==================== multi_range_finder
==> multi_range_finder/class_map.png <==
Scale bar: 50 um. Fill, decap, tap and diode cells in grey.
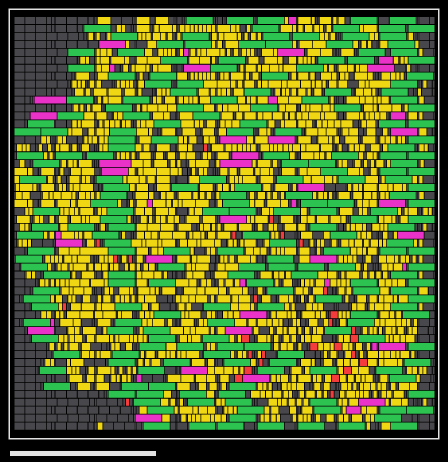
==> multi_range_finder/layers.png <==
Scale bar: 50 um.
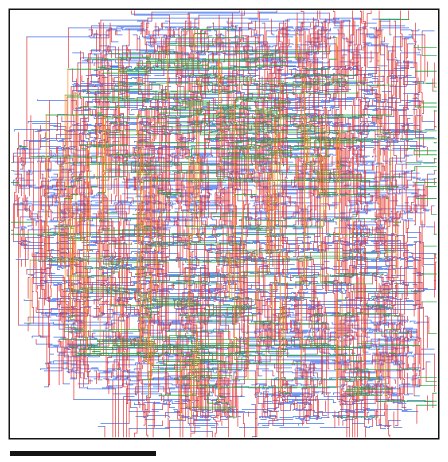
**src/rtl/multi_range_finder.sv**
```systemverilog
`default_nettype none
// ============================================================================
// Module   : multi_range_finder
// Brief    : Multi-channel framed min/max/range/count tracker. Each channel
//            runs independent go..finish sessions; define RANGE_SIGNED_EN
//            for two's-complement samples and signed comparisons.
// Revision : 1.0 - initial release
// ============================================================================
module multi_range_finder #(
    parameter int WIDTH     = 16,
    parameter int CHANNELS  = 4,
    parameter int CNT_WIDTH = 8
) (
    input  logic                        clock,
    input  logic                        reset,
    input  logic                        in_valid,
    input  logic [$clog2(CHANNELS)-1:0] in_ch,
    input  logic [WIDTH-1:0]            data_in,
    input  logic                        go,
    input  logic                        finish,
    output logic [CHANNELS-1:0]         ch_active,
    output logic                        res_valid,
    output logic [$clog2(CHANNELS)-1:0] res_ch,
    output logic [WIDTH-1:0]            res_min,
    output logic [WIDTH-1:0]            res_max,
    output logic [WIDTH:0]              res_range,
    output logic [CNT_WIDTH-1:0]        res_count,
    output logic                        err_valid,
    output logic [$clog2(CHANNELS)-1:0] err_ch
);

    localparam int CH_W = $clog2(CHANNELS);

    typedef enum logic [0:0] {
        IDLE = 1'b0,
        RECV = 1'b1
    } state_t;

    logic [CHANNELS-1:0] done_vec;
    logic [CHANNELS-1:0] err_vec;
    logic [WIDTH-1:0]     nxt_min [CHANNELS];
    logic [WIDTH-1:0]     nxt_max [CHANNELS];
    logic [CNT_WIDTH-1:0] nxt_cnt [CHANNELS];

    logic [WIDTH-1:0]     sel_min;
    logic [WIDTH-1:0]     sel_max;
    logic [CNT_WIDTH-1:0] sel_cnt;
    logic [WIDTH:0]       sel_range;

    function automatic logic smaller(input logic [WIDTH-1:0] a, input logic [WIDTH-1:0] b);
`ifdef RANGE_SIGNED_EN
        return $signed(a) < $signed(b);
`else
        return a < b;
`endif
    endfunction

    generate
        for (genvar i = 0; i < CHANNELS; i++) begin : g_ch
            state_t               state;
            logic [WIDTH-1:0]     min_q;
            logic [WIDTH-1:0]     max_q;
            logic [CNT_WIDTH-1:0] cnt_q;
            logic                 sel;
            logic                 is_err;
            logic                 is_start;
            logic                 is_upd;

            // Out-of-range tags never match any channel index, so they fall through silently.
            assign sel      = in_valid && (in_ch == CH_W'(i));
            assign is_err   = sel && ((go && finish) ||
                                      (state == IDLE && finish) ||
                                      (state == RECV && go));
            assign is_start = sel && (state == IDLE) && go && !finish;
            assign is_upd   = sel && (state == RECV) && !go;

            assign nxt_min[i] = smaller(data_in, min_q) ? data_in : min_q;
            assign nxt_max[i] = smaller(max_q, data_in) ? data_in : max_q;
            assign nxt_cnt[i] = (&cnt_q) ? cnt_q : cnt_q + CNT_WIDTH'(1);

            assign done_vec[i]  = is_upd && finish;
            assign err_vec[i]   = is_err;
            assign ch_active[i] = (state == RECV);

            always_ff @(posedge clock or posedge reset) begin
                if (reset) begin
                    state <= IDLE;
                    min_q <= '0;
                    max_q <= '0;
                    cnt_q <= '0;
                end else if (is_err) begin
                    state <= IDLE;
                end else if (is_start) begin
                    state <= RECV;
                    min_q <= data_in;
                    max_q <= data_in;
                    cnt_q <= CNT_WIDTH'(1);
                end else if (is_upd) begin
                    min_q <= nxt_min[i];
                    max_q <= nxt_max[i];
                    cnt_q <= nxt_cnt[i];
                    if (finish) begin
                        state <= IDLE;
                    end
                end
            end
        end
    endgenerate

    // At most one channel completes per cycle, so an OR-style mux is sufficient.
    always_comb begin
        sel_min = '0;
        sel_max = '0;
        sel_cnt = '0;
        for (int i = 0; i < CHANNELS; i++) begin
            if (done_vec[i]) begin
                sel_min = nxt_min[i];
                sel_max = nxt_max[i];
                sel_cnt = nxt_cnt[i];
            end
        end
    end

`ifdef RANGE_SIGNED_EN
    assign sel_range = {sel_max[WIDTH-1], sel_max} - {sel_min[WIDTH-1], sel_min};
`else
    assign sel_range = {1'b0, sel_max} - {1'b0, sel_min};
`endif

    always_ff @(posedge clock or posedge reset) begin
        if (reset) begin
            res_valid <= 1'b0;
            res_ch    <= '0;
            res_min   <= '0;
            res_max   <= '0;
            res_range <= '0;
            res_count <= '0;
            err_valid <= 1'b0;
            err_ch    <= '0;
        end else begin
            res_valid <= |done_vec;
            err_valid <= |err_vec;
            if (|done_vec) begin
                res_ch    <= in_ch;
                res_min   <= sel_min;
                res_max   <= sel_max;
                res_range <= sel_range;
                res_count <= sel_cnt;
            end
            if (|err_vec) begin
                err_ch <= in_ch;
            end
        end
    end

endmodule
`default_nettype wire

```
**config.mk**
```make
export PLATFORM = sky130hd
export DESIGN_NAME = multi_range_finder
export DESIGN_NICKNAME = d
export VERILOG_FILES = /design/src/rtl/multi_range_finder.sv
export SDC_FILE = /design/constraint.sdc
export NUM_CORES = 1
export LEC_CHECK = 0
export CAP_MARGIN = 15
export CORE_UTILIZATION = 70
export DETAILED_ROUTE_END_ITERATION = 10
export DONT_BUFFER_PORTS = 1
export GPL_TIMING_DRIVEN = 1
export PLACE_DENSITY = 0.89
export RECOVER_POWER = 100
export REMOVE_ABC_BUFFERS = 1
export SYNTH_ARGS = -nofsm -noshare
export SYNTH_HDL_FRONTEND = slang
export SYNTH_SLANG_ARGS = --single-unit
export TNS_END_PERCENT = 100
```
**constraint.sdc**
```tcl
create_clock -name clock -period 16.6 [get_ports clock]
set_clock_uncertainty 0.15 [all_clocks]
set_input_delay 4.15 -clock clock [delete_from_list [all_inputs] [get_ports clock]]
set_output_delay 4.15 -clock clock [all_outputs]
set_load 0.02 [all_outputs]
```
==> results.sh <==
# physical design summary
export IMPL_worstPathArrival_ps=11330
export IMPL_status="finished, violations left"
export IMPL_final_max_slew_viol_count=528
export IMPL_cts_tree="done"
export IMPL_setup_slack_ps=5430
export IMPL_synth_flops=227
export IMPL_total_power_w=0.00259
export IMPL_drc_errors=0
export IMPL_place_ws_ps=6380
export IMPL_hp_start="g_ch[2].min_q[11]"
export IMPL_fin_util_pct=76.1
export IMPL_cts_clk_slew_worst_paths_ps=60
export IMPL_nMultiInputCombCells=1235
export IMPL_switching_share_pct=41.6
export IMPL_warnings=27
export IMPL_simple_gate_share_pct=15.2
export IMPL_cts_max_path_buffers=3
export IMPL_grt_met2_usage_pct=63.5
export IMPL_synth_top_area_share_pct=38.9
export IMPL_dpl_cell_count=1846
export IMPL_die_w_um=146
export IMPL_die_h_um=146
export IMPL_hold_path_endpoint="g_ch[2].min_q[11]"
export IMPL_power_density_nw_per_um2=167
export IMPL_drtPass1Iterations=6
export IMPL_ff_type="dfrtp_1"
export IMPL_flop_area_um2=5680
export IMPL_violations="capacitance limit, slew limit"
export IMPL_crit_path_end_kind="flop"
export IMPL_clk_latency_ps=530
export IMPL_hold_depth=2
export IMPL_maxCapViolCount=13
export IMPL_synth_area_um2=14600
export IMPL_syn2layout_area_growth_pct=6.16
export IMPL_most_common_layout_cells="227 x dfrtp_1, 224 x nand2_1, 196 x o21ai_0"
export IMPL_ys_sh_adder_pct=12.1
export IMPL_synthArstFlopShare_pct=100
export IMPL_cts_setup_buffers=0
export IMPL_io_buffers=0
Notes on multi_range_finder/class_map.png above:
[registers] green | cells: 227
[clock drivers and dummy loads] magenta | cells: 44
[remaining logic cells] yellow | cells: 1,321
[remaining buffers and delay cells] red | cells: 29
sequential cell area share: 36.7%
Rows: 52

Notes on multi_range_finder/layers.png above:
[M1] blue | wire length: 16,200 um
[M2] red | wire length: 19,400 um
[M3] green | wire length: 5,310 um
[M4] orange | wire length: 2,670 um
vias: 13,139
GRT Overall Usage: 41.2%
Total Wirelength: 43,600 um
post-detailed-route wirelength per cell: 23.1 um


==================== multiplier_sequential_parameterized
==> multiplier_sequential_parameterized/m4.png <==
Scale bar: 50 um.
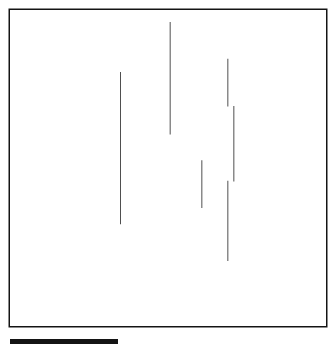
==> multiplier_sequential_parameterized/gates.png <==
Scale bar: 50 um.
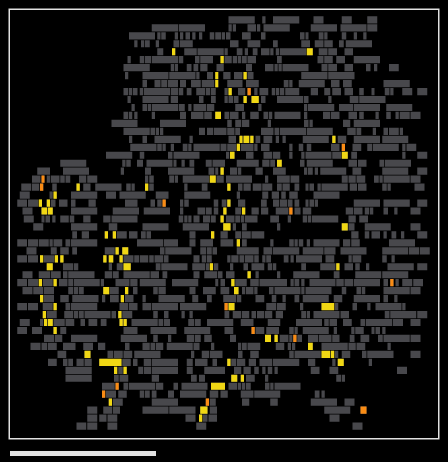
[config.mk]
export PLATFORM = sky130hd
export DESIGN_NAME = multiplier_sequential_parameterized
export DESIGN_NICKNAME = d
export VERILOG_FILES = /design/src/rtl/multiplier_pkg.sv /design/src/rtl/multiplier_step.sv /design/src/rtl/multiplier_sequential_parameterized.sv
export SDC_FILE = /design/constraint.sdc
export NUM_CORES = 1
export LEC_CHECK = 0
export CORE_MARGIN = 2
export CORE_UTILIZATION = 40
export CTS_CLUSTER_DIAMETER = 40
export DETAILED_ROUTE_END_ITERATION = 10
export PLACE_DENSITY = 0.61
export SLEW_MARGIN = 20
export SYNTH_ARGS = -nofsm -noshare
export SYNTH_HDL_FRONTEND = slang
export SYNTH_HIERARCHICAL = 1
export SYNTH_SLANG_ARGS = --single-unit
[constraint.sdc]
create_clock -name clk -period 8.7 [get_ports clk]
set_clock_uncertainty 0.1 [all_clocks]
set_input_delay 1.74 -clock clk [delete_from_list [all_inputs] [get_ports clk]]
set_output_delay 1.74 -clock clk [all_outputs]
set_load 0.02 [all_outputs]
[src/rtl/multiplier_pkg.sv]
// Shared definitions for the sequential shift-add multiplier.
//   state_t       : controller states (IDLE, CALC, FINISH)
//   num_steps()   : number of CALC cycles for a given operand width and step size
//   step_divides(): parameter legality test used at elaboration
package multiplier_pkg;

  typedef enum logic [1:0] {
    IDLE   = 2'd0,
    CALC   = 2'd1,
    FINISH = 2'd2
  } state_t;

  function automatic int num_steps(input int bit_w, input int step_w);
    return bit_w / step_w;
  endfunction

  function automatic bit step_divides(input int bit_w, input int step_w);
    return (bit_w >= 2) && (step_w > 0) && ((bit_w % step_w) == 0);
  endfunction

endpackage

[src/rtl/multiplier_step.sv]
// One shift-add step: next accumulator = acc + mcand * chunk, modulo 2^(2*BIT).
//   mcand_i  [2*BIT-1:0] : shifted multiplicand register
//   chunk_i  [STEP-1:0]  : low STEP bits of the multiplier register
//   acc_i    [2*BIT-1:0] : current accumulator
//   acc_o    [2*BIT-1:0] : next accumulator
module multiplier_step #(
  parameter int BIT  = 16,
  parameter int STEP = 1
) (
  input  logic [2*BIT-1:0] mcand_i,
  input  logic [STEP-1:0]  chunk_i,
  input  logic [2*BIT-1:0] acc_i,
  output logic [2*BIT-1:0] acc_o
);

  logic [2*BIT-1:0] chunk_ext;
  logic [2*BIT-1:0] partial;

  always_comb begin
    chunk_ext = {{(2*BIT-STEP){1'b0}}, chunk_i};
    partial   = mcand_i * chunk_ext;
    acc_o     = acc_i + partial;
  end

endmodule

[src/rtl/multiplier_sequential_parameterized.sv]
// Iterative shift-add multiplier retiring STEP multiplier bits per cycle.
// Signed operands are converted to magnitudes on entry and the sign is
// re-applied to the full-width result in FINISH.
//   clk, rst            : clock (rising edge), async active-high reset
//   start               : request, sampled only in IDLE
//   signed_mode         : 1 = two's-complement operands, sampled with start
//   multiplicand        : operand A, sampled with start
//   multiplier          : operand B, sampled with start
//   busy                : high while an operation is in flight
//   done                : one-cycle pulse when product updates
//   product             : last completed result, held until next done
import multiplier_pkg::*;

module multiplier_sequential_parameterized #(
  parameter int BIT  = 16,
  parameter int STEP = 1
) (
  input  logic             clk,
  input  logic             rst,
  input  logic             start,
  input  logic             signed_mode,
  input  logic [BIT-1:0]   multiplicand,
  input  logic [BIT-1:0]   multiplier,
  output logic             busy,
  output logic             done,
  output logic [2*BIT-1:0] product
);

  if (!step_divides(BIT, STEP)) begin : g_param_check
    $error("multiplier_sequential_parameterized: BIT must be >= 2 and divisible by STEP");
  end

  localparam int N  = num_steps(BIT, STEP);
  localparam int CW = $clog2(N + 1);
  localparam logic [CW-1:0] LAST = CW'(N - 1);

  state_t           state_q;
  logic [2*BIT-1:0] mcand_q;
  logic [BIT-1:0]   mplier_q;
  logic [2*BIT-1:0] acc_q;
  logic [2*BIT-1:0] acc_d;
  logic [CW-1:0]    count_q;
  logic             neg_q;

  logic [BIT-1:0]   a_mag;
  logic [BIT-1:0]   b_mag;
  logic             neg_d;

  // Magnitude of the most negative value still fits unsigned in BIT bits.
  always_comb begin
    a_mag = (signed_mode && multiplicand[BIT-1]) ? -multiplicand : multiplicand;
    b_mag = (signed_mode && multiplier[BIT-1])   ? -multiplier   : multiplier;
    neg_d = signed_mode & (multiplicand[BIT-1] ^ multiplier[BIT-1]);
  end

  multiplier_step #(
    .BIT  (BIT),
    .STEP (STEP)
  ) u_step (
    .mcand_i (mcand_q),
    .chunk_i (mplier_q[STEP-1:0]),
    .acc_i   (acc_q),
    .acc_o   (acc_d)
  );

  always_ff @(posedge clk or posedge rst) begin
    if (rst) begin
      state_q  <= IDLE;
      mcand_q  <= '0;
      mplier_q <= '0;
      acc_q    <= '0;
      count_q  <= '0;
      neg_q    <= 1'b0;
      busy     <= 1'b0;
      done     <= 1'b0;
      product  <= '0;
    end else begin
      done <= 1'b0;
      case (state_q)
        IDLE: begin
          if (start) begin
            mcand_q  <= {{BIT{1'b0}}, a_mag};
            mplier_q <= b_mag;
            neg_q    <= neg_d;
            acc_q    <= '0;
            count_q  <= '0;
            busy     <= 1'b1;
            state_q  <= CALC;
          end
        end
        CALC: begin
          acc_q    <= acc_d;
          mcand_q  <= mcand_q << STEP;
          mplier_q <= mplier_q >> STEP;
          count_q  <= count_q + 1'b1;
          if (count_q == LAST) begin
            state_q <= FINISH;
          end
        end
        FINISH: begin
          product <= neg_q ? -acc_q : acc_q;
          done    <= 1'b1;
          busy    <= 1'b0;
          state_q <= IDLE;
        end
        default: begin
          busy    <= 1'b0;
          state_q <= IDLE;
        end
      endcase
    end
  end

endmodule
==> results.sh <==
# physical design summary
export IMPL_crit_fanout=85
export IMPL_ys_cells=951
export IMPL_crit_path_cell_trace="clkdlybuf4s50_1 -> or3b_2 -> buf_4 -> nor2_1 -> a22o_1 -> a21oi_1 -> o21ai_0"
export IMPL_yosys_stat_area_um2=8090
export IMPL_n_all_buffers=77
export IMPL_finalSetupTns_ps=0
export IMPL_antenna_found_initial=0
export IMPL_power_top_group="combinational cells"
export IMPL_ant_nets=0
export IMPL_critPathMaxStageDelay_ps=480
export IMPL_ff2ff_path_depth=13
export IMPL_cts_max_path_buffers=2
export IMPL_seq_cells=122
export IMPL_simple_gate_share_pct=23.0
export IMPL_tap_cells=270
export IMPL_warnings=26
export IMPL_seq_area_share_pct=31.9
export IMPL_use_met3_pct=3.03
export IMPL_dr_wl_met2_um=8080
export IMPL_switching_share_pct=43.5
export IMPL_grtUsageTotal_pct=18.0
export IMPL_synth_warnings=6
export IMPL_synthArstFlopShare_pct=100
export IMPL_power_density_nw_per_um2=365
export IMPL_top_cell="nand2_1"
export IMPL_crit_path_start_kind="input pin"
export IMPL_ys_seq_share_pct=37.8
export IMPL_status="completed"
export IMPL_drc_errors=0
export IMPL_place_hpwl_um=13400
export IMPL_rsz0062_at_grt="false"
export IMPL_cp_top_family="simple AND/OR/NAND/NOR gates"
export IMPL_core_util_floorplan_pct=40.3
export IMPL_maxCapViolCount=0
export IMPL_cp_slowest_cell="clkdlybuf4s50_1"
export IMPL_ys_sh_aoi_pct=21.0
export IMPL_cts_setup_buffers=0
export IMPL_diodes=0
export IMPL_die_h_um=146
export IMPL_intPower_w=0.00197
export IMPL_die_w_um=146
export IMPL_ff_type="dfrtp_1"
export IMPL_io_pin_count=70
export IMPL_place_congestion=0.855
## Picture notes: multiplier_sequential_parameterized/m4.png
longest straight run: 70.0 um
wire length on this layer: 237 um
nets with wire on the layer: 3
Total Wirelength: 18,400 um
vias: 6,774

## Picture notes: multiplier_sequential_parameterized/gates.png
[nor cells] yellow | cells: 86
[inv cells] orange | cells: 14
most instantiated logic cell after routing: nand2_1
Layout Cells excl Fill: 1,281
fraction of area in multi-input gates: 50.3%


==================== mem_access_unit
==> mem_access_unit/layers.png <==
Scale bar: 50 um.
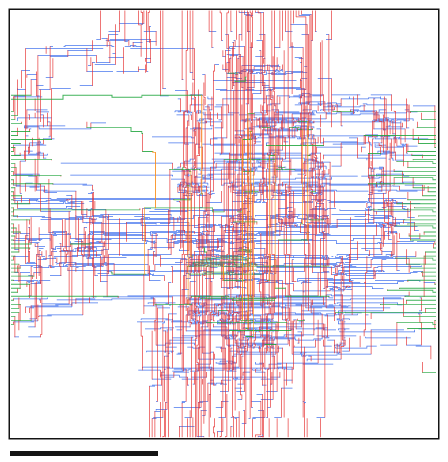
==> mem_access_unit/class_map.png <==
Scale bar: 50 um. Fill, decap, tap and diode cells in grey.
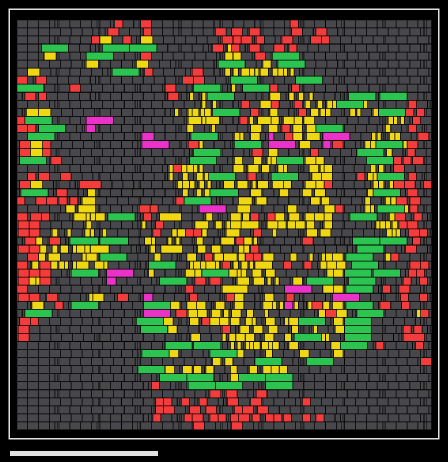
==> mem_access_unit/gates.png <==
Scale bar: 50 um.
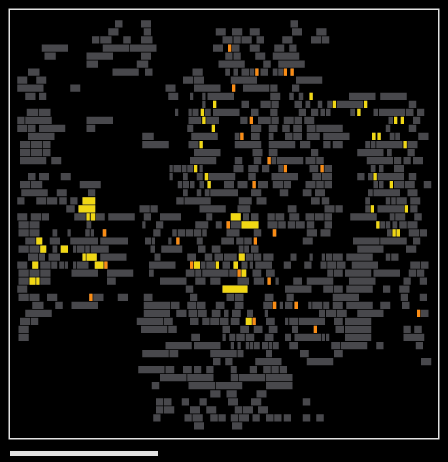
==> config.mk <==
export PLATFORM = sky130hd
export DESIGN_NAME = mem_access_unit
export DESIGN_NICKNAME = d
export VERILOG_FILES = /design/src/rtl/mem_access_unit.sv
export SDC_FILE = /design/constraint.sdc
export NUM_CORES = 1
export LEC_CHECK = 0
export CORE_MARGIN = 2
export CORE_UTILIZATION = 25
export CTS_CLUSTER_DIAMETER = 60
export DETAILED_ROUTE_END_ITERATION = 7
export HOLD_SLACK_MARGIN = 0.15
export PLACE_DENSITY = 0.58
export SLEW_MARGIN = 20
export SYNTH_ARGS = -nofsm -noshare
export SYNTH_HDL_FRONTEND = slang
export SYNTH_SLANG_ARGS = --single-unit
==> constraint.sdc <==
create_clock -name clk -period 2.3 [get_ports clk]
set_input_delay 0.23 -clock clk [delete_from_list [all_inputs] [get_ports clk]]
set_output_delay 0.23 -clock clk [all_outputs]
set_load 0.1 [all_outputs]
==> src/rtl/mem_access_unit.sv <==
// rtl/mem_access_unit.sv - byte-addressed load/store unit in front of a word-addressed data RAM
module mem_access_unit #(
  parameter int ADDR_W = 12
) (
  input  logic              clk,
  input  logic              clr_n,
  input  logic              req_valid,
  output logic              req_ready,
  input  logic              req_we,
  input  logic [2:0]        req_funct3,
  input  logic [31:0]       req_addr,
  input  logic [31:0]       req_wdata,
  output logic              rsp_valid,
  output logic [31:0]       rsp_rdata,
  output logic              rsp_err,
  output logic [ADDR_W-1:0] ram_address,
  output logic [31:0]       ram_dataIn,
  input  logic [31:0]       ram_dataOut,
  output logic              ram_sel,
  output logic              ram_ld,
  output logic              ram_str,
  output logic              ram_clr
);

  typedef enum logic [2:0] {S_IDLE, S_LOAD, S_LWAIT, S_STORE, S_RESP} state_t;

  state_t            state, state_nxt;
  logic              we_q;
  logic [2:0]        f3_q;
  logic [ADDR_W+1:0] addr_q;
  logic [31:0]       wr_q;
  logic              accept, req_err;
  logic [7:0]        lane_b;
  logic [15:0]       lane_h;
  logic [31:0]       load_ext, merged;

  assign req_ready   = (state == S_IDLE);
  assign accept      = req_valid & req_ready;
  assign ram_clr     = ~clr_n;
  assign ram_address = addr_q[ADDR_W+1:2];
  assign ram_dataIn  = wr_q;

  always_comb begin
    req_err = 1'b0;
    case (req_funct3)
      3'b000, 3'b100: req_err = 1'b0;
      3'b001, 3'b101: req_err = req_addr[0];
      3'b010:         req_err = (req_addr[1:0] != 2'b00);
      default:        req_err = 1'b1;
    endcase
    if (req_we && req_funct3[2])
      req_err = 1'b1;
    if (req_addr[31:ADDR_W+2] != '0)
      req_err = 1'b1;
  end

  always_comb begin
    state_nxt = state;
    ram_sel   = 1'b0;
    ram_ld    = 1'b0;
    ram_str   = 1'b0;
    rsp_valid = 1'b0;
    case (state)
      S_IDLE: begin
        if (accept) begin
          if (req_err)                             state_nxt = S_RESP;
          else if (req_we && req_funct3 == 3'b010) state_nxt = S_STORE;
          else                                     state_nxt = S_LOAD;
        end
      end
      S_LOAD: begin
        ram_sel   = 1'b1;
        ram_ld    = 1'b1;
        state_nxt = S_LWAIT;
      end
      S_LWAIT: state_nxt = we_q ? S_STORE : S_RESP;
      S_STORE: begin
        ram_sel   = 1'b1;
        ram_str   = 1'b1;
        state_nxt = S_RESP;
      end
      S_RESP: begin
        rsp_valid = 1'b1;
        state_nxt = S_IDLE;
      end
      default: state_nxt = S_IDLE;
    endcase
  end

  // Little-endian lane extraction and sub-word merge over the word read in LWAIT
  always_comb begin
    case (addr_q[1:0])
      2'd0:    lane_b = ram_dataOut[7:0];
      2'd1:    lane_b = ram_dataOut[15:8];
      2'd2:    lane_b = ram_dataOut[23:16];
      default: lane_b = ram_dataOut[31:24];
    endcase
    lane_h = addr_q[1] ? ram_dataOut[31:16] : ram_dataOut[15:0];
    case (f3_q)
      3'b000:  load_ext = {{24{lane_b[7]}}, lane_b};
      3'b001:  load_ext = {{16{lane_h[15]}}, lane_h};
      3'b100:  load_ext = {24'd0, lane_b};
      3'b101:  load_ext = {16'd0, lane_h};
      default: load_ext = ram_dataOut;
    endcase
    merged = ram_dataOut;
    if (!f3_q[0])
      merged[{addr_q[1:0], 3'b000} +: 8] = wr_q[7:0];
    else if (addr_q[1])
      merged[31:16] = wr_q[15:0];
    else
      merged[15:0] = wr_q[15:0];
  end

  always_ff @(posedge clk or negedge clr_n) begin
    if (!clr_n) begin
      state     <= S_IDLE;
      we_q      <= 1'b0;
      f3_q      <= 3'd0;
      addr_q    <= '0;
      wr_q      <= 32'd0;
      rsp_rdata <= 32'd0;
      rsp_err   <= 1'b0;
    end else begin
      state <= state_nxt;
      case (state)
        S_IDLE: begin
          if (accept) begin
            we_q   <= req_we;
            f3_q   <= req_funct3;
            addr_q <= req_addr[ADDR_W+1:0];
            wr_q   <= req_wdata;
            if (req_err) begin
              rsp_rdata <= 32'd0;
              rsp_err   <= 1'b1;
            end
          end
        end
        S_LWAIT: begin
          if (we_q) begin
            wr_q <= merged;
          end else begin
            rsp_rdata <= load_ext;
            rsp_err   <= 1'b0;
          end
        end
        S_STORE: begin
          rsp_rdata <= 32'd0;
          rsp_err   <= 1'b0;
        end
        default: ;
      endcase
    end
  end

endmodule

==> results.sh <==
# physical design summary
export IMPL_nonClkBufAreaFrac_pct=26.4
export IMPL_finalSetupTns_ps=0
export IMPL_cp_depth=8
export IMPL_status="completed"
export IMPL_syn2layout_area_growth_pct=45.6
export IMPL_maxCapViolCount=0
export IMPL_crit_path_start_kind="flop"
export IMPL_grt_overflow=0
export IMPL_crit_fanout=8
export IMPL_place_ws_ps=80.3
export IMPL_inverters=26
export IMPL_ir_drop_v=0.000378
export IMPL_cts_clk_slew_worst_paths_ps=70
export IMPL_grt_busiest_layer="met2"
export IMPL_p_seq_share_pct=34.2
export IMPL_dpl_cell_count=928
export IMPL_ant_nets=0
export IMPL_placed_area_um2=6880
export IMPL_drive_above_1_share_pct=25.1
export IMPL_critPathMaxStageDelay_ps=410
export IMPL_cpMostUsedCell="a21oi_1"
export IMPL_leakagePower_nw=3.11
## Picture notes: mem_access_unit/layers.png
[M4] orange | wire length: 558 um
[M1] blue | wire length: 7,780 um
[M2] red | wire length: 9,050 um
[M3] green | wire length: 1,360 um
GRT Overall Usage: 17.7%
Total Wirelength: 18,800 um
vias: 4,821

## Picture notes: mem_access_unit/class_map.png
[clock drivers and dummy loads] magenta | cells: 16
[remaining buffers and delay cells] red | cells: 216
[remaining logic cells] yellow | cells: 362
[registers] green | cells: 86
area of the core: 19,500 um2
sequential cell area share: 29.9%
Rows: 51
Design Area, Final: 7210 um2

## Picture notes: mem_access_unit/gates.png
[nor cells] yellow | cells: 46
[inv cells] orange | cells: 26
Layout Cells excl Fill: 945
most instantiated logic cell after routing: buf_4
fraction of area in multi-input gates: 33.9%


==================== ex_div_seq_flat
$ cat src/rtl/div_pkg.sv
// ---------------------------------------------------------------------------
// div_pkg
// Shared definitions for the execute-stage divider sequencer.
//   - div_state_e      : FSM state encoding (IDLE/BYZERO/BUSY/DONE)
//   - DIV_WIDTH        : operand width
//   - DIV_RESULT_WIDTH : width of the {remainder, quotient} result
//   - STALL_*          : stall request encoding seen by the pipeline controller
// ---------------------------------------------------------------------------
package div_pkg;

  localparam int DIV_WIDTH        = 32;
  localparam int DIV_RESULT_WIDTH = 2 * DIV_WIDTH;

  typedef enum logic [1:0] {
    DIV_IDLE   = 2'b00,
    DIV_BYZERO = 2'b01,
    DIV_BUSY   = 2'b10,
    DIV_DONE   = 2'b11
  } div_state_e;

  localparam logic STALL_NO  = 1'b0;
  localparam logic STALL_YES = 1'b1;

endpackage

$ cat src/rtl/ex_div_seq_if.sv
// ---------------------------------------------------------------------------
// ex_div_seq_if
// Request/response bundle between the execute stage (master) and the
// divider sequencer (slave).
//   start_i    : division request, held until ready_o
//   annul_i    : flush of the request / operation in flight
//   signed_i   : 1 = DIV, 0 = DIVU
//   opdata1_i  : dividend
//   opdata2_i  : divisor
//   result_o   : {remainder, quotient}, non-zero only while ready_o=1
//   ready_o    : result valid
//   stallreq_o : pipeline stall request
// ---------------------------------------------------------------------------
interface ex_div_seq_if
  import div_pkg::*;
#(
  parameter int WIDTH = DIV_WIDTH
);

  logic               start_i;
  logic               annul_i;
  logic               signed_i;
  logic [WIDTH-1:0]   opdata1_i;
  logic [WIDTH-1:0]   opdata2_i;
  logic [2*WIDTH-1:0] result_o;
  logic               ready_o;
  logic               stallreq_o;

  // Execute stage side.
  modport master (
    output start_i, annul_i, signed_i, opdata1_i, opdata2_i,
    input  result_o, ready_o, stallreq_o
  );

  // Divider side.
  modport slave (
    input  start_i, annul_i, signed_i, opdata1_i, opdata2_i,
    output result_o, ready_o, stallreq_o
  );

endinterface

$ cat src/rtl/div_step.sv
// ---------------------------------------------------------------------------
// div_step
// One radix-2 restoring division step (purely combinational).
//   partial_i : {partial remainder, next dividend bit}, WIDTH+1 bits
//   divisor_i : divisor magnitude
//   rem_o     : new partial remainder
//   qbit_o    : quotient bit (1 = trial subtraction had no borrow)
// ---------------------------------------------------------------------------
module div_step #(
  parameter int WIDTH = 32
) (
  input  logic [WIDTH:0]   partial_i,
  input  logic [WIDTH-1:0] divisor_i,
  output logic [WIDTH-1:0] rem_o,
  output logic             qbit_o
);

  logic [WIDTH+1:0] diff;
  logic [WIDTH:0]   sel;
  logic             sel_msb_unused;

  // One extra bit above the operands carries the borrow out.
  assign diff   = {1'b0, partial_i} - {2'b00, divisor_i};
  assign qbit_o = ~diff[WIDTH+1];

  // The partial remainder is always below the divisor, so the kept value
  // fits in WIDTH bits and the top bit of sel is always zero.
  assign sel            = qbit_o ? diff[WIDTH:0] : partial_i;
  assign rem_o          = sel[WIDTH-1:0];
  assign sel_msb_unused = sel[WIDTH];

endmodule

$ cat src/rtl/ex_div_seq.sv
// ---------------------------------------------------------------------------
// ex_div_seq
// Multi-cycle restoring divider for the execute stage. Accepts one DIV/DIVU
// at a time, produces one quotient bit per cycle, then spends one final
// BUSY cycle on sign correction before presenting the result in DONE.
//
// Ports:
//   clk  : rising-edge clock
//   rst  : synchronous active-high reset
//   bus  : ex_div_seq_if.slave (start/annul/signed/operands in,
//          result/ready/stallreq out)
//
// Build option:
//   DIV_SIGNED_EN : when defined, signed_i=1 divides signed operands
//                   (quotient truncates toward zero, remainder follows the
//                   dividend's sign). When undefined, all divisions are
//                   unsigned and signed_i is ignored.
// ---------------------------------------------------------------------------
module ex_div_seq
  import div_pkg::*;
#(
  parameter int WIDTH = DIV_WIDTH
) (
  input  logic         clk,
  input  logic         rst,
  ex_div_seq_if.slave  bus
);

  localparam int                CNT_W    = $clog2(WIDTH + 1);
  // Counter value of the sign-correction cycle that follows the last step.
  localparam logic [CNT_W-1:0]  CNT_LAST = CNT_W'(WIDTH);
  localparam logic [CNT_W-1:0]  CNT_ONE  = CNT_W'(1);
  localparam logic [WIDTH-1:0]  ONE_W    = {{(WIDTH-1){1'b0}}, 1'b1};

  div_state_e          state_q, state_d;
  logic [CNT_W-1:0]    cnt_q, cnt_d;
  // dvd_q holds the dividend; quotient bits shift in from the bottom as the
  // dividend bits shift out of the top, so it ends up holding the quotient.
  logic [WIDTH-1:0]    dvd_q, dvd_d;
  logic [WIDTH-1:0]    dvs_q, dvs_d;
  logic [WIDTH-1:0]    rem_q, rem_d;
  logic [2*WIDTH-1:0]  result_q, result_d;
  logic                ready_q, ready_d;

  logic [WIDTH-1:0]    mag1, mag2;
  logic [WIDTH-1:0]    quot_fix, rem_fix;
  logic [WIDTH-1:0]    step_rem;
  logic                step_qbit;
  logic                leave;

  div_step #(.WIDTH(WIDTH)) u_step (
    .partial_i ({rem_q, dvd_q[WIDTH-1]}),
    .divisor_i (dvs_q),
    .rem_o     (step_rem),
    .qbit_o    (step_qbit)
  );

`ifdef DIV_SIGNED_EN
  logic sign1_q, sign1_d;
  logic sign2_q, sign2_d;
  logic neg1, neg2;

  assign neg1 = bus.signed_i & bus.opdata1_i[WIDTH-1];
  assign neg2 = bus.signed_i & bus.opdata2_i[WIDTH-1];
  assign mag1 = neg1 ? (~bus.opdata1_i + ONE_W) : bus.opdata1_i;
  assign mag2 = neg2 ? (~bus.opdata2_i + ONE_W) : bus.opdata2_i;

  // Most-negative / -1 negates 0x80..0 back to itself: wraps silently.
  assign quot_fix = (sign1_q ^ sign2_q) ? (~dvd_q + ONE_W) : dvd_q;
  assign rem_fix  = sign1_q ? (~rem_q + ONE_W) : rem_q;
`else
  logic signed_unused;

  assign signed_unused = bus.signed_i;
  assign mag1          = bus.opdata1_i;
  assign mag2          = bus.opdata2_i;
  assign quot_fix      = dvd_q;
  assign rem_fix       = rem_q;
`endif

  // Abort / release condition shared by BYZERO, BUSY and DONE.
  assign leave = bus.annul_i | ~bus.start_i;

  // ---------------- state register ----------------
  always_ff @(posedge clk) begin
    if (rst) begin
      state_q  <= DIV_IDLE;
      cnt_q    <= '0;
      dvd_q    <= '0;
      dvs_q    <= '0;
      rem_q    <= '0;
      result_q <= '0;
      ready_q  <= 1'b0;
`ifdef DIV_SIGNED_EN
      sign1_q  <= 1'b0;
      sign2_q  <= 1'b0;
`endif
    end else begin
      state_q  <= state_d;
      cnt_q    <= cnt_d;
      dvd_q    <= dvd_d;
      dvs_q    <= dvs_d;
      rem_q    <= rem_d;
      result_q <= result_d;
      ready_q  <= ready_d;
`ifdef DIV_SIGNED_EN
      sign1_q  <= sign1_d;
      sign2_q  <= sign2_d;
`endif
    end
  end

  // ---------------- next-state logic ----------------
  always_comb begin
    state_d = state_q;
    case (state_q)
      DIV_IDLE: begin
        // annul_i wins over start_i.
        if (bus.start_i && !bus.annul_i) begin
          state_d = (bus.opdata2_i == '0) ? DIV_BYZERO : DIV_BUSY;
        end
      end
      DIV_BYZERO: state_d = leave ? DIV_IDLE : DIV_DONE;
      DIV_BUSY: begin
        if (leave) begin
          state_d = DIV_IDLE;
        end else if (cnt_q == CNT_LAST) begin
          state_d = DIV_DONE;
        end
      end
      DIV_DONE: begin
        if (leave) begin
          state_d = DIV_IDLE;
        end
      end
      default: state_d = DIV_IDLE;
    endcase
  end

  // ---------------- output / datapath logic ----------------
  always_comb begin
    cnt_d    = cnt_q;
    dvd_d    = dvd_q;
    dvs_d    = dvs_q;
    rem_d    = rem_q;
    result_d = '0;
    ready_d  = (state_d == DIV_DONE);
`ifdef DIV_SIGNED_EN
    sign1_d  = sign1_q;
    sign2_d  = sign2_q;
`endif
    case (state_q)
      DIV_IDLE: begin
        if (state_d == DIV_BUSY) begin
          dvd_d   = mag1;
          dvs_d   = mag2;
          rem_d   = '0;
          cnt_d   = '0;
`ifdef DIV_SIGNED_EN
          sign1_d = neg1;
          sign2_d = neg2;
`endif
        end
      end
      DIV_BUSY: begin
        if (cnt_q != CNT_LAST) begin
          rem_d = step_rem;
          dvd_d = {dvd_q[WIDTH-2:0], step_qbit};
          cnt_d = cnt_q + CNT_ONE;
        end
        if (state_d == DIV_DONE) begin
          result_d = {rem_fix, quot_fix};
        end
      end
      DIV_DONE: begin
        if (state_d == DIV_DONE) begin
          result_d = result_q;
        end
      end
      default: ;  // BYZERO -> DONE loads a zero result
    endcase
  end

  assign bus.result_o   = result_q;
  assign bus.ready_o    = ready_q;
  assign bus.stallreq_o = (bus.start_i && !ready_q) ? STALL_YES : STALL_NO;

endmodule

$ cat src/flat_wrapper.sv
// flat-port wrapper written by rule: the top's interface ports become plain ports
module ex_div_seq_flat import div_pkg::*;
#(
  parameter int WIDTH = DIV_WIDTH
)
  (clk, rst, bus_start_i, bus_annul_i, bus_signed_i, bus_opdata1_i, bus_opdata2_i, bus_result_o, bus_ready_o, bus_stallreq_o);
  ex_div_seq_if #(.WIDTH(WIDTH)) bus_i ();
  input  logic clk;
  input  logic rst;
  input wire logic [$bits(bus_i.start_i)-1:0] bus_start_i;
  input wire logic [$bits(bus_i.annul_i)-1:0] bus_annul_i;
  input wire logic [$bits(bus_i.signed_i)-1:0] bus_signed_i;
  input wire logic [$bits(bus_i.opdata1_i)-1:0] bus_opdata1_i;
  input wire logic [$bits(bus_i.opdata2_i)-1:0] bus_opdata2_i;
  output wire logic [$bits(bus_i.result_o)-1:0] bus_result_o;
  output wire logic [$bits(bus_i.ready_o)-1:0] bus_ready_o;
  output wire logic [$bits(bus_i.stallreq_o)-1:0] bus_stallreq_o;
  assign bus_i.start_i = bus_start_i;
  assign bus_i.annul_i = bus_annul_i;
  assign bus_i.signed_i = bus_signed_i;
  assign bus_i.opdata1_i = bus_opdata1_i;
  assign bus_i.opdata2_i = bus_opdata2_i;
  assign bus_result_o = bus_i.result_o;
  assign bus_ready_o = bus_i.ready_o;
  assign bus_stallreq_o = bus_i.stallreq_o;
  ex_div_seq #(.WIDTH(WIDTH)) u_core (.clk(clk), .rst(rst), .bus(bus_i));
endmodule
$ cat config.mk
export PLATFORM = sky130hd
export DESIGN_NAME = ex_div_seq_flat
export DESIGN_NICKNAME = d
export VERILOG_FILES = /design/src/rtl/div_pkg.sv /design/src/rtl/ex_div_seq_if.sv /design/src/rtl/div_step.sv /design/src/rtl/ex_div_seq.sv /design/src/flat_wrapper.sv
export SDC_FILE = /design/constraint.sdc
export NUM_CORES = 1
export LEC_CHECK = 0
export ABC_AREA = 1
export CAP_MARGIN = 20
export CORE_MARGIN = 2
export CORE_UTILIZATION = 42
export DETAILED_ROUTE_END_ITERATION = 12
export GPL_TIMING_DRIVEN = 0
export HOLD_SLACK_MARGIN = 0.06
export RECOVER_POWER = 25
export SLEW_MARGIN = 20
export SYNTH_ARGS = -nofsm -noshare
export SYNTH_HDL_FRONTEND = slang
export SYNTH_SLANG_ARGS = --single-unit
$ cat constraint.sdc
create_clock -name clk -period 2.8 [get_ports clk]
set_clock_uncertainty 0.15 [all_clocks]
set_input_delay 0.42 -clock clk [delete_from_list [all_inputs] [get_ports clk]]
set_output_delay 0.42 -clock clk [all_outputs]
set_load 0.02 [all_outputs]
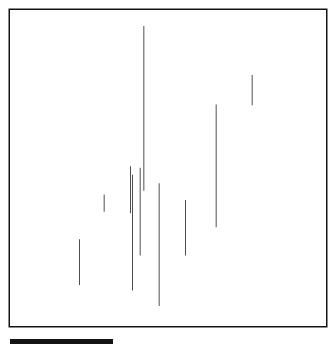
(ex_div_seq_flat/m4.png)
Scale bar: 50 um.
wire length on this layer: 389 um
share of all routed wire: 1.3%
main direction: vertical
longest straight run: 79.6 um
nets with wire on the layer: 8
Total Wirelength: 30,500 um
vias: 9,582

==> results.sh <==
# physical design summary
export IMPL_largest_register_ffs=64
export IMPL_seq_cells=169
export IMPL_hold_ws_ps=309
export IMPL_hp_start="u_core.dvs_q[27]"
export IMPL_yosys_stat_area_um2=9330
export IMPL_warnings=28
export IMPL_combGateArea_um2=5060
export IMPL_setup_slack_ps=214
export IMPL_status="completed"
export IMPL_worstPathArrival_ps=2810
export IMPL_largest_cell_class="combinational gates"
export IMPL_htree_levels=4
export IMPL_p_seq_w=0.00250
export IMPL_flop_area_um2=3380
export IMPL_synth_cell_types=38
export IMPL_synth_edff_count=0
export IMPL_yosys_top_cells_area="dfxtp_1 36%, nand2_1 19%, nand3_1 7.8%"
export IMPL_core_util_floorplan_pct=42.7
export IMPL_path_buffers=3
export IMPL_setup_viol=0
export IMPL_grtUsageTotal_pct=26.2
export IMPL_nMultiInputCombCells=1040
export IMPL_crit_start="bus_opdata2_i[0]"
export IMPL_tap_cells=280
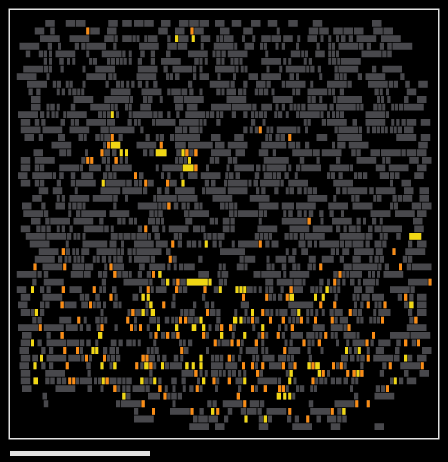
(ex_div_seq_flat/gates.png)
Scale bar: 50 um.
[inv cells] orange | cells: 151
[nor cells] yellow | cells: 84
most instantiated logic cell after routing: nand2_1
Layout Cells excl Fill: 1,872
fraction of area in multi-input gates: 43.7%


==================== uart_rx
==> uart_rx/class_map.png <==
Scale bar: 20 um. Fill, decap, tap and diode cells in grey.
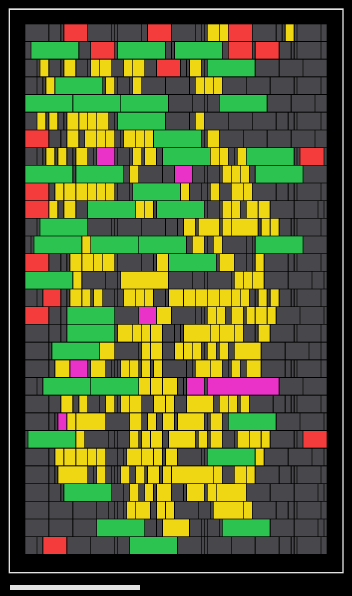
--- config.mk ---
export PLATFORM = sky130hd
export DESIGN_NAME = uart_rx
export DESIGN_NICKNAME = d
export VERILOG_FILES = /design/src/rtl/uart_rx.sv
export SDC_FILE = /design/constraint.sdc
export NUM_CORES = 1
export LEC_CHECK = 0
export ABC_AREA = 1
export CAP_MARGIN = 0
export CORE_ASPECT_RATIO = 1.75
export CORE_MARGIN = 2
export CORE_UTILIZATION = 45
export CTS_BUF_LIST = sky130_fd_sc_hd__clkbuf_4
export CTS_CLUSTER_SIZE = 16
export DETAILED_ROUTE_END_ITERATION = 10
export MAX_ROUTING_LAYER = met4
export PLACE_DENSITY = 0.73
export SLEW_MARGIN = 25
export SYNTH_ARGS = -nofsm -noshare
export SYNTH_HDL_FRONTEND = slang
export SYNTH_SLANG_ARGS = --single-unit
--- constraint.sdc ---
create_clock -name CLK -period 2.7 [get_ports CLK]
set_input_delay 0.405 -clock CLK [delete_from_list [all_inputs] [get_ports CLK]]
set_output_delay 0.405 -clock CLK [all_outputs]
set_load 0.01 [all_outputs]
--- src/rtl/uart_rx.sv ---
// 8N1 asynchronous serial receiver with a valid/ready byte output and single-cycle error pulses.
// Define UART_RX_PARITY_EN to insert an even-parity bit between the data bits and the stop bit.
module uart_rx #(
  parameter int BIT_DIV     = 186,
  parameter int SYNC_STAGES = 2
) (
  input  logic       CLK,
  input  logic       RESET,
  input  logic       RXD,
  output logic [7:0] DATA,
  output logic       VALID,
  input  logic       READY,
  output logic       BUSY,
  output logic       FRAME_ERR,
  output logic       OVERRUN,
  output logic       PARITY_ERR
);

  localparam int TW = $clog2(BIT_DIV);
  localparam logic [TW-1:0] RELOAD = TW'(BIT_DIV - 1);
  localparam logic [TW-1:0] HALF   = TW'(BIT_DIV / 2 - 1);

  typedef enum logic [2:0] {
    S_IDLE, S_START, S_DATA, S_PARITY, S_STOP, S_BREAK
  } state_t;

  logic [SYNC_STAGES-1:0] sync;
  logic                   rx_s;
  logic                   rx_q;
  state_t                 state;
  logic [TW-1:0]          timer;
  logic [2:0]             idx;
  logic [7:0]             shreg;
  logic                   par_bad;
  logic                   good;
  logic                   ferr_pend;
  logic                   perr_pend;
  logic                   tick;

  assign rx_s = sync[SYNC_STAGES-1];
  assign tick = (timer == '0);
  assign BUSY = (state != S_IDLE);

  // NOTE: all state below uses non-blocking assignments so every flop samples
  // the pre-edge values of its neighbours, exactly like the hardware.
  always_ff @(posedge CLK) begin
    if (RESET) begin
      // NOTE: the synchronizer resets to the idle line level so leaving reset
      // never looks like a falling start edge.
      sync       <= '1;
      rx_q       <= 1'b1;
      state      <= S_IDLE;
      timer      <= '0;
      idx        <= '0;
      shreg      <= '0;
      par_bad    <= 1'b0;
      good       <= 1'b0;
      ferr_pend  <= 1'b0;
      perr_pend  <= 1'b0;
      DATA       <= '0;
      VALID      <= 1'b0;
      FRAME_ERR  <= 1'b0;
      OVERRUN    <= 1'b0;
      PARITY_ERR <= 1'b0;
    end else begin
      sync      <= {sync[SYNC_STAGES-2:0], RXD};
      rx_q      <= rx_s;
      good      <= 1'b0;
      ferr_pend <= 1'b0;
      perr_pend <= 1'b0;

      // Half-period load on the start edge puts every later tick at a bit centre.
      if (state == S_IDLE) begin
        if (rx_q && !rx_s) timer <= HALF;
      end else if (tick) begin
        timer <= RELOAD;
      end else begin
        timer <= timer - 1'b1;
      end

      case (state)
        S_IDLE:  if (rx_q && !rx_s) state <= S_START;
        S_START: if (tick) begin
          if (rx_s) state <= S_IDLE;
          else begin
            idx   <= '0;
            state <= S_DATA;
          end
        end
        S_DATA: if (tick) begin
          shreg <= {rx_s, shreg[7:1]};
          idx   <= idx + 3'd1;
          if (idx == 3'd7) begin
`ifdef UART_RX_PARITY_EN
            state <= S_PARITY;
`else
            state <= S_STOP;
`endif
          end
        end
`ifdef UART_RX_PARITY_EN
        S_PARITY: if (tick) begin
          par_bad <= ^{shreg, rx_s};
          state   <= S_STOP;
        end
`endif
        S_STOP: if (tick) begin
          if (rx_s) begin
            state <= S_IDLE;
            if (par_bad) perr_pend <= 1'b1;
            else         good      <= 1'b1;
          end else begin
            ferr_pend <= 1'b1;
            state     <= S_BREAK;
          end
        end
        S_BREAK: if (rx_s) state <= S_IDLE;
        default: state <= S_IDLE;
      endcase

      // Delivery one cycle after the stop sample; an accept in that cycle frees the slot.
      FRAME_ERR <= ferr_pend;
      OVERRUN   <= 1'b0;
`ifdef UART_RX_PARITY_EN
      PARITY_ERR <= perr_pend;
`else
      PARITY_ERR <= 1'b0;
`endif
      if (good && (!VALID || READY)) begin
        DATA  <= shreg;
        VALID <= 1'b1;
      end else begin
        if (good) OVERRUN <= 1'b1;
        if (VALID && READY) VALID <= 1'b0;
      end
    end
  end

endmodule

==> results.sh <==
# physical design summary
export IMPL_clock_skew_ps=9.75
export IMPL_n_all_buffers=16
export IMPL_die_w_um=51.1
export IMPL_rsz0062_at_grt="false"
export IMPL_drtPass1Iterations=5
export IMPL_ys_sh_aoi_pct=12.2
export IMPL_synth_flops=38
export IMPL_comb_cell_share_pct=42.2
export IMPL_ir_drop_v=0.000518
export IMPL_ant_nets=0
export IMPL_crit_path_end_kind="primary output"
export IMPL_cts_clk_slew_worst_paths_ps=110
export IMPL_first_global_vias=1496
export IMPL_drive_above_1_share_pct=12.5
export IMPL_yosys_top_cells_area="dfxtp_1 44%, nor2_1 10%, nand2_1 6.9%"
export IMPL_path_class="reg2out"
export IMPL_grt_pass1_wl_um=6240
export IMPL_ys_cells=238
export IMPL_finalCritPeriodShare_pct=74.5
export IMPL_critPathCapture="BUSY"
export IMPL_switching_share_pct=44.3
export IMPL_fill_cells=380
export IMPL_cts_max_path_buffers=2
export IMPL_yosys_area_top_type="dfxtp_1"
export IMPL_grt_max_degree=25
export IMPL_place_hpwl_um=2700
export IMPL_clk_latency_ps=340
export IMPL_wl_met1_um=1390
export IMPL_dr_wl_met2_um=1960
export IMPL_core_util_floorplan_pct=46.1
export IMPL_hold_depth=2
export IMPL_status="completed"
export IMPL_cts_sinks=38
export IMPL_leakagePower_nw=0.917
export IMPL_layout_top_cell="nor2_1"
export IMPL_tap_cells=48
export IMPL_cts_resized_gates=0
export IMPL_rr_endpoint="timer[1]"
export IMPL_synth_area_um2=1750
export IMPL_setup_viol=0
Notes on uart_rx/class_map.png above:
[clock drivers and dummy loads] magenta | cells: 7
[remaining logic cells] yellow | cells: 196
[remaining buffers and delay cells] red | cells: 16
[registers] green | cells: 38
Rows: 30
area of the core: 3790 um2
Design Area, Final: 2020 um2


==================== chunked_adder
==> chunked_adder/layers.png <==
Scale bar: 20 um.
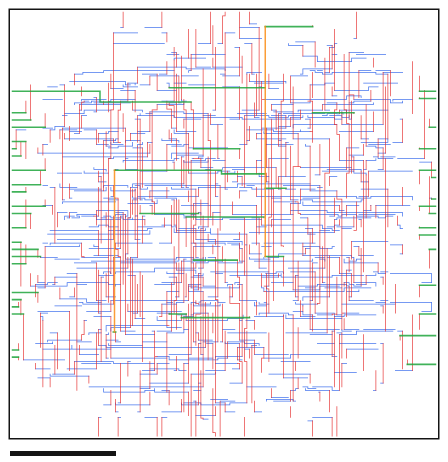
**src/rtl/chunked_adder_pkg.sv**
```systemverilog
// Shared definitions for the chunked (multi-cycle, CHUNK bits per cycle) adder.
package chunked_adder_pkg;

    // Default geometry of the adder.
    localparam int DEF_WIDTH = 16;
    localparam int DEF_CHUNK = 4;

    // Controller states: accept operands, ripple chunks, present result.
    typedef enum logic [1:0] {
        ST_IDLE = 2'd0,
        ST_RUN  = 2'd1,
        ST_DONE = 2'd2
    } state_e;

    // Number of chunk cycles needed for one operation.
    function automatic int calc_nchunk(input int width, input int chunk);
        return width / chunk;
    endfunction

    // Chunk counter width; kept at least one bit so NCHUNK == 1 still elaborates.
    function automatic int calc_cnt_w(input int nchunk);
        return (nchunk > 1) ? $clog2(nchunk) : 1;
    endfunction

    // Two's-complement overflow: operands agree in sign, result does not.
    function automatic logic signed_ovf(input logic a_msb, input logic b_msb,
                                        input logic s_msb);
        return (a_msb == b_msb) && (s_msb != a_msb);
    endfunction

endpackage

```
**src/rtl/chunked_adder_full_adder.sv**
```systemverilog
// One-bit full adder; the chunk adder is a ripple chain of these cells.
module full_adder (
    input  logic i_a,
    input  logic i_b,
    input  logic i_c,
    output logic o_s,
    output logic o_c
);

    assign o_s = i_a ^ i_b ^ i_c;
    assign o_c = (i_a & i_b) | (i_a & i_c) | (i_b & i_c);

endmodule

```
**src/rtl/chunked_adder.sv**
```systemverilog
// Multi-cycle adder/subtractor: adds CHUNK bits per clock, LSB chunk first,
// with a valid/ready handshake on both the operand and result sides.
// WIDTH must be an integer multiple of CHUNK.
module chunked_adder
    import chunked_adder_pkg::*;
#(
    parameter int WIDTH = DEF_WIDTH,
    parameter int CHUNK = DEF_CHUNK
) (
    input  logic             i_clk,
    input  logic             i_rst_n,
    input  logic             i_valid,
    output logic             o_ready,
    input  logic [WIDTH-1:0] i_A,
    input  logic [WIDTH-1:0] i_B,
    input  logic             i_sub,
    input  logic             i_carry,
    output logic             o_valid,
    input  logic             i_ready,
    output logic [WIDTH-1:0] o_S,
    output logic             o_carry,
    output logic             o_ovf
);

    localparam int NCHUNK = calc_nchunk(WIDTH, CHUNK);
    localparam int CNT_W  = calc_cnt_w(NCHUNK);
    localparam logic [CNT_W-1:0] LAST_CNT = CNT_W'(NCHUNK - 1);

    // Controller and working registers
    state_e           state_q, state_d;
    logic [CNT_W-1:0] cnt_q, cnt_d;
    logic [WIDTH-1:0] a_q, a_d;
    logic [WIDTH-1:0] b_q, b_d;      // already inverted for subtract
    logic [WIDTH-1:0] s_q, s_d;      // partial sum, filled chunk by chunk
    logic             c_q, c_d;      // carry between chunks

    // Result registers, only updated on entry to DONE
    logic [WIDTH-1:0] res_s_q, res_s_d;
    logic             res_c_q, res_c_d;
    logic             res_ovf_q, res_ovf_d;

    // Datapath for the current chunk
    logic [CHUNK-1:0] a_chunk_s;
    logic [CHUNK-1:0] b_chunk_s;
    logic [CHUNK-1:0] sum_chunk_s;
    logic [CHUNK:0]   carry_s;
    logic [WIDTH-1:0] s_next_s;

    // Select chunk cnt_q of both operands (one-hot OR, so no priority logic).
    always_comb begin
        a_chunk_s = '0;
        b_chunk_s = '0;
        for (int k = 0; k < NCHUNK; k++) begin
            a_chunk_s = a_chunk_s | ((cnt_q == CNT_W'(k)) ? a_q[k*CHUNK +: CHUNK] : '0);
            b_chunk_s = b_chunk_s | ((cnt_q == CNT_W'(k)) ? b_q[k*CHUNK +: CHUNK] : '0);
        end
    end

    // Ripple chain over one chunk, seeded by the registered inter-chunk carry.
    assign carry_s[0] = c_q;

    for (genvar i = 0; i < CHUNK; i++) begin : g_fa
        full_adder u_fa (
            .i_a (a_chunk_s[i]),
            .i_b (b_chunk_s[i]),
            .i_c (carry_s[i]),
            .o_s (sum_chunk_s[i]),
            .o_c (carry_s[i+1])
        );
    end

    // Merge the freshly computed chunk into the partial sum.
    always_comb begin
        s_next_s = s_q;
        for (int k = 0; k < NCHUNK; k++) begin
            s_next_s[k*CHUNK +: CHUNK] = (cnt_q == CNT_W'(k)) ? sum_chunk_s
                                                               : s_q[k*CHUNK +: CHUNK];
        end
    end

    // Next-state and next-register logic for the IDLE/RUN/DONE controller.
    always_comb begin
        state_d   = state_q;
        cnt_d     = cnt_q;
        a_d       = a_q;
        b_d       = b_q;
        s_d       = s_q;
        c_d       = c_q;
        res_s_d   = res_s_q;
        res_c_d   = res_c_q;
        res_ovf_d = res_ovf_q;

        case (state_q)
            ST_IDLE: begin
                if (i_valid) begin
                    // Subtract is A + ~B + 1; a borrow-in removes that +1.
                    a_d     = i_A;
                    b_d     = i_sub ? ~i_B : i_B;
                    c_d     = i_carry ^ i_sub;
                    cnt_d   = '0;
                    state_d = ST_RUN;
                end else begin
                    state_d = ST_IDLE;
                end
            end
            ST_RUN: begin
                s_d = s_next_s;
                c_d = carry_s[CHUNK];
                if (cnt_q == LAST_CNT) begin
                    res_s_d   = s_next_s;
                    res_c_d   = carry_s[CHUNK];
                    res_ovf_d = signed_ovf(a_q[WIDTH-1], b_q[WIDTH-1], s_next_s[WIDTH-1]);
                    state_d   = ST_DONE;
                end else begin
                    cnt_d   = cnt_q + CNT_W'(1);
                    state_d = ST_RUN;
                end
            end
            ST_DONE: begin
                if (i_ready) begin
                    state_d = ST_IDLE;
                end else begin
                    state_d = ST_DONE;
                end
            end
            default: begin
                state_d = ST_IDLE;
            end
        endcase
    end

    // State, working and result registers with asynchronous clear.
    always_ff @(posedge i_clk or negedge i_rst_n) begin
        if (!i_rst_n) begin
            state_q   <= ST_IDLE;
            cnt_q     <= '0;
            a_q       <= '0;
            b_q       <= '0;
            s_q       <= '0;
            c_q       <= 1'b0;
            res_s_q   <= '0;
            res_c_q   <= 1'b0;
            res_ovf_q <= 1'b0;
        end else begin
            state_q   <= state_d;
            cnt_q     <= cnt_d;
            a_q       <= a_d;
            b_q       <= b_d;
            s_q       <= s_d;
            c_q       <= c_d;
            res_s_q   <= res_s_d;
            res_c_q   <= res_c_d;
            res_ovf_q <= res_ovf_d;
        end
    end

    assign o_ready = (state_q == ST_IDLE);
    assign o_valid = (state_q == ST_DONE);
    assign o_S     = res_s_q;
    assign o_carry = res_c_q;
    assign o_ovf   = res_ovf_q;

endmodule

```
**config.mk**
```make
export PLATFORM = sky130hd
export DESIGN_NAME = chunked_adder
export DESIGN_NICKNAME = d
export VERILOG_FILES = /design/src/rtl/chunked_adder_pkg.sv /design/src/rtl/chunked_adder_full_adder.sv /design/src/rtl/chunked_adder.sv
export SDC_FILE = /design/constraint.sdc
export NUM_CORES = 1
export LEC_CHECK = 0
export CORE_UTILIZATION = 50
export CTS_CLUSTER_SIZE = 24
export DETAILED_ROUTE_END_ITERATION = 8
export HOLD_SLACK_MARGIN = 0.08
export PLACE_DENSITY = 0.77
export SLEW_MARGIN = 15
export SYNTH_ARGS = -nofsm -noshare
export SYNTH_HDL_FRONTEND = slang
export SYNTH_SLANG_ARGS = --single-unit
```
**constraint.sdc**
```tcl
create_clock -name i_clk -period 3.9 [get_ports i_clk]
set_input_delay 0.78 -clock i_clk [delete_from_list [all_inputs] [get_ports i_clk]]
set_output_delay 0.78 -clock i_clk [all_outputs]
set_load 0.02 [all_outputs]
```
==> results.sh <==
# physical design summary
export IMPL_syn2layout_area_growth_pct=26.4
export IMPL_yosys_area_top_type="dfrtp_1"
export IMPL_simple_gate_share_pct=7.78
export IMPL_status="completed"
export IMPL_fin_area_um2=3940
export IMPL_comb_cell_share_pct=33.0
export IMPL_path_class="reg2reg"
export IMPL_cp_depth=11
export IMPL_grt_max_degree=54
export IMPL_place_congestion=0.752
export IMPL_fill_cells=484
export IMPL_rr_endpoint="o_S[15]"
export IMPL_synth_cell_types=26
export IMPL_synth_top_area_share_pct=53.7
export IMPL_dr_first_iter_drc_count=148
export IMPL_tightest_slew_ps=943
export IMPL_power_density_nw_per_um2=983
export IMPL_fin_nets=368
export IMPL_grt_pass1_wl_um=10200
export IMPL_die_area_um2=6560
export IMPL_use_met3_pct=5.39
export IMPL_worstPathArrival_ps=3560
export IMPL_stdcell_count=402
export IMPL_crit_path_start_kind="flop"
export IMPL_cp_top_family="adder cells"
export IMPL_rsz0062_at_grt="false"
export IMPL_clock_fmax_ghz=0.299
export IMPL_io_buffers=57
export IMPL_seq_area_share_pct=42.5
export IMPL_finalSetupTns_ps=0
export IMPL_ys_sh_adder_pct=4.17
export IMPL_crit_fanout=8
export IMPL_cts_sinks=67
export IMPL_ff_type="dfrtp_1"
export IMPL_cts_max_path_buffers=2
About chunked_adder/layers.png:
[M1] blue | wire length: 2,700 um
[M2] red | wire length: 2,780 um
[M3] green | wire length: 280 um
[M4] orange | wire length: 74.1 um
GRT Overall Usage: 21.0%
vias: 2,135
Total Wirelength: 5840 um
post-detailed-route wirelength per cell: 14.5 um


==================== uart_trx_core
==> uart_trx_core/placed.png <==
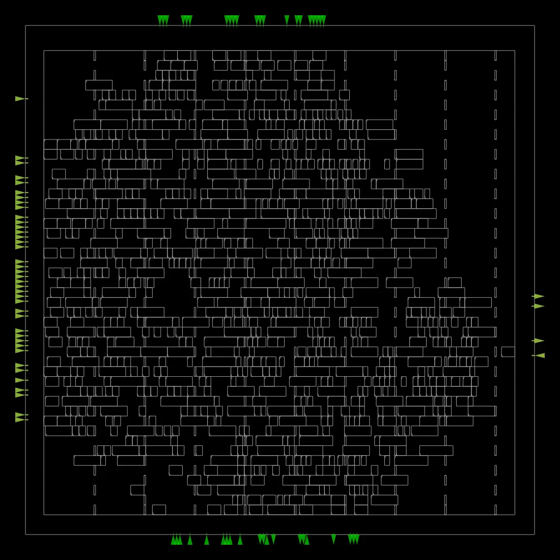
==> uart_trx_core/gates.png <==
Scale bar: 50 um.
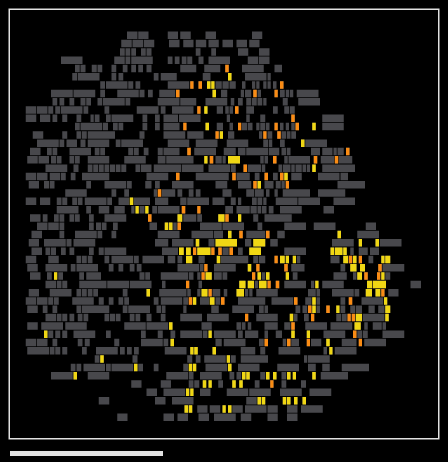
==> uart_trx_core/class_map.png <==
Scale bar: 50 um. Fill, decap, tap and diode cells in grey.
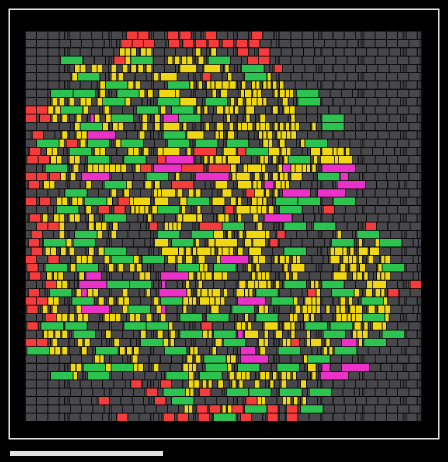
**config.mk**
```make
export PLATFORM = sky130hd
export DESIGN_NAME = uart_trx_core
export DESIGN_NICKNAME = d
export VERILOG_FILES = /design/src/rtl/uart_trx_core.sv
export SDC_FILE = /design/constraint.sdc
export NUM_CORES = 1
export LEC_CHECK = 0
export ABC_AREA = 1
export CORE_MARGIN = 5
export CORE_UTILIZATION = 35
export DETAILED_ROUTE_END_ITERATION = 7
export PLACE_DENSITY_LB_ADDON = 0.25
export SYNTH_ARGS = -nofsm -noshare
export SYNTH_HDL_FRONTEND = slang
export SYNTH_SLANG_ARGS = --single-unit
export TNS_END_PERCENT = 30
```
**constraint.sdc**
```tcl
create_clock -name clk -period 2.3 [get_ports clk]
set_input_delay 0.46 -clock clk [delete_from_list [all_inputs] [get_ports clk]]
set_output_delay 0.46 -clock clk [all_outputs]
set_load 0.02 [all_outputs]
```
**src/rtl/uart_trx_core.sv**
```systemverilog
// uart_trx_core
//   Byte-oriented UART transceiver core: a start-edge detector, an 8N1
//   receiver and a multi-byte 8N1 transmitter.
//
//   Ports
//     clk          single clock, rising edge
//     rst_n        synchronous reset, active-high despite the name
//     rx_pin_in    asynchronous serial input, idle high
//     h2l_sig      1-cycle pulse on a synchronized high->low of rx_pin_in
//     rx_data      last correctly framed received byte
//     rx_done_sig  1-cycle pulse when rx_data is updated
//     tx_sig       transmit request, a 0->1 edge starts a burst
//     tx_data      burst payload, byte k = tx_data[8k+7:8k]
//     len          bytes in the burst (0 = nothing, >8 clamped to 8)
//     tx_pin_out   serial output, idle high
//     tx_busy      high while a burst is in progress
module uart_trx_core #(
   parameter int CLKS_PER_BIT = 5208
) (
   input  logic        clk,
   input  logic        rst_n,
   input  logic        rx_pin_in,
   output logic        h2l_sig,
   output logic [7:0]  rx_data,
   output logic        rx_done_sig,
   input  logic        tx_sig,
   input  logic [63:0] tx_data,
   input  logic [3:0]  len,
   output logic        tx_pin_out,
   output logic        tx_busy
);

   localparam int CW   = $clog2(CLKS_PER_BIT);
   localparam int HALF = CLKS_PER_BIT / 2;

   typedef enum logic [1:0] {S_IDLE, S_START, S_DATA, S_STOP} state_t;

   // ------------------------------------------------------------------
   // Start-edge detector: 2-flop synchronizer plus a history flop.
   // ------------------------------------------------------------------
   logic sync1_reg, sync2_reg, hist_reg, h2l_reg;

   always_ff @(posedge clk) begin
      if (rst_n) begin
         sync1_reg <= 1'b1;
         sync2_reg <= 1'b1;
         hist_reg  <= 1'b1;
         h2l_reg   <= 1'b0;
      end else begin
         sync1_reg <= rx_pin_in;
         sync2_reg <= sync1_reg;
         hist_reg  <= sync2_reg;
         h2l_reg   <= hist_reg & ~sync2_reg;
      end
   end

   assign h2l_sig = h2l_reg;

   // ------------------------------------------------------------------
   // Receiver
   // ------------------------------------------------------------------
   state_t          rx_state_reg, rx_state_next;
   logic [CW-1:0]   rx_cnt_reg, rx_cnt_next;
   logic [2:0]      rx_bit_reg, rx_bit_next;
   logic [7:0]      rx_shift_reg, rx_shift_next;
   logic [7:0]      rx_data_reg, rx_data_next;
   logic            rx_done_reg, rx_done_next;
   logic            rx_tick, rx_half;

   assign rx_tick = (rx_cnt_reg == CW'(CLKS_PER_BIT - 1));
   assign rx_half = (rx_cnt_reg == CW'(HALF - 1));

   always_ff @(posedge clk) begin
      if (rst_n) begin
         rx_state_reg <= S_IDLE;
         rx_cnt_reg   <= '0;
         rx_bit_reg   <= '0;
         rx_shift_reg <= '0;
         rx_data_reg  <= '0;
         rx_done_reg  <= 1'b0;
      end else begin
         rx_state_reg <= rx_state_next;
         rx_cnt_reg   <= rx_cnt_next;
         rx_bit_reg   <= rx_bit_next;
         rx_shift_reg <= rx_shift_next;
         rx_data_reg  <= rx_data_next;
         rx_done_reg  <= rx_done_next;
      end
   end

   always_comb begin
      rx_state_next = rx_state_reg;
      case (rx_state_reg)
         S_IDLE:  if (h2l_reg) rx_state_next = S_START;
         // A line that is high again at mid start bit was a glitch.
         S_START: if (rx_half) rx_state_next = sync2_reg ? S_IDLE : S_DATA;
         S_DATA:  if (rx_tick && rx_bit_reg == 3'd7) rx_state_next = S_STOP;
         S_STOP:  if (rx_tick) rx_state_next = S_IDLE;
         default: rx_state_next = S_IDLE;
      endcase
   end

   always_comb begin
      rx_cnt_next   = rx_cnt_reg + CW'(1);
      rx_bit_next   = rx_bit_reg;
      rx_shift_next = rx_shift_reg;
      rx_data_next  = rx_data_reg;
      rx_done_next  = 1'b0;
      case (rx_state_reg)
         S_IDLE: begin
            rx_cnt_next = '0;
            rx_bit_next = '0;
         end
         S_START: begin
            if (rx_half) rx_cnt_next = '0;
         end
         S_DATA: begin
            if (rx_tick) begin
               rx_cnt_next   = '0;
               rx_shift_next = {sync2_reg, rx_shift_reg[7:1]};
               rx_bit_next   = rx_bit_reg + 3'd1;
            end
         end
         S_STOP: begin
            if (rx_tick) begin
               rx_cnt_next = '0;
               // A low stop bit is a framing error: drop the byte silently.
               if (sync2_reg) begin
                  rx_data_next = rx_shift_reg;
                  rx_done_next = 1'b1;
               end
            end
         end
         default: rx_cnt_next = '0;
      endcase
   end

   assign rx_data     = rx_data_reg;
   assign rx_done_sig = rx_done_reg;

   // ------------------------------------------------------------------
   // Transmitter
   // ------------------------------------------------------------------
   state_t          tx_state_reg, tx_state_next;
   logic [CW-1:0]   tx_cnt_reg, tx_cnt_next;
   logic [2:0]      tx_bit_reg, tx_bit_next;
   logic [3:0]      tx_left_reg, tx_left_next;
   logic [63:0]     tx_shift_reg, tx_shift_next;
   logic            tx_pin_reg, tx_pin_next;
   logic            tx_busy_reg, tx_busy_next;
   logic            tx_prev_reg;
   logic            tx_tick, tx_rise;
   logic [3:0]      len_clamped;

   assign tx_tick     = (tx_cnt_reg == CW'(CLKS_PER_BIT - 1));
   assign tx_rise     = tx_sig & ~tx_prev_reg;
   assign len_clamped = (len > 4'd8) ? 4'd8 : len;

   always_ff @(posedge clk) begin
      if (rst_n) begin
         tx_state_reg <= S_IDLE;
         tx_cnt_reg   <= '0;
         tx_bit_reg   <= '0;
         tx_left_reg  <= '0;
         tx_shift_reg <= '0;
         tx_pin_reg   <= 1'b1;
         tx_busy_reg  <= 1'b0;
         tx_prev_reg  <= 1'b0;
      end else begin
         tx_state_reg <= tx_state_next;
         tx_cnt_reg   <= tx_cnt_next;
         tx_bit_reg   <= tx_bit_next;
         tx_left_reg  <= tx_left_next;
         tx_shift_reg <= tx_shift_next;
         tx_pin_reg   <= tx_pin_next;
         tx_busy_reg  <= tx_busy_next;
         tx_prev_reg  <= tx_sig;
      end
   end

   always_comb begin
      tx_state_next = tx_state_reg;
      case (tx_state_reg)
         S_IDLE:  if (tx_rise && len != 4'd0) tx_state_next = S_START;
         S_START: if (tx_tick) tx_state_next = S_DATA;
         S_DATA:  if (tx_tick && tx_bit_reg == 3'd7) tx_state_next = S_STOP;
         // Back-to-back frames: the next start bit follows the stop bit directly.
         S_STOP:  if (tx_tick) tx_state_next = (tx_left_reg == 4'd1) ? S_IDLE : S_START;
         default: tx_state_next = S_IDLE;
      endcase
   end

   always_comb begin
      tx_cnt_next   = tx_cnt_reg + CW'(1);
      tx_bit_next   = tx_bit_reg;
      tx_left_next  = tx_left_reg;
      tx_shift_next = tx_shift_reg;
      case (tx_state_reg)
         S_IDLE: begin
            tx_cnt_next = '0;
            tx_bit_next = '0;
            if (tx_rise && len != 4'd0) begin
               tx_shift_next = tx_data;
               tx_left_next  = len_clamped;
            end
         end
         S_START: begin
            if (tx_tick) tx_cnt_next = '0;
         end
         S_DATA: begin
            if (tx_tick) begin
               tx_cnt_next = '0;
               tx_bit_next = tx_bit_reg + 3'd1;
            end
         end
         S_STOP: begin
            if (tx_tick) begin
               tx_cnt_next   = '0;
               tx_left_next  = tx_left_reg - 4'd1;
               tx_shift_next = {8'h00, tx_shift_reg[63:8]};
            end
         end
         default: tx_cnt_next = '0;
      endcase

      // Line level and busy are derived from the next state so that both
      // outputs come straight from flops and change together with the state.
      tx_busy_next = (tx_state_next != S_IDLE);
      case (tx_state_next)
         S_START: tx_pin_next = 1'b0;
         S_DATA:  tx_pin_next = tx_shift_next[{3'b000, tx_bit_next}];
         default: tx_pin_next = 1'b1;
      endcase
   end

   assign tx_pin_out = tx_pin_reg;
   assign tx_busy    = tx_busy_reg;

endmodule

```
==> results.sh <==
# physical design summary
export IMPL_place_hpwl_um=9980
export IMPL_cts_tree="done"
export IMPL_period_needed_ps=2110
export IMPL_cts_buffers=17
export IMPL_path_class="reg2reg"
export IMPL_die_w_um=140
export IMPL_crit_fanout=43
export IMPL_rsz0062_at_grt="false"
export IMPL_status="completed"
export IMPL_setup_viol=0
export IMPL_ys_cells=780
export IMPL_crit_path_start_kind="flop"
export IMPL_grt_overflow=0
export IMPL_dr_first_iter_drc_count=286
export IMPL_cts_resized_gates=0
export IMPL_clk_latency_ps=410
export IMPL_synth_area_um2=5930
export IMPL_largest_register_ffs=64
export IMPL_p_sw_w=0.00163
export IMPL_setup_slack_ps=193
export IMPL_avgSynthCellArea_um2=7.61
export IMPL_rr_endpoint="tx_shift_reg[10]"
export IMPL_maxSlewHeadroom_pct=65.8
export IMPL_yosys_area_top_type="dfxtp_1"
export IMPL_cp_top_family="buffers and inverters"
export IMPL_maxCapViolCount=0
export IMPL_placed_area_um2=7000
export IMPL_largest_cell_class="combinational gates"
export IMPL_diodes=0
export IMPL_drtPass1Iterations=5
export IMPL_use_met3_pct=4.09
export IMPL_crit_path_cell_trace="inv_1 -> ha_1 -> inv_2 -> nand2_1 -> nor2_4 -> buf_4 -> buf_12 -> a21oi_1 -> a221oi_2"
About uart_trx_core/placed.png:
area of the core: 16,600 um2
sequential cell area share: 33.7%
Layout Cells excl Fill: 1,089

About uart_trx_core/gates.png:
[nor cells] yellow | cells: 118
[inv cells] orange | cells: 75
fraction of area in multi-input gates: 37.9%
most instantiated logic cell after routing: dfxtp_1

About uart_trx_core/class_map.png:
[remaining buffers and delay cells] red | cells: 99
[remaining logic cells] yellow | cells: 610
[clock drivers and dummy loads] magenta | cells: 32
[registers] green | cells: 128
Rows: 47
Design Area, Final: 7610 um2
fin util: 45.9%


==================== dram_arbiter_flat
--- src/rtl/dram_arbiter_if.sv ---
// Core-array and DRAM side signals of the shared data-memory arbiter.
// Packed per-core buses: core i occupies its own nibble or byte lane.
interface dram_arbiter_if #(
  parameter int NCORE = 4
);
  logic [4*NCORE-1:0] Mem_Ctrl_all;
  logic [8*NCORE-1:0] DAddress_all;
  logic [8*NCORE-1:0] Ddout_all;
  logic [NCORE-1:0]   acq;
  logic [7:0]         Ddin;
  logic [7:0]         mem_addr;
  logic [7:0]         mem_data;
  logic               mem_wren;
  logic [7:0]         mem_q;
  logic [NCORE-1:0]   gnt;
  logic               busy;

  modport slave (
    input  Mem_Ctrl_all, DAddress_all, Ddout_all, mem_q,
    output acq, Ddin, mem_addr, mem_data, mem_wren, gnt, busy
  );

  modport master (
    output Mem_Ctrl_all, DAddress_all, Ddout_all, mem_q,
    input  acq, Ddin, mem_addr, mem_data, mem_wren, gnt, busy
  );
endinterface

--- src/rtl/dram_arbiter.sv ---
// Round-robin arbiter serialising per-core requests onto one DRAM port.
// Each transaction takes IDLE -> ACCESS -> RESP, one cycle each.
module dram_arbiter #(
  parameter int NCORE = 4
) (
  input  logic           CLK,
  input  logic           rst,
  dram_arbiter_if.slave  bus
);
  localparam int SW = $clog2(NCORE);

  typedef enum logic [1:0] {
    IDLE   = 2'd0,
    ACCESS = 2'd1,
    RESP   = 2'd2
  } state_t;

  state_t           r_state;
  state_t           w_nstate;
  logic [SW-1:0]    r_ptr;
  logic [SW-1:0]    r_sel;
  logic [7:0]       r_addr;
  logic [7:0]       r_data;
  logic             r_wren;
  logic [NCORE-1:0] w_req;
  logic [NCORE-1:0] w_wr;
  logic [SW-1:0]    w_win;
  logic             w_any;

  always_comb begin
    for (int i = 0; i < NCORE; i++) begin
      w_req[i] = bus.Mem_Ctrl_all[4*i] | bus.Mem_Ctrl_all[4*i+1];
      w_wr[i]  = bus.Mem_Ctrl_all[4*i+1];
    end
  end

  // Scan downward so the nearest requester above ptr wins last.
  always_comb begin
    logic [SW-1:0] v_idx;
    w_any = 1'b0;
    w_win = '0;
    for (int k = NCORE - 1; k >= 0; k--) begin
      v_idx = r_ptr + SW'(k);
      if (w_req[v_idx]) begin
        w_any = 1'b1;
        w_win = v_idx;
      end
    end
  end

  always_ff @(posedge CLK or posedge rst) begin
    if (rst) r_state <= IDLE;
    else     r_state <= w_nstate;
  end

  always_comb begin
    w_nstate = r_state;
    unique case (r_state)
      IDLE:    if (w_any) w_nstate = ACCESS;
      ACCESS:  w_nstate = RESP;
      RESP:    w_nstate = IDLE;
      default: w_nstate = IDLE;
    endcase
  end

  always_ff @(posedge CLK or posedge rst) begin
    if (rst) begin
      r_ptr  <= '0;
      r_sel  <= '0;
      r_addr <= '0;
      r_data <= '0;
      r_wren <= 1'b0;
    end else begin
      unique case (r_state)
        IDLE: begin
          if (w_any) begin
            r_sel  <= w_win;
            r_addr <= bus.DAddress_all[int'(w_win)*8 +: 8];
            r_data <= bus.Ddout_all[int'(w_win)*8 +: 8];
            r_wren <= w_wr[w_win];
          end else begin
            r_wren <= 1'b0;
          end
        end
        ACCESS: r_wren <= 1'b0;
        RESP:   r_ptr  <= r_sel + 1'b1;
        default: r_wren <= 1'b0;
      endcase
    end
  end

  always_comb begin
    bus.Ddin     = bus.mem_q;
    bus.mem_addr = r_addr;
    bus.mem_data = r_data;
    bus.mem_wren = r_wren;
    bus.busy     = (r_state != IDLE);
    bus.gnt      = '0;
    bus.acq      = '0;
    for (int i = 0; i < NCORE; i++) begin
      bus.gnt[i] = (r_state != IDLE) && (r_sel == SW'(i));
      bus.acq[i] = ~w_req[i] |
                   ((r_state == RESP) && (r_sel == SW'(i)));
    end
  end
endmodule
--- src/flat_wrapper.sv ---
// flat-port wrapper written by rule: the top's interface ports become plain ports
module dram_arbiter_flat 
#(
  parameter int NCORE = 4
)
  (CLK, rst, bus_Mem_Ctrl_all, bus_DAddress_all, bus_Ddout_all, bus_mem_q, bus_acq, bus_Ddin, bus_mem_addr, bus_mem_data, bus_mem_wren, bus_gnt, bus_busy);
  dram_arbiter_if #(.NCORE(NCORE)) bus_i ();
  input  logic CLK;
  input  logic rst;
  input wire logic [$bits(bus_i.Mem_Ctrl_all)-1:0] bus_Mem_Ctrl_all;
  input wire logic [$bits(bus_i.DAddress_all)-1:0] bus_DAddress_all;
  input wire logic [$bits(bus_i.Ddout_all)-1:0] bus_Ddout_all;
  input wire logic [$bits(bus_i.mem_q)-1:0] bus_mem_q;
  output wire logic [$bits(bus_i.acq)-1:0] bus_acq;
  output wire logic [$bits(bus_i.Ddin)-1:0] bus_Ddin;
  output wire logic [$bits(bus_i.mem_addr)-1:0] bus_mem_addr;
  output wire logic [$bits(bus_i.mem_data)-1:0] bus_mem_data;
  output wire logic [$bits(bus_i.mem_wren)-1:0] bus_mem_wren;
  output wire logic [$bits(bus_i.gnt)-1:0] bus_gnt;
  output wire logic [$bits(bus_i.busy)-1:0] bus_busy;
  assign bus_i.Mem_Ctrl_all = bus_Mem_Ctrl_all;
  assign bus_i.DAddress_all = bus_DAddress_all;
  assign bus_i.Ddout_all = bus_Ddout_all;
  assign bus_i.mem_q = bus_mem_q;
  assign bus_acq = bus_i.acq;
  assign bus_Ddin = bus_i.Ddin;
  assign bus_mem_addr = bus_i.mem_addr;
  assign bus_mem_data = bus_i.mem_data;
  assign bus_mem_wren = bus_i.mem_wren;
  assign bus_gnt = bus_i.gnt;
  assign bus_busy = bus_i.busy;
  dram_arbiter #(.NCORE(NCORE)) u_core (.CLK(CLK), .rst(rst), .bus(bus_i));
endmodule
--- config.mk ---
export PLATFORM = sky130hd
export DESIGN_NAME = dram_arbiter_flat
export DESIGN_NICKNAME = d
export VERILOG_FILES = /design/src/rtl/dram_arbiter_if.sv /design/src/rtl/dram_arbiter.sv /design/src/flat_wrapper.sv
export SDC_FILE = /design/constraint.sdc
export NUM_CORES = 1
export LEC_CHECK = 0
export CORE_ASPECT_RATIO = 1.75
export CORE_UTILIZATION = 32
export DETAILED_ROUTE_END_ITERATION = 12
export PLACE_DENSITY = 0.89
export SYNTH_ARGS = -nofsm -noshare
export SYNTH_HDL_FRONTEND = slang
export SYNTH_SLANG_ARGS = --single-unit
export TNS_END_PERCENT = 1
--- constraint.sdc ---
create_clock -name CLK -period 1.55 [get_ports CLK]
set_input_delay 0.31 -clock CLK [delete_from_list [all_inputs] [get_ports CLK]]
set_output_delay 0.31 -clock CLK [all_outputs]
set_load 0.01 [all_outputs]
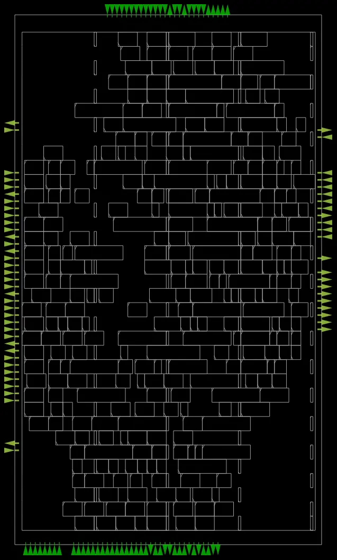
(dram_arbiter_flat/placed.png)
fin util: 62.2%
area of the core: 5340 um2
Layout Cells excl Fill: 396
filler instances: 439
sequential cell area share: 17.4%

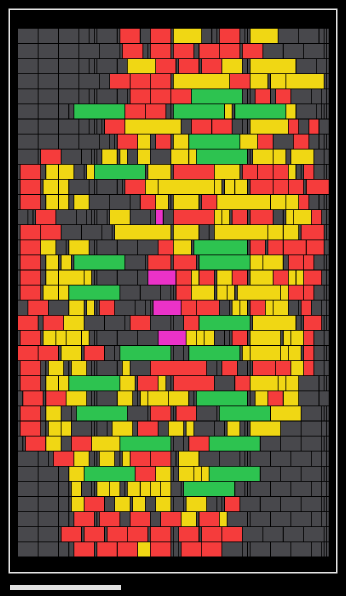
(dram_arbiter_flat/class_map.png)
Scale bar: 20 um. Fill, decap, tap and diode cells in grey.
[remaining buffers and delay cells] red | cells: 142
[registers] green | cells: 23
[clock drivers and dummy loads] magenta | cells: 4
[remaining logic cells] yellow | cells: 153
Rows: 35
Design Area, Final: 3320 um2

==> results.sh <==
# physical design summary
export IMPL_status="finished, violations left"
export IMPL_setup_slack_ps=-245
export IMPL_layout_top_cell="clkdlybuf4s50_1"
export IMPL_warnings=40
export IMPL_nMultiInputCombCells=147
export IMPL_powerClk_w=0.000373
export IMPL_nClkBuffers=4
export IMPL_p_seq_w=0.00113
export IMPL_violations="setup timing"
export IMPL_hold_ws_ps=392
export IMPL_setup_viol=21
export IMPL_use_met3_pct=1.92
export IMPL_cts_tree="done"
export IMPL_synth_cell_types=37
export IMPL_top_layer="met4"
export IMPL_ys_seq_share_pct=32.0
export IMPL_nonClkBufAreaFrac_pct=40.3
export IMPL_place_hpwl_um=4670

==================== spi_master_cfg
==> config.mk <==
export PLATFORM = sky130hd
export DESIGN_NAME = spi_master_cfg
export DESIGN_NICKNAME = d
export VERILOG_FILES = /design/src/rtl/spi_pkg.sv /design/src/rtl/spi_clkgen.sv /design/src/rtl/spi_master_cfg.sv
export SDC_FILE = /design/constraint.sdc
export NUM_CORES = 1
export LEC_CHECK = 0
export CAP_MARGIN = 5
export CORE_MARGIN = 2
export CORE_UTILIZATION = 24
export DETAILED_ROUTE_END_ITERATION = 7
export SYNTH_ARGS = -nofsm -noshare
export SYNTH_HDL_FRONTEND = slang
export SYNTH_SLANG_ARGS = --single-unit
export TNS_END_PERCENT = 5
==> constraint.sdc <==
create_clock -name clk -period 2.9 [get_ports clk]
set_input_delay 0.29 -clock clk [delete_from_list [all_inputs] [get_ports clk]]
set_output_delay 0.29 -clock clk [all_outputs]
set_load 0.01 [all_outputs]
==> src/rtl/spi_pkg.sv <==
// Shared types and helpers for the configurable SPI master.
package spi_pkg;

    typedef enum logic [1:0] {
        IDLE  = 2'd0,
        LEAD  = 2'd1,
        XFER  = 2'd2,
        TRAIL = 2'd3
    } state_t;

    localparam logic [1:0] MODE0 = 2'b00;
    localparam logic [1:0] MODE1 = 2'b01;
    localparam logic [1:0] MODE2 = 2'b10;
    localparam logic [1:0] MODE3 = 2'b11;

    function automatic logic [63:0] bitrev(input logic [63:0] v);
        logic [63:0] r;
        for (int i = 0; i < 64; i++) begin
            r[i] = v[63-i];
        end
        return r;
    endfunction

endpackage

==> src/rtl/spi_clkgen.sv <==
// Half-period timer: counts down a latched divider and emits a
// one-cycle tick every div+1 enabled cycles.
module spi_clkgen #(
    parameter int DIV_W = 16
) (
    input  logic             clk,
    input  logic             rstn,
    input  logic             i_load,
    input  logic [DIV_W-1:0] i_div,
    input  logic             i_en,
    output logic             o_tick
);

    logic [DIV_W-1:0] r_div;
    logic [DIV_W-1:0] r_cnt;
    logic             w_zero;

    assign w_zero = (r_cnt == '0);
    assign o_tick = i_en & w_zero;

    always_ff @(posedge clk or negedge rstn) begin
        if (!rstn) begin
            r_div <= '0;
            r_cnt <= '0;
        end else if (i_load) begin
            r_div <= i_div;
            r_cnt <= i_div;
        end else if (i_en) begin
            r_cnt <= w_zero ? r_div : r_cnt - 1'b1;
        end
    end

endmodule

==> src/rtl/spi_master_cfg.sv <==
// Runtime-configurable SPI master with start/busy/done handshake.
// Mode, divider, bit order and chip select are latched at accept.
module spi_master_cfg
    import spi_pkg::*;
#(
    parameter int DATA_W = 32,
    parameter int CS_NUM = 4,
    parameter int DIV_W  = 16,
    localparam int CSW   = (CS_NUM > 1) ? $clog2(CS_NUM) : 1
) (
    input  logic              clk,
    input  logic              rstn,
    input  logic              start,
    input  logic              cpol,
    input  logic              cpha,
    input  logic              lsb_first,
    input  logic [DIV_W-1:0]  clk_div,
    input  logic [CSW-1:0]    cs_sel,
    input  logic [DATA_W-1:0] tx_data,
    output logic [DATA_W-1:0] rx_data,
    output logic              busy,
    output logic              done,
    output logic              sck,
    output logic [CS_NUM-1:0] csn,
    output logic              mosi,
    input  logic              miso
);

    localparam int EW = $clog2(2 * DATA_W) + 1;

    state_t            r_state, w_state_nxt;
    logic              r_sck, w_sck_nxt;
    logic              r_mosi, w_mosi_nxt;
    logic [CS_NUM-1:0] r_csn, w_csn_nxt;
    logic              r_busy, w_busy_nxt;
    logic              r_done, w_done_nxt;
    logic [DATA_W-1:0] r_rx_data, w_rx_data_nxt;
    logic [DATA_W-1:0] r_tx, w_tx_nxt;
    logic [DATA_W-1:0] r_rx, w_rx_nxt;
    logic [EW-1:0]     r_edge, w_edge_nxt;
    logic [1:0]        r_mode, w_mode_nxt;
    logic              r_lsb, w_lsb_nxt;

    logic              w_load;
    logic              w_en;
    logic              w_tick;
    logic              w_lead;
    logic              w_last;
    logic              w_sample;
    logic [CS_NUM-1:0] w_csn_sel;
    logic [DATA_W-1:0] w_tx_rev;
    logic [DATA_W-1:0] w_rx_rev;
    logic [DATA_W-1:0] w_tx_ord;

    assign w_en     = (r_state != IDLE);
    assign w_lead   = ~r_edge[0];
    assign w_last   = (r_edge == EW'(2 * DATA_W - 1));
    assign w_tx_rev = DATA_W'(bitrev(64'(tx_data)) >> (64 - DATA_W));
    assign w_rx_rev = DATA_W'(bitrev(64'(r_rx)) >> (64 - DATA_W));
    assign w_tx_ord = lsb_first ? w_tx_rev : tx_data;

    spi_clkgen #(
        .DIV_W (DIV_W)
    ) u_clkgen (
        .clk    (clk),
        .rstn   (rstn),
        .i_load (w_load),
        .i_div  (clk_div),
        .i_en   (w_en),
        .o_tick (w_tick)
    );

    // Out-of-range selects match no line, so every csn stays high.
    always_comb begin
        w_csn_sel = '1;
        for (int i = 0; i < CS_NUM; i++) begin
            if (cs_sel == CSW'(i)) begin
                w_csn_sel[i] = 1'b0;
            end
        end
    end

    always_comb begin
        unique case (r_mode)
            MODE0, MODE2: w_sample = w_lead;
            MODE1, MODE3: w_sample = ~w_lead;
            default:      w_sample = w_lead;
        endcase
    end

    always_comb begin
        w_state_nxt   = r_state;
        w_sck_nxt     = r_sck;
        w_mosi_nxt    = r_mosi;
        w_csn_nxt     = r_csn;
        w_busy_nxt    = r_busy;
        w_done_nxt    = 1'b0;
        w_rx_data_nxt = r_rx_data;
        w_tx_nxt      = r_tx;
        w_rx_nxt      = r_rx;
        w_edge_nxt    = r_edge;
        w_mode_nxt    = r_mode;
        w_lsb_nxt     = r_lsb;
        w_load        = 1'b0;
        unique case (r_state)
            IDLE: begin
                w_sck_nxt  = cpol;
                w_mosi_nxt = 1'b0;
                w_csn_nxt  = '1;
                w_busy_nxt = 1'b0;
                if (start) begin
                    w_load      = 1'b1;
                    w_state_nxt = LEAD;
                    w_busy_nxt  = 1'b1;
                    w_csn_nxt   = w_csn_sel;
                    w_mode_nxt  = {cpol, cpha};
                    w_lsb_nxt   = lsb_first;
                    w_edge_nxt  = '0;
                    w_rx_nxt    = '0;
                    // Mode 0/2 must present the first bit before the first edge.
                    if (!cpha) begin
                        w_mosi_nxt = w_tx_ord[DATA_W-1];
                        w_tx_nxt   = w_tx_ord << 1;
                    end else begin
                        w_tx_nxt   = w_tx_ord;
                    end
                end
            end
            LEAD: begin
                if (w_tick) begin
                    w_state_nxt = XFER;
                end
            end
            XFER: begin
                if (w_tick) begin
                    w_sck_nxt  = ~r_sck;
                    w_edge_nxt = r_edge + 1'b1;
                    if (w_sample) begin
                        w_rx_nxt = {r_rx[DATA_W-2:0], miso};
                    end else if (!w_last) begin
                        w_mosi_nxt = r_tx[DATA_W-1];
                        w_tx_nxt   = r_tx << 1;
                    end
                    if (w_last) begin
                        w_state_nxt = TRAIL;
                    end
                end
            end
            TRAIL: begin
                if (w_tick) begin
                    w_state_nxt   = IDLE;
                    w_csn_nxt     = '1;
                    w_rx_data_nxt = r_lsb ? w_rx_rev : r_rx;
                    w_done_nxt    = 1'b1;
                    w_busy_nxt    = 1'b0;
                end
            end
        endcase
    end

    always_ff @(posedge clk or negedge rstn) begin
        if (!rstn) begin
            r_state   <= IDLE;
            r_sck     <= 1'b0;
            r_mosi    <= 1'b0;
            r_csn     <= '1;
            r_busy    <= 1'b0;
            r_done    <= 1'b0;
            r_rx_data <= '0;
            r_tx      <= '0;
            r_rx      <= '0;
            r_edge    <= '0;
            r_mode    <= MODE0;
            r_lsb     <= 1'b0;
        end else begin
            r_state   <= w_state_nxt;
            r_sck     <= w_sck_nxt;
            r_mosi    <= w_mosi_nxt;
            r_csn     <= w_csn_nxt;
            r_busy    <= w_busy_nxt;
            r_done    <= w_done_nxt;
            r_rx_data <= w_rx_data_nxt;
            r_tx      <= w_tx_nxt;
            r_rx      <= w_rx_nxt;
            r_edge    <= w_edge_nxt;
            r_mode    <= w_mode_nxt;
            r_lsb     <= w_lsb_nxt;
        end
    end

    assign rx_data = r_rx_data;
    assign busy    = r_busy;
    assign done    = r_done;
    assign sck     = r_sck;
    assign csn     = r_csn;
    assign mosi    = r_mosi;

endmodule

==> results.sh <==
# physical design summary
export IMPL_p_sw_w=0.00350
export IMPL_fin_area_um2=10600
export IMPL_place_congestion=0.791
export IMPL_die_area_um2=36700
export IMPL_wl_met1_um=10100
export IMPL_nonClkBufAreaFrac_pct=12.0
export IMPL_clock_skew_ps=12.7
export IMPL_yosys_top_cells_area="dfrtp_1 42%, mux2_2 8.3%, nand2_1 6.8%"
export IMPL_ys_sh_xor_pct=0.623
export IMPL_die_w_um=191
export IMPL_avgViaCountPerCell=4.94
export IMPL_ant_nets=0
export IMPL_drive_above_1_share_pct=16.4
export IMPL_seq_area_share_pct=34.7
export IMPL_grt_max_degree=67
export IMPL_drc_errors=0
export IMPL_core_util_floorplan_pct=24.4
export IMPL_crit_start="u_clkgen.r_cnt[8]"
export IMPL_syn_nets=940
export IMPL_status="completed"
export IMPL_fin_util_pct=30.7
export IMPL_htree_levels=4
export IMPL_io_pin_count=97
export IMPL_dpl_cell_count=1384
export IMPL_period_needed_ps=2570
export IMPL_ys_sh_aoi_pct=18.8
export IMPL_hold_viol=0
export IMPL_core_area_um2=34500
export IMPL_cp_top_family="simple AND/OR/NAND/NOR gates"
export IMPL_num_vias=6994
export IMPL_nMultiInputCombCells=605
export IMPL_top_logic_kind="AND-OR/OR-AND gates"
export IMPL_cts_root_buf="clkbuf_16"
export IMPL_cts_resized_gates=0
export IMPL_cts_clk_slew_worst_paths_ps=60
export IMPL_place_hpwl_um=15200
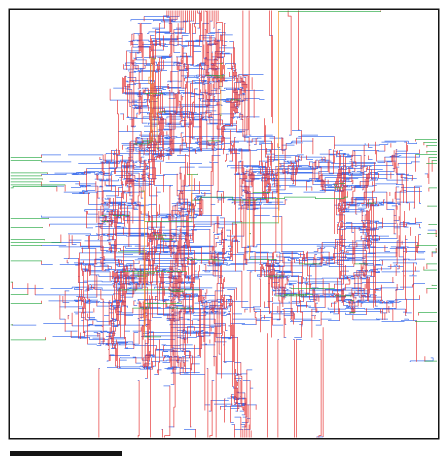
(spi_master_cfg/layers.png)
Scale bar: 50 um.
[M4] orange | wire length: 330 um
[M3] green | wire length: 878 um
[M2] red | wire length: 10,800 um
[M1] blue | wire length: 10,100 um
GRT Overall Usage: 12.4%
Total Wirelength: 22,100 um


==================== tdc_fine_encoder_flat
$ cat config.mk
export PLATFORM = sky130hd
export DESIGN_NAME = tdc_fine_encoder_flat
export DESIGN_NICKNAME = d
export VERILOG_FILES = /design/src/rtl/tdc_pkg.sv /design/src/rtl/tdc_fine_encoder_if.sv /design/src/rtl/tdc_popcount.sv /design/src/rtl/tdc_fine_encoder.sv /design/src/flat_wrapper.sv
export SDC_FILE = /design/constraint.sdc
export NUM_CORES = 1
export LEC_CHECK = 0
export CORE_MARGIN = 3
export CORE_UTILIZATION = 30
export DETAILED_ROUTE_END_ITERATION = 16
export GPL_TIMING_DRIVEN = 0
export PLACE_DENSITY = 0.49
export SYNTH_ARGS = -nofsm -noshare
export SYNTH_HDL_FRONTEND = slang
export SYNTH_HIERARCHICAL = 1
export SYNTH_SLANG_ARGS = --single-unit
$ cat constraint.sdc
create_clock -name clk -period 5.75 [get_ports clk]
set_clock_uncertainty 0.1 [all_clocks]
set_input_delay 1.15 -clock clk [delete_from_list [all_inputs] [get_ports clk]]
set_output_delay 1.15 -clock clk [all_outputs]
set_load 0.05 [all_outputs]
$ cat src/rtl/tdc_pkg.sv
// Shared definitions for the TDC fine-time encoder: default geometry,
// FSM state encoding and an elaboration-time clog2 helper.
package tdc_pkg;

    localparam int NCARRY4_DEF  = 32'sd8;
    localparam int NTAPS_DEF    = 32'sd4 * NCARRY4_DEF;
    localparam int COARSE_W_DEF = 32'sd16;

    typedef enum logic [0:0] {
        ST_IDLE     = 1'b0,
        ST_WAIT_LOW = 1'b1
    } tdc_state_t;

    // Smallest r with 2**r >= value; used to size counts that must reach NTAPS.
    function automatic int clog2(input int value);
        int r;
        r = 32'sd0;
        for (int i = 32'sd0; i < 32'sd31; i++) begin
            if ((32'sd1 <<< i) < value) begin
                r = i + 32'sd1;
            end
        end
        return r;
    endfunction

    localparam int FINE_W_DEF = clog2(NTAPS_DEF + 32'sd1);

endpackage

$ cat src/rtl/tdc_fine_encoder_if.sv
// Timestamp output channel: valid/ready handshake carrying fine code,
// coarse count and saturation flag.
interface tdc_fine_encoder_if
    import tdc_pkg::*;
#(
    parameter int COARSE_W = COARSE_W_DEF,
    parameter int FINE_W   = FINE_W_DEF
);

    logic                hit_valid;
    logic                hit_ready;
    logic [FINE_W-1:0]   hit_fine;
    logic [COARSE_W-1:0] hit_coarse;
    logic                hit_sat;

    modport master (
        output hit_valid,
        output hit_fine,
        output hit_coarse,
        output hit_sat,
        input  hit_ready
    );

    modport slave (
        input  hit_valid,
        input  hit_fine,
        input  hit_coarse,
        input  hit_sat,
        output hit_ready
    );

endinterface

$ cat src/rtl/tdc_popcount.sv
// Combinational population count of the sampled tap vector as a balanced
// pairwise adder tree; bubbles in the thermometer code are simply counted.
module tdc_popcount
    import tdc_pkg::*;
#(
    parameter int NTAPS  = NTAPS_DEF,
    parameter int FINE_W = clog2(NTAPS + 32'sd1)
) (
    input  logic [NTAPS-1:0]  i_taps,
    output logic [FINE_W-1:0] o_count
);

    localparam int LEVELS = clog2(NTAPS);
    localparam int LEAVES = 32'sd1 <<< LEVELS;

    // Leaves padded with zeros up to a power of two, then summed level by level.
    always_comb begin
        logic [FINE_W-1:0] tree [0:LEVELS][0:LEAVES-1];
        for (int lv = 32'sd0; lv <= LEVELS; lv++) begin
            for (int k = 32'sd0; k < LEAVES; k++) begin
                tree[lv][k] = {FINE_W{1'b0}};
            end
        end
        for (int k = 32'sd0; k < NTAPS; k++) begin
            tree[0][k] = FINE_W'(i_taps[k]);
        end
        for (int lv = 32'sd1; lv <= LEVELS; lv++) begin
            for (int k = 32'sd0; k < (LEAVES >>> lv); k++) begin
                tree[lv][k] = tree[lv-1][2*k] + tree[lv-1][2*k+1];
            end
        end
        o_count = tree[LEVELS][0];
    end

endmodule

$ cat src/rtl/tdc_fine_encoder.sv
// TDC fine-time encoder: double-samples the delay-line taps, detects the
// rising edge of tap 0 and emits a fine/coarse timestamp over a handshake.
module tdc_fine_encoder
    import tdc_pkg::*;
#(
    parameter int NCARRY4  = NCARRY4_DEF,
    parameter int NTAPS    = 32'sd4 * NCARRY4,
    parameter int COARSE_W = COARSE_W_DEF,
    parameter int FINE_W   = clog2(NTAPS + 32'sd1)
) (
    input  logic                 clk,
    input  logic                 rst_n,
    input  logic [NTAPS-1:0]     taps,
    input  logic                 enable,
    tdc_fine_encoder_if.master   hit_if,
    output logic                 overflow
);

    logic [NTAPS-1:0]    r_s1;
    logic [NTAPS-1:0]    r_s2;
    logic [COARSE_W-1:0] r_coarse;
    tdc_state_t          r_state;
    logic                r_hit_valid;
    logic [FINE_W-1:0]   r_hit_fine;
    logic [COARSE_W-1:0] r_hit_coarse;
    logic                r_hit_sat;
    logic                r_overflow;

    logic [FINE_W-1:0]   w_popcnt;
    logic                w_hit;
    logic                w_xfer;

    tdc_popcount #(
        .NTAPS  (NTAPS),
        .FINE_W (FINE_W)
    ) u_popcount (
        .i_taps  (r_s2),
        .o_count (w_popcnt)
    );

    // Only the first sample with tap 0 set counts; WAIT_LOW masks the rest of the pulse.
    assign w_hit  = (r_state == ST_IDLE) && enable && r_s2[0];
    assign w_xfer = r_hit_valid && hit_if.hit_ready;

    // Two-flop capture of the asynchronous taps and the free-running coarse count.
    always_ff @(posedge clk or negedge rst_n) begin
        if (!rst_n) begin
            r_s1     <= {NTAPS{1'b0}};
            r_s2     <= {NTAPS{1'b0}};
            r_coarse <= {COARSE_W{1'b0}};
        end else begin
            r_s1     <= taps;
            r_s2     <= r_s1;
            r_coarse <= r_coarse + COARSE_W'(1'b1);
        end
    end

    // Edge-detect FSM together with the registered timestamp and overflow flag.
    always_ff @(posedge clk or negedge rst_n) begin
        if (!rst_n) begin
            r_state      <= ST_IDLE;
            r_hit_valid  <= 1'b0;
            r_hit_fine   <= {FINE_W{1'b0}};
            r_hit_coarse <= {COARSE_W{1'b0}};
            r_hit_sat    <= 1'b0;
            r_overflow   <= 1'b0;
        end else begin
            case (r_state)
                ST_IDLE: begin
                    if (w_hit) begin
                        r_state <= ST_WAIT_LOW;
                    end else begin
                        r_state <= ST_IDLE;
                    end
                end
                ST_WAIT_LOW: begin
                    if (!r_s2[0]) begin
                        r_state <= ST_IDLE;
                    end else begin
                        r_state <= ST_WAIT_LOW;
                    end
                end
                default: begin
                    r_state <= ST_IDLE;
                end
            endcase

            // A hit may replace the payload only when the slot is empty or draining now.
            if (w_hit && (!r_hit_valid || hit_if.hit_ready)) begin
                r_hit_valid  <= 1'b1;
                r_hit_fine   <= w_popcnt;
                r_hit_coarse <= r_coarse;
                r_hit_sat    <= (w_popcnt == FINE_W'(NTAPS));
            end else if (w_hit) begin
                r_overflow   <= 1'b1;
            end else if (w_xfer) begin
                r_hit_valid  <= 1'b0;
            end else begin
                r_hit_valid  <= r_hit_valid;
            end
        end
    end

    assign hit_if.hit_valid  = r_hit_valid;
    assign hit_if.hit_fine   = r_hit_fine;
    assign hit_if.hit_coarse = r_hit_coarse;
    assign hit_if.hit_sat    = r_hit_sat;
    assign overflow          = r_overflow;

endmodule

$ cat src/flat_wrapper.sv
// flat-port wrapper written by rule: the top's interface ports become plain ports
module tdc_fine_encoder_flat import tdc_pkg::*;
#(
    parameter int NCARRY4  = NCARRY4_DEF,
    parameter int NTAPS    = 32'sd4 * NCARRY4,
    parameter int COARSE_W = COARSE_W_DEF,
    parameter int FINE_W   = clog2(NTAPS + 32'sd1)
)
  (clk, rst_n, taps, enable, overflow, hit_if_hit_valid, hit_if_hit_fine, hit_if_hit_coarse, hit_if_hit_sat, hit_if_hit_ready);
  tdc_fine_encoder_if #(.COARSE_W(COARSE_W), .FINE_W(FINE_W)) hit_if_i ();
  input  logic clk;
  input  logic rst_n;
  input  logic [NTAPS-1:0] taps;
  input  logic enable;
  output logic overflow;
  output wire logic [$bits(hit_if_i.hit_valid)-1:0] hit_if_hit_valid;
  output wire logic [$bits(hit_if_i.hit_fine)-1:0] hit_if_hit_fine;
  output wire logic [$bits(hit_if_i.hit_coarse)-1:0] hit_if_hit_coarse;
  output wire logic [$bits(hit_if_i.hit_sat)-1:0] hit_if_hit_sat;
  input wire logic [$bits(hit_if_i.hit_ready)-1:0] hit_if_hit_ready;
  assign hit_if_hit_valid = hit_if_i.hit_valid;
  assign hit_if_hit_fine = hit_if_i.hit_fine;
  assign hit_if_hit_coarse = hit_if_i.hit_coarse;
  assign hit_if_hit_sat = hit_if_i.hit_sat;
  assign hit_if_i.hit_ready = hit_if_hit_ready;
  tdc_fine_encoder #(.NCARRY4(NCARRY4), .NTAPS(NTAPS), .COARSE_W(COARSE_W), .FINE_W(FINE_W)) u_core (.clk(clk), .rst_n(rst_n), .taps(taps), .enable(enable), .hit_if(hit_if_i), .overflow(overflow));
endmodule
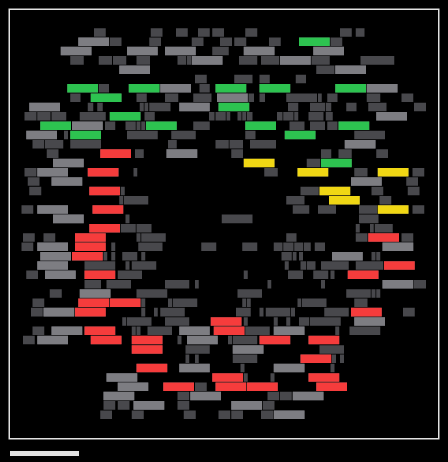
(tdc_fine_encoder_flat/ff_map.png)
Scale bar: 20 um. Other sequential cells in the stronger grey, the rest of the logic in the fainter grey.
[`u_core/r_coarse`] green | flops: 16
[`u_core/r_s2`] red | flops: 32
[`u_core/hit_if.hit_fine`] yellow | flops: 6 | where: east
not coloured: 52
Power Sequential: 0.000825 W
sequential cell area share: 49.1%
sequential cell area: 2650 um2
fin util: 40.0%

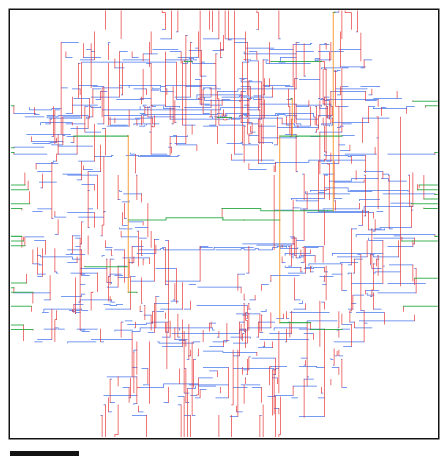
(tdc_fine_encoder_flat/layers.png)
Scale bar: 20 um.
[M1] blue | wire length: 2,850 um
[M4] orange | wire length: 169 um
[M3] green | wire length: 290 um
[M2] red | wire length: 3,050 um
GRT Overall Usage: 9.02%
Total Wirelength: 6360 um

==> results.sh <==
# physical design summary
export IMPL_core_area_um2=13500
export IMPL_critPathCapture="u_core/hit_if.hit_sat"
export IMPL_ant_nets=0
export IMPL_syn2layout_area_growth_pct=27.4
export IMPL_yosys_stat_area_um2=4240
export IMPL_n_all_buffers=65
export IMPL_seq_cells=106
export IMPL_cp_depth=17
export IMPL_tap_cells=176
export IMPL_status="completed"
export IMPL_stdcell_count=525
export IMPL_p_sw_w=0.000872
export IMPL_dpl_cell_count=508
export IMPL_die_w_um=125
export IMPL_place_ws_ps=-47.4
export IMPL_powerComb_w=0.00102
export IMPL_diodes=0
export IMPL_die_area_um2=15600
export IMPL_core_util_floorplan_pct=31.4
export IMPL_yosys_top_cells_area="dfrtp_1 63%, fa_1 11%, mux2_4 4.6%"
export IMPL_clock_fmax_ghz=0.180
export IMPL_most_common_layout_cells="106 x dfrtp_1, 59 x clkdlybuf4s50_1, 50 x inv_1"
export IMPL_nonClkBufAreaFrac_pct=12.3
export IMPL_io_pin_count=61
export IMPL_htree_levels=3
export IMPL_cts_root_buf="clkbuf_16"
export IMPL_hold_ws_ps=249
export IMPL_synth_edff_count=0
export IMPL_synth_area_um2=4240
export IMPL_top_cell="dfrtp_1"
export IMPL_warnings=27
export IMPL_cts_clk_slew_worst_paths_ps=70
export IMPL_hp_start="u_core/r_s1[25]"
export IMPL_powerClk_w=0.000586
export IMPL_synth_warnings=6
export IMPL_avgSynthCellArea_um2=15.6
export IMPL_syn_nets=340
export IMPL_hold_viol=0
export IMPL_nClkBuffers=11
export IMPL_worstPathArrival_ps=5730
export IMPL_yosys_area_top_type="dfrtp_1"
export IMPL_ff_type="dfrtp_1"
export IMPL_cpMostUsedCell="fa_1"
export IMPL_synth_cell_types=28

==================== paddle_ctl
===== src/rtl/paddle_ctl.sv =====
// Paddle controller: clamped, frame-synchronous paddle position (direct or slew-limited),
// ball hold/launch FSM and timed wide-paddle power-up. All outputs registered, 1-cycle latency; no backpressure.
module paddle_ctl #(
   parameter int X_MIN       = 0,
   parameter int X_MAX       = 1023,
   parameter int Y_POS       = 748,
   parameter int X_START     = 412,
   parameter int W_NORM      = 200,
   parameter int W_WIDE      = 300,
   parameter int MAX_STEP    = 16,
   parameter int WIDE_FRAMES = 600
) (
   input  logic        pclk,
   input  logic        reset,
   input  logic        frame_tick,
   input  logic [11:0] mouse_xpos,
   input  logic        mouse_left,
   input  logic        mode,
   input  logic        freeze,
   input  logic        ball_lost,
   input  logic        wide_req,
   output logic [11:0] xpos,
   output logic [11:0] ypos,
   output logic [11:0] paddle_w,
   output logic        ball_held,
   output logic        launch,
   output logic        wide_active
);

   localparam logic [11:0] XMIN_C   = 12'(X_MIN);
   localparam logic [11:0] XMAX1_C  = 12'(X_MAX + 1);
   localparam logic [11:0] YPOS_C   = 12'(Y_POS);
   localparam logic [11:0] XSTART_C = 12'(X_START);
   localparam logic [11:0] WNORM_C  = 12'(W_NORM);
   localparam logic [11:0] WWIDE_C  = 12'(W_WIDE);
   localparam logic [11:0] STEP_C   = 12'(MAX_STEP);
   localparam logic [11:0] WFR_C    = 12'(WIDE_FRAMES);

   typedef enum logic {HOLD, PLAY} state_t;

   state_t      state_q;
   state_t      state_nxt;
   logic        launch_nxt;
   logic        btn_d;
   logic        rise;
   logic        move;
   logic [11:0] wide_cnt;
   logic [11:0] x_hi;
   logic [11:0] target;
   logic [11:0] cur;
   logic [11:0] x_nxt;

   assign rise = mouse_left & ~btn_d;
   assign move = frame_tick & ~freeze;

   // A paddle that no longer fits (width grew) is pulled inside the range first;
   // only motion beyond that correction is slew-limited.
   always_comb begin
      x_hi   = XMAX1_C - paddle_w;
      target = mouse_xpos;
      if (mouse_xpos < XMIN_C) begin
         target = XMIN_C;
      end else if (mouse_xpos > x_hi) begin
         target = x_hi;
      end
      cur   = (xpos > x_hi) ? x_hi : xpos;
      x_nxt = target;
      if (mode) begin
         if (target > cur + STEP_C) begin
            x_nxt = cur + STEP_C;
         end else if (cur > target + STEP_C) begin
            x_nxt = cur - STEP_C;
         end
      end
   end

   always_comb begin
      state_nxt  = state_q;
      launch_nxt = 1'b0;
      case (state_q)
         HOLD: begin
            if (rise && !freeze) begin
               state_nxt  = PLAY;
               launch_nxt = 1'b1;
            end
         end
         PLAY: begin
            if (ball_lost) begin
               state_nxt = HOLD;
            end
         end
         default: state_nxt = HOLD;
      endcase
   end

   always_ff @(posedge pclk) begin
      if (reset) begin
         state_q   <= HOLD;
         btn_d     <= 1'b1;
         ball_held <= 1'b1;
         launch    <= 1'b0;
      end else begin
         state_q   <= state_nxt;
         btn_d     <= mouse_left;
         ball_held <= (state_nxt == HOLD);
         launch    <= launch_nxt;
      end
   end

   always_ff @(posedge pclk) begin
      if (reset) begin
         xpos <= XSTART_C;
         ypos <= YPOS_C;
      end else begin
         ypos <= YPOS_C;
         if (move) begin
            xpos <= x_nxt;
         end
      end
   end

   // Priority: ball_lost clears, then wide_req reloads, then frame decrement.
   always_ff @(posedge pclk) begin
      if (reset) begin
         wide_cnt    <= '0;
         wide_active <= 1'b0;
         paddle_w    <= WNORM_C;
      end else if (ball_lost) begin
         wide_cnt    <= '0;
         wide_active <= 1'b0;
         paddle_w    <= WNORM_C;
      end else if (wide_req) begin
         wide_cnt    <= WFR_C;
         wide_active <= 1'b1;
         paddle_w    <= WWIDE_C;
      end else if (wide_active && move) begin
         wide_cnt <= wide_cnt - 12'd1;
         if (wide_cnt == 12'd1) begin
            wide_active <= 1'b0;
            paddle_w    <= WNORM_C;
         end
      end
   end

endmodule

===== config.mk =====
export PLATFORM = sky130hd
export DESIGN_NAME = paddle_ctl
export DESIGN_NICKNAME = d
export VERILOG_FILES = /design/src/rtl/paddle_ctl.sv
export SDC_FILE = /design/constraint.sdc
export NUM_CORES = 1
export LEC_CHECK = 0
export ABC_AREA = 1
export CAP_MARGIN = 40
export CELL_PAD_IN_SITES_DETAIL_PLACEMENT = 1
export CELL_PAD_IN_SITES_GLOBAL_PLACEMENT = 1
export CORE_UTILIZATION = 30
export CTS_CLUSTER_DIAMETER = 60
export DETAILED_ROUTE_END_ITERATION = 8
export PLACE_DENSITY_LB_ADDON = 0.1
export SLEW_MARGIN = 10
export SYNTH_ARGS = -nofsm -noshare
export SYNTH_HDL_FRONTEND = slang
export SYNTH_SLANG_ARGS = --single-unit

===== constraint.sdc =====
create_clock -name pclk -period 9.5 [get_ports pclk]
set_input_delay 0.95 -clock pclk [delete_from_list [all_inputs] [get_ports pclk]]
set_output_delay 0.95 -clock pclk [all_outputs]
set_load 0.02 [all_outputs]

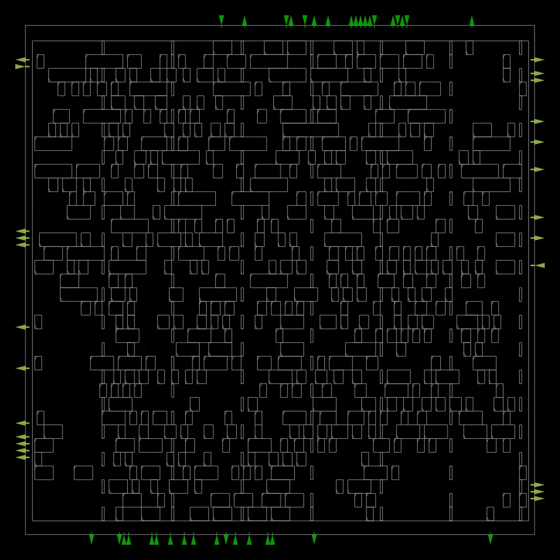
(paddle_ctl/placed.png)
Rows: 35
tap cells: 129

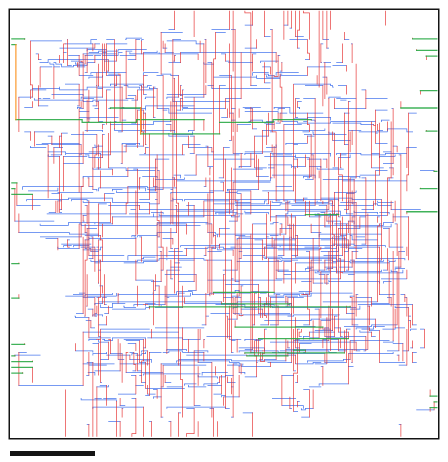
(paddle_ctl/layers.png)
Scale bar: 20 um.
[M2] red | wire length: 3,840 um
[M4] orange | wire length: 23.8 um
[M3] green | wire length: 331 um
[M1] blue | wire length: 3,880 um
GRT Overall Usage: 17.2%
Total Wirelength: 8080 um
vias: 2,851

==> results.sh <==
# physical design summary
export IMPL_status="completed"
export IMPL_nMultiInputCombCells=332
export IMPL_fin_nets=545
export IMPL_leakagePower_nw=1.72
export IMPL_place_congestion=0.918
export IMPL_avgSynthCellArea_um2=6.65
export IMPL_finalCritPeriodShare_pct=52.6
export IMPL_drive_above_1_share_pct=7.00
export IMPL_cts_setup_buffers=0
export IMPL_hold_ws_ps=440
export IMPL_period_needed_ps=5000
export IMPL_avgViaCountPerCell=4.64
export IMPL_cts_resized_gates=0
export IMPL_total_power_w=0.000429
export IMPL_rrSetupSlack_ps=4800
export IMPL_ys_sh_xor_pct=2.98
export IMPL_clock_skew_ps=10.7
export IMPL_hold_path_endpoint="launch"
export IMPL_cts_max_path_buffers=2
export IMPL_place_ws_ps=4200
export IMPL_setup_viol=0
export IMPL_top_logic_kind="simple AND/OR/NAND/NOR gates"
export IMPL_clock_fmax_ghz=0.200
export IMPL_top_cells_by_count="84 x nand2_1, 71 x inv_1, 40 x ha_1"
export IMPL_most_common_layout_cells="84 x nand2_1, 71 x inv_1, 40 x ha_1"
export IMPL_cp_top_family="AND-OR/OR-AND gates"
export IMPL_ff_type="dfxtp_1"
export IMPL_ys_seq_share_pct=20.4
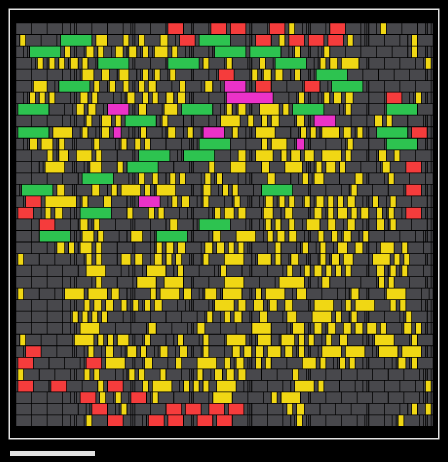
(paddle_ctl/class_map.png)
Scale bar: 20 um. Fill, decap, tap and diode cells in grey.
[clock drivers and dummy loads] magenta | cells: 8
[remaining buffers and delay cells] red | cells: 39
[registers] green | cells: 30
[remaining logic cells] yellow | cells: 409
Design Area, Final: 3500 um2
area of the core: 9370 um2
fin util: 37.4%


==================== mfcc_frame_scheduler
==> mfcc_frame_scheduler/gates.png <==
Scale bar: 20 um.
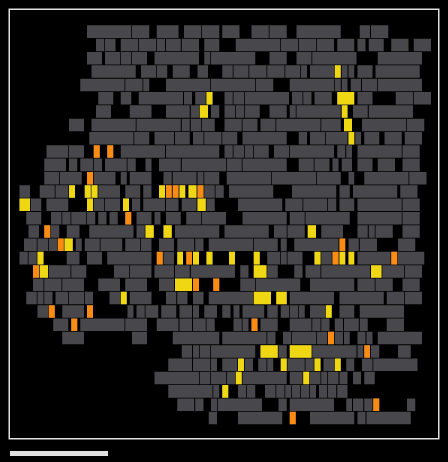
==> mfcc_frame_scheduler/class_map.png <==
Scale bar: 20 um. Fill, decap, tap and diode cells in grey.
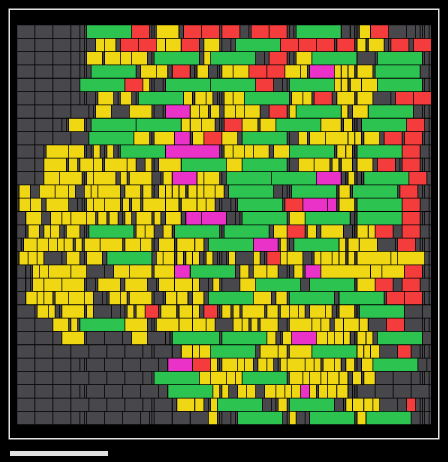
==> mfcc_frame_scheduler/placed.png <==
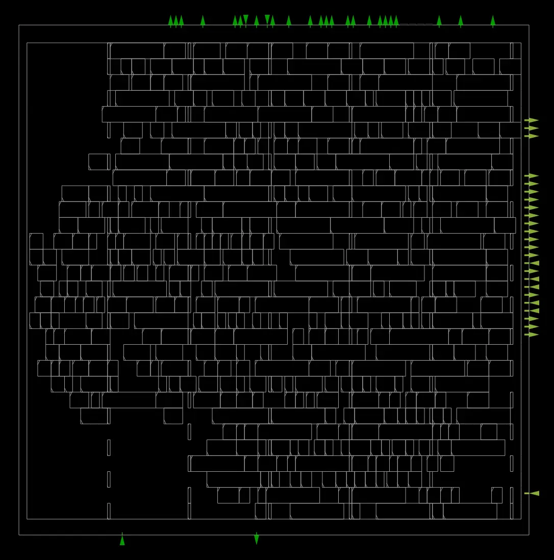
**src/rtl/mfcc_frame_scheduler.sv**
```systemverilog
// mfcc_frame_scheduler
//   Sequences one MFCC frame through the stages
//   window move -> Hamming -> FFT -> Mel -> DCT.
//   Counts samples written to the PCM FIFO and launches a frame once enough
//   new samples exist: FRAME_SIZE for the first frame after priming and
//   FRAME_MOVE (one hop) for every later frame. Each stage gets a one-cycle
//   start pulse on entry and the scheduler waits for that stage's done.
//   Overruns (producer more than two hops ahead) drop a hop and are counted.
//   A per-stage watchdog returns to IDLE and raises a sticky timeout flag.
//
// Ports
//   clk, rst_n                     clock, asynchronous active-low reset
//   enable_i                       run enable; low while IDLE re-primes
//   sample_valid_i                 one sample written to the FIFO
//   <stage>_start_o / _done_i      per-stage start pulse / completion
//                                  (move, hamming, fft, mel, dct)
//   frame_done_o                   one-cycle pulse per completed frame
//   frame_count_o                  completed frames (wraps)
//   dropped_count_o                dropped hops (saturates)
//   timeout_o                      sticky stage-timeout flag
//   busy_o                         high whenever stage_o is not IDLE
//   stage_o                        0 IDLE, 1 MOVE, 2 HAM, 3 FFT, 4 MEL, 5 DCT
module mfcc_frame_scheduler #(
  parameter int FRAME_SIZE     = 400,
  parameter int FRAME_MOVE     = 160,
  parameter int TIMEOUT_CYCLES = 65535,
  parameter int CNT_WIDTH      = 16
) (
  input  logic                 clk,
  input  logic                 rst_n,
  input  logic                 enable_i,
  input  logic                 sample_valid_i,
  output logic                 move_start_o,
  input  logic                 move_done_i,
  output logic                 hamming_start_o,
  input  logic                 hamming_done_i,
  output logic                 fft_start_o,
  input  logic                 fft_done_i,
  output logic                 mel_start_o,
  input  logic                 mel_done_i,
  output logic                 dct_start_o,
  input  logic                 dct_done_i,
  output logic                 frame_done_o,
  output logic [CNT_WIDTH-1:0] frame_count_o,
  output logic [CNT_WIDTH-1:0] dropped_count_o,
  output logic                 timeout_o,
  output logic                 busy_o,
  output logic [2:0]           stage_o
);

  localparam logic [2:0] ST_IDLE = 3'd0;
  localparam logic [2:0] ST_MOVE = 3'd1;
  localparam logic [2:0] ST_HAM  = 3'd2;
  localparam logic [2:0] ST_FFT  = 3'd3;
  localparam logic [2:0] ST_MEL  = 3'd4;
  localparam logic [2:0] ST_DCT  = 3'd5;

  // avail never exceeds 2*FRAME_MOVE+1 while busy, nor FRAME_SIZE+1 while
  // waiting for the first launch; size for the larger plus headroom.
  localparam int AVAIL_MAX = (FRAME_SIZE > 2 * FRAME_MOVE) ? FRAME_SIZE : 2 * FRAME_MOVE;
  localparam int AVAIL_W   = $clog2(AVAIL_MAX + 2);
  localparam int WD_W      = $clog2(TIMEOUT_CYCLES + 1);

  localparam logic [AVAIL_W-1:0] SIZE_C     = AVAIL_W'(FRAME_SIZE);
  localparam logic [AVAIL_W-1:0] MOVE_C     = AVAIL_W'(FRAME_MOVE);
  localparam logic [AVAIL_W-1:0] OVERRUN_C  = AVAIL_W'(2 * FRAME_MOVE);
  localparam logic [AVAIL_W-1:0] REFILL_C   = AVAIL_W'(FRAME_MOVE + 1);
  localparam logic [WD_W-1:0]    WD_LAST_C  = WD_W'(TIMEOUT_CYCLES - 1);

  logic [2:0]           stage_reg, stage_next;
  logic [4:0]           start_reg, start_next;
  logic                 frame_done_reg, frame_done_next;
  logic [CNT_WIDTH-1:0] frame_count_reg, frame_count_next;
  logic [CNT_WIDTH-1:0] dropped_reg, dropped_next;
  logic                 timeout_reg, timeout_next;
  logic [AVAIL_W-1:0]   avail_reg, avail_next;
  logic                 first_reg, first_next;
  logic [WD_W-1:0]      wd_reg, wd_next;

  // Done inputs ordered like the stage codes (bit 0 = MOVE ... bit 4 = DCT).
  logic [4:0] done_vec;
  logic [4:0] stage_done;
  logic       cur_done;

  assign done_vec = {dct_done_i, mel_done_i, fft_done_i, hamming_done_i, move_done_i};

  // Only the done belonging to the current stage is honoured.
  generate
    for (genvar gi = 0; gi < 5; gi++) begin : g_done
      assign stage_done[gi] = (stage_reg == 3'(gi + 1)) && done_vec[gi];
    end
  endgenerate

  assign cur_done = |stage_done;

  logic               idle;
  logic [AVAIL_W-1:0] need;
  logic               launch;
  logic               sample_in;

  assign idle      = (stage_reg == ST_IDLE);
  assign need      = first_reg ? SIZE_C : MOVE_C;
  assign launch    = idle && enable_i && (avail_reg >= need);
  assign sample_in = enable_i && sample_valid_i;

  always_comb begin
    stage_next       = stage_reg;
    start_next       = '0;
    frame_done_next  = 1'b0;
    frame_count_next = frame_count_reg;
    dropped_next     = dropped_reg;
    timeout_next     = timeout_reg;
    avail_next       = avail_reg;
    first_next       = first_reg;
    wd_next          = wd_reg;

    // Sample accounting and launch
    if (idle && !enable_i) begin
      // Disabled while idle: re-prime so the next run waits for a full frame.
      avail_next   = '0;
      first_next   = 1'b1;
      timeout_next = 1'b0;
    end else if (launch) begin
      // A sample arriving in the launch cycle is carried into the next hop.
      avail_next = avail_reg - need + AVAIL_W'(sample_valid_i);
      first_next = 1'b0;
      stage_next = ST_MOVE;
      start_next = 5'b00001;
      wd_next    = '0;
    end else if (sample_in) begin
      if (!idle && (avail_reg == OVERRUN_C)) begin
        // Producer is two hops ahead: discard one hop, keep counting.
        avail_next = REFILL_C;
        if (dropped_reg != '1) begin
          dropped_next = dropped_reg + CNT_WIDTH'(1);
        end
      end else begin
        avail_next = avail_reg + AVAIL_W'(1);
      end
    end

    // Stage sequencing and watchdog
    if (!idle) begin
      if (cur_done) begin
        wd_next = '0;
        if (stage_reg == ST_DCT) begin
          stage_next       = ST_IDLE;
          frame_done_next  = 1'b1;
          frame_count_next = frame_count_reg + CNT_WIDTH'(1);
        end else begin
          stage_next = stage_reg + 3'd1;
          // Stage code s (1-based) maps to start bit s-1, so the next
          // stage's bit index equals the current stage code.
          start_next = 5'b00001 << stage_reg;
        end
      end else if (wd_reg == WD_LAST_C) begin
        stage_next   = ST_IDLE;
        timeout_next = 1'b1;
        wd_next      = '0;
      end else begin
        wd_next = wd_reg + WD_W'(1);
      end
    end
  end

  always_ff @(posedge clk or negedge rst_n) begin
    if (!rst_n) begin
      stage_reg       <= ST_IDLE;
      start_reg       <= '0;
      frame_done_reg  <= 1'b0;
      frame_count_reg <= '0;
      dropped_reg     <= '0;
      timeout_reg     <= 1'b0;
      avail_reg       <= '0;
      first_reg       <= 1'b1;
      wd_reg          <= '0;
    end else begin
      stage_reg       <= stage_next;
      start_reg       <= start_next;
      frame_done_reg  <= frame_done_next;
      frame_count_reg <= frame_count_next;
      dropped_reg     <= dropped_next;
      timeout_reg     <= timeout_next;
      avail_reg       <= avail_next;
      first_reg       <= first_next;
      wd_reg          <= wd_next;
    end
  end

  assign move_start_o    = start_reg[0];
  assign hamming_start_o = start_reg[1];
  assign fft_start_o     = start_reg[2];
  assign mel_start_o     = start_reg[3];
  assign dct_start_o     = start_reg[4];
  assign frame_done_o    = frame_done_reg;
  assign frame_count_o   = frame_count_reg;
  assign dropped_count_o = dropped_reg;
  assign timeout_o       = timeout_reg;
  assign busy_o          = (stage_reg != ST_IDLE);
  assign stage_o         = stage_reg;

endmodule

```
**config.mk**
```make
export PLATFORM = sky130hd
export DESIGN_NAME = mfcc_frame_scheduler
export DESIGN_NICKNAME = d
export VERILOG_FILES = /design/src/rtl/mfcc_frame_scheduler.sv
export SDC_FILE = /design/constraint.sdc
export NUM_CORES = 1
export LEC_CHECK = 0
export CAP_MARGIN = 20
export CORE_UTILIZATION = 55
export CTS_BUF_LIST = sky130_fd_sc_hd__clkbuf_8 sky130_fd_sc_hd__clkbuf_16
export CTS_CLUSTER_DIAMETER = 200
export DETAILED_ROUTE_END_ITERATION = 8
export PLACE_DENSITY = 0.86
export SYNTH_ARGS = -nofsm -noshare
export SYNTH_HDL_FRONTEND = slang
export SYNTH_SLANG_ARGS = --single-unit
```
**constraint.sdc**
```tcl
create_clock -name clk -period 3.7 [get_ports clk]
set_input_delay 0.74 -clock clk [delete_from_list [all_inputs] [get_ports clk]]
set_output_delay 0.74 -clock clk [all_outputs]
set_load 0.03 [all_outputs]
```
==> results.sh <==
# physical design summary
export IMPL_cp_slowest_cell="clkdlybuf4s50_1"
export IMPL_ff2ff_path_depth=8
export IMPL_drc_errors=0
export IMPL_worstPathArrival_ps=2260
export IMPL_first_global_vias=3217
export IMPL_p_sw_w=0.00121
export IMPL_status="completed"
export IMPL_cts_buffers=9
export IMPL_grt_met2_usage_pct=41.9
export IMPL_critPathMaxStageDelay_ps=640
export IMPL_ant_nets=0
export IMPL_top_cell="dfrtp_1"
export IMPL_most_common_layout_cells="67 x dfrtp_1, 50 x clkdlybuf4s50_1, 38 x nand2_1"
export IMPL_clk_latency_ps=350
export IMPL_place_ws_ps=779
export IMPL_synth_cell_types=58
export IMPL_die_area_um2=7630
export IMPL_synth_warnings=0
export IMPL_wl_um=9040
export IMPL_n_all_buffers=55
export IMPL_grt_busiest_layer="met2"
## Picture notes: mfcc_frame_scheduler/gates.png
[inv cells] orange | cells: 25
[nor cells] yellow | cells: 47
fraction of area in multi-input gates: 45.2%
most instantiated logic cell after routing: dfrtp_1
Layout Cells excl Fill: 580

## Picture notes: mfcc_frame_scheduler/class_map.png
[registers] green | cells: 68
[remaining buffers and delay cells] red | cells: 55
[clock drivers and dummy loads] magenta | cells: 16
[remaining logic cells] yellow | cells: 345
fin util: 70.0%
sequential cell area share: 35.2%
Rows: 30
area of the core: 6910 um2
Design Area, Final: 4840 um2

## Picture notes: mfcc_frame_scheduler/placed.png
filler instances: 511
flop count: 68
tap cells: 96


==================== pipe_hazard_ctrl_flat
==> pipe_hazard_ctrl_flat/ff_map.png <==
Scale bar: 20 um. Other sequential cells in the stronger grey, the rest of the logic in the fainter grey.
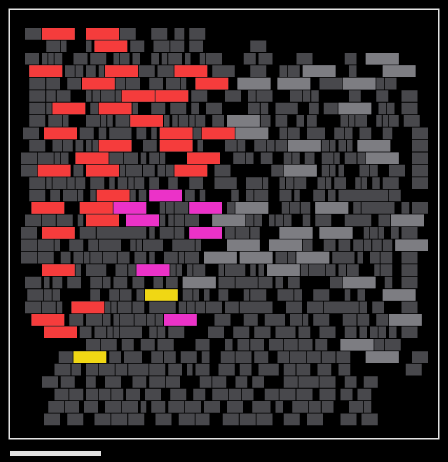
==> pipe_hazard_ctrl_flat/placed.png <==
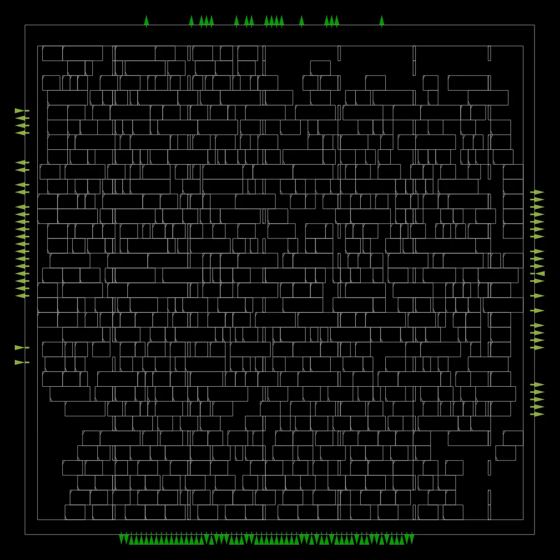
## config.mk

```make
export PLATFORM = sky130hd
export DESIGN_NAME = pipe_hazard_ctrl_flat
export DESIGN_NICKNAME = d
export VERILOG_FILES = /design/src/rtl/pipe_hazard_ctrl_pkg.sv /design/src/rtl/pipe_hazard_ctrl_if.sv /design/src/rtl/pipe_hazard_ctrl_fwd_unit.sv /design/src/rtl/pipe_hazard_ctrl.sv /design/src/flat_wrapper.sv
export SDC_FILE = /design/constraint.sdc
export NUM_CORES = 1
export LEC_CHECK = 0
export CAP_MARGIN = 20
export CORE_MARGIN = 2
export CORE_UTILIZATION = 48
export CTS_BUF_LIST = sky130_fd_sc_hd__clkbuf_4 sky130_fd_sc_hd__clkbuf_8
export CTS_CLUSTER_DIAMETER = 200
export DETAILED_ROUTE_END_ITERATION = 7
export PLACE_DENSITY = 0.83
export SLEW_MARGIN = 10
export SYNTH_ARGS = -nofsm -noshare
export SYNTH_HDL_FRONTEND = slang
export SYNTH_SLANG_ARGS = --single-unit
```

## constraint.sdc

```tcl
create_clock -name CLK -period 3 [get_ports CLK]
set_input_delay 0.6 -clock CLK [delete_from_list [all_inputs] [get_ports CLK]]
set_output_delay 0.6 -clock CLK [all_outputs]
set_load 0.01 [all_outputs]
```

## src/rtl/pipe_hazard_ctrl_pkg.sv

```systemverilog
// Shared types for the pipeline hazard controller: FSM encoding, forwarding
// selects and the writeback-source record compared by the forwarding units.
package pipe_ctrl_pkg;

  typedef enum logic [1:0] {
    RUN      = 2'd0,
    MEM_WAIT = 2'd1,
    HALT     = 2'd2
  } state_t;

  typedef logic [1:0] fwd_sel_t;

  localparam fwd_sel_t FWD_RF    = 2'b00;
  localparam fwd_sel_t FWD_EXMEM = 2'b10;
  localparam fwd_sel_t FWD_MEMWB = 2'b01;

  localparam int NUM_OPS = 2;

  typedef struct packed {
    logic [4:0] wa;
    logic       we;
  } wb_src_t;

  // x0 is hardwired, so a write to it never produces a forwardable value
  function automatic logic src_hit(wb_src_t s, logic [4:0] ra);
    return s.we && (s.wa != 5'd0) && (s.wa == ra);
  endfunction

endpackage

```

## src/rtl/pipe_hazard_ctrl_if.sv

```systemverilog
// Bundle of hazard-controller inputs (pipeline register fields) and outputs
// (stage controls, forwarding selects, status counters).
interface pipe_hazard_ctrl_if #(parameter int CNT_W = 32);

  logic [4:0]       ID_RA1, ID_RA2;
  logic             ID_USE_RS1, ID_USE_RS2;
  logic [4:0]       IDEX_RA1, IDEX_RA2, IDEX_WA;
  logic             IDEX_MemRead;
  logic [4:0]       EXMEM_WA;
  logic             EXMEM_RF_WE;
  logic [4:0]       MEMWB_WA;
  logic             MEMWB_RF_WE;
  logic             EX_REDIRECT;
  logic             D_MEM_REQ, D_MEM_READY;

  logic             PC_WE, IFID_WE, IDEX_WE, EXMEM_WE, MEMWB_WE;
  logic             IFID_FLUSH, IDEX_BUBBLE, MEMWB_BUBBLE;
  logic [1:0]       FWD_A, FWD_B;
  logic             HALTED;
  logic [CNT_W-1:0] STALL_CNT, FLUSH_CNT;

  modport master (
    output ID_RA1, ID_RA2, ID_USE_RS1, ID_USE_RS2,
    output IDEX_RA1, IDEX_RA2, IDEX_WA, IDEX_MemRead,
    output EXMEM_WA, EXMEM_RF_WE, MEMWB_WA, MEMWB_RF_WE,
    output EX_REDIRECT, D_MEM_REQ, D_MEM_READY,
    input  PC_WE, IFID_WE, IDEX_WE, EXMEM_WE, MEMWB_WE,
    input  IFID_FLUSH, IDEX_BUBBLE, MEMWB_BUBBLE,
    input  FWD_A, FWD_B, HALTED, STALL_CNT, FLUSH_CNT
  );

  modport slave (
    input  ID_RA1, ID_RA2, ID_USE_RS1, ID_USE_RS2,
    input  IDEX_RA1, IDEX_RA2, IDEX_WA, IDEX_MemRead,
    input  EXMEM_WA, EXMEM_RF_WE, MEMWB_WA, MEMWB_RF_WE,
    input  EX_REDIRECT, D_MEM_REQ, D_MEM_READY,
    output PC_WE, IFID_WE, IDEX_WE, EXMEM_WE, MEMWB_WE,
    output IFID_FLUSH, IDEX_BUBBLE, MEMWB_BUBBLE,
    output FWD_A, FWD_B, HALTED, STALL_CNT, FLUSH_CNT
  );

endinterface

```

## src/rtl/pipe_hazard_ctrl_fwd_unit.sv

```systemverilog
// Forwarding comparator for one ALU operand; the younger EX/MEM result wins
// over MEM/WB when both target the same register.
import pipe_ctrl_pkg::*;

module fwd_unit (
  input  wb_src_t    exmem,
  input  wb_src_t    memwb,
  input  logic [4:0] ra,
  output fwd_sel_t   sel
);

  always_comb begin
    sel = FWD_RF;
    if (src_hit(exmem, ra))      sel = FWD_EXMEM;
    else if (src_hit(memwb, ra)) sel = FWD_MEMWB;
  end

endmodule

```

## src/rtl/pipe_hazard_ctrl.sv

```systemverilog
// Stage-register sequencing for the 5-stage pipeline: load-use stalls, EX
// redirects, D-mem wait freeze with watchdog, and stall/flush counters.
import pipe_ctrl_pkg::*;

module pipe_hazard_ctrl #(
  parameter int WAIT_TIMEOUT = 64,
  parameter int CNT_W        = 32
) (
  input  logic             CLK,
  input  logic             RST,
  pipe_hazard_ctrl_if.slave bus
);

  localparam int WCW = $clog2(WAIT_TIMEOUT + 1);

  state_t           state;
  logic [WCW-1:0]   wait_cnt;
  logic [CNT_W-1:0] stall_cnt, flush_cnt;

  wb_src_t                      exmem_src, memwb_src;
  logic [NUM_OPS-1:0][4:0]      op_ra;
  logic [NUM_OPS-1:0][1:0]      op_fwd;

  assign exmem_src = '{wa: bus.EXMEM_WA, we: bus.EXMEM_RF_WE};
  assign memwb_src = '{wa: bus.MEMWB_WA, we: bus.MEMWB_RF_WE};
  assign op_ra     = {bus.IDEX_RA2, bus.IDEX_RA1};

  for (genvar g = 0; g < NUM_OPS; g++) begin : g_fwd
    fwd_unit u_fwd (
      .exmem (exmem_src),
      .memwb (memwb_src),
      .ra    (op_ra[g]),
      .sel   (op_fwd[g])
    );
  end

  assign bus.FWD_A = op_fwd[0];
  assign bus.FWD_B = op_fwd[1];

  logic frozen, load_use, miss;
  logic pc_we, ifid_we, idex_we, exmem_we, memwb_we;
  logic ifid_flush, idex_bubble, memwb_bubble;
  logic stall_inc, flush_inc;

  assign miss = bus.D_MEM_REQ && !bus.D_MEM_READY;

  // Once waiting, only READY releases the freeze; REQ is not re-qualified
  assign frozen = ((state == RUN) && miss) || ((state == MEM_WAIT) && !bus.D_MEM_READY);

  assign load_use = bus.IDEX_MemRead && (bus.IDEX_WA != 5'd0) &&
                    ((bus.ID_USE_RS1 && (bus.IDEX_WA == bus.ID_RA1)) ||
                     (bus.ID_USE_RS2 && (bus.IDEX_WA == bus.ID_RA2)));

  always_comb begin
    pc_we        = 1'b1;
    ifid_we      = 1'b1;
    idex_we      = 1'b1;
    exmem_we     = 1'b1;
    memwb_we     = 1'b1;
    ifid_flush   = 1'b0;
    idex_bubble  = 1'b0;
    memwb_bubble = 1'b0;
    stall_inc    = 1'b0;
    flush_inc    = 1'b0;
    if (state == HALT) begin
      {pc_we, ifid_we, idex_we, exmem_we, memwb_we} = 5'b0;
    end else if (frozen) begin
      {pc_we, ifid_we, idex_we, exmem_we, memwb_we} = 5'b0;
      memwb_bubble = 1'b1;
      stall_inc    = 1'b1;
    end else if (bus.EX_REDIRECT) begin
      // the load-use victim sits in ID and is flushed anyway
      ifid_flush  = 1'b1;
      idex_bubble = 1'b1;
      flush_inc   = 1'b1;
    end else if (load_use) begin
      pc_we       = 1'b0;
      ifid_we     = 1'b0;
      idex_bubble = 1'b1;
      stall_inc   = 1'b1;
    end
  end

  assign bus.PC_WE        = pc_we;
  assign bus.IFID_WE      = ifid_we;
  assign bus.IDEX_WE      = idex_we;
  assign bus.EXMEM_WE     = exmem_we;
  assign bus.MEMWB_WE     = memwb_we;
  assign bus.IFID_FLUSH   = ifid_flush;
  assign bus.IDEX_BUBBLE  = idex_bubble;
  assign bus.MEMWB_BUBBLE = memwb_bubble;
  assign bus.HALTED       = (state == HALT);
  assign bus.STALL_CNT    = stall_cnt;
  assign bus.FLUSH_CNT    = flush_cnt;

  // wait_cnt counts consecutive frozen cycles, including the initial miss cycle
  always_ff @(posedge CLK) begin
    if (RST) begin
      state     <= RUN;
      wait_cnt  <= '0;
      stall_cnt <= '0;
      flush_cnt <= '0;
    end else begin
      if (stall_inc) stall_cnt <= stall_cnt + 1'b1;
      if (flush_inc) flush_cnt <= flush_cnt + 1'b1;
      case (state)
        RUN: begin
          if (miss) begin
            state    <= MEM_WAIT;
            wait_cnt <= WCW'(1);
          end
        end
        MEM_WAIT: begin
          if (bus.D_MEM_READY) begin
            state    <= RUN;
            wait_cnt <= '0;
          end else if (wait_cnt >= WCW'(WAIT_TIMEOUT - 1)) begin
            state <= HALT;
          end else begin
            wait_cnt <= wait_cnt + 1'b1;
          end
        end
        HALT:    state <= HALT;
        default: state <= RUN;
      endcase
    end
  end

endmodule

```

## src/flat_wrapper.sv

```systemverilog
// flat-port wrapper written by rule: the top's interface ports become plain ports
module pipe_hazard_ctrl_flat 
#(
  parameter int WAIT_TIMEOUT = 64,
  parameter int CNT_W        = 32
)
  (CLK, RST, bus_ID_RA1, bus_ID_RA2, bus_ID_USE_RS1, bus_ID_USE_RS2, bus_IDEX_RA1, bus_IDEX_RA2, bus_IDEX_WA, bus_IDEX_MemRead, bus_EXMEM_WA, bus_EXMEM_RF_WE, bus_MEMWB_WA, bus_MEMWB_RF_WE, bus_EX_REDIRECT, bus_D_MEM_REQ, bus_D_MEM_READY, bus_PC_WE, bus_IFID_WE, bus_IDEX_WE, bus_EXMEM_WE, bus_MEMWB_WE, bus_IFID_FLUSH, bus_IDEX_BUBBLE, bus_MEMWB_BUBBLE, bus_FWD_A, bus_FWD_B, bus_HALTED, bus_STALL_CNT, bus_FLUSH_CNT);
  pipe_hazard_ctrl_if #(.CNT_W(CNT_W)) bus_i ();
  input  logic CLK;
  input  logic RST;
  input wire logic [$bits(bus_i.ID_RA1)-1:0] bus_ID_RA1;
  input wire logic [$bits(bus_i.ID_RA2)-1:0] bus_ID_RA2;
  input wire logic [$bits(bus_i.ID_USE_RS1)-1:0] bus_ID_USE_RS1;
  input wire logic [$bits(bus_i.ID_USE_RS2)-1:0] bus_ID_USE_RS2;
  input wire logic [$bits(bus_i.IDEX_RA1)-1:0] bus_IDEX_RA1;
  input wire logic [$bits(bus_i.IDEX_RA2)-1:0] bus_IDEX_RA2;
  input wire logic [$bits(bus_i.IDEX_WA)-1:0] bus_IDEX_WA;
  input wire logic [$bits(bus_i.IDEX_MemRead)-1:0] bus_IDEX_MemRead;
  input wire logic [$bits(bus_i.EXMEM_WA)-1:0] bus_EXMEM_WA;
  input wire logic [$bits(bus_i.EXMEM_RF_WE)-1:0] bus_EXMEM_RF_WE;
  input wire logic [$bits(bus_i.MEMWB_WA)-1:0] bus_MEMWB_WA;
  input wire logic [$bits(bus_i.MEMWB_RF_WE)-1:0] bus_MEMWB_RF_WE;
  input wire logic [$bits(bus_i.EX_REDIRECT)-1:0] bus_EX_REDIRECT;
  input wire logic [$bits(bus_i.D_MEM_REQ)-1:0] bus_D_MEM_REQ;
  input wire logic [$bits(bus_i.D_MEM_READY)-1:0] bus_D_MEM_READY;
  output wire logic [$bits(bus_i.PC_WE)-1:0] bus_PC_WE;
  output wire logic [$bits(bus_i.IFID_WE)-1:0] bus_IFID_WE;
  output wire logic [$bits(bus_i.IDEX_WE)-1:0] bus_IDEX_WE;
  output wire logic [$bits(bus_i.EXMEM_WE)-1:0] bus_EXMEM_WE;
  output wire logic [$bits(bus_i.MEMWB_WE)-1:0] bus_MEMWB_WE;
  output wire logic [$bits(bus_i.IFID_FLUSH)-1:0] bus_IFID_FLUSH;
  output wire logic [$bits(bus_i.IDEX_BUBBLE)-1:0] bus_IDEX_BUBBLE;
  output wire logic [$bits(bus_i.MEMWB_BUBBLE)-1:0] bus_MEMWB_BUBBLE;
  output wire logic [$bits(bus_i.FWD_A)-1:0] bus_FWD_A;
  output wire logic [$bits(bus_i.FWD_B)-1:0] bus_FWD_B;
  output wire logic [$bits(bus_i.HALTED)-1:0] bus_HALTED;
  output wire logic [$bits(bus_i.STALL_CNT)-1:0] bus_STALL_CNT;
  output wire logic [$bits(bus_i.FLUSH_CNT)-1:0] bus_FLUSH_CNT;
  assign bus_i.ID_RA1 = bus_ID_RA1;
  assign bus_i.ID_RA2 = bus_ID_RA2;
  assign bus_i.ID_USE_RS1 = bus_ID_USE_RS1;
  assign bus_i.ID_USE_RS2 = bus_ID_USE_RS2;
  assign bus_i.IDEX_RA1 = bus_IDEX_RA1;
  assign bus_i.IDEX_RA2 = bus_IDEX_RA2;
  assign bus_i.IDEX_WA = bus_IDEX_WA;
  assign bus_i.IDEX_MemRead = bus_IDEX_MemRead;
  assign bus_i.EXMEM_WA = bus_EXMEM_WA;
  assign bus_i.EXMEM_RF_WE = bus_EXMEM_RF_WE;
  assign bus_i.MEMWB_WA = bus_MEMWB_WA;
  assign bus_i.MEMWB_RF_WE = bus_MEMWB_RF_WE;
  assign bus_i.EX_REDIRECT = bus_EX_REDIRECT;
  assign bus_i.D_MEM_REQ = bus_D_MEM_REQ;
  assign bus_i.D_MEM_READY = bus_D_MEM_READY;
  assign bus_PC_WE = bus_i.PC_WE;
  assign bus_IFID_WE = bus_i.IFID_WE;
  assign bus_IDEX_WE = bus_i.IDEX_WE;
  assign bus_EXMEM_WE = bus_i.EXMEM_WE;
  assign bus_MEMWB_WE = bus_i.MEMWB_WE;
  assign bus_IFID_FLUSH = bus_i.IFID_FLUSH;
  assign bus_IDEX_BUBBLE = bus_i.IDEX_BUBBLE;
  assign bus_MEMWB_BUBBLE = bus_i.MEMWB_BUBBLE;
  assign bus_FWD_A = bus_i.FWD_A;
  assign bus_FWD_B = bus_i.FWD_B;
  assign bus_HALTED = bus_i.HALTED;
  assign bus_STALL_CNT = bus_i.STALL_CNT;
  assign bus_FLUSH_CNT = bus_i.FLUSH_CNT;
  pipe_hazard_ctrl #(.WAIT_TIMEOUT(WAIT_TIMEOUT), .CNT_W(CNT_W)) u_core (.CLK(CLK), .RST(RST), .bus(bus_i));
endmodule
```

==> results.sh <==
# physical design summary
export IMPL_postSynthCellCount=461
export IMPL_cts_setup_buffers=0
export IMPL_nonClkBufAreaFrac_pct=25.9
export IMPL_synth_warnings=0
export IMPL_leakagePower_nw=1.93
export IMPL_setup_viol=1
export IMPL_comb_cell_share_pct=41.2
export IMPL_grt_pass1_wl_um=18500
export IMPL_synthArstFlopShare_pct=0
export IMPL_violations="setup timing"
export IMPL_hold_depth=2
export IMPL_setup_slack_ps=-39.1
export IMPL_yosys_top_cells_area="dfxtp_1 38%, xor2_1 9.5%, a21oi_1 5.3%"
export IMPL_hold_path_endpoint="u_core.bus.STALL_CNT[31]"
export IMPL_worstPathArrival_ps=2440
export IMPL_hold_viol=0
export IMPL_status="finished, violations left"
export IMPL_synth_cell_types=52
export IMPL_synth_edff_count=0
## Picture notes: pipe_hazard_ctrl_flat/ff_map.png
[`u_core.bus.FLUSH_CNT`] red | flops: 32
[`u_core.state`] yellow | flops: 2
[`u_core.wait_cnt`] magenta | flops: 7
sequential cell area: 1460 um2
Power Sequential: 0.000986 W
fin util: 72.2%
sequential cell area share: 26.1%

## Picture notes: pipe_hazard_ctrl_flat/placed.png
Layout Cells excl Fill: 709
tap cells: 102
Rows: 32
filler instances: 629
area of the core: 7770 um2


==================== deint_result_flat
$ cat src/rtl/deint_result_if.sv
// Handshake bundle between the dual-slope phase sequencer, the deintegrate
// capture stage and the readout logic. master = capture stage, slave = its environment.
interface deint_result_if #(
   parameter int COUNT_W = 16
);
   logic [1:0]         afe_sel_i;
   logic               comp_i;
   logic               ref_sign_i;
   logic [2:0]         range_sel_i;
   logic [COUNT_W-1:0] result_o;
   logic               sign_o;
   logic [2:0]         range_o;
   logic               overrange_o;
   logic               valid_o;
   logic               ready_i;
   logic               overrun_o;

   modport master (
      input  afe_sel_i, comp_i, ref_sign_i, range_sel_i, ready_i,
      output result_o, sign_o, range_o, overrange_o, valid_o, overrun_o
   );

   modport slave (
      output afe_sel_i, comp_i, ref_sign_i, range_sel_i, ready_i,
      input  result_o, sign_o, range_o, overrange_o, valid_o, overrun_o
   );
endinterface

$ cat src/rtl/deint_result.sv
// Deintegrate-phase counter and result capture for the dual-slope voltmeter.
// Optional batch averaging of conversions is enabled with `define DEINT_AVG_EN.
//
// state | meaning
// IDLE  | waiting for the deintegrate phase (afe_sel == 11)
// ARM   | clear counter, capture comparator polarity, sign and range
// COUNT | count until the comparator flips or the count saturates
// HOLD  | conversion done, wait for the phase to leave deintegrate
module deint_result #(
   parameter int          COUNT_W   = 16,
   parameter int unsigned MAX_COUNT = 16'hFFFF,
   parameter int          AVG_LOG2  = 2
) (
   input logic           clk_i,
   input logic           rst_i,
   deint_result_if.master bus
);
   localparam logic [COUNT_W-1:0] MAX_C = COUNT_W'(MAX_COUNT);

   typedef enum logic [1:0] {S_IDLE, S_ARM, S_COUNT, S_HOLD} state_t;

   state_t             state;
   logic [1:0]         comp_sync;
   logic               comp_s;
   logic               deint;
   logic [COUNT_W-1:0] count;
   logic               pol;
   logic               sh_sign;
   logic [2:0]         sh_range;

   logic               conv_done;
   logic [COUNT_W-1:0] conv_val;
   logic               conv_sign;
   logic [2:0]         conv_range;
   logic               conv_ovr;

   logic               pres;
   logic [COUNT_W-1:0] pres_val;
   logic               pres_sign;
   logic [2:0]         pres_range;
   logic               pres_ovr;

   logic [COUNT_W-1:0] result_q;
   logic               sign_q;
   logic [2:0]         range_q;
   logic               ovr_q;
   logic               valid_q;
   logic               overrun_q;

   assign comp_s = comp_sync[1];
   assign deint  = (bus.afe_sel_i == 2'b11);

   always_ff @(posedge clk_i or posedge rst_i) begin
      if (rst_i) begin
         state      <= S_IDLE;
         comp_sync  <= 2'b00;
         count      <= '0;
         pol        <= 1'b0;
         sh_sign    <= 1'b0;
         sh_range   <= 3'd0;
         conv_done  <= 1'b0;
         conv_val   <= '0;
         conv_sign  <= 1'b0;
         conv_range <= 3'd0;
         conv_ovr   <= 1'b0;
      end else begin
         comp_sync <= {comp_sync[0], bus.comp_i};
         conv_done <= 1'b0;
         case (state)
            S_IDLE: begin
               if (deint) state <= S_ARM;
            end
            S_ARM: begin
               if (!deint) begin
                  state <= S_IDLE;
               end else begin
                  count    <= '0;
                  pol      <= comp_s;
                  sh_sign  <= bus.ref_sign_i;
                  sh_range <= bus.range_sel_i;
                  state    <= S_COUNT;
               end
            end
            S_COUNT: begin
               // a zero crossing on the saturating cycle still wins over overrange
               if (!deint) begin
                  state <= S_IDLE;
               end else if (comp_s != pol) begin
                  conv_done  <= 1'b1;
                  conv_val   <= count;
                  conv_ovr   <= 1'b0;
                  conv_sign  <= sh_sign;
                  conv_range <= sh_range;
                  state      <= S_HOLD;
               end else if (count == MAX_C) begin
                  conv_done  <= 1'b1;
                  conv_val   <= MAX_C;
                  conv_ovr   <= 1'b1;
                  conv_sign  <= sh_sign;
                  conv_range <= sh_range;
                  state      <= S_HOLD;
               end else begin
                  count <= count + 1'b1;
               end
            end
            S_HOLD: begin
               if (!deint) state <= S_IDLE;
            end
            default: state <= S_IDLE;
         endcase
      end
   end

`ifdef DEINT_AVG_EN
   localparam int ACC_W = COUNT_W + 1 + AVG_LOG2;
   localparam int N_W   = AVG_LOG2 + 1;
   localparam logic [N_W-1:0] BATCH = N_W'(1 << AVG_LOG2);

   logic signed [ACC_W-1:0] acc;
   logic signed [ACC_W-1:0] conv_ext;
   logic signed [ACC_W-1:0] conv_s;
   logic signed [ACC_W-1:0] base;
   logic signed [ACC_W-1:0] sum;
   logic signed [ACC_W-1:0] avg;
   logic        [ACC_W-1:0] mag;
   logic        [N_W-1:0]   n;
   logic        [N_W-1:0]   n_next;
   logic        [2:0]       batch_range;
   logic                    restart;
   logic                    batch_full;

   always_comb begin
      conv_ext   = signed'({{(ACC_W-COUNT_W){1'b0}}, conv_val});
      conv_s     = conv_sign ? -conv_ext : conv_ext;
      restart    = (n == '0) || (conv_range != batch_range);
      base       = acc;
      n_next     = n + 1'b1;
      if (restart) begin
         base   = '0;
         n_next = N_W'(1);
      end
      sum        = base + conv_s;
      avg        = sum >>> AVG_LOG2;
      mag        = avg[ACC_W-1] ? -avg : avg;
      batch_full = (n_next == BATCH);
      pres       = conv_done && (conv_ovr || batch_full);
      pres_range = conv_range;
      if (conv_ovr) begin
         pres_val  = conv_val;
         pres_sign = conv_sign;
         pres_ovr  = 1'b1;
      end else begin
         pres_val  = (|mag[ACC_W-1:COUNT_W]) ? '1 : mag[COUNT_W-1:0];
         pres_sign = avg[ACC_W-1];
         pres_ovr  = 1'b0;
      end
   end

   always_ff @(posedge clk_i or posedge rst_i) begin
      if (rst_i) begin
         acc         <= '0;
         n           <= '0;
         batch_range <= 3'd0;
      end else if (conv_done) begin
         if (conv_ovr || batch_full) begin
            acc <= '0;
            n   <= '0;
         end else begin
            acc         <= sum;
            n           <= n_next;
            batch_range <= conv_range;
         end
      end
   end
`else
   always_comb begin
      pres       = conv_done;
      pres_val   = conv_val;
      pres_sign  = conv_sign;
      pres_range = conv_range;
      pres_ovr   = conv_ovr;
   end
`endif

   // a new result in the same cycle as consumption is a clean handover, not an overrun
   always_ff @(posedge clk_i or posedge rst_i) begin
      if (rst_i) begin
         result_q  <= '0;
         sign_q    <= 1'b0;
         range_q   <= 3'd0;
         ovr_q     <= 1'b0;
         valid_q   <= 1'b0;
         overrun_q <= 1'b0;
      end else if (pres) begin
         result_q <= pres_val;
         sign_q   <= pres_sign;
         range_q  <= pres_range;
         ovr_q    <= pres_ovr;
         valid_q  <= 1'b1;
         if (valid_q && !bus.ready_i) overrun_q <= 1'b1;
         else if (valid_q)            overrun_q <= 1'b0;
      end else if (valid_q && bus.ready_i) begin
         valid_q   <= 1'b0;
         overrun_q <= 1'b0;
      end
   end

   assign bus.result_o    = result_q;
   assign bus.sign_o      = sign_q;
   assign bus.range_o     = range_q;
   assign bus.overrange_o = ovr_q;
   assign bus.valid_o     = valid_q;
   assign bus.overrun_o   = overrun_q;
endmodule
$ cat src/flat_wrapper.sv
// flat-port wrapper written by rule: the top's interface ports become plain ports
module deint_result_flat 
#(
   parameter int          COUNT_W   = 16,
   parameter int unsigned MAX_COUNT = 16'hFFFF,
   parameter int          AVG_LOG2  = 2
)
  (clk_i, rst_i, bus_afe_sel_i, bus_comp_i, bus_ref_sign_i, bus_range_sel_i, bus_ready_i, bus_result_o, bus_sign_o, bus_range_o, bus_overrange_o, bus_valid_o, bus_overrun_o);
  deint_result_if #(.COUNT_W(COUNT_W)) bus_i ();
  input logic clk_i;
  input logic rst_i;
  input wire logic [$bits(bus_i.afe_sel_i)-1:0] bus_afe_sel_i;
  input wire logic [$bits(bus_i.comp_i)-1:0] bus_comp_i;
  input wire logic [$bits(bus_i.ref_sign_i)-1:0] bus_ref_sign_i;
  input wire logic [$bits(bus_i.range_sel_i)-1:0] bus_range_sel_i;
  input wire logic [$bits(bus_i.ready_i)-1:0] bus_ready_i;
  output wire logic [$bits(bus_i.result_o)-1:0] bus_result_o;
  output wire logic [$bits(bus_i.sign_o)-1:0] bus_sign_o;
  output wire logic [$bits(bus_i.range_o)-1:0] bus_range_o;
  output wire logic [$bits(bus_i.overrange_o)-1:0] bus_overrange_o;
  output wire logic [$bits(bus_i.valid_o)-1:0] bus_valid_o;
  output wire logic [$bits(bus_i.overrun_o)-1:0] bus_overrun_o;
  assign bus_i.afe_sel_i = bus_afe_sel_i;
  assign bus_i.comp_i = bus_comp_i;
  assign bus_i.ref_sign_i = bus_ref_sign_i;
  assign bus_i.range_sel_i = bus_range_sel_i;
  assign bus_i.ready_i = bus_ready_i;
  assign bus_result_o = bus_i.result_o;
  assign bus_sign_o = bus_i.sign_o;
  assign bus_range_o = bus_i.range_o;
  assign bus_overrange_o = bus_i.overrange_o;
  assign bus_valid_o = bus_i.valid_o;
  assign bus_overrun_o = bus_i.overrun_o;
  deint_result #(.COUNT_W(COUNT_W), .MAX_COUNT(MAX_COUNT), .AVG_LOG2(AVG_LOG2)) u_core (.clk_i(clk_i), .rst_i(rst_i), .bus(bus_i));
endmodule
$ cat config.mk
export PLATFORM = sky130hd
export DESIGN_NAME = deint_result_flat
export DESIGN_NICKNAME = d
export VERILOG_FILES = /design/src/rtl/deint_result_if.sv /design/src/rtl/deint_result.sv /design/src/flat_wrapper.sv
export SDC_FILE = /design/constraint.sdc
export NUM_CORES = 1
export LEC_CHECK = 0
export ABC_AREA = 1
export CORE_ASPECT_RATIO = 1.4
export CORE_UTILIZATION = 50
export CTS_CLUSTER_SIZE = 30
export DETAILED_ROUTE_END_ITERATION = 16
export PLACE_DENSITY = 0.82
export SLEW_MARGIN = 5
export SYNTH_ARGS = -nofsm -noshare
export SYNTH_HDL_FRONTEND = slang
export SYNTH_SLANG_ARGS = --single-unit
$ cat constraint.sdc
create_clock -name clk_i -period 1.9 [get_ports clk_i]
set_input_delay 0.285 -clock clk_i [delete_from_list [all_inputs] [get_ports clk_i]]
set_output_delay 0.285 -clock clk_i [all_outputs]
set_load 0.01 [all_outputs]
==> results.sh <==
# physical design summary
export IMPL_place_ws_ps=161
export IMPL_status="completed"
export IMPL_maxSlewHeadroom_pct=61.0
export IMPL_cts_resized_gates=0
export IMPL_core_util_floorplan_pct=51.9
export IMPL_path_buffers=2
export IMPL_place_hpwl_um=4530
export IMPL_power_share_combinational_pct=22.5
export IMPL_ys_seq_share_pct=51.4
export IMPL_grt_busiest_layer="met2"
export IMPL_p_seq_w=0.00184
export IMPL_grt_met2_usage_pct=33.5
export IMPL_avgSynthCellArea_um2=8.16
export IMPL_ys_sh_adder_pct=2.20
export IMPL_crit_path_end_kind="flop"
export IMPL_path_class="reg2reg"
export IMPL_place_congestion=0.925
export IMPL_fill_cells=551
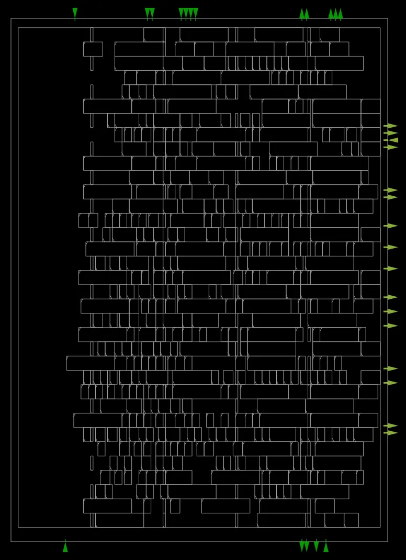
(deint_result_flat/placed.png)
tap cells: 74
fin util: 61.3%

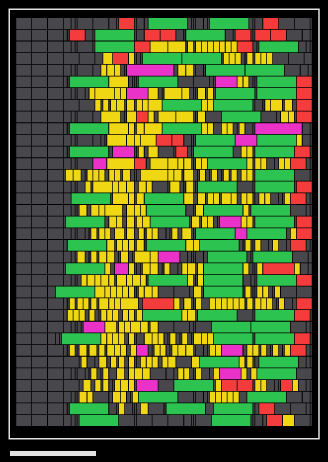
(deint_result_flat/class_map.png)
Scale bar: 20 um. Fill, decap, tap and diode cells in grey.
[clock drivers and dummy loads] magenta | cells: 16
[remaining buffers and delay cells] red | cells: 39
[remaining logic cells] yellow | cells: 332
[registers] green | cells: 70
sequential cell area share: 43.5%
area of the core: 6570 um2

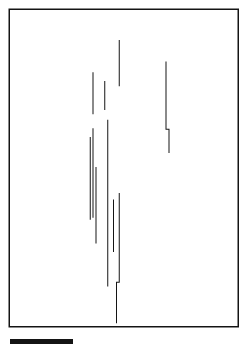
(deint_result_flat/m4.png)
Scale bar: 20 um.
share of all routed wire: 4.0%
wire length on this layer: 253 um
nets with wire on the layer: 8
main direction: vertical
Total Wirelength: 6350 um
vias: 2,740


==================== mmu_ptw_walker
$ cat config.mk
export PLATFORM = sky130hd
export DESIGN_NAME = mmu_ptw_walker
export DESIGN_NICKNAME = d
export VERILOG_FILES = /design/src/rtl/mmu_ptw_walker.sv
export SDC_FILE = /design/constraint.sdc
export NUM_CORES = 1
export LEC_CHECK = 0
export ABC_AREA = 1
export CAP_MARGIN = 10
export CORE_MARGIN = 5
export CORE_UTILIZATION = 36
export DETAILED_ROUTE_END_ITERATION = 8
export PLACE_DENSITY_LB_ADDON = 0.25
export SETUP_SLACK_MARGIN = 0.1
export SLEW_MARGIN = 5
export SYNTH_ARGS = -nofsm -noshare
export SYNTH_HDL_FRONTEND = slang
export SYNTH_SLANG_ARGS = --single-unit
$ cat constraint.sdc
create_clock -name clk -period 1.36 [get_ports clk]
set_input_delay 0.34 -clock clk [delete_from_list [all_inputs] [get_ports clk]]
set_output_delay 0.34 -clock clk [all_outputs]
set_load 0.05 [all_outputs]
$ cat src/rtl/mmu_ptw_walker.sv
// mmu_ptw_walker: two-level Sv32 hardware page-table walker.
//
// Ports:
//   clk, rst          single clock, synchronous active-high reset
//   walk_req_i        walk request on TLB miss (taken only while idle)
//   walk_vaddr_i      virtual address (VPN1=[31:22], VPN0=[21:12])
//   walk_satp_ppn_i   root page-table PPN from satp
//   walk_is_store_i   access is a store (enables the D-bit check)
//   walk_ready_o      high while the walker is idle
//   flush_i           abort the current walk (sfence / satp write)
//   ptw_req_o         PTE read request to the PTW arbiter
//   ptw_addr_o        physical address of the PTE being read
//   ptw_data_i        PTE data, valid in the ack cycle only
//   ptw_ack_i         PTE read acknowledge
//   resp_valid_o      one-cycle response strobe
//   resp_pte_o        raw final PTE (also on a fault)
//   resp_superpage_o  result is a 4 MiB leaf
//   resp_fault_o      page fault
module mmu_ptw_walker (
  input  logic        clk,
  input  logic        rst,
  input  logic        walk_req_i,
  input  logic [31:0] walk_vaddr_i,
  input  logic [21:0] walk_satp_ppn_i,
  input  logic        walk_is_store_i,
  output logic        walk_ready_o,
  input  logic        flush_i,
  output logic        ptw_req_o,
  output logic [31:0] ptw_addr_o,
  input  logic [31:0] ptw_data_i,
  input  logic        ptw_ack_i,
  output logic        resp_valid_o,
  output logic [31:0] resp_pte_o,
  output logic        resp_superpage_o,
  output logic        resp_fault_o
);

  typedef enum logic [2:0] {
    IDLE,
    L1_WAIT,
    L0_SETUP,
    L0_WAIT,
    RESP,
    DRAIN
  } state_t;

  state_t      state_q, state_d;
  logic [9:0]  vpn0_q;
  logic        is_store_q;
  logic [31:0] ptw_addr_q;
  logic [31:0] resp_pte_q;
  logic        resp_superpage_q;
  logic        resp_fault_q;

  logic        accept;
  logic        load_l0;
  logic        load_resp;
  logic        fault_d;
  logic        super_d;

  // PTE fields of the incoming data
  logic pte_v, pte_r, pte_w, pte_x, pte_a, pte_d;
  logic pte_invalid, pte_leaf, leaf_fault, super_misaligned;

  // Physical addresses are 32 bits wide, so ppn[21:20] and the page offset
  // never contribute.
  logic unused_bits;
  assign unused_bits = ^{walk_satp_ppn_i[21:20], walk_vaddr_i[11:0]};

  assign pte_v = ptw_data_i[0];
  assign pte_r = ptw_data_i[1];
  assign pte_w = ptw_data_i[2];
  assign pte_x = ptw_data_i[3];
  assign pte_a = ptw_data_i[6];
  assign pte_d = ptw_data_i[7];

  assign pte_invalid      = !pte_v || (!pte_r && pte_w);
  assign pte_leaf         = pte_r || pte_x;
  assign leaf_fault       = !pte_a || (is_store_q && !pte_d);
  assign super_misaligned = |ptw_data_i[19:10];

  always_comb begin
    state_d   = state_q;
    accept    = 1'b0;
    load_l0   = 1'b0;
    load_resp = 1'b0;
    fault_d   = 1'b0;
    super_d   = 1'b0;
    case (state_q)
      IDLE: begin
        if (walk_req_i && !flush_i) begin
          state_d = L1_WAIT;
          accept  = 1'b1;
        end
      end
      L1_WAIT: begin
        if (ptw_ack_i) begin
          if (flush_i) begin
            state_d = IDLE;
          end else if (pte_invalid) begin
            state_d   = RESP;
            load_resp = 1'b1;
            fault_d   = 1'b1;
          end else if (pte_leaf) begin
            state_d   = RESP;
            load_resp = 1'b1;
            super_d   = 1'b1;
            fault_d   = leaf_fault || super_misaligned;
          end else begin
            state_d = L0_SETUP;
            load_l0 = 1'b1;
          end
        end else if (flush_i) begin
          state_d = DRAIN;
        end
      end
      // Idle cycle between levels so the arbiter can grant another master.
      L0_SETUP: begin
        state_d = flush_i ? IDLE : L0_WAIT;
      end
      L0_WAIT: begin
        if (ptw_ack_i) begin
          if (flush_i) begin
            state_d = IDLE;
          end else begin
            state_d   = RESP;
            load_resp = 1'b1;
            // a non-leaf at the last level is a fault as well
            fault_d   = pte_invalid || !pte_leaf || leaf_fault;
          end
        end else if (flush_i) begin
          state_d = DRAIN;
        end
      end
      RESP: begin
        state_d = IDLE;
      end
      // Outstanding read must complete before the arbiter is released.
      DRAIN: begin
        if (ptw_ack_i) state_d = IDLE;
      end
      default: begin
        state_d = IDLE;
      end
    endcase
  end

  always_ff @(posedge clk) begin
    if (rst) begin
      state_q          <= IDLE;
      vpn0_q           <= '0;
      is_store_q       <= 1'b0;
      ptw_addr_q       <= '0;
      resp_pte_q       <= '0;
      resp_superpage_q <= 1'b0;
      resp_fault_q     <= 1'b0;
    end else begin
      state_q <= state_d;
      if (accept) begin
        vpn0_q     <= walk_vaddr_i[21:12];
        is_store_q <= walk_is_store_i;
        ptw_addr_q <= {walk_satp_ppn_i[19:0], walk_vaddr_i[31:22], 2'b00};
      end
      if (load_l0) begin
        ptw_addr_q <= {ptw_data_i[29:10], vpn0_q, 2'b00};
      end
      if (load_resp) begin
        resp_pte_q       <= ptw_data_i;
        resp_superpage_q <= super_d;
        resp_fault_q     <= fault_d;
      end
    end
  end

  assign walk_ready_o     = (state_q == IDLE);
  assign ptw_req_o        = (state_q == L1_WAIT) || (state_q == L0_WAIT) ||
                            (state_q == DRAIN);
  assign ptw_addr_o       = ptw_addr_q;
  assign resp_valid_o     = (state_q == RESP) && !flush_i;
  assign resp_pte_o       = resp_pte_q;
  assign resp_superpage_o = resp_superpage_q;
  assign resp_fault_o     = resp_fault_q;

endmodule

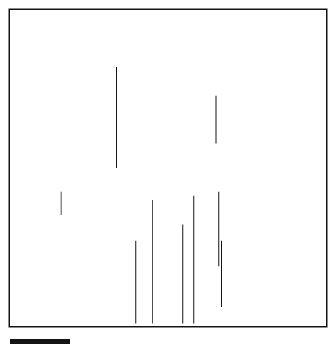
(mmu_ptw_walker/m4.png)
Scale bar: 20 um.
nets with wire on the layer: 9
share of all routed wire: 1.9%
main direction: vertical
wire length on this layer: 246 um
longest straight run: 42.2 um
Total Wirelength: 12,800 um
vias: 3,830

==> results.sh <==
# physical design summary
export IMPL_setup_slack_ps=-210
export IMPL_synth_area_um2=3260
export IMPL_setup_viol=70
export IMPL_cp_slowest_cell="dfxtp_4"
export IMPL_place_ws_ps=-532
export IMPL_first_global_vias=3782
export IMPL_avgSynthCellArea_um2=7.13
export IMPL_path_buffers=2
export IMPL_hold_viol=0
export IMPL_dr_first_iter_drc_count=143
export IMPL_status="finished, violations left"
export IMPL_worstPathArrival_ps=1230
export IMPL_nClkBuffers=12
export IMPL_violations="setup timing"
export IMPL_ys_cells=457
export IMPL_fin_nets=739
export IMPL_path_class="reg2out"
export IMPL_synth_cell_types=27
export IMPL_seq_cells=78

==================== vend_sequencer_flat
--- src/rtl/vend_sequencer_pkg.sv ---
// Shared types and constants for the vending channel sequencer.
// Holds the machine-state encoding and the coin face values used when a refund
// is paid out as coins (CHANGE_COINS_EN builds only).
package vend_pkg;

    typedef enum logic [1:0] {
        S_IDLE   = 2'b00,
        S_PAY    = 2'b01,
        S_VEND   = 2'b10,
        S_CANCEL = 2'b11
    } state_e;

    localparam logic [8:0] CENTS_DOLLAR  = 9'd100;
    localparam logic [8:0] CENTS_QUARTER = 9'd25;
    localparam logic [8:0] CENTS_DIME    = 9'd10;
    localparam logic [8:0] CENTS_NICKEL  = 9'd5;

endpackage

--- src/rtl/vend_sequencer_if.sv ---
// Bundle of selection, restock, payment-handshake and motor/refund signals
// between the vending sequencer (slave) and its environment (master).
// Coin outputs are present only when CHANGE_COINS_EN is defined.
interface vend_sequencer_if #(
    parameter int NUM_ITEMS = 8,
    parameter int CNT_W     = 4
) ();
    logic                 sel_valid;
    logic [3:0]           sel_index;
    logic                 cancel_req;
    logic                 restock_valid;
    logic [3:0]           restock_index;
    logic [CNT_W-1:0]     restock_qty;
    logic                 reduce_inventory;
    logic                 cancelled_done;
    logic [8:0]           change;
    logic [1:0]           state;
    logic [3:0]           cur_index;
    logic                 cancelled;
    logic                 reduce_inventory_done;
    logic [NUM_ITEMS-1:0] vend_motor;
    logic                 sold_out;
    logic [NUM_ITEMS-1:0] empty_map;
    logic                 refund_valid;
    logic [8:0]           refund_amount;
`ifdef CHANGE_COINS_EN
    logic                 coin_dollar;
    logic                 coin_quarter;
    logic                 coin_dime;
    logic                 coin_nickel;
`endif

    modport slave (
        input  sel_valid, sel_index, cancel_req, restock_valid, restock_index,
               restock_qty, reduce_inventory, cancelled_done, change,
`ifdef CHANGE_COINS_EN
        output coin_dollar, coin_quarter, coin_dime, coin_nickel,
`endif
        output state, cur_index, cancelled, reduce_inventory_done, vend_motor,
               sold_out, empty_map, refund_valid, refund_amount
    );

    modport master (
        output sel_valid, sel_index, cancel_req, restock_valid, restock_index,
               restock_qty, reduce_inventory, cancelled_done, change,
`ifdef CHANGE_COINS_EN
        input  coin_dollar, coin_quarter, coin_dime, coin_nickel,
`endif
        input  state, cur_index, cancelled, reduce_inventory_done, vend_motor,
               sold_out, empty_map, refund_valid, refund_amount
    );
endinterface

--- src/rtl/vend_sequencer_change_dispenser.sv ---
// Greedy coin decomposition of a captured refund: one coin pulse per cycle,
// largest coin first; a remainder below a nickel is dropped.
// Only instantiated when CHANGE_COINS_EN is defined.
module change_dispenser
    import vend_pkg::*;
(
    input  logic       clk,
    input  logic       rst_n,
    input  logic       load_i,
    input  logic [8:0] amount_i,
    output logic       coin_dollar_o,
    output logic       coin_quarter_o,
    output logic       coin_dime_o,
    output logic       coin_nickel_o,
    output logic       busy_o
);
    logic [8:0] remain_q, remain_d;
    logic [3:0] coins_q, coins_d;   // {dollar, quarter, dime, nickel}

    // Pick the next coin and reduce the remaining amount.
    always_comb begin
        remain_d = remain_q;
        coins_d  = 4'b0000;
        if (load_i) begin
            remain_d = amount_i;
        end else if (remain_q >= CENTS_DOLLAR) begin
            remain_d = remain_q - CENTS_DOLLAR;
            coins_d  = 4'b1000;
        end else if (remain_q >= CENTS_QUARTER) begin
            remain_d = remain_q - CENTS_QUARTER;
            coins_d  = 4'b0100;
        end else if (remain_q >= CENTS_DIME) begin
            remain_d = remain_q - CENTS_DIME;
            coins_d  = 4'b0010;
        end else if (remain_q >= CENTS_NICKEL) begin
            remain_d = remain_q - CENTS_NICKEL;
            coins_d  = 4'b0001;
        end else begin
            remain_d = remain_q;
        end
    end

    // Remaining amount and registered coin pulses.
    always_ff @(posedge clk or negedge rst_n) begin
        if (!rst_n) begin
            remain_q <= 9'd0;
            coins_q  <= 4'b0000;
        end else begin
            remain_q <= remain_d;
            coins_q  <= coins_d;
        end
    end

    assign coin_dollar_o  = coins_q[3];
    assign coin_quarter_o = coins_q[2];
    assign coin_dime_o    = coins_q[1];
    assign coin_nickel_o  = coins_q[0];
    assign busy_o         = (remain_q >= CENTS_NICKEL);
endmodule

--- src/rtl/vend_sequencer.sv ---
// Sequencer for one vending channel: selection, per-slot inventory, payment
// timeout, motor drive and refund handshake with the payment block.
// Optional feature macro: CHANGE_COINS_EN (refund paid out as coin pulses).
module vend_sequencer
    import vend_pkg::*;
#(
    parameter int NUM_ITEMS      = 8,
    parameter int CNT_W          = 4,
    parameter int INIT_COUNT     = 5,
    parameter int TIMEOUT_CYCLES = 1000,
    parameter int MOTOR_CYCLES   = 4
) (
    input  logic              clk,
    input  logic              rst,     // asynchronous, active low
    vend_sequencer_if.slave   bus
);
    localparam int IDX_W   = $clog2(NUM_ITEMS);
    localparam int TIMER_W = $clog2(TIMEOUT_CYCLES);
    localparam int MCNT_W  = $clog2(MOTOR_CYCLES + 1);

    state_e                          state_q, state_d;
    logic [3:0]                      cur_index_q, cur_index_d;
    logic [NUM_ITEMS-1:0][CNT_W-1:0] count_q, count_d;
    logic [TIMER_W-1:0]              timer_q, timer_d;
    logic [MCNT_W-1:0]               mcnt_q, mcnt_d;
    logic [NUM_ITEMS-1:0]            motor_q, motor_d;
    logic                            cancelled_q, cancelled_d;
    logic                            done_q, done_d;
    logic                            sold_out_q, sold_out_d;
    logic                            refund_valid_q, refund_valid_d;
    logic [8:0]                      refund_amount_q, refund_amount_d;
    logic                            coins_idle_s;
    logic                            capture_s;
    logic [IDX_W-1:0]                cur_idx_s, sel_idx_s, rst_idx_s;

    // Saturating unsigned add done one bit wider, then clamped.
    function automatic logic [CNT_W-1:0] sat_add(input logic [CNT_W-1:0] a,
                                                 input logic [CNT_W-1:0] b);
        logic [CNT_W:0] sum;
        sum = {1'b0, a} + {1'b0, b};
        if (sum[CNT_W]) return {CNT_W{1'b1}};
        else            return sum[CNT_W-1:0];
    endfunction

    assign cur_idx_s = cur_index_q[IDX_W-1:0];
    assign sel_idx_s = bus.sel_index[IDX_W-1:0];
    assign rst_idx_s = bus.restock_index[IDX_W-1:0];
    assign capture_s = (state_q == S_CANCEL) && cancelled_q && bus.cancelled_done;

`ifdef CHANGE_COINS_EN
    logic coin_busy_s;

    change_dispenser u_change (
        .clk            (clk),
        .rst_n          (rst),
        .load_i         (capture_s),
        .amount_i       (bus.change),
        .coin_dollar_o  (bus.coin_dollar),
        .coin_quarter_o (bus.coin_quarter),
        .coin_dime_o    (bus.coin_dime),
        .coin_nickel_o  (bus.coin_nickel),
        .busy_o         (coin_busy_s)
    );
    assign coins_idle_s = !coin_busy_s;
`else
    assign coins_idle_s = 1'b1;
`endif

    // Next-state, inventory and output-register logic for the channel FSM.
    always_comb begin
        state_d         = state_q;
        cur_index_d     = cur_index_q;
        count_d         = count_q;
        timer_d         = timer_q;
        mcnt_d          = mcnt_q;
        motor_d         = motor_q;
        cancelled_d     = cancelled_q;
        done_d          = done_q;
        sold_out_d      = 1'b0;
        refund_valid_d  = 1'b0;
        refund_amount_d = refund_amount_q;
        case (state_q)
            S_IDLE: begin
                // Restock wins over a same-cycle selection.
                if (bus.restock_valid) begin
                    if (32'(bus.restock_index) < NUM_ITEMS) begin
                        count_d[rst_idx_s] = sat_add(count_q[rst_idx_s], bus.restock_qty);
                    end else begin
                        count_d = count_q;
                    end
                end else if (bus.sel_valid && (32'(bus.sel_index) < NUM_ITEMS)) begin
                    if (count_q[sel_idx_s] != {CNT_W{1'b0}}) begin
                        cur_index_d = bus.sel_index;
                        timer_d     = {TIMER_W{1'b0}};
                        state_d     = S_PAY;
                    end else begin
                        sold_out_d  = 1'b1;
                    end
                end else begin
                    state_d = S_IDLE;
                end
            end
            S_PAY: begin
                timer_d = timer_q + TIMER_W'(1);
                if (bus.reduce_inventory) begin
                    state_d = S_VEND;
                    motor_d = NUM_ITEMS'(1) << cur_idx_s;
                    mcnt_d  = {MCNT_W{1'b0}};
                end else if (bus.cancel_req || (timer_q == TIMER_W'(TIMEOUT_CYCLES - 1))) begin
                    state_d     = S_CANCEL;
                    cancelled_d = 1'b1;
                end else begin
                    state_d = S_PAY;
                end
            end
            S_VEND: begin
                if (motor_q != {NUM_ITEMS{1'b0}}) begin
                    if (mcnt_q == {MCNT_W{1'b0}}) begin
                        count_d[cur_idx_s] = count_q[cur_idx_s] - CNT_W'(1);
                    end else begin
                        count_d = count_q;
                    end
                    if (mcnt_q == MCNT_W'(MOTOR_CYCLES - 1)) begin
                        motor_d = {NUM_ITEMS{1'b0}};
                        done_d  = 1'b1;
                    end else begin
                        mcnt_d  = mcnt_q + MCNT_W'(1);
                    end
                end else if (done_q && !bus.reduce_inventory) begin
                    done_d  = 1'b0;
                    state_d = S_IDLE;
                end else begin
                    state_d = S_VEND;
                end
            end
            S_CANCEL: begin
                if (capture_s) begin
                    refund_amount_d = bus.change;
                    refund_valid_d  = 1'b1;
                    cancelled_d     = 1'b0;
                end else if (!cancelled_q && !bus.cancelled_done && coins_idle_s) begin
                    state_d = S_IDLE;
                end else begin
                    state_d = S_CANCEL;
                end
            end
            default: begin
                state_d = S_IDLE;
            end
        endcase
    end

    // State and output registers; reset aborts any operation immediately.
    always_ff @(posedge clk or negedge rst) begin
        if (!rst) begin
            state_q         <= S_IDLE;
            cur_index_q     <= 4'd0;
            count_q         <= {NUM_ITEMS{CNT_W'(INIT_COUNT)}};
            timer_q         <= {TIMER_W{1'b0}};
            mcnt_q          <= {MCNT_W{1'b0}};
            motor_q         <= {NUM_ITEMS{1'b0}};
            cancelled_q     <= 1'b0;
            done_q          <= 1'b0;
            sold_out_q      <= 1'b0;
            refund_valid_q  <= 1'b0;
            refund_amount_q <= 9'd0;
        end else begin
            state_q         <= state_d;
            cur_index_q     <= cur_index_d;
            count_q         <= count_d;
            timer_q         <= timer_d;
            mcnt_q          <= mcnt_d;
            motor_q         <= motor_d;
            cancelled_q     <= cancelled_d;
            done_q          <= done_d;
            sold_out_q      <= sold_out_d;
            refund_valid_q  <= refund_valid_d;
            refund_amount_q <= refund_amount_d;
        end
    end

    // Empty-slot map derived from the inventory registers.
    always_comb begin
        bus.empty_map = {NUM_ITEMS{1'b0}};
        for (int i = 0; i < NUM_ITEMS; i++) begin
            bus.empty_map[i] = (count_q[i] == {CNT_W{1'b0}});
        end
    end

    assign bus.state                 = state_q;
    assign bus.cur_index             = cur_index_q;
    assign bus.cancelled             = cancelled_q;
    assign bus.reduce_inventory_done = done_q;
    assign bus.vend_motor            = motor_q;
    assign bus.sold_out              = sold_out_q;
    assign bus.refund_valid          = refund_valid_q;
    assign bus.refund_amount         = refund_amount_q;
endmodule

--- src/flat_wrapper.sv ---
// flat-port wrapper written by rule: the top's interface ports become plain ports
module vend_sequencer_flat import vend_pkg::*;
#(
    parameter int NUM_ITEMS      = 8,
    parameter int CNT_W          = 4,
    parameter int INIT_COUNT     = 5,
    parameter int TIMEOUT_CYCLES = 1000,
    parameter int MOTOR_CYCLES   = 4
)
  (clk, rst, bus_sel_valid, bus_sel_index, bus_cancel_req, bus_restock_valid, bus_restock_index, bus_restock_qty, bus_reduce_inventory, bus_cancelled_done, bus_change, bus_state, bus_cur_index, bus_cancelled, bus_reduce_inventory_done, bus_vend_motor, bus_sold_out, bus_empty_map, bus_refund_valid, bus_refund_amount);
  vend_sequencer_if #(.NUM_ITEMS(NUM_ITEMS), .CNT_W(CNT_W)) bus_i ();
  input  logic clk;
  input  logic rst;
  input wire logic [$bits(bus_i.sel_valid)-1:0] bus_sel_valid;
  input wire logic [$bits(bus_i.sel_index)-1:0] bus_sel_index;
  input wire logic [$bits(bus_i.cancel_req)-1:0] bus_cancel_req;
  input wire logic [$bits(bus_i.restock_valid)-1:0] bus_restock_valid;
  input wire logic [$bits(bus_i.restock_index)-1:0] bus_restock_index;
  input wire logic [$bits(bus_i.restock_qty)-1:0] bus_restock_qty;
  input wire logic [$bits(bus_i.reduce_inventory)-1:0] bus_reduce_inventory;
  input wire logic [$bits(bus_i.cancelled_done)-1:0] bus_cancelled_done;
  input wire logic [$bits(bus_i.change)-1:0] bus_change;
  output wire logic [$bits(bus_i.state)-1:0] bus_state;
  output wire logic [$bits(bus_i.cur_index)-1:0] bus_cur_index;
  output wire logic [$bits(bus_i.cancelled)-1:0] bus_cancelled;
  output wire logic [$bits(bus_i.reduce_inventory_done)-1:0] bus_reduce_inventory_done;
  output wire logic [$bits(bus_i.vend_motor)-1:0] bus_vend_motor;
  output wire logic [$bits(bus_i.sold_out)-1:0] bus_sold_out;
  output wire logic [$bits(bus_i.empty_map)-1:0] bus_empty_map;
  output wire logic [$bits(bus_i.refund_valid)-1:0] bus_refund_valid;
  output wire logic [$bits(bus_i.refund_amount)-1:0] bus_refund_amount;
  assign bus_i.sel_valid = bus_sel_valid;
  assign bus_i.sel_index = bus_sel_index;
  assign bus_i.cancel_req = bus_cancel_req;
  assign bus_i.restock_valid = bus_restock_valid;
  assign bus_i.restock_index = bus_restock_index;
  assign bus_i.restock_qty = bus_restock_qty;
  assign bus_i.reduce_inventory = bus_reduce_inventory;
  assign bus_i.cancelled_done = bus_cancelled_done;
  assign bus_i.change = bus_change;
  assign bus_state = bus_i.state;
  assign bus_cur_index = bus_i.cur_index;
  assign bus_cancelled = bus_i.cancelled;
  assign bus_reduce_inventory_done = bus_i.reduce_inventory_done;
  assign bus_vend_motor = bus_i.vend_motor;
  assign bus_sold_out = bus_i.sold_out;
  assign bus_empty_map = bus_i.empty_map;
  assign bus_refund_valid = bus_i.refund_valid;
  assign bus_refund_amount = bus_i.refund_amount;
  vend_sequencer #(.NUM_ITEMS(NUM_ITEMS), .CNT_W(CNT_W), .INIT_COUNT(INIT_COUNT), .TIMEOUT_CYCLES(TIMEOUT_CYCLES), .MOTOR_CYCLES(MOTOR_CYCLES)) u_core (.clk(clk), .rst(rst), .bus(bus_i));
endmodule
--- config.mk ---
export PLATFORM = sky130hd
export DESIGN_NAME = vend_sequencer_flat
export DESIGN_NICKNAME = d
export VERILOG_FILES = /design/src/rtl/vend_sequencer_pkg.sv /design/src/rtl/vend_sequencer_if.sv /design/src/rtl/vend_sequencer_change_dispenser.sv /design/src/rtl/vend_sequencer.sv /design/src/flat_wrapper.sv
export SDC_FILE = /design/constraint.sdc
export NUM_CORES = 1
export LEC_CHECK = 0
export CORE_AREA = 10 10 105 107
export DETAILED_ROUTE_END_ITERATION = 10
export DIE_AREA = 0 0 115 117
export HOLD_SLACK_MARGIN = 0.12
export PLACE_DENSITY = 0.76
export SLEW_MARGIN = 10
export SYNTH_ARGS = -nofsm -noshare
export SYNTH_HDL_FRONTEND = slang
export SYNTH_SLANG_ARGS = --single-unit
export TNS_END_PERCENT = 10
--- constraint.sdc ---
create_clock -name clk -period 2.7 [get_ports clk]
set_clock_uncertainty 0.05 [all_clocks]
set_input_delay 0.54 -clock clk [delete_from_list [all_inputs] [get_ports clk]]
set_output_delay 0.54 -clock clk [all_outputs]
set_load 0.01 [all_outputs]
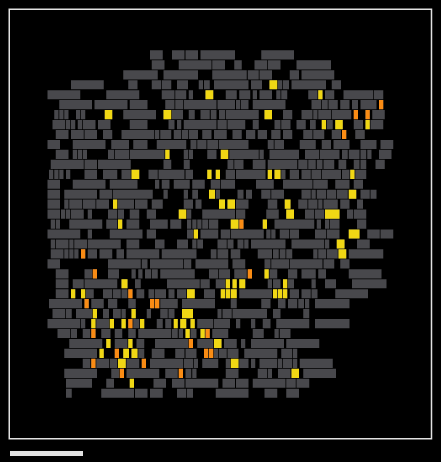
(vend_sequencer_flat/gates.png)
Scale bar: 20 um.
[inv cells] orange | cells: 23
[nor cells] yellow | cells: 70
fraction of area in multi-input gates: 42.4%
Layout Cells excl Fill: 714

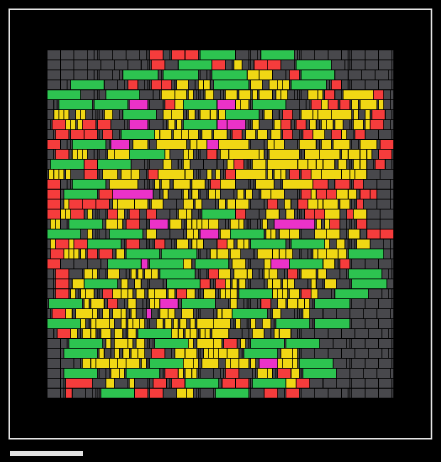
(vend_sequencer_flat/class_map.png)
Scale bar: 20 um. Fill, decap, tap and diode cells in grey.
[clock drivers and dummy loads] magenta | cells: 16
[remaining logic cells] yellow | cells: 394
[remaining buffers and delay cells] red | cells: 121
[registers] green | cells: 72
area of the core: 9020 um2
Rows: 35

==> results.sh <==
# physical design summary
export IMPL_status="completed"
export IMPL_io_pin_count=63
export IMPL_synth_cell_types=54
export IMPL_yosys_stat_area_um2=4410
export IMPL_cts_sinks=72
export IMPL_place_hpwl_um=11100
export IMPL_avgViaCountPerCell=6.26
export IMPL_combGateArea_um2=2460
export IMPL_cp_depth=14
export IMPL_hold_class="in2async"
export IMPL_crit_start="bus_restock_index[2]"
export IMPL_critPathMaxStageDelay_ps=390
export IMPL_largest_cell_class="combinational gates"
export IMPL_finalCritPeriodShare_pct=96.6
export IMPL_die_w_um=115
export IMPL_syn_nets=528
export IMPL_nonClkBufAreaFrac_pct=18.4
export IMPL_rsz0062_at_grt="false"
export IMPL_most_common_layout_cells="81 x nand2_1, 58 x clkdlybuf4s50_1, 56 x buf_4, 56 x dfrtp_1, 37 x nor2_1"
export IMPL_crit_path_cell_trace="buf_2 -> nor2b_1 -> a22oi_1 -> nor2_1 -> a211oi_2 -> buf_4 -> fa_2 -> inv_2 -> a21o_1 -> a21oi_2 -> and2_4 -> buf_4 -> o22ai_1 -> a22o_1"
export IMPL_maxCapViolCount=0
export IMPL_synth_warnings=0
export IMPL_top_cells_by_count="81 x nand2_1, 56 x dfrtp_1, 38 x nor2_1"
export IMPL_hold_ws_ps=142
export IMPL_tightest_slew_ps=699
export IMPL_cp_top_family="AND-OR/OR-AND gates"
export IMPL_rr_endpoint="u_core.count_q[2]"
export IMPL_synthArstFlopShare_pct=100
export IMPL_powerComb_w=0.00371
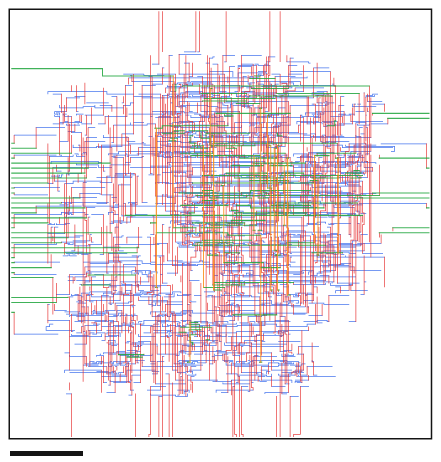
(vend_sequencer_flat/layers.png)
Scale bar: 20 um.
[M3] green | wire length: 1,630 um
[M1] blue | wire length: 5,720 um
[M2] red | wire length: 6,650 um
[M4] orange | wire length: 550 um
vias: 4,468
Total Wirelength: 14,600 um
GRT Overall Usage: 22.0%


==================== mem_pwm
==> mem_pwm/m4.png <==
Scale bar: 50 um.
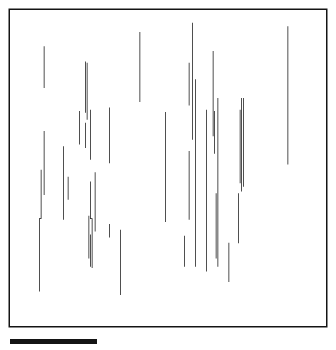
==> mem_pwm/layers.png <==
Scale bar: 50 um.
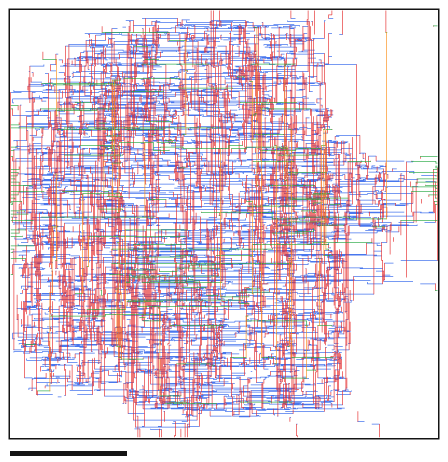
==> mem_pwm/gates.png <==
Scale bar: 50 um.
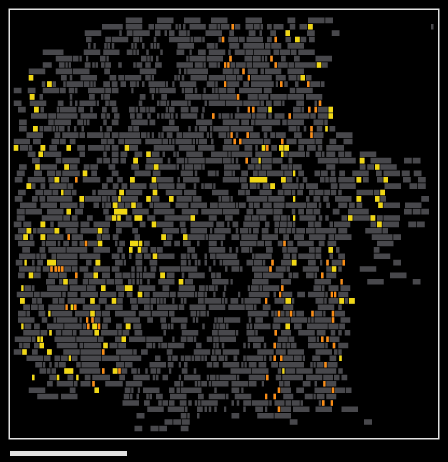
[src/rtl/mem_pwm_pkg.sv]
`default_nettype none
// ============================================================================
// Module      : mem_pwm_pkg
// Description : Register map, CTRL bit positions and defaults for mem_pwm.
// Revision    : 1.0 - initial release
// ============================================================================
package mem_pwm_pkg;

  localparam int CNT_W_DEF = 16;

  // Word index of each register, i.e. byte offset >> 2 (mem_addr[5:2]).
  typedef enum logic [3:0] {
    REG_CTRL     = 4'h0,
    REG_PRESCALE = 4'h1,
    REG_PERIOD   = 4'h2,
    REG_STATUS   = 4'h3
  } reg_idx_e;

  localparam logic [3:0] REG_DUTY_BASE = 4'h4;

  localparam int CTRL_EN_BIT     = 0;
  localparam int CTRL_CH_EN_LSB  = 8;
  localparam int CTRL_IRQ_EN_BIT = 16;

  function automatic logic [31:0] strb_mask(input logic [3:0] strb);
    return {{8{strb[3]}}, {8{strb[2]}}, {8{strb[1]}}, {8{strb[0]}}};
  endfunction

endpackage
`default_nettype wire

[src/rtl/pwm_channel.sv]
`default_nettype none
// ============================================================================
// Module      : pwm_channel
// Description : One PWM lane: shadow/active duty, comparator, registered out.
// Revision    : 1.0 - initial release
// ============================================================================
module pwm_channel
  import mem_pwm_pkg::*;
#(
  parameter int CNT_W = CNT_W_DEF
) (
  input  logic             clk,
  input  logic             rstn,
  input  logic             i_wr,
  input  logic [CNT_W-1:0] i_wdata,
  input  logic [CNT_W-1:0] i_wmask,
  input  logic             i_load,
  input  logic             i_en,
  input  logic [CNT_W-1:0] i_cnt,
  output logic [CNT_W-1:0] o_duty,
  output logic             o_do,
  output logic             o_oe
);

  logic [CNT_W-1:0] r_duty_sh;
  logic [CNT_W-1:0] r_duty_act;
  logic             r_do;
  logic             r_oe;

  always_ff @(posedge clk) begin
    if (!rstn) begin
      r_duty_sh  <= '0;
      r_duty_act <= '0;
      r_do       <= 1'b0;
      r_oe       <= 1'b0;
    end else begin
      if (i_wr) begin
        r_duty_sh <= (r_duty_sh & ~i_wmask) | (i_wdata & i_wmask);
      end
      if (i_load) begin
        r_duty_act <= r_duty_sh;
      end
      r_do <= i_en & (i_cnt < r_duty_act);
      r_oe <= i_en;
    end
  end

  assign o_duty = r_duty_sh;
  assign o_do   = r_do;
  assign o_oe   = r_oe;

endmodule
`default_nettype wire

[src/rtl/mem_pwm.sv]
`default_nettype none
// ============================================================================
// Module      : mem_pwm
// Description : iomem-mapped multi-channel PWM with shared prescaled counter.
//               Optional macro MEM_PWM_IRQ_EN enables the wrap interrupt.
// Revision    : 1.0 - initial release
// ============================================================================
module mem_pwm
  import mem_pwm_pkg::*;
#(
  parameter int NCH   = 4,
  parameter int CNT_W = CNT_W_DEF
) (
  input  logic           clk,
  input  logic           rstn,
  input  logic           mem_valid,
  output logic           mem_ready,
  input  logic [31:0]    mem_addr,
  output logic [31:0]    mem_rdata,
  input  logic [31:0]    mem_wdata,
  input  logic [3:0]     mem_wstrb,
  output logic [NCH-1:0] pwm_oe,
  output logic [NCH-1:0] pwm_do,
  output logic           irq
);

  logic                       r_ready;
  logic [31:0]                r_rdata;
  logic                       r_en;
  logic [NCH-1:0]             r_chen;
  logic [CNT_W-1:0]           r_prescale;
  logic [CNT_W-1:0]           r_period_sh;
  logic [CNT_W-1:0]           r_period_act;
  logic [CNT_W-1:0]           r_pre;
  logic [CNT_W-1:0]           r_cnt;
  logic                       r_wrap;

  logic                       w_accept;
  logic                       w_wr;
  logic [31:0]                w_mask;
  logic [31:0]                w_rdata;
  logic [CNT_W-1:0]           w_wmask_c;
  logic [CNT_W-1:0]           w_wdata_c;
  logic [3:0]                 w_idx;
  logic                       w_tick;
  logic                       w_wrap;
  logic                       w_load;
  logic                       w_w1c;
  logic [NCH:0][CNT_W-1:0]    w_duty_or;
  logic                       w_unused;

  // r_ready doubles as the busy flag: a held request is not re-acknowledged.
  assign w_accept  = mem_valid & ~r_ready;
  assign w_wr      = w_accept & (|mem_wstrb);
  assign w_mask    = strb_mask(mem_wstrb);
  assign w_wmask_c = w_mask[CNT_W-1:0];
  assign w_wdata_c = mem_wdata[CNT_W-1:0];
  assign w_idx     = mem_addr[5:2];

  assign w_tick = r_en & (r_pre >= r_prescale);
  assign w_wrap = w_tick & (r_cnt == r_period_act);
  assign w_load = w_wrap | ~r_en;
  assign w_w1c  = w_wr & (w_idx == REG_STATUS) & w_mask[0] & mem_wdata[0];

  assign w_unused = &{1'b0, mem_addr, mem_wdata, w_mask};

  always_ff @(posedge clk) begin
    if (!rstn) begin
      r_ready      <= 1'b0;
      r_rdata      <= '0;
      r_en         <= 1'b0;
      r_chen       <= '0;
      r_prescale   <= '0;
      r_period_sh  <= '0;
      r_period_act <= '0;
      r_pre        <= '0;
      r_cnt        <= '0;
      r_wrap       <= 1'b0;
    end else begin
      r_ready <= w_accept;
      if (w_accept) begin
        r_rdata <= w_rdata;
      end
      if (w_wr && (w_idx == REG_CTRL)) begin
        if (w_mask[CTRL_EN_BIT]) begin
          r_en <= mem_wdata[CTRL_EN_BIT];
        end
        r_chen <= (r_chen & ~w_mask[CTRL_CH_EN_LSB +: NCH])
                | (mem_wdata[CTRL_CH_EN_LSB +: NCH] & w_mask[CTRL_CH_EN_LSB +: NCH]);
      end
      if (w_wr && (w_idx == REG_PRESCALE)) begin
        r_prescale <= (r_prescale & ~w_wmask_c) | (w_wdata_c & w_wmask_c);
      end
      if (w_wr && (w_idx == REG_PERIOD)) begin
        r_period_sh <= (r_period_sh & ~w_wmask_c) | (w_wdata_c & w_wmask_c);
      end
      if (w_load) begin
        r_period_act <= r_period_sh;
      end
      if (!r_en) begin
        r_pre <= '0;
        r_cnt <= '0;
      end else if (w_tick) begin
        r_pre <= '0;
        r_cnt <= w_wrap ? '0 : r_cnt + 1'b1;
      end else begin
        r_pre <= r_pre + 1'b1;
      end
      // A wrap in the same cycle as a clear keeps the flag set.
      if (w_wrap) begin
        r_wrap <= 1'b1;
      end else if (w_w1c) begin
        r_wrap <= 1'b0;
      end
    end
  end

`ifdef MEM_PWM_IRQ_EN
  logic r_irq_en;
  logic r_irq;

  always_ff @(posedge clk) begin
    if (!rstn) begin
      r_irq_en <= 1'b0;
      r_irq    <= 1'b0;
    end else begin
      if (w_wr && (w_idx == REG_CTRL) && w_mask[CTRL_IRQ_EN_BIT]) begin
        r_irq_en <= mem_wdata[CTRL_IRQ_EN_BIT];
      end
      r_irq <= r_wrap & r_irq_en;
    end
  end

  assign irq = r_irq;
`else
  assign irq = 1'b0;
`endif

  assign w_duty_or[0] = '0;

  generate
    for (genvar i = 0; i < NCH; i++) begin : g_ch
      logic             w_hit;
      logic [CNT_W-1:0] w_duty;

      assign w_hit = (w_idx == (REG_DUTY_BASE + 4'(i)));

      pwm_channel #(
        .CNT_W (CNT_W)
      ) u_ch (
        .clk     (clk),
        .rstn    (rstn),
        .i_wr    (w_wr & w_hit),
        .i_wdata (w_wdata_c),
        .i_wmask (w_wmask_c),
        .i_load  (w_load),
        .i_en    (r_en & r_chen[i]),
        .i_cnt   (r_cnt),
        .o_duty  (w_duty),
        .o_do    (pwm_do[i]),
        .o_oe    (pwm_oe[i])
      );

      assign w_duty_or[i+1] = w_duty_or[i] | (w_hit ? w_duty : '0);
    end
  endgenerate

  always_comb begin
    w_rdata = '0;
    case (w_idx)
      REG_CTRL: begin
        w_rdata[CTRL_EN_BIT]             = r_en;
        w_rdata[CTRL_CH_EN_LSB +: NCH]   = r_chen;
`ifdef MEM_PWM_IRQ_EN
        w_rdata[CTRL_IRQ_EN_BIT]         = r_irq_en;
`endif
      end
      REG_PRESCALE: w_rdata[CNT_W-1:0] = r_prescale;
      REG_PERIOD:   w_rdata[CNT_W-1:0] = r_period_sh;
      REG_STATUS: begin
        w_rdata[0]          = r_wrap;
        w_rdata[16 +: CNT_W] = r_cnt;
      end
      default:      w_rdata[CNT_W-1:0] = w_duty_or[NCH];
    endcase
  end

  assign mem_ready = r_ready;
  assign mem_rdata = r_rdata;

endmodule
`default_nettype wire

[config.mk]
export PLATFORM = sky130hd
export DESIGN_NAME = mem_pwm
export DESIGN_NICKNAME = d
export VERILOG_FILES = /design/src/rtl/mem_pwm_pkg.sv /design/src/rtl/pwm_channel.sv /design/src/rtl/mem_pwm.sv
export SDC_FILE = /design/constraint.sdc
export NUM_CORES = 1
export LEC_CHECK = 0
export CAP_MARGIN = 20
export CORE_MARGIN = 1
export CORE_UTILIZATION = 39
export CTS_BUF_LIST = sky130_fd_sc_hd__clkbuf_16
export CTS_CLUSTER_DIAMETER = 50
export DETAILED_ROUTE_END_ITERATION = 7
export SLEW_MARGIN = 20
export SYNTH_ARGS = -nofsm -noshare
export SYNTH_HDL_FRONTEND = slang
export SYNTH_SLANG_ARGS = --single-unit
[constraint.sdc]
create_clock -name clk -period 2.1 [get_ports clk]
set_input_delay 0.525 -clock clk [delete_from_list [all_inputs] [get_ports clk]]
set_output_delay 0.525 -clock clk [all_outputs]
set_load 0.02 [all_outputs]
==> results.sh <==
# physical design summary
export IMPL_status="finished, violations left"
export IMPL_violations="setup timing"
export IMPL_yosys_stat_area_um2=12700
export IMPL_top_cells_by_count="311 x nand2_1, 255 x dfxtp_1, 122 x mux2i_1"
export IMPL_io_buffers=65
export IMPL_cts_max_path_buffers=3
export IMPL_use_met3_pct=4.03
export IMPL_placement_rows=65
export IMPL_seq_cells=255
export IMPL_crit_required_ps=2550
export IMPL_drive_above_1_share_pct=20.1
export IMPL_synthArstFlopShare_pct=0
export IMPL_ys_sh_adder_pct=7.67
export IMPL_drc_errors=0
export IMPL_synth_warnings=0
export IMPL_ys_cells=1445
export IMPL_met3_length_um=2270
export IMPL_setup_slack_ps=-306
export IMPL_nonClkBufAreaFrac_pct=13.2
export IMPL_setup_viol=113
export IMPL_rr_endpoint="r_cnt[5]"
export IMPL_hold_depth=3
export IMPL_finalSetupTns_ps=-24830
export IMPL_dpl_cell_count=1994
export IMPL_finalCritPeriodShare_pct=115
export IMPL_antenna_found_initial=0
export IMPL_clk_latency_ps=530
export IMPL_clkCellAreaFrac_pct=7.35
export IMPL_cts_sinks=255
export IMPL_hold_viol=0
export IMPL_hold_buffers=0
export IMPL_place_congestion=0.932
export IMPL_place_ws_ps=-542
export IMPL_drtPass1Iterations=5
export IMPL_n_all_buffers=225
export IMPL_nMultiInputCombCells=1022
export IMPL_ant_nets=0
export IMPL_cts_setup_buffers=13
export IMPL_p_seq_w=0.00490
## Picture notes: mem_pwm/m4.png
main direction: vertical
longest straight run: 108 um
wire length on this layer: 1,450 um
share of all routed wire: 3.7%
nets with wire on the layer: 28
Total Wirelength: 38,800 um
vias: 10,844

## Picture notes: mem_pwm/layers.png
[M4] orange | wire length: 1,450 um
[M3] green | wire length: 2,270 um
[M2] red | wire length: 17,000 um
[M1] blue | wire length: 18,200 um
GRT Overall Usage: 23.0%
post-detailed-route wirelength per cell: 18.6 um

## Picture notes: mem_pwm/gates.png
[inv cells] orange | cells: 82
[nor cells] yellow | cells: 127
most instantiated logic cell after routing: nand2_1
Layout Cells excl Fill: 2,086
fraction of area in multi-input gates: 43.5%


==================== pipe_perf_monitor_flat
==> pipe_perf_monitor_flat/placed.png <==
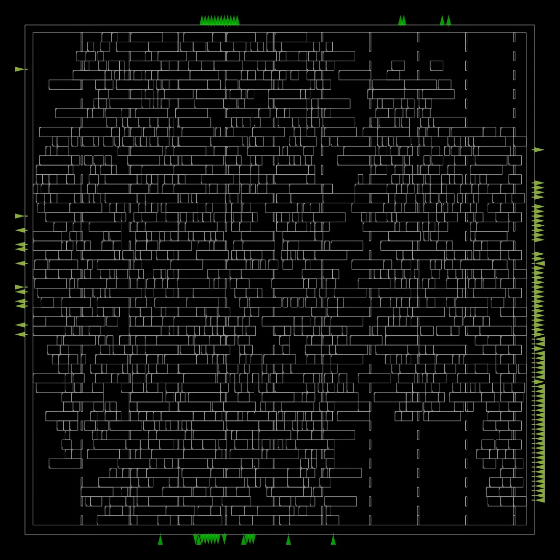
==> pipe_perf_monitor_flat/m4.png <==
Scale bar: 50 um.
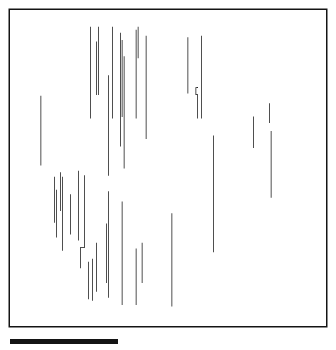
### config.mk
export PLATFORM = sky130hd
export DESIGN_NAME = pipe_perf_monitor_flat
export DESIGN_NICKNAME = d
export VERILOG_FILES = /design/src/rtl/pipe_perf_monitor_if.sv /design/src/rtl/pipe_perf_monitor.sv /design/src/flat_wrapper.sv
export SDC_FILE = /design/constraint.sdc
export NUM_CORES = 1
export LEC_CHECK = 0
export ABC_CLOCK_PERIOD_IN_PS = 8900
export CAP_MARGIN = 30
export CORE_MARGIN = 2
export CORE_UTILIZATION = 50
export CTS_CLUSTER_DIAMETER = 200
export DETAILED_ROUTE_END_ITERATION = 6
export PLACE_DENSITY = 0.76
export SETUP_SLACK_MARGIN = 0.2
export SYNTH_ARGS = -nofsm -noshare
export SYNTH_HDL_FRONTEND = slang
export SYNTH_SLANG_ARGS = --single-unit
### constraint.sdc
create_clock -name clk -period 8.9 [get_ports clk]
set_clock_uncertainty 0.15 [all_clocks]
set_input_delay 2.225 -clock clk [delete_from_list [all_inputs] [get_ports clk]]
set_output_delay 2.225 -clock clk [all_outputs]
set_load 0.05 [all_outputs]
### src/rtl/pipe_perf_monitor_if.sv
// Control, status and counter-readback signals of the pipeline performance monitor.
// The master drives stimulus and read select; the slave is the monitor itself.
interface pipe_perf_monitor_if #(
    parameter int unsigned CNT_W   = 32,
    parameter int unsigned NUM_EVT = 4
);
    localparam int unsigned SEL_W = (NUM_EVT > 1) ? $clog2(NUM_EVT) : 1;

    logic               start;
    logic               clear;
    logic [31:0]        instr_if;
    logic [NUM_EVT-1:0] evt;
    logic [SEL_W-1:0]   rd_sel;
    logic [CNT_W-1:0]   cycle_count;
    logic [CNT_W-1:0]   evt_count;
    logic               busy;
    logic               halted;
    logic               timeout;
    logic               done;

    modport master (
        output start, clear, instr_if, evt, rd_sel,
        input  cycle_count, evt_count, busy, halted, timeout, done
    );

    modport slave (
        input  start, clear, instr_if, evt, rd_sel,
        output cycle_count, evt_count, busy, halted, timeout, done
    );
endinterface

### src/rtl/pipe_perf_monitor.sv
// Pipeline performance monitor: counts run cycles and event strobes from start until
// a halt instruction (plus drain window) or a cycle limit, then freezes for readback.
module pipe_perf_monitor #(
    parameter int unsigned CNT_W        = 32,
    parameter int unsigned NUM_EVT      = 4,
    parameter logic [31:0] HALT_INSTR   = 32'h0000_0000,
    parameter int unsigned MAX_CYCLES   = 1000,
    parameter int unsigned DRAIN_CYCLES = 4
) (
    input logic               clk,
    input logic               reset_n,
    pipe_perf_monitor_if.slave bus
);
    localparam int unsigned DW         = (DRAIN_CYCLES > 1) ? $clog2(DRAIN_CYCLES) : 1;
    localparam int unsigned DRAIN_LOAD = (DRAIN_CYCLES > 0) ? DRAIN_CYCLES - 1 : 0;
    // Wide enough that MAX_CYCLES is never truncated against a narrow counter.
    localparam int unsigned CW         = (CNT_W > 32) ? CNT_W : 32;

    typedef enum logic [1:0] {StIdle, StRun, StDrain, StDone} state_e;

    state_e                          state_q, state_d;
    logic [DW-1:0]                   drain_q, drain_d;
    logic                            halted_q, halted_d;
    logic                            timeout_q, timeout_d;
    logic                            done_q, done_d;
    logic [CNT_W-1:0]                cycle_q, cycle_d;
    logic [NUM_EVT-1:0][CNT_W-1:0]   evt_q, evt_d;
    logic                            cnt_en;
    logic                            limit_hit;

    function automatic logic [CNT_W-1:0] sat_inc(input logic [CNT_W-1:0] v);
        return (v == {CNT_W{1'b1}}) ? v : v + CNT_W'(1);
    endfunction

    assign limit_hit = (CW'(cycle_q) == CW'(MAX_CYCLES - 1));

    always_comb begin
        state_d   = state_q;
        drain_d   = drain_q;
        halted_d  = halted_q;
        timeout_d = timeout_q;
        unique case (state_q)
            StIdle: if (bus.start) state_d = StRun;
            StRun: begin
                // A halt on the limit cycle takes priority over the timeout.
                if (bus.instr_if == HALT_INSTR) begin
                    halted_d = 1'b1;
                    if (DRAIN_CYCLES == 0) begin
                        state_d = StDone;
                    end else begin
                        state_d = StDrain;
                        drain_d = DW'(DRAIN_LOAD);
                    end
                end else if (limit_hit) begin
                    state_d   = StDone;
                    timeout_d = 1'b1;
                end
            end
            StDrain: begin
                if (drain_q == '0) state_d = StDone;
                else               drain_d = drain_q - DW'(1);
            end
            StDone: state_d = StDone;
            default: state_d = StIdle;
        endcase
        if (bus.clear) begin
            state_d   = StIdle;
            drain_d   = '0;
            halted_d  = 1'b0;
            timeout_d = 1'b0;
        end
        done_d = (state_d == StDone) && (state_q != StDone);
    end

    assign cnt_en = (state_q == StRun) || (state_q == StDrain);

    always_comb begin
        cycle_d = cycle_q;
        evt_d   = evt_q;
        if (bus.clear) begin
            cycle_d = '0;
            evt_d   = '0;
        end else if (cnt_en) begin
            cycle_d = sat_inc(cycle_q);
            for (int k = 0; k < NUM_EVT; k++) begin
                if (bus.evt[k]) evt_d[k] = sat_inc(evt_q[k]);
            end
        end
    end

    always_ff @(posedge clk or negedge reset_n) begin
        if (!reset_n) begin
            state_q   <= StIdle;
            drain_q   <= '0;
            halted_q  <= 1'b0;
            timeout_q <= 1'b0;
            done_q    <= 1'b0;
            cycle_q   <= '0;
            evt_q     <= '0;
        end else begin
            state_q   <= state_d;
            drain_q   <= drain_d;
            halted_q  <= halted_d;
            timeout_q <= timeout_d;
            done_q    <= done_d;
            cycle_q   <= cycle_d;
            evt_q     <= evt_d;
        end
    end

    always_comb begin
        bus.evt_count = '0;
        if (32'(bus.rd_sel) < NUM_EVT) bus.evt_count = evt_q[bus.rd_sel];
    end

    assign bus.cycle_count = cycle_q;
    assign bus.busy        = cnt_en;
    assign bus.halted      = halted_q;
    assign bus.timeout     = timeout_q;
    assign bus.done        = done_q;
endmodule

### src/flat_wrapper.sv
// flat-port wrapper written by rule: the top's interface ports become plain ports
module pipe_perf_monitor_flat 
#(
    parameter int unsigned CNT_W        = 32,
    parameter int unsigned NUM_EVT      = 4,
    parameter logic [31:0] HALT_INSTR   = 32'h0000_0000,
    parameter int unsigned MAX_CYCLES   = 1000,
    parameter int unsigned DRAIN_CYCLES = 4
)
  (clk, reset_n, bus_start, bus_clear, bus_instr_if, bus_evt, bus_rd_sel, bus_cycle_count, bus_evt_count, bus_busy, bus_halted, bus_timeout, bus_done);
  pipe_perf_monitor_if #(.CNT_W(CNT_W), .NUM_EVT(NUM_EVT)) bus_i ();
  input logic clk;
  input logic reset_n;
  input wire logic [$bits(bus_i.start)-1:0] bus_start;
  input wire logic [$bits(bus_i.clear)-1:0] bus_clear;
  input wire logic [$bits(bus_i.instr_if)-1:0] bus_instr_if;
  input wire logic [$bits(bus_i.evt)-1:0] bus_evt;
  input wire logic [$bits(bus_i.rd_sel)-1:0] bus_rd_sel;
  output wire logic [$bits(bus_i.cycle_count)-1:0] bus_cycle_count;
  output wire logic [$bits(bus_i.evt_count)-1:0] bus_evt_count;
  output wire logic [$bits(bus_i.busy)-1:0] bus_busy;
  output wire logic [$bits(bus_i.halted)-1:0] bus_halted;
  output wire logic [$bits(bus_i.timeout)-1:0] bus_timeout;
  output wire logic [$bits(bus_i.done)-1:0] bus_done;
  assign bus_i.start = bus_start;
  assign bus_i.clear = bus_clear;
  assign bus_i.instr_if = bus_instr_if;
  assign bus_i.evt = bus_evt;
  assign bus_i.rd_sel = bus_rd_sel;
  assign bus_cycle_count = bus_i.cycle_count;
  assign bus_evt_count = bus_i.evt_count;
  assign bus_busy = bus_i.busy;
  assign bus_halted = bus_i.halted;
  assign bus_timeout = bus_i.timeout;
  assign bus_done = bus_i.done;
  pipe_perf_monitor #(.CNT_W(CNT_W), .NUM_EVT(NUM_EVT), .HALT_INSTR(HALT_INSTR), .MAX_CYCLES(MAX_CYCLES), .DRAIN_CYCLES(DRAIN_CYCLES)) u_core (.clk(clk), .reset_n(reset_n), .bus(bus_i));
endmodule
==> results.sh <==
# physical design summary
export IMPL_die_h_um=146
export IMPL_synth_cell_types=60
export IMPL_ys_sh_adder_pct=1.24
export IMPL_yosys_stat_area_um2=10100
export IMPL_io_buffers=109
export IMPL_die_area_um2=21400
export IMPL_clkCellAreaFrac_pct=4.84
export IMPL_ys_sh_aoi_pct=14.3
export IMPL_warnings=29
export IMPL_mux_area_share_pct=8.94
export IMPL_postSynthCellCount=1075
export IMPL_crit_required_ps=6530
export IMPL_r2r_start="u_core.state_q[0]"
export IMPL_core_util_floorplan_pct=50.5
export IMPL_power_top_group="sequential cells"
export IMPL_hold_class="reg2reg"
export IMPL_yosys_area_top_type="dfrtp_1"
export IMPL_intPower_w=0.00132
export IMPL_critPathMaxStageDelay_ps=730
export IMPL_use_met1_pct=33.5
export IMPL_fin_nets=1214
export IMPL_nMultiInputCombCells=836
export IMPL_status="completed"
export IMPL_crit_fanout=32
Notes on pipe_perf_monitor_flat/placed.png above:
filler instances: 1,738
Layout Cells excl Fill: 1,444
area of the core: 20,000 um2

Notes on pipe_perf_monitor_flat/m4.png above:
main direction: vertical
longest straight run: 53.7 um
wire length on this layer: 1,110 um
share of all routed wire: 3.9%
nets with wire on the layer: 32
Total Wirelength: 28,400 um
vias: 9,251


==================== prog_data_mem_flat
## config.mk

```make
export PLATFORM = sky130hd
export DESIGN_NAME = prog_data_mem_flat
export DESIGN_NICKNAME = d
export VERILOG_FILES = /design/src/rtl/prog_data_mem_pkg.sv /design/src/rtl/prog_data_mem_if.sv /design/src/rtl/prog_data_mem_boot_fsm.sv /design/src/rtl/prog_data_mem.sv /design/src/flat_wrapper.sv
export SDC_FILE = /design/constraint.sdc
export NUM_CORES = 1
export LEC_CHECK = 0
export CAP_MARGIN = 0
export CORE_ASPECT_RATIO = 0.8
export CORE_MARGIN = 8
export CORE_UTILIZATION = 30
export CTS_CLUSTER_DIAMETER = 40
export DETAILED_ROUTE_END_ITERATION = 8
export SETUP_SLACK_MARGIN = 0.3
export SYNTH_ARGS = -nofsm -noshare
export SYNTH_HDL_FRONTEND = slang
export SYNTH_HIERARCHICAL = 1
export SYNTH_SLANG_ARGS = --single-unit
```

## constraint.sdc

```tcl
create_clock -name clk -period 5.85 [get_ports clk]
set_clock_uncertainty 0.1 [all_clocks]
set_input_delay 1.755 -clock clk [delete_from_list [all_inputs] [get_ports clk]]
set_output_delay 1.755 -clock clk [all_outputs]
set_load 0.005 [all_outputs]
```

## src/rtl/prog_data_mem_pkg.sv

```systemverilog
// Shared definitions for the processor memory.
// Covers the boot FSM states, lane-width derivation and the byte-extension helper.
package prog_data_mem_pkg;

  typedef enum logic [1:0] {
    ST_CLEAR = 2'd0,
    ST_LOAD  = 2'd1,
    ST_RUN   = 2'd2
  } boot_state_t;

  function automatic int lanes_of(input int data_w);
    return data_w / 8;
  endfunction

  function automatic int lsb_w_of(input int data_w);
    return $clog2(data_w / 8);
  endfunction

  // Fill bit for the upper part of a byte read: copies bit 7 only when signed.
  function automatic logic ext_fill(input logic [7:0] b, input logic sgn);
    return sgn & b[7];
  endfunction

endpackage

```

## src/rtl/prog_data_mem_if.sv

```systemverilog
// Boot-load, instruction-fetch and load/store signals of the processor memory.
// The host/datapath side uses master; the memory uses slave.
interface prog_data_mem_if
  import prog_data_mem_pkg::*;
#(
  parameter int DATA_W = 16,
  parameter int ADDR_W = 6
);
  localparam int LSB_W = lsb_w_of(DATA_W);

  logic                     load_valid;
  logic [DATA_W-1:0]        load_data;
  logic                     load_last;
  logic                     load_ready;
  logic                     boot_done;
  logic                     i_req;
  logic [ADDR_W-1:0]        i_addr;
  logic [DATA_W-1:0]        i_data;
  logic                     i_valid;
  logic                     d_re;
  logic                     d_we;
  logic                     d_byte;
  logic                     d_signed;
  logic [ADDR_W+LSB_W-1:0]  d_addr;
  logic [DATA_W-1:0]        d_wdata;
  logic [DATA_W-1:0]        d_rdata;
  logic                     d_valid;

  modport master (
    output load_valid, load_data, load_last, i_req, i_addr,
           d_re, d_we, d_byte, d_signed, d_addr, d_wdata,
    input  load_ready, boot_done, i_data, i_valid, d_rdata, d_valid
  );

  modport slave (
    input  load_valid, load_data, load_last, i_req, i_addr,
           d_re, d_we, d_byte, d_signed, d_addr, d_wdata,
    output load_ready, boot_done, i_data, i_valid, d_rdata, d_valid
  );

endinterface

```

## src/rtl/prog_data_mem_boot_fsm.sv

```systemverilog
// Boot sequencer: optional zero-fill, streamed program load, then run.
// It owns the single write port and selects between clear, load and datapath writes.
module mem_boot_fsm
  import prog_data_mem_pkg::*;
#(
  parameter int DATA_W         = 16,
  parameter int ADDR_W         = 6,
  parameter int CLEAR_ON_RESET = 1,
  localparam int LANES         = lanes_of(DATA_W),
  localparam int LSB_W         = lsb_w_of(DATA_W)
) (
  input  logic              clk,
  input  logic              proc_rst,
  input  logic              load_valid,
  input  logic [DATA_W-1:0] load_data,
  input  logic              load_last,
  output logic              load_ready,
  output logic              boot_done,
  input  logic              d_we,
  input  logic              d_byte,
  input  logic [ADDR_W-1:0] d_word,
  input  logic [LSB_W-1:0]  d_lane,
  input  logic [DATA_W-1:0] d_wdata,
  output logic              run,
  output logic              wr_en,
  output logic [ADDR_W-1:0] wr_addr,
  output logic [DATA_W-1:0] wr_data,
  output logic [LANES-1:0]  wr_mask
);

  localparam boot_state_t      START     = (CLEAR_ON_RESET != 0) ? ST_CLEAR : ST_LOAD;
  localparam logic [ADDR_W-1:0] LAST_ADDR = '1;

  boot_state_t       state, state_next;
  logic [ADDR_W-1:0] cnt, cnt_next;
  logic              accept;
  logic [LANES-1:0]  lane_onehot;

  assign accept      = (state == ST_LOAD) && load_ready && load_valid;
  assign lane_onehot = LANES'(1) << d_lane;
  assign run         = (state == ST_RUN);

  // Handshake flags are registered from the next state so they are low straight out of reset.
  always_ff @(posedge clk) begin
    if (proc_rst) begin
      state      <= START;
      cnt        <= '0;
      load_ready <= 1'b0;
      boot_done  <= 1'b0;
    end else begin
      state      <= state_next;
      cnt        <= cnt_next;
      load_ready <= (state_next == ST_LOAD);
      boot_done  <= (state_next == ST_RUN);
    end
  end

  always_comb begin
    state_next = state;
    cnt_next   = cnt;
    wr_en      = 1'b0;
    wr_addr    = cnt;
    wr_data    = '0;
    wr_mask    = '1;
    case (state)
      ST_CLEAR: begin
        wr_en    = 1'b1;
        cnt_next = cnt + 1'b1;
        if (cnt == LAST_ADDR) begin
          state_next = ST_LOAD;
          cnt_next   = '0;
        end
      end
      ST_LOAD: begin
        if (accept) begin
          wr_en    = 1'b1;
          wr_data  = load_data;
          cnt_next = cnt + 1'b1;
          // A full image ends the load even without load_last; the counter never wraps.
          if (load_last || (cnt == LAST_ADDR)) begin
            state_next = ST_RUN;
            cnt_next   = cnt;
          end
        end
      end
      ST_RUN: begin
        wr_en   = d_we;
        wr_addr = d_word;
        if (d_byte) begin
          wr_data = {LANES{d_wdata[7:0]}};
          wr_mask = lane_onehot;
        end else begin
          wr_data = d_wdata;
        end
      end
      default: begin
        state_next = START;
        cnt_next   = '0;
      end
    endcase
  end

endmodule

```

## src/rtl/prog_data_mem.sv

```systemverilog
// Processor memory with a read-only fetch port and a word/byte load-store port.
// Contents are written by the boot sequencer, then by the datapath once running.
module prog_data_mem
  import prog_data_mem_pkg::*;
#(
  parameter int DATA_W         = 16,
  parameter int ADDR_W         = 6,
  parameter int CLEAR_ON_RESET = 1,
  localparam int LANES         = lanes_of(DATA_W),
  localparam int LSB_W         = lsb_w_of(DATA_W),
  localparam int DEPTH         = 2 ** ADDR_W
) (
  input  logic          clk,
  input  logic          proc_rst,
  prog_data_mem_if.slave bus
);

  logic [DATA_W-1:0] mem [DEPTH];

  logic              run;
  logic              wr_en;
  logic [ADDR_W-1:0] wr_addr;
  logic [DATA_W-1:0] wr_data;
  logic [LANES-1:0]  wr_mask;
  logic [ADDR_W-1:0] d_word;
  logic [LSB_W-1:0]  d_lane;
  logic [DATA_W-1:0] word_rd;
  logic [7:0]        byte_rd;
  logic [DATA_W-1:0] byte_ext;

  assign d_word   = bus.d_addr[ADDR_W+LSB_W-1:LSB_W];
  assign d_lane   = bus.d_addr[LSB_W-1:0];
  assign word_rd  = mem[d_word];
  assign byte_rd  = word_rd[{d_lane, 3'b000} +: 8];
  assign byte_ext = {{(DATA_W-8){ext_fill(byte_rd, bus.d_signed)}}, byte_rd};

  mem_boot_fsm #(
    .DATA_W         (DATA_W),
    .ADDR_W         (ADDR_W),
    .CLEAR_ON_RESET (CLEAR_ON_RESET)
  ) u_boot (
    .clk        (clk),
    .proc_rst   (proc_rst),
    .load_valid (bus.load_valid),
    .load_data  (bus.load_data),
    .load_last  (bus.load_last),
    .load_ready (bus.load_ready),
    .boot_done  (bus.boot_done),
    .d_we       (bus.d_we),
    .d_byte     (bus.d_byte),
    .d_word     (d_word),
    .d_lane     (d_lane),
    .d_wdata    (bus.d_wdata),
    .run        (run),
    .wr_en      (wr_en),
    .wr_addr    (wr_addr),
    .wr_data    (wr_data),
    .wr_mask    (wr_mask)
  );

  // Storage is not reset; the boot sequence is what gives it defined contents.
  always_ff @(posedge clk) begin
    if (wr_en) begin
      for (int l = 0; l < LANES; l++) begin
        if (wr_mask[l]) mem[wr_addr][l*8 +: 8] <= wr_data[l*8 +: 8];
      end
    end
  end

  // Both read ports sample the array before this edge's write lands (read-before-write).
  always_ff @(posedge clk) begin
    if (proc_rst) begin
      bus.i_data  <= '0;
      bus.i_valid <= 1'b0;
      bus.d_rdata <= '0;
      bus.d_valid <= 1'b0;
    end else begin
      bus.i_valid <= run && bus.i_req;
      bus.d_valid <= run && bus.d_re;
      if (run && bus.i_req) bus.i_data <= mem[bus.i_addr];
      if (run && bus.d_re) bus.d_rdata <= bus.d_byte ? byte_ext : word_rd;
    end
  end

endmodule

```

## src/flat_wrapper.sv

```systemverilog
// flat-port wrapper written by rule: the top's interface ports become plain ports
module prog_data_mem_flat import prog_data_mem_pkg::*;
#(
  parameter int DATA_W         = 16,
  parameter int ADDR_W         = 6,
  parameter int CLEAR_ON_RESET = 1,
  localparam int LANES         = lanes_of(DATA_W),
  localparam int LSB_W         = lsb_w_of(DATA_W),
  localparam int DEPTH         = 2 ** ADDR_W
)
  (clk, proc_rst, bus_load_valid, bus_load_data, bus_load_last, bus_i_req, bus_i_addr, bus_d_re, bus_d_we, bus_d_byte, bus_d_signed, bus_d_addr, bus_d_wdata, bus_load_ready, bus_boot_done, bus_i_data, bus_i_valid, bus_d_rdata, bus_d_valid);
  prog_data_mem_if #(.DATA_W(DATA_W), .ADDR_W(ADDR_W)) bus_i ();
  input  logic clk;
  input  logic proc_rst;
  input wire logic [$bits(bus_i.load_valid)-1:0] bus_load_valid;
  input wire logic [$bits(bus_i.load_data)-1:0] bus_load_data;
  input wire logic [$bits(bus_i.load_last)-1:0] bus_load_last;
  input wire logic [$bits(bus_i.i_req)-1:0] bus_i_req;
  input wire logic [$bits(bus_i.i_addr)-1:0] bus_i_addr;
  input wire logic [$bits(bus_i.d_re)-1:0] bus_d_re;
  input wire logic [$bits(bus_i.d_we)-1:0] bus_d_we;
  input wire logic [$bits(bus_i.d_byte)-1:0] bus_d_byte;
  input wire logic [$bits(bus_i.d_signed)-1:0] bus_d_signed;
  input wire logic [$bits(bus_i.d_addr)-1:0] bus_d_addr;
  input wire logic [$bits(bus_i.d_wdata)-1:0] bus_d_wdata;
  output wire logic [$bits(bus_i.load_ready)-1:0] bus_load_ready;
  output wire logic [$bits(bus_i.boot_done)-1:0] bus_boot_done;
  output wire logic [$bits(bus_i.i_data)-1:0] bus_i_data;
  output wire logic [$bits(bus_i.i_valid)-1:0] bus_i_valid;
  output wire logic [$bits(bus_i.d_rdata)-1:0] bus_d_rdata;
  output wire logic [$bits(bus_i.d_valid)-1:0] bus_d_valid;
  assign bus_i.load_valid = bus_load_valid;
  assign bus_i.load_data = bus_load_data;
  assign bus_i.load_last = bus_load_last;
  assign bus_i.i_req = bus_i_req;
  assign bus_i.i_addr = bus_i_addr;
  assign bus_i.d_re = bus_d_re;
  assign bus_i.d_we = bus_d_we;
  assign bus_i.d_byte = bus_d_byte;
  assign bus_i.d_signed = bus_d_signed;
  assign bus_i.d_addr = bus_d_addr;
  assign bus_i.d_wdata = bus_d_wdata;
  assign bus_load_ready = bus_i.load_ready;
  assign bus_boot_done = bus_i.boot_done;
  assign bus_i_data = bus_i.i_data;
  assign bus_i_valid = bus_i.i_valid;
  assign bus_d_rdata = bus_i.d_rdata;
  assign bus_d_valid = bus_i.d_valid;
  prog_data_mem #(.DATA_W(DATA_W), .ADDR_W(ADDR_W), .CLEAR_ON_RESET(CLEAR_ON_RESET)) u_core (.clk(clk), .proc_rst(proc_rst), .bus(bus_i));
endmodule
```

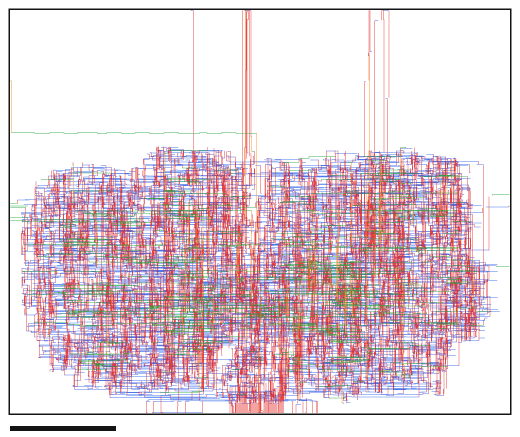
(prog_data_mem_flat/layers.png)
Scale bar: 100 um.
[M3] green | wire length: 13,700 um
[M1] blue | wire length: 64.7 mm
[M4] orange | wire length: 3,650 um
[M2] red | wire length: 69.8 mm
GRT Overall Usage: 16.4%
vias: 28,627

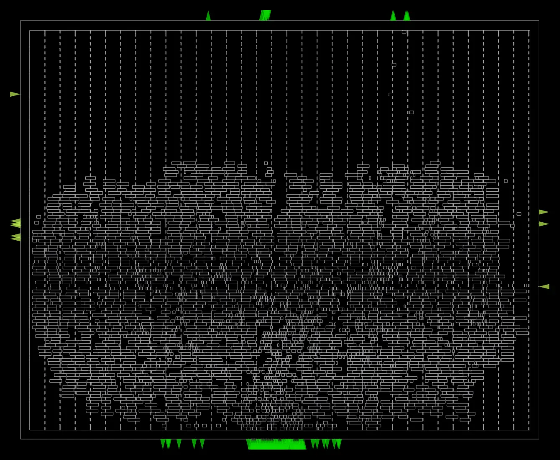
(prog_data_mem_flat/placed.png)
flop count: 1,068
area of the core: 166,000 um2
sequential cell area share: 53.7%
Rows: 134

==> results.sh <==
# physical design summary
export IMPL_flop_area_um2=31600
export IMPL_fin_nets=2847
export IMPL_drive_above_1_share_pct=36.2
export IMPL_most_common_layout_cells="1,024 x edfxtp_1, 572 x mux4_2, 188 x nor2_1"
export IMPL_clock_fmax_ghz=0.221
export IMPL_die_w_um=473
export IMPL_syn2layout_area_growth_pct=17.4
export IMPL_status="completed"
export IMPL_top_register="u_core/mem"
export IMPL_cts_tree="done"
export IMPL_hold_class="reg2reg"
export IMPL_nonClkBufAreaFrac_pct=4.65
export IMPL_die_h_um=382
export IMPL_wl_um=152000
export IMPL_synth_area_um2=50100
export IMPL_postSynthCellCount=2564
export IMPL_antenna_found_initial=6
export IMPL_p_seq_share_pct=48.7
export IMPL_intPower_w=0.0133
export IMPL_io_buffers=89
export IMPL_ff_type="edfxtp_1"
export IMPL_crit_fanout=34
export IMPL_io_pin_count=90
export IMPL_synth_warnings=6
export IMPL_cts_max_path_buffers=3
export IMPL_top_cell="edfxtp_1"
export IMPL_crit_start="bus_d_addr[3]"
export IMPL_stdcell_count=5135
export IMPL_diodes=3
export IMPL_largestRegisters="u_core/mem (1024), u_core/bus.d_rdata (16), u_core/bus.i_data (16)"
export IMPL_total_power_w=0.0173
export IMPL_crit_path_start_kind="input pin"
export IMPL_layout_top_cell="edfxtp_1"
export IMPL_critPathMaxStageDelay_ps=880
export IMPL_cp_depth=8
export IMPL_hp_start="u_core/bus.i_data[6]"
export IMPL_rrSetupSlack_ps=1960
export IMPL_htree_levels=3
export IMPL_p_sw_w=0.00400
export IMPL_clkCellAreaFrac_pct=6.75

==================== spi_arbiter
File: src/rtl/spi_arbiter.sv
// spi_arbiter: shares one SPI byte engine between two requesters.
// Requester 0 is the CPU peripheral port and requester 1 is the flash/boot
// loader. Each requester owns one chip select. The arbiter adds CS setup and
// hold timing, multi-byte bursts with CS held low, round-robin grants and an
// abort when the engine never acknowledges spi_start.
module spi_arbiter #(
  parameter int CS_SETUP      = 4,
  parameter int CS_HOLD       = 4,
  parameter int START_TIMEOUT = 255
) (
  input  logic       clk,
  input  logic       reset,
  input  logic       req0_valid,
  input  logic [7:0] req0_tx,
  input  logic       req0_last,
  output logic       req0_ack,
  input  logic       req1_valid,
  input  logic [7:0] req1_tx,
  input  logic       req1_last,
  output logic       req1_ack,
  output logic [7:0] rx_data,
  output logic       err,
  output logic       spi_start,
  output logic [7:0] spi_data_tx,
  input  logic [7:0] spi_data_rx,
  input  logic       spi_busy,
  output logic [1:0] spi_cs_n
);

  typedef enum logic [2:0] {
    S_IDLE,
    S_SETUP,
    S_START,
    S_WAIT,
    S_NEXT,
    S_HOLD
  } state_t;

  localparam logic [7:0] SETUP_END   = 8'(CS_SETUP - 1);
  localparam logic [7:0] HOLD_END    = 8'(CS_HOLD - 1);
  localparam logic [7:0] TIMEOUT_END = 8'(START_TIMEOUT);

  state_t     state, state_nxt;
  logic       owner, owner_nxt;
  logic       last_owner, last_owner_nxt;
  logic       last_r, last_nxt;
  logic       busy_r;
  logic [7:0] cnt, cnt_nxt;
  logic [1:0] cs_n_nxt;
  logic [1:0] ack_nxt;
  logic       start_nxt;
  logic       err_nxt;
  logic [7:0] data_tx_nxt;
  logic [7:0] rx_nxt;

  // Grant candidate in IDLE, and the current owner's request lines.
  logic       grant;
  logic       own_valid;
  logic       own_last;
  logic [7:0] own_tx;
  logic [1:0] own_ack;
  logic       ack_any;

  assign grant     = (req0_valid && req1_valid) ? ~last_owner : req1_valid;
  assign own_valid = owner ? req1_valid : req0_valid;
  assign own_last  = owner ? req1_last  : req0_last;
  assign own_tx    = owner ? req1_tx    : req0_tx;
  assign own_ack   = owner ? 2'b10      : 2'b01;
  assign ack_any   = req0_ack | req1_ack;

  // Register the engine busy flag; every decision looks at busy_r only.
  // NOTE: busy_r is deliberately outside reset so it keeps tracking an engine
  // that is still finishing a byte while the arbiter is held in reset.
  always_ff @(posedge clk) begin
    busy_r <= spi_busy;
  end

  // State and registered outputs, with synchronous reset.
  // NOTE: sequential state uses non-blocking assignments only, so every
  // register samples the values from before the edge.
  always_ff @(posedge clk) begin
    if (reset) begin
      state       <= S_IDLE;
      owner       <= 1'b0;
      last_owner  <= 1'b1;
      last_r      <= 1'b0;
      cnt         <= 8'd0;
      spi_cs_n    <= 2'b11;
      spi_start   <= 1'b0;
      spi_data_tx <= 8'd0;
      rx_data     <= 8'd0;
      err         <= 1'b0;
      req0_ack    <= 1'b0;
      req1_ack    <= 1'b0;
    end else begin
      state       <= state_nxt;
      owner       <= owner_nxt;
      last_owner  <= last_owner_nxt;
      last_r      <= last_nxt;
      cnt         <= cnt_nxt;
      spi_cs_n    <= cs_n_nxt;
      spi_start   <= start_nxt;
      spi_data_tx <= data_tx_nxt;
      rx_data     <= rx_nxt;
      err         <= err_nxt;
      req0_ack    <= ack_nxt[0];
      req1_ack    <= ack_nxt[1];
    end
  end

  // Next-state and next-output logic for the sequencing FSM.
  always_comb begin
    // NOTE: every value gets a default before the case so that no path can
    // leave one unassigned and infer a latch.
    state_nxt      = state;
    owner_nxt      = owner;
    last_owner_nxt = last_owner;
    last_nxt       = last_r;
    cnt_nxt        = cnt;
    cs_n_nxt       = spi_cs_n;
    start_nxt      = spi_start;
    data_tx_nxt    = spi_data_tx;
    rx_nxt         = rx_data;
    err_nxt        = err;
    ack_nxt        = 2'b00;

    case (state)
      S_IDLE: begin
        // The engine is never reset, so wait until it has gone quiet.
        if (!busy_r && (req0_valid || req1_valid)) begin
          owner_nxt      = grant;
          last_owner_nxt = grant;
          data_tx_nxt    = grant ? req1_tx   : req0_tx;
          last_nxt       = grant ? req1_last : req0_last;
          cs_n_nxt       = grant ? 2'b01     : 2'b10;
          cnt_nxt        = 8'd0;
          state_nxt      = S_SETUP;
        end
      end

      S_SETUP: begin
        if (cnt == SETUP_END) begin
          start_nxt = 1'b1;
          cnt_nxt   = 8'd0;
          state_nxt = S_START;
        end else begin
          cnt_nxt = cnt + 8'd1;
        end
      end

      S_START: begin
        if (busy_r) begin
          start_nxt = 1'b0;
          state_nxt = S_WAIT;
        end else if (cnt == TIMEOUT_END) begin
          start_nxt = 1'b0;
          ack_nxt   = own_ack;
          err_nxt   = 1'b1;
          cnt_nxt   = 8'd0;
          state_nxt = S_HOLD;
        end else begin
          cnt_nxt = cnt + 8'd1;
        end
      end

      S_WAIT: begin
        if (!busy_r) begin
          rx_nxt    = spi_data_rx;
          ack_nxt   = own_ack;
          err_nxt   = 1'b0;
          cnt_nxt   = 8'd0;
          state_nxt = last_r ? S_HOLD : S_NEXT;
        end
      end

      S_NEXT: begin
        // The ack cycle is skipped: the requester updates its lines on that edge.
        if (!ack_any && own_valid) begin
          data_tx_nxt = own_tx;
          last_nxt    = own_last;
          start_nxt   = 1'b1;
          cnt_nxt     = 8'd0;
          state_nxt   = S_START;
        end
      end

      S_HOLD: begin
        if (cnt == HOLD_END) begin
          cs_n_nxt  = 2'b11;
          cnt_nxt   = 8'd0;
          state_nxt = S_IDLE;
        end else begin
          cnt_nxt = cnt + 8'd1;
        end
      end

      default: begin
        state_nxt = S_IDLE;
      end
    endcase
  end

endmodule

File: config.mk
export PLATFORM = sky130hd
export DESIGN_NAME = spi_arbiter
export DESIGN_NICKNAME = d
export VERILOG_FILES = /design/src/rtl/spi_arbiter.sv
export SDC_FILE = /design/constraint.sdc
export NUM_CORES = 1
export LEC_CHECK = 0
export CAP_MARGIN = 20
export CELL_PAD_IN_SITES_DETAIL_PLACEMENT = 2
export CELL_PAD_IN_SITES_GLOBAL_PLACEMENT = 2
export CORE_MARGIN = 8
export CORE_UTILIZATION = 26
export DETAILED_ROUTE_END_ITERATION = 6
export PLACE_DENSITY = 0.9
export SYNTH_ARGS = -nofsm -noshare
export SYNTH_HDL_FRONTEND = slang
export SYNTH_SLANG_ARGS = --single-unit
File: constraint.sdc
create_clock -name clk -period 2 [get_ports clk]
set_input_delay 0.4 -clock clk [delete_from_list [all_inputs] [get_ports clk]]
set_output_delay 0.4 -clock clk [all_outputs]
set_load 0.05 [all_outputs]
==> results.sh <==
# physical design summary
export IMPL_status="finished, violations left"
export IMPL_violations="setup timing"
export IMPL_crit_required_ps=2150
export IMPL_simple_gate_share_pct=25.9
export IMPL_fin_area_um2=2700
export IMPL_synth_area_um2=1760
export IMPL_synth_top_area_share_pct=42.1
export IMPL_setup_slack_ps=-12.5
export IMPL_drive_above_1_share_pct=17.3
export IMPL_io_buffers=52
export IMPL_largestRegisters="cnt (8), rx_data (8), spi_data_tx (8)"
export IMPL_grtUsageTotal_pct=13.3
export IMPL_hold_viol=0
export IMPL_setup_viol=1
export IMPL_dr_wl_met2_um=3610
export IMPL_nMultiInputCombCells=158
export IMPL_syn2layout_area_growth_pct=53.4
export IMPL_clock_skew_ps=8.15
export IMPL_use_met3_pct=3.84
export IMPL_top_cell="dfxtp_1"
export IMPL_crit_path_start_kind="flop"
export IMPL_place_congestion=0.760
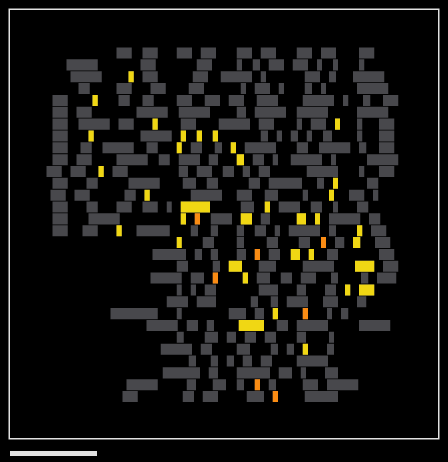
(spi_arbiter/gates.png)
Scale bar: 20 um.
[inv cells] orange | cells: 7
[nor cells] yellow | cells: 35
Layout Cells excl Fill: 363
most instantiated logic cell after routing: clkdlybuf4s50_1
fraction of area in multi-input gates: 36.7%

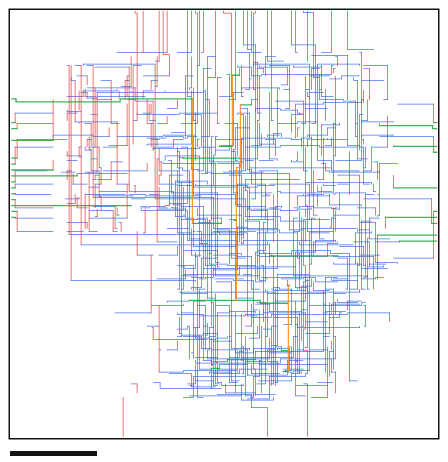
(spi_arbiter/layers.png)
Scale bar: 20 um.
[M4] orange | wire length: 110 um
[M2] red | wire length: 3,610 um
[M3] green | wire length: 260 um
[M1] blue | wire length: 2,930 um
post-detailed-route wirelength per cell: 19.0 um
vias: 1,889
Total Wirelength: 6910 um


==================== alarm_set_controller_flat
==> alarm_set_controller_flat/gates.png <==
Scale bar: 50 um.
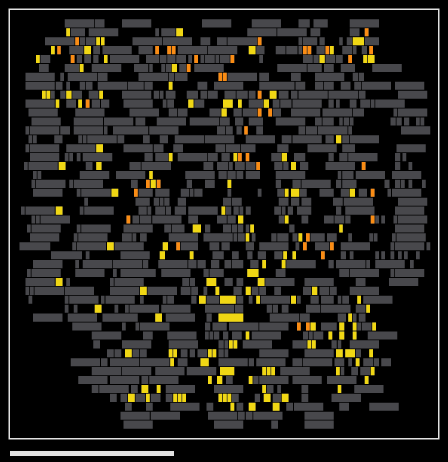
==> alarm_set_controller_flat/class_map.png <==
Scale bar: 50 um. Fill, decap, tap and diode cells in grey.
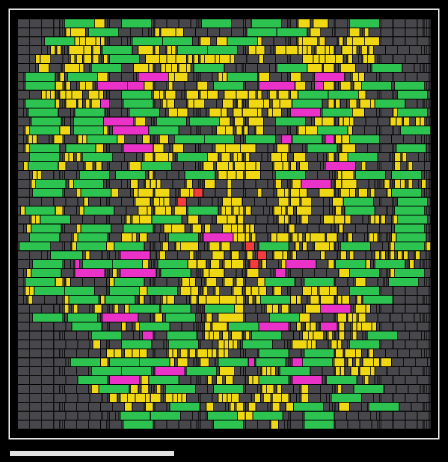
<file path="config.mk">
export PLATFORM = sky130hd
export DESIGN_NAME = alarm_set_controller_flat
export DESIGN_NICKNAME = d
export VERILOG_FILES = /design/src/rtl/alarm_set_controller_if.sv /design/src/rtl/alarm_set_controller.sv /design/src/flat_wrapper.sv
export SDC_FILE = /design/constraint.sdc
export NUM_CORES = 1
export LEC_CHECK = 0
export CAP_MARGIN = 20
export CORE_MARGIN = 2
export CORE_UTILIZATION = 50
export DETAILED_ROUTE_END_ITERATION = 10
export DONT_BUFFER_PORTS = 1
export PLACE_DENSITY = 0.63
export RECOVER_POWER = 50
export SLEW_MARGIN = 20
export SYNTH_ARGS = -nofsm -noshare
export SYNTH_HDL_FRONTEND = slang
export SYNTH_SLANG_ARGS = --single-unit
export TNS_END_PERCENT = 50
</file>
<file path="constraint.sdc">
create_clock -name clk_in -period 5.2 [get_ports clk_in]
set_input_delay 1.04 -clock clk_in [delete_from_list [all_inputs] [get_ports clk_in]]
set_output_delay 1.04 -clock clk_in [all_outputs]
set_load 0.1 [all_outputs]
</file>
<file path="src/rtl/alarm_set_controller_if.sv">
// Signal bundle between the alarm-set controller and its surroundings:
// button/tick/time inputs on one side, load strobe and display outputs on the other.
interface alarm_set_controller_if;
    logic        tick_1hz;
    logic        btn_mode;
    logic        btn_inc;
    logic [15:0] cur_time;
    logic        load;
    logic [15:0] load_time;
    logic [15:0] disp_digits;
    logic [3:0]  digit_blank;
    logic        disp_alarm;
    logic        alarm_en;
    logic        alarm_ring;
    logic        edit_active;

    // Environment side: drives buttons, tick and running time; observes the controller.
    modport master (
        output tick_1hz, btn_mode, btn_inc, cur_time,
        input  load, load_time, disp_digits, digit_blank,
        input  disp_alarm, alarm_en, alarm_ring, edit_active
    );

    // Controller side.
    modport slave (
        input  tick_1hz, btn_mode, btn_inc, cur_time,
        output load, load_time, disp_digits, digit_blank,
        output disp_alarm, alarm_en, alarm_ring, edit_active
    );
endinterface

</file>
<file path="src/rtl/alarm_set_controller.sv">
// Mode/edit sequencer for the alarm clock: time-set and alarm-set editing with
// auto-repeat, blinking of the digits under edit, alarm match detection and ringer.
module alarm_set_controller #(
    parameter int BLINK_DIV    = 1250,
    parameter int REPEAT_DELAY = 2500,
    parameter int REPEAT_RATE  = 500,
    parameter int RING_SECONDS = 60
) (
    input  logic                  clk_in,
    input  logic                  reset,
    alarm_set_controller_if.slave bus
);

    typedef enum logic [2:0] {
        ST_RUN    = 3'd0,
        ST_SET_H  = 3'd1,
        ST_SET_M  = 3'd2,
        ST_SET_AH = 3'd3,
        ST_SET_AM = 3'd4,
        ST_RING   = 3'd5
    } state_t;

    // First repeat fires once the level has been high for REPEAT_DELAY cycles,
    // counting the press cycle itself.
    localparam logic [31:0] RPT_FIRST  = 32'(REPEAT_DELAY - 1);
    localparam logic [31:0] RPT_RATE   = 32'(REPEAT_RATE);
    localparam logic [31:0] BLINK_LAST = 32'(BLINK_DIV - 1);
    localparam logic [31:0] RING_LAST  = 32'(RING_SECONDS - 1);

    // BCD hour increment, wrapping 23 -> 00.
    function automatic logic [7:0] hour_inc(input logic [7:0] h);
        logic [7:0] r;
        if (h[7:4] >= 4'd2 && h[3:0] >= 4'd3) begin
            r = 8'h00;
        end else if (h[3:0] >= 4'd9) begin
            r = {h[7:4] + 4'd1, 4'd0};
        end else begin
            r = {h[7:4], h[3:0] + 4'd1};
        end
        return r;
    endfunction

    // BCD minute increment, wrapping 59 -> 00 with no carry out.
    function automatic logic [7:0] minute_inc(input logic [7:0] m);
        logic [7:0] r;
        if (m[3:0] >= 4'd9) begin
            if (m[7:4] >= 4'd5) begin
                r = 8'h00;
            end else begin
                r = {m[7:4] + 4'd1, 4'd0};
            end
        end else begin
            r = {m[7:4], m[3:0] + 4'd1};
        end
        return r;
    endfunction

    state_t      state_reg, state_next;
    logic [15:0] edit_reg, edit_next;
    logic [15:0] alarm_reg, alarm_next;
    logic        alarm_en_reg, alarm_en_next;
    logic [31:0] ring_cnt_reg, ring_cnt_next;

    logic        mode_prev_reg, inc_prev_reg;
    logic        match_reg, match_prev_reg;

    logic [31:0] rpt_cnt_reg, rpt_cnt_next;
    logic        rpt_armed_reg, rpt_armed_next;
    logic [31:0] blink_cnt_reg, blink_cnt_next;
    logic        blink_phase_reg, blink_phase_next;

    logic        load_reg, load_next;
    logic [15:0] load_time_reg;
    logic [15:0] disp_digits_reg, disp_next;
    logic [3:0]  digit_blank_reg, blank_next;
    logic        disp_alarm_reg, disp_alarm_next;
    logic        alarm_ring_reg;
    logic        edit_active_reg;

    logic mode_press, inc_press, inc_held, match_rise, in_set;
    logic rpt_due, inc_fire;
    logic hour_sel, min_sel;

    assign mode_press = bus.btn_mode & ~mode_prev_reg;
    assign inc_press  = bus.btn_inc & ~inc_prev_reg;
    assign inc_held   = bus.btn_inc & inc_prev_reg;
    assign match_rise = match_reg & ~match_prev_reg;
    assign in_set     = (state_reg == ST_SET_H)  || (state_reg == ST_SET_M) ||
                        (state_reg == ST_SET_AH) || (state_reg == ST_SET_AM);

    // A cleared repeat counter (zero) never fires; only a fresh press re-arms it.
    assign rpt_due  = (rpt_cnt_reg != 32'd0) &&
                      (rpt_armed_reg ? (rpt_cnt_reg >= RPT_RATE) : (rpt_cnt_reg >= RPT_FIRST));
    // Mode wins over inc whenever both are active in the same cycle.
    assign inc_fire = in_set && !mode_press && (inc_press || (inc_held && rpt_due));

    // Button history and registered alarm match.
    always_ff @(posedge clk_in or negedge reset) begin
        if (!reset) begin
            mode_prev_reg  <= 1'b0;
            inc_prev_reg   <= 1'b0;
            match_reg      <= 1'b0;
            match_prev_reg <= 1'b0;
        end else begin
            mode_prev_reg  <= bus.btn_mode;
            inc_prev_reg   <= bus.btn_inc;
            match_reg      <= alarm_en_reg && (bus.cur_time == alarm_reg);
            match_prev_reg <= match_reg;
        end
    end

    // Sequencer state and the edit/alarm registers it owns.
    always_ff @(posedge clk_in or negedge reset) begin
        if (!reset) begin
            state_reg    <= ST_RUN;
            edit_reg     <= 16'h0000;
            alarm_reg    <= 16'h0000;
            alarm_en_reg <= 1'b0;
            ring_cnt_reg <= 32'd0;
        end else begin
            state_reg    <= state_next;
            edit_reg     <= edit_next;
            alarm_reg    <= alarm_next;
            alarm_en_reg <= alarm_en_next;
            ring_cnt_reg <= ring_cnt_next;
        end
    end

    // Next-state and edit actions for each mode.
    always_comb begin
        state_next    = state_reg;
        edit_next     = edit_reg;
        alarm_next    = alarm_reg;
        alarm_en_next = alarm_en_reg;
        ring_cnt_next = ring_cnt_reg;
        load_next     = 1'b0;
        case (state_reg)
            ST_RUN: begin
                // An alarm hit takes the cycle; presses in that cycle are dropped.
                if (match_rise) begin
                    state_next    = ST_RING;
                    ring_cnt_next = 32'd0;
                end else if (mode_press) begin
                    state_next = ST_SET_H;
                    edit_next  = bus.cur_time;
                end else if (inc_press) begin
                    alarm_en_next = ~alarm_en_reg;
                end
            end
            ST_SET_H: begin
                if (mode_press) begin
                    state_next = ST_SET_M;
                end else if (inc_fire) begin
                    edit_next[15:8] = hour_inc(edit_reg[15:8]);
                end
            end
            ST_SET_M: begin
                if (mode_press) begin
                    state_next = ST_SET_AH;
                    load_next  = 1'b1;
                end else if (inc_fire) begin
                    edit_next[7:0] = minute_inc(edit_reg[7:0]);
                end
            end
            ST_SET_AH: begin
                if (mode_press) begin
                    state_next = ST_SET_AM;
                end else if (inc_fire) begin
                    alarm_next[15:8] = hour_inc(alarm_reg[15:8]);
                end
            end
            ST_SET_AM: begin
                if (mode_press) begin
                    state_next = ST_RUN;
                end else if (inc_fire) begin
                    alarm_next[7:0] = minute_inc(alarm_reg[7:0]);
                end
            end
            ST_RING: begin
                if (mode_press || inc_press) begin
                    state_next = ST_RUN;
                end else if (bus.tick_1hz) begin
                    if (ring_cnt_reg >= RING_LAST) begin
                        state_next = ST_RUN;
                    end else begin
                        ring_cnt_next = ring_cnt_reg + 32'd1;
                    end
                end
            end
            default: begin
                state_next = ST_RUN;
            end
        endcase
    end

    // Auto-repeat counter: cycles since the last increment while inc stays held.
    always_comb begin
        rpt_cnt_next   = 32'd0;
        rpt_armed_next = 1'b0;
        if (in_set && !mode_press && bus.btn_inc) begin
            if (inc_press) begin
                rpt_cnt_next = 32'd1;
            end else if (rpt_cnt_reg != 32'd0) begin
                if (rpt_due) begin
                    rpt_cnt_next   = 32'd1;
                    rpt_armed_next = 1'b1;
                end else begin
                    rpt_cnt_next   = rpt_cnt_reg + 32'd1;
                    rpt_armed_next = rpt_armed_reg;
                end
            end
        end
    end

    // Blink timebase; an increment restarts it so the edited digits show solid.
    always_comb begin
        blink_cnt_next   = blink_cnt_reg + 32'd1;
        blink_phase_next = blink_phase_reg;
        if (inc_fire) begin
            blink_cnt_next   = 32'd0;
            blink_phase_next = 1'b0;
        end else if (blink_cnt_reg >= BLINK_LAST) begin
            blink_cnt_next   = 32'd0;
            blink_phase_next = ~blink_phase_reg;
        end
    end

    // Repeat and blink counter registers.
    always_ff @(posedge clk_in or negedge reset) begin
        if (!reset) begin
            rpt_cnt_reg     <= 32'd0;
            rpt_armed_reg   <= 1'b0;
            blink_cnt_reg   <= 32'd0;
            blink_phase_reg <= 1'b0;
        end else begin
            rpt_cnt_reg     <= rpt_cnt_next;
            rpt_armed_reg   <= rpt_armed_next;
            blink_cnt_reg   <= blink_cnt_next;
            blink_phase_reg <= blink_phase_next;
        end
    end

    // Display source selection, looking at where the sequencer is going next.
    always_comb begin
        disp_next       = bus.cur_time;
        disp_alarm_next = 1'b0;
        case (state_next)
            ST_SET_H, ST_SET_M: begin
                disp_next = edit_next;
            end
            ST_SET_AH, ST_SET_AM: begin
                disp_next       = alarm_next;
                disp_alarm_next = 1'b1;
            end
            default: begin
                disp_next = bus.cur_time;
            end
        endcase
    end

    assign hour_sel = (state_next == ST_SET_H) || (state_next == ST_SET_AH);
    assign min_sel  = (state_next == ST_SET_M) || (state_next == ST_SET_AM);

    generate
        for (genvar gi = 0; gi < 4; gi++) begin : g_blank
            if (gi >= 2) begin : g_hour
                assign blank_next[gi] = blink_phase_next & hour_sel;
            end else begin : g_min
                assign blank_next[gi] = blink_phase_next & min_sel;
            end
        end
    endgenerate

    // Registered outputs; load_time keeps the last loaded value after the strobe.
    always_ff @(posedge clk_in or negedge reset) begin
        if (!reset) begin
            load_reg        <= 1'b0;
            load_time_reg   <= 16'h0000;
            disp_digits_reg <= 16'h0000;
            digit_blank_reg <= 4'b0000;
            disp_alarm_reg  <= 1'b0;
            alarm_ring_reg  <= 1'b0;
            edit_active_reg <= 1'b0;
        end else begin
            load_reg <= load_next;
            if (load_next) begin
                load_time_reg <= edit_reg;
            end
            disp_digits_reg <= disp_next;
            digit_blank_reg <= blank_next;
            disp_alarm_reg  <= disp_alarm_next;
            alarm_ring_reg  <= (state_next == ST_RING);
            edit_active_reg <= (state_next == ST_SET_H)  || (state_next == ST_SET_M) ||
                               (state_next == ST_SET_AH) || (state_next == ST_SET_AM);
        end
    end

    assign bus.load        = load_reg;
    assign bus.load_time   = load_time_reg;
    assign bus.disp_digits = disp_digits_reg;
    assign bus.digit_blank = digit_blank_reg;
    assign bus.disp_alarm  = disp_alarm_reg;
    assign bus.alarm_en    = alarm_en_reg;
    assign bus.alarm_ring  = alarm_ring_reg;
    assign bus.edit_active = edit_active_reg;

endmodule

</file>
<file path="src/flat_wrapper.sv">
// flat-port wrapper written by rule: the top's interface ports become plain ports
module alarm_set_controller_flat 
#(
    parameter int BLINK_DIV    = 1250,
    parameter int REPEAT_DELAY = 2500,
    parameter int REPEAT_RATE  = 500,
    parameter int RING_SECONDS = 60
)
  (clk_in, reset, bus_tick_1hz, bus_btn_mode, bus_btn_inc, bus_cur_time, bus_load, bus_load_time, bus_disp_digits, bus_digit_blank, bus_disp_alarm, bus_alarm_en, bus_alarm_ring, bus_edit_active);
  alarm_set_controller_if bus_i ();
  input  logic clk_in;
  input  logic reset;
  input wire logic [$bits(bus_i.tick_1hz)-1:0] bus_tick_1hz;
  input wire logic [$bits(bus_i.btn_mode)-1:0] bus_btn_mode;
  input wire logic [$bits(bus_i.btn_inc)-1:0] bus_btn_inc;
  input wire logic [$bits(bus_i.cur_time)-1:0] bus_cur_time;
  output wire logic [$bits(bus_i.load)-1:0] bus_load;
  output wire logic [$bits(bus_i.load_time)-1:0] bus_load_time;
  output wire logic [$bits(bus_i.disp_digits)-1:0] bus_disp_digits;
  output wire logic [$bits(bus_i.digit_blank)-1:0] bus_digit_blank;
  output wire logic [$bits(bus_i.disp_alarm)-1:0] bus_disp_alarm;
  output wire logic [$bits(bus_i.alarm_en)-1:0] bus_alarm_en;
  output wire logic [$bits(bus_i.alarm_ring)-1:0] bus_alarm_ring;
  output wire logic [$bits(bus_i.edit_active)-1:0] bus_edit_active;
  assign bus_i.tick_1hz = bus_tick_1hz;
  assign bus_i.btn_mode = bus_btn_mode;
  assign bus_i.btn_inc = bus_btn_inc;
  assign bus_i.cur_time = bus_cur_time;
  assign bus_load = bus_i.load;
  assign bus_load_time = bus_i.load_time;
  assign bus_disp_digits = bus_i.disp_digits;
  assign bus_digit_blank = bus_i.digit_blank;
  assign bus_disp_alarm = bus_i.disp_alarm;
  assign bus_alarm_en = bus_i.alarm_en;
  assign bus_alarm_ring = bus_i.alarm_ring;
  assign bus_edit_active = bus_i.edit_active;
  alarm_set_controller #(.BLINK_DIV(BLINK_DIV), .REPEAT_DELAY(REPEAT_DELAY), .REPEAT_RATE(REPEAT_RATE), .RING_SECONDS(RING_SECONDS)) u_core (.clk_in(clk_in), .reset(reset), .bus(bus_i));
endmodule
</file>
==> results.sh <==
# physical design summary
export IMPL_crit_path_cell_trace="or3_1 -> nor2_1 -> or4_1 -> nor2_1 -> mux2_4 -> and2_1 -> a2111o_1"
export IMPL_mux_area_share_pct=1.37
export IMPL_ys_cells=760
export IMPL_hold_viol=0
export IMPL_use_met1_pct=31.0
export IMPL_critPathCapture="u_core.bus.disp_digits[12]"
export IMPL_die_h_um=131
export IMPL_yosys_top_cells_area="dfrtp_1 55%, ha_1 4.4%, nand2_1 3.7%"
export IMPL_rrSetupSlack_ps=2020
export IMPL_cts_tree="done"
export IMPL_total_power_w=0.00522
export IMPL_synth_warnings=0
export IMPL_antenna_found_initial=0
export IMPL_clk_latency_ps=430
export IMPL_status="completed"
export IMPL_intPower_w=0.00285
export IMPL_cts_setup_buffers=0
export IMPL_htree_levels=4
export IMPL_clock_skew_ps=14.3
export IMPL_r2r_start="u_core.state_reg[0]"
export IMPL_synth_cell_types=71
export IMPL_nonClkBufAreaFrac_pct=0.417
export IMPL_grt_busiest_layer="met2"
export IMPL_maxCapViolCount=0
export IMPL_num_vias=5780
export IMPL_hold_ws_ps=315
export IMPL_die_w_um=131
export IMPL_synth_area_um2=8010
About alarm_set_controller_flat/gates.png:
[nor cells] yellow | cells: 129
[inv cells] orange | cells: 40
most instantiated logic cell after routing: dfrtp_1
fraction of area in multi-input gates: 38.9%
Layout Cells excl Fill: 1,031

About alarm_set_controller_flat/class_map.png:
[remaining buffers and delay cells] red | cells: 5
[remaining logic cells] yellow | cells: 602
[registers] green | cells: 176
[clock drivers and dummy loads] magenta | cells: 32
sequential cell area share: 48.9%
fin util: 57.1%
Design Area, Final: 9010 um2


==================== rpsc_input_filter_flat
File: src/rtl/rpsc_input_filter_if.sv
// Signal bundle between the RPSC field-input filter and the card logic.
// Optional glitch-counter signals exist only when RPSC_FILT_GLITCH_CNT_EN is defined.
interface rpsc_input_filter_if #(
   parameter int N_CH = 4
);
   logic [N_CH-1:0]   raw_in;
   logic [N_CH-1:0]   filt_out;
   logic [N_CH-1:0]   rise_pulse;
   logic [N_CH-1:0]   fall_pulse;
   logic [N_CH-1:0]   fault_latch;
   logic [N_CH-1:0]   fault_ack;
`ifdef RPSC_FILT_GLITCH_CNT_EN
   logic              glitch_clr;
   logic [8*N_CH-1:0] glitch_cnt;

   modport master (
      output raw_in, fault_ack, glitch_clr,
      input  filt_out, rise_pulse, fall_pulse, fault_latch, glitch_cnt
   );
   modport slave (
      input  raw_in, fault_ack, glitch_clr,
      output filt_out, rise_pulse, fall_pulse, fault_latch, glitch_cnt
   );
`else
   modport master (
      output raw_in, fault_ack,
      input  filt_out, rise_pulse, fall_pulse, fault_latch
   );
   modport slave (
      input  raw_in, fault_ack,
      output filt_out, rise_pulse, fall_pulse, fault_latch
   );
`endif
endinterface

File: src/rtl/rpsc_input_filter.sv
// Per-channel synchroniser, saturating integrator with hysteresis, edge pulses and sticky fault latch.
// Define RPSC_FILT_GLITCH_CNT_EN to add the per-channel 8-bit glitch counters.
module rpsc_input_filter #(
   parameter int              N_CH        = 4,
   parameter int              CNT_W       = 16,
   parameter int              FILT_CYCLES = 781,
   parameter logic [N_CH-1:0] LATCH_MASK  = {N_CH{1'b0}}
) (
   input logic                clk,
   input logic                reset,
   rpsc_input_filter_if.slave flt_io
);

   localparam logic [CNT_W-1:0] CNT_FULL = CNT_W'(FILT_CYCLES);
   localparam logic [CNT_W-1:0] CNT_ZERO = {CNT_W{1'b0}};
   localparam logic [CNT_W-1:0] CNT_ONE  = {{(CNT_W-1){1'b0}}, 1'b1};

   logic [N_CH-1:0]  s1_q, s2_q;
   logic [CNT_W-1:0] cnt_q [N_CH];
   logic [CNT_W-1:0] cnt_d [N_CH];
   logic [N_CH-1:0]  filt_q, filt_d;
   logic [N_CH-1:0]  rise_q, rise_d;
   logic [N_CH-1:0]  fall_q, fall_d;
   logic [N_CH-1:0]  latch_q, latch_d;

   // Integrator and hysteresis: level flips only when the count reaches either rail.
   always_comb begin
      for (int c = 0; c < N_CH; c++) begin
         cnt_d[c]  = cnt_q[c];
         filt_d[c] = filt_q[c];
         if (s2_q[c] && (cnt_q[c] < CNT_FULL)) begin
            cnt_d[c] = cnt_q[c] + CNT_ONE;
         end else if (!s2_q[c] && (cnt_q[c] > CNT_ZERO)) begin
            cnt_d[c] = cnt_q[c] - CNT_ONE;
         end else begin
            cnt_d[c] = cnt_q[c];
         end
         if (cnt_d[c] == CNT_FULL) begin
            filt_d[c] = 1'b1;
         end else if (cnt_d[c] == CNT_ZERO) begin
            filt_d[c] = 1'b0;
         end else begin
            filt_d[c] = filt_q[c];
         end
      end
   end

   // Pulses track the level change; a latch set outranks a coincident acknowledge.
   always_comb begin
      rise_d  = filt_d & ~filt_q;
      fall_d  = ~filt_d & filt_q;
      latch_d = LATCH_MASK & (rise_d | (latch_q & ~(flt_io.fault_ack & ~filt_q)));
   end

   // Synchroniser, integrator and output registers.
   always_ff @(posedge clk) begin
      if (reset) begin
         s1_q    <= {N_CH{1'b0}};
         s2_q    <= {N_CH{1'b0}};
         filt_q  <= {N_CH{1'b0}};
         rise_q  <= {N_CH{1'b0}};
         fall_q  <= {N_CH{1'b0}};
         latch_q <= {N_CH{1'b0}};
         for (int c = 0; c < N_CH; c++) begin
            cnt_q[c] <= CNT_ZERO;
         end
      end else begin
         s1_q    <= flt_io.raw_in;
         s2_q    <= s1_q;
         filt_q  <= filt_d;
         rise_q  <= rise_d;
         fall_q  <= fall_d;
         latch_q <= latch_d;
         for (int c = 0; c < N_CH; c++) begin
            cnt_q[c] <= cnt_d[c];
         end
      end
   end

   assign flt_io.filt_out    = filt_q;
   assign flt_io.rise_pulse  = rise_q;
   assign flt_io.fall_pulse  = fall_q;
   assign flt_io.fault_latch = latch_q;

`ifdef RPSC_FILT_GLITCH_CNT_EN
   logic [N_CH-1:0]   diff_q, diff_d;
   logic [7:0]        gcnt_q [N_CH];
   logic [7:0]        gcnt_d [N_CH];
   logic [8*N_CH-1:0] gcnt_flat_s;

   // A glitch is counted when the synchronised input comes back into agreement with the level.
   always_comb begin
      diff_d      = s2_q ^ filt_q;
      gcnt_flat_s = {(8*N_CH){1'b0}};
      for (int c = 0; c < N_CH; c++) begin
         gcnt_d[c] = gcnt_q[c];
         if (flt_io.glitch_clr) begin
            gcnt_d[c] = 8'h00;
         end else if (diff_q[c] && !diff_d[c] && (gcnt_q[c] != 8'hFF)) begin
            gcnt_d[c] = gcnt_q[c] + 8'h01;
         end else begin
            gcnt_d[c] = gcnt_q[c];
         end
         gcnt_flat_s[8*c +: 8] = gcnt_q[c];
      end
   end

   // Glitch counter registers.
   always_ff @(posedge clk) begin
      if (reset) begin
         diff_q <= {N_CH{1'b0}};
         for (int c = 0; c < N_CH; c++) begin
            gcnt_q[c] <= 8'h00;
         end
      end else begin
         diff_q <= diff_d;
         for (int c = 0; c < N_CH; c++) begin
            gcnt_q[c] <= gcnt_d[c];
         end
      end
   end

   assign flt_io.glitch_cnt = gcnt_flat_s;
`endif

endmodule
File: src/flat_wrapper.sv
// flat-port wrapper written by rule: the top's interface ports become plain ports
module rpsc_input_filter_flat 
#(
   parameter int              N_CH        = 4,
   parameter int              CNT_W       = 16,
   parameter int              FILT_CYCLES = 781,
   parameter logic [N_CH-1:0] LATCH_MASK  = {N_CH{1'b0}}
)
  (clk, reset, flt_io_raw_in, flt_io_fault_ack, flt_io_filt_out, flt_io_rise_pulse, flt_io_fall_pulse, flt_io_fault_latch);
  rpsc_input_filter_if #(.N_CH(N_CH)) flt_io_i ();
  input logic clk;
  input logic reset;
  input wire logic [$bits(flt_io_i.raw_in)-1:0] flt_io_raw_in;
  input wire logic [$bits(flt_io_i.fault_ack)-1:0] flt_io_fault_ack;
  output wire logic [$bits(flt_io_i.filt_out)-1:0] flt_io_filt_out;
  output wire logic [$bits(flt_io_i.rise_pulse)-1:0] flt_io_rise_pulse;
  output wire logic [$bits(flt_io_i.fall_pulse)-1:0] flt_io_fall_pulse;
  output wire logic [$bits(flt_io_i.fault_latch)-1:0] flt_io_fault_latch;
  assign flt_io_i.raw_in = flt_io_raw_in;
  assign flt_io_i.fault_ack = flt_io_fault_ack;
  assign flt_io_filt_out = flt_io_i.filt_out;
  assign flt_io_rise_pulse = flt_io_i.rise_pulse;
  assign flt_io_fall_pulse = flt_io_i.fall_pulse;
  assign flt_io_fault_latch = flt_io_i.fault_latch;
  rpsc_input_filter #(.N_CH(N_CH), .CNT_W(CNT_W), .FILT_CYCLES(FILT_CYCLES), .LATCH_MASK(LATCH_MASK)) u_core (.clk(clk), .reset(reset), .flt_io(flt_io_i));
endmodule
File: config.mk
export PLATFORM = sky130hd
export DESIGN_NAME = rpsc_input_filter_flat
export DESIGN_NICKNAME = d
export VERILOG_FILES = /design/src/rtl/rpsc_input_filter_if.sv /design/src/rtl/rpsc_input_filter.sv /design/src/flat_wrapper.sv
export SDC_FILE = /design/constraint.sdc
export NUM_CORES = 1
export LEC_CHECK = 0
export CORE_MARGIN = 3
export CORE_UTILIZATION = 55
export CTS_CLUSTER_DIAMETER = 150
export DETAILED_ROUTE_END_ITERATION = 10
export PLACE_DENSITY = 0.74
export SLEW_MARGIN = 20
export SYNTH_ARGS = -nofsm -noshare
export SYNTH_HDL_FRONTEND = slang
export SYNTH_SLANG_ARGS = --single-unit
File: constraint.sdc
create_clock -name clk -period 4.88 [get_ports clk]
set_input_delay 0.976 -clock clk [delete_from_list [all_inputs] [get_ports clk]]
set_output_delay 0.976 -clock clk [all_outputs]
set_load 0.05 [all_outputs]
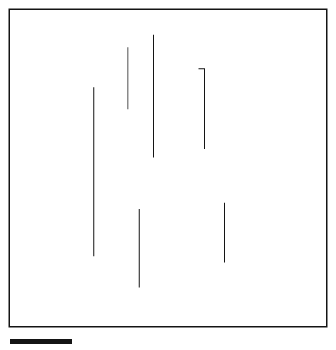
(rpsc_input_filter_flat/m4.png)
Scale bar: 20 um.
share of all routed wire: 1.7%
main direction: vertical
vias: 4,591
Total Wirelength: 10,600 um

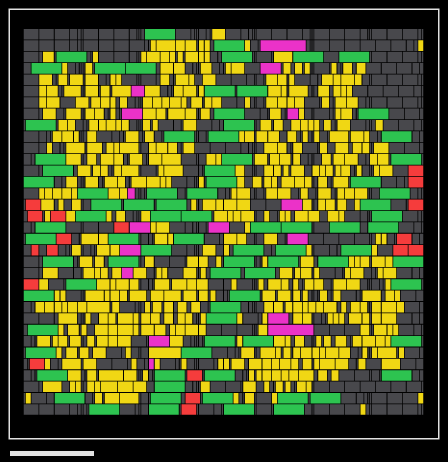
(rpsc_input_filter_flat/class_map.png)
Scale bar: 20 um. Fill, decap, tap and diode cells in grey.
[remaining logic cells] yellow | cells: 514
[remaining buffers and delay cells] red | cells: 18
[clock drivers and dummy loads] magenta | cells: 16
[registers] green | cells: 84
fin util: 62.1%
sequential cell area share: 30.6%
Rows: 34

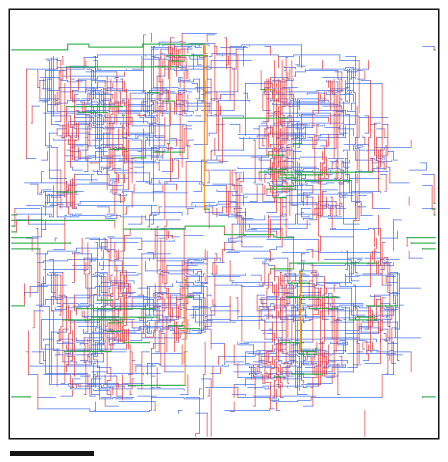
(rpsc_input_filter_flat/layers.png)
Scale bar: 20 um.
[M3] green | wire length: 548 um
[M2] red | wire length: 4,840 um
[M1] blue | wire length: 5,070 um
[M4] orange | wire length: 185 um
GRT Overall Usage: 21.5%
post-detailed-route wirelength per cell: 14.4 um

==> results.sh <==
# physical design summary
export IMPL_status="completed"
export IMPL_drive_above_1_share_pct=6.33
export IMPL_cp_depth=9
export IMPL_top_logic_kind="simple AND/OR/NAND/NOR gates"
export IMPL_ff2ff_path_depth=9
export IMPL_simple_gate_share_pct=35.7
export IMPL_hold_buffers=0
export IMPL_use_met1_pct=29.9
export IMPL_mux_area_share_pct=1.20
export IMPL_rr_endpoint="u_core.flt_io.filt_out[0]"
export IMPL_largest_cell_class="combinational gates"
export IMPL_cts_sinks=84
export IMPL_finalSetupTns_ps=0
export IMPL_synth_warnings=0
export IMPL_ys_sh_aoi_pct=15.2
export IMPL_hold_viol=0
export IMPL_comb_cell_share_pct=58.9
export IMPL_synth_flops=84
export IMPL_die_h_um=102
export IMPL_power_top_group="combinational cells"
export IMPL_powerClk_w=0.000539
export IMPL_met3_length_um=548
export IMPL_yosys_area_top_type="dfxtp_1"
export IMPL_ys_seq_share_pct=32.9
export IMPL_ys_cells=629
export IMPL_diodes=0
export IMPL_synthArstFlopShare_pct=0
export IMPL_inverters=13
export IMPL_drtPass1Iterations=4
export IMPL_grt_pass1_wl_um=18600
export IMPL_flop_area_um2=1680
export IMPL_total_power_w=0.00409
export IMPL_dr_wl_met2_um=4840
export IMPL_cp_slowest_cell="or4_4"
export IMPL_grt_overflow=0
export IMPL_p_seq_share_pct=29.9
export IMPL_nClkBuffers=10
export IMPL_layout_top_cell="nor2_1"
export IMPL_io_buffers=17
export IMPL_antenna_found_initial=0
export IMPL_cts_clk_slew_worst_paths_ps=90
export IMPL_use_met3_pct=3.75
export IMPL_cts_tree="done"
export IMPL_tightest_slew_ps=840
export IMPL_grt_busiest_layer="met2"


==> layout pictures side by side <==
Cell outlines without signal wires.
(a)
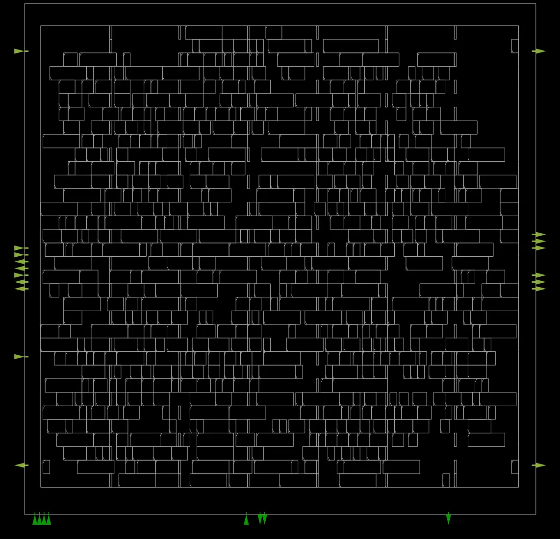
(b)
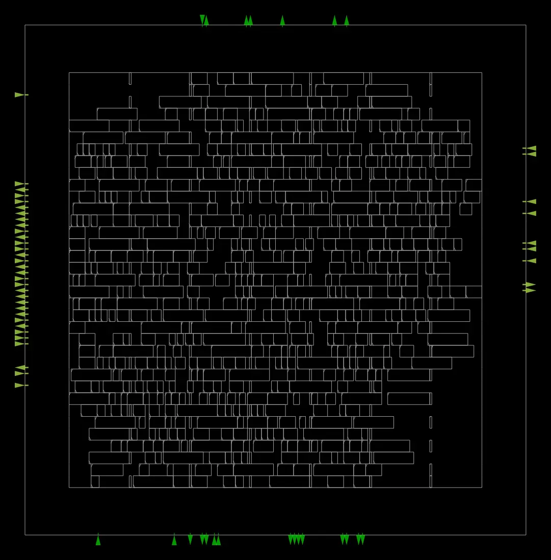
(c)
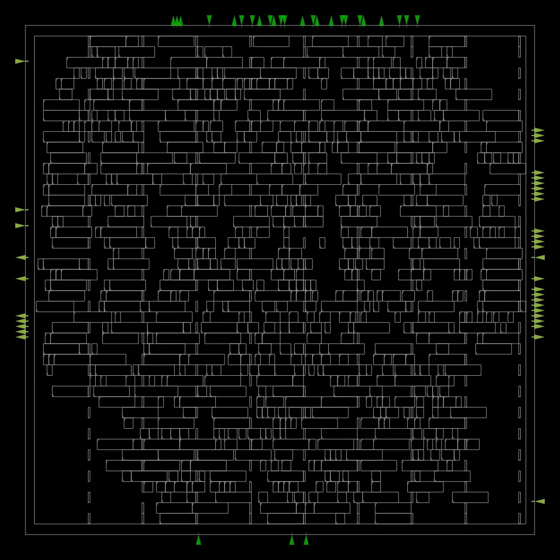
(d)
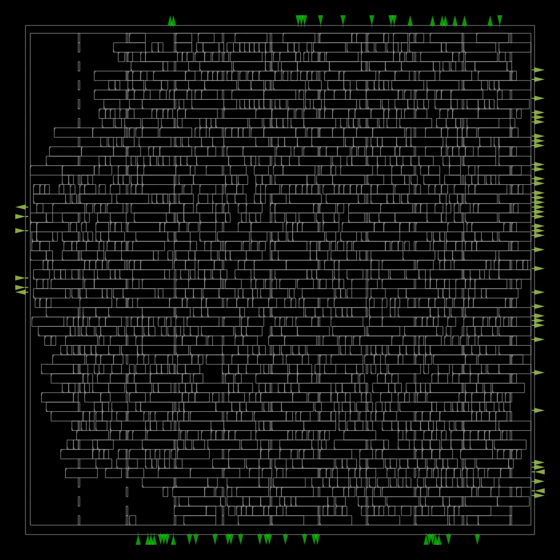
(e)
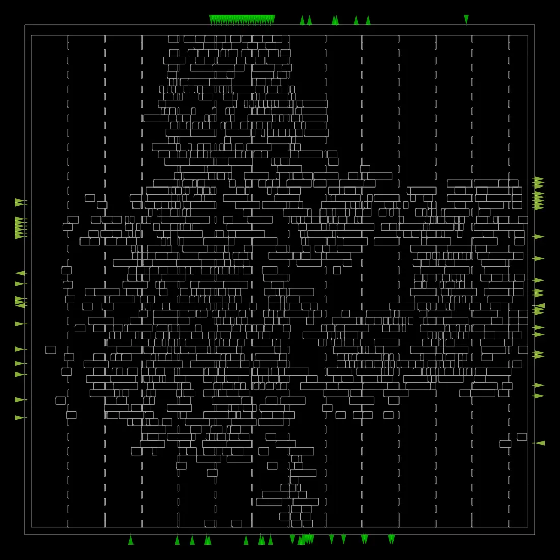
(f)
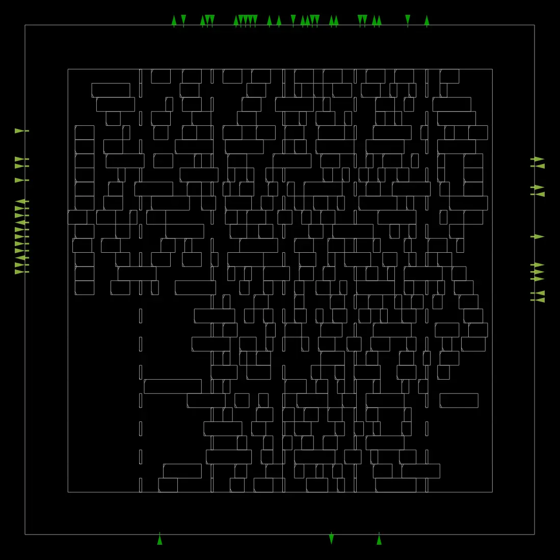
- vend_sequencer_flat = (b)
- spi_arbiter = (f)
- spi_master_cfg = (e)
- alarm_set_controller_flat = (c)
- rpsc_input_filter_flat = (a)
- multi_range_finder = (d)
- fewest cells: (f)


==> layout pictures side by side <==
Logic cells by family.
image #1
Scale bar: 20 um.
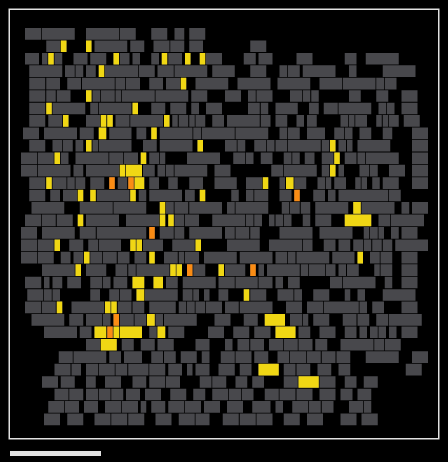
image #2
Scale bar: 20 um.
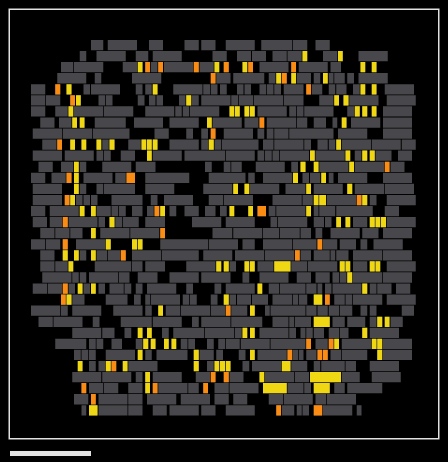
image #3
Scale bar: 20 um.
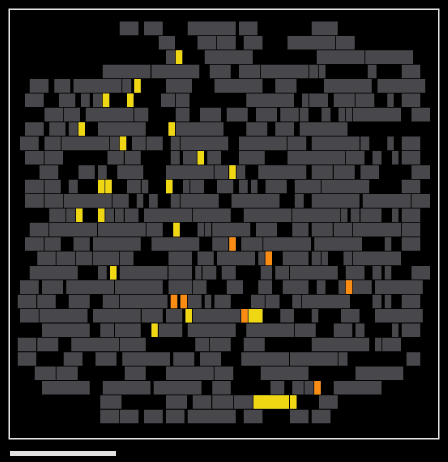
image #4
Scale bar: 20 um.
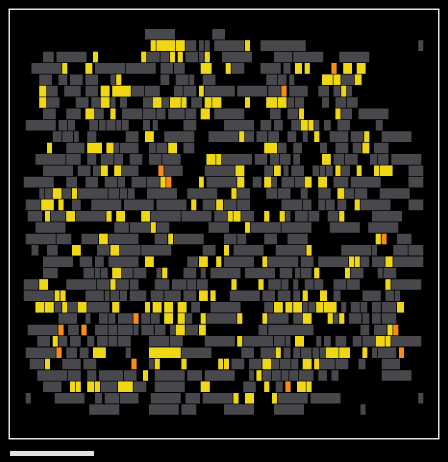
image #5
Scale bar: 20 um.
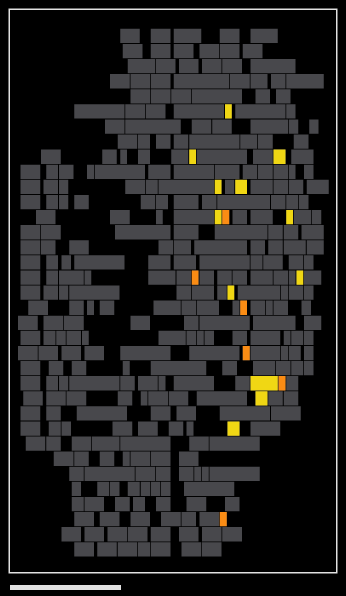
image #6
Scale bar: 50 um.
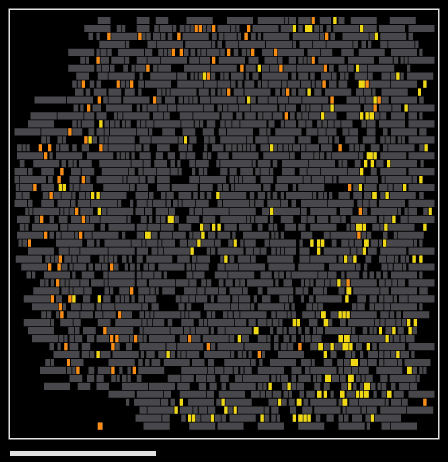
- image #4 = rpsc_input_filter_flat
- image #6 = multi_range_finder
- image #2 = mmu_ptw_walker
- image #3 = chunked_adder
- image #1 = pipe_hazard_ctrl_flat
- image #5 = dram_arbiter_flat

Power and IR drop assume default switching activity.
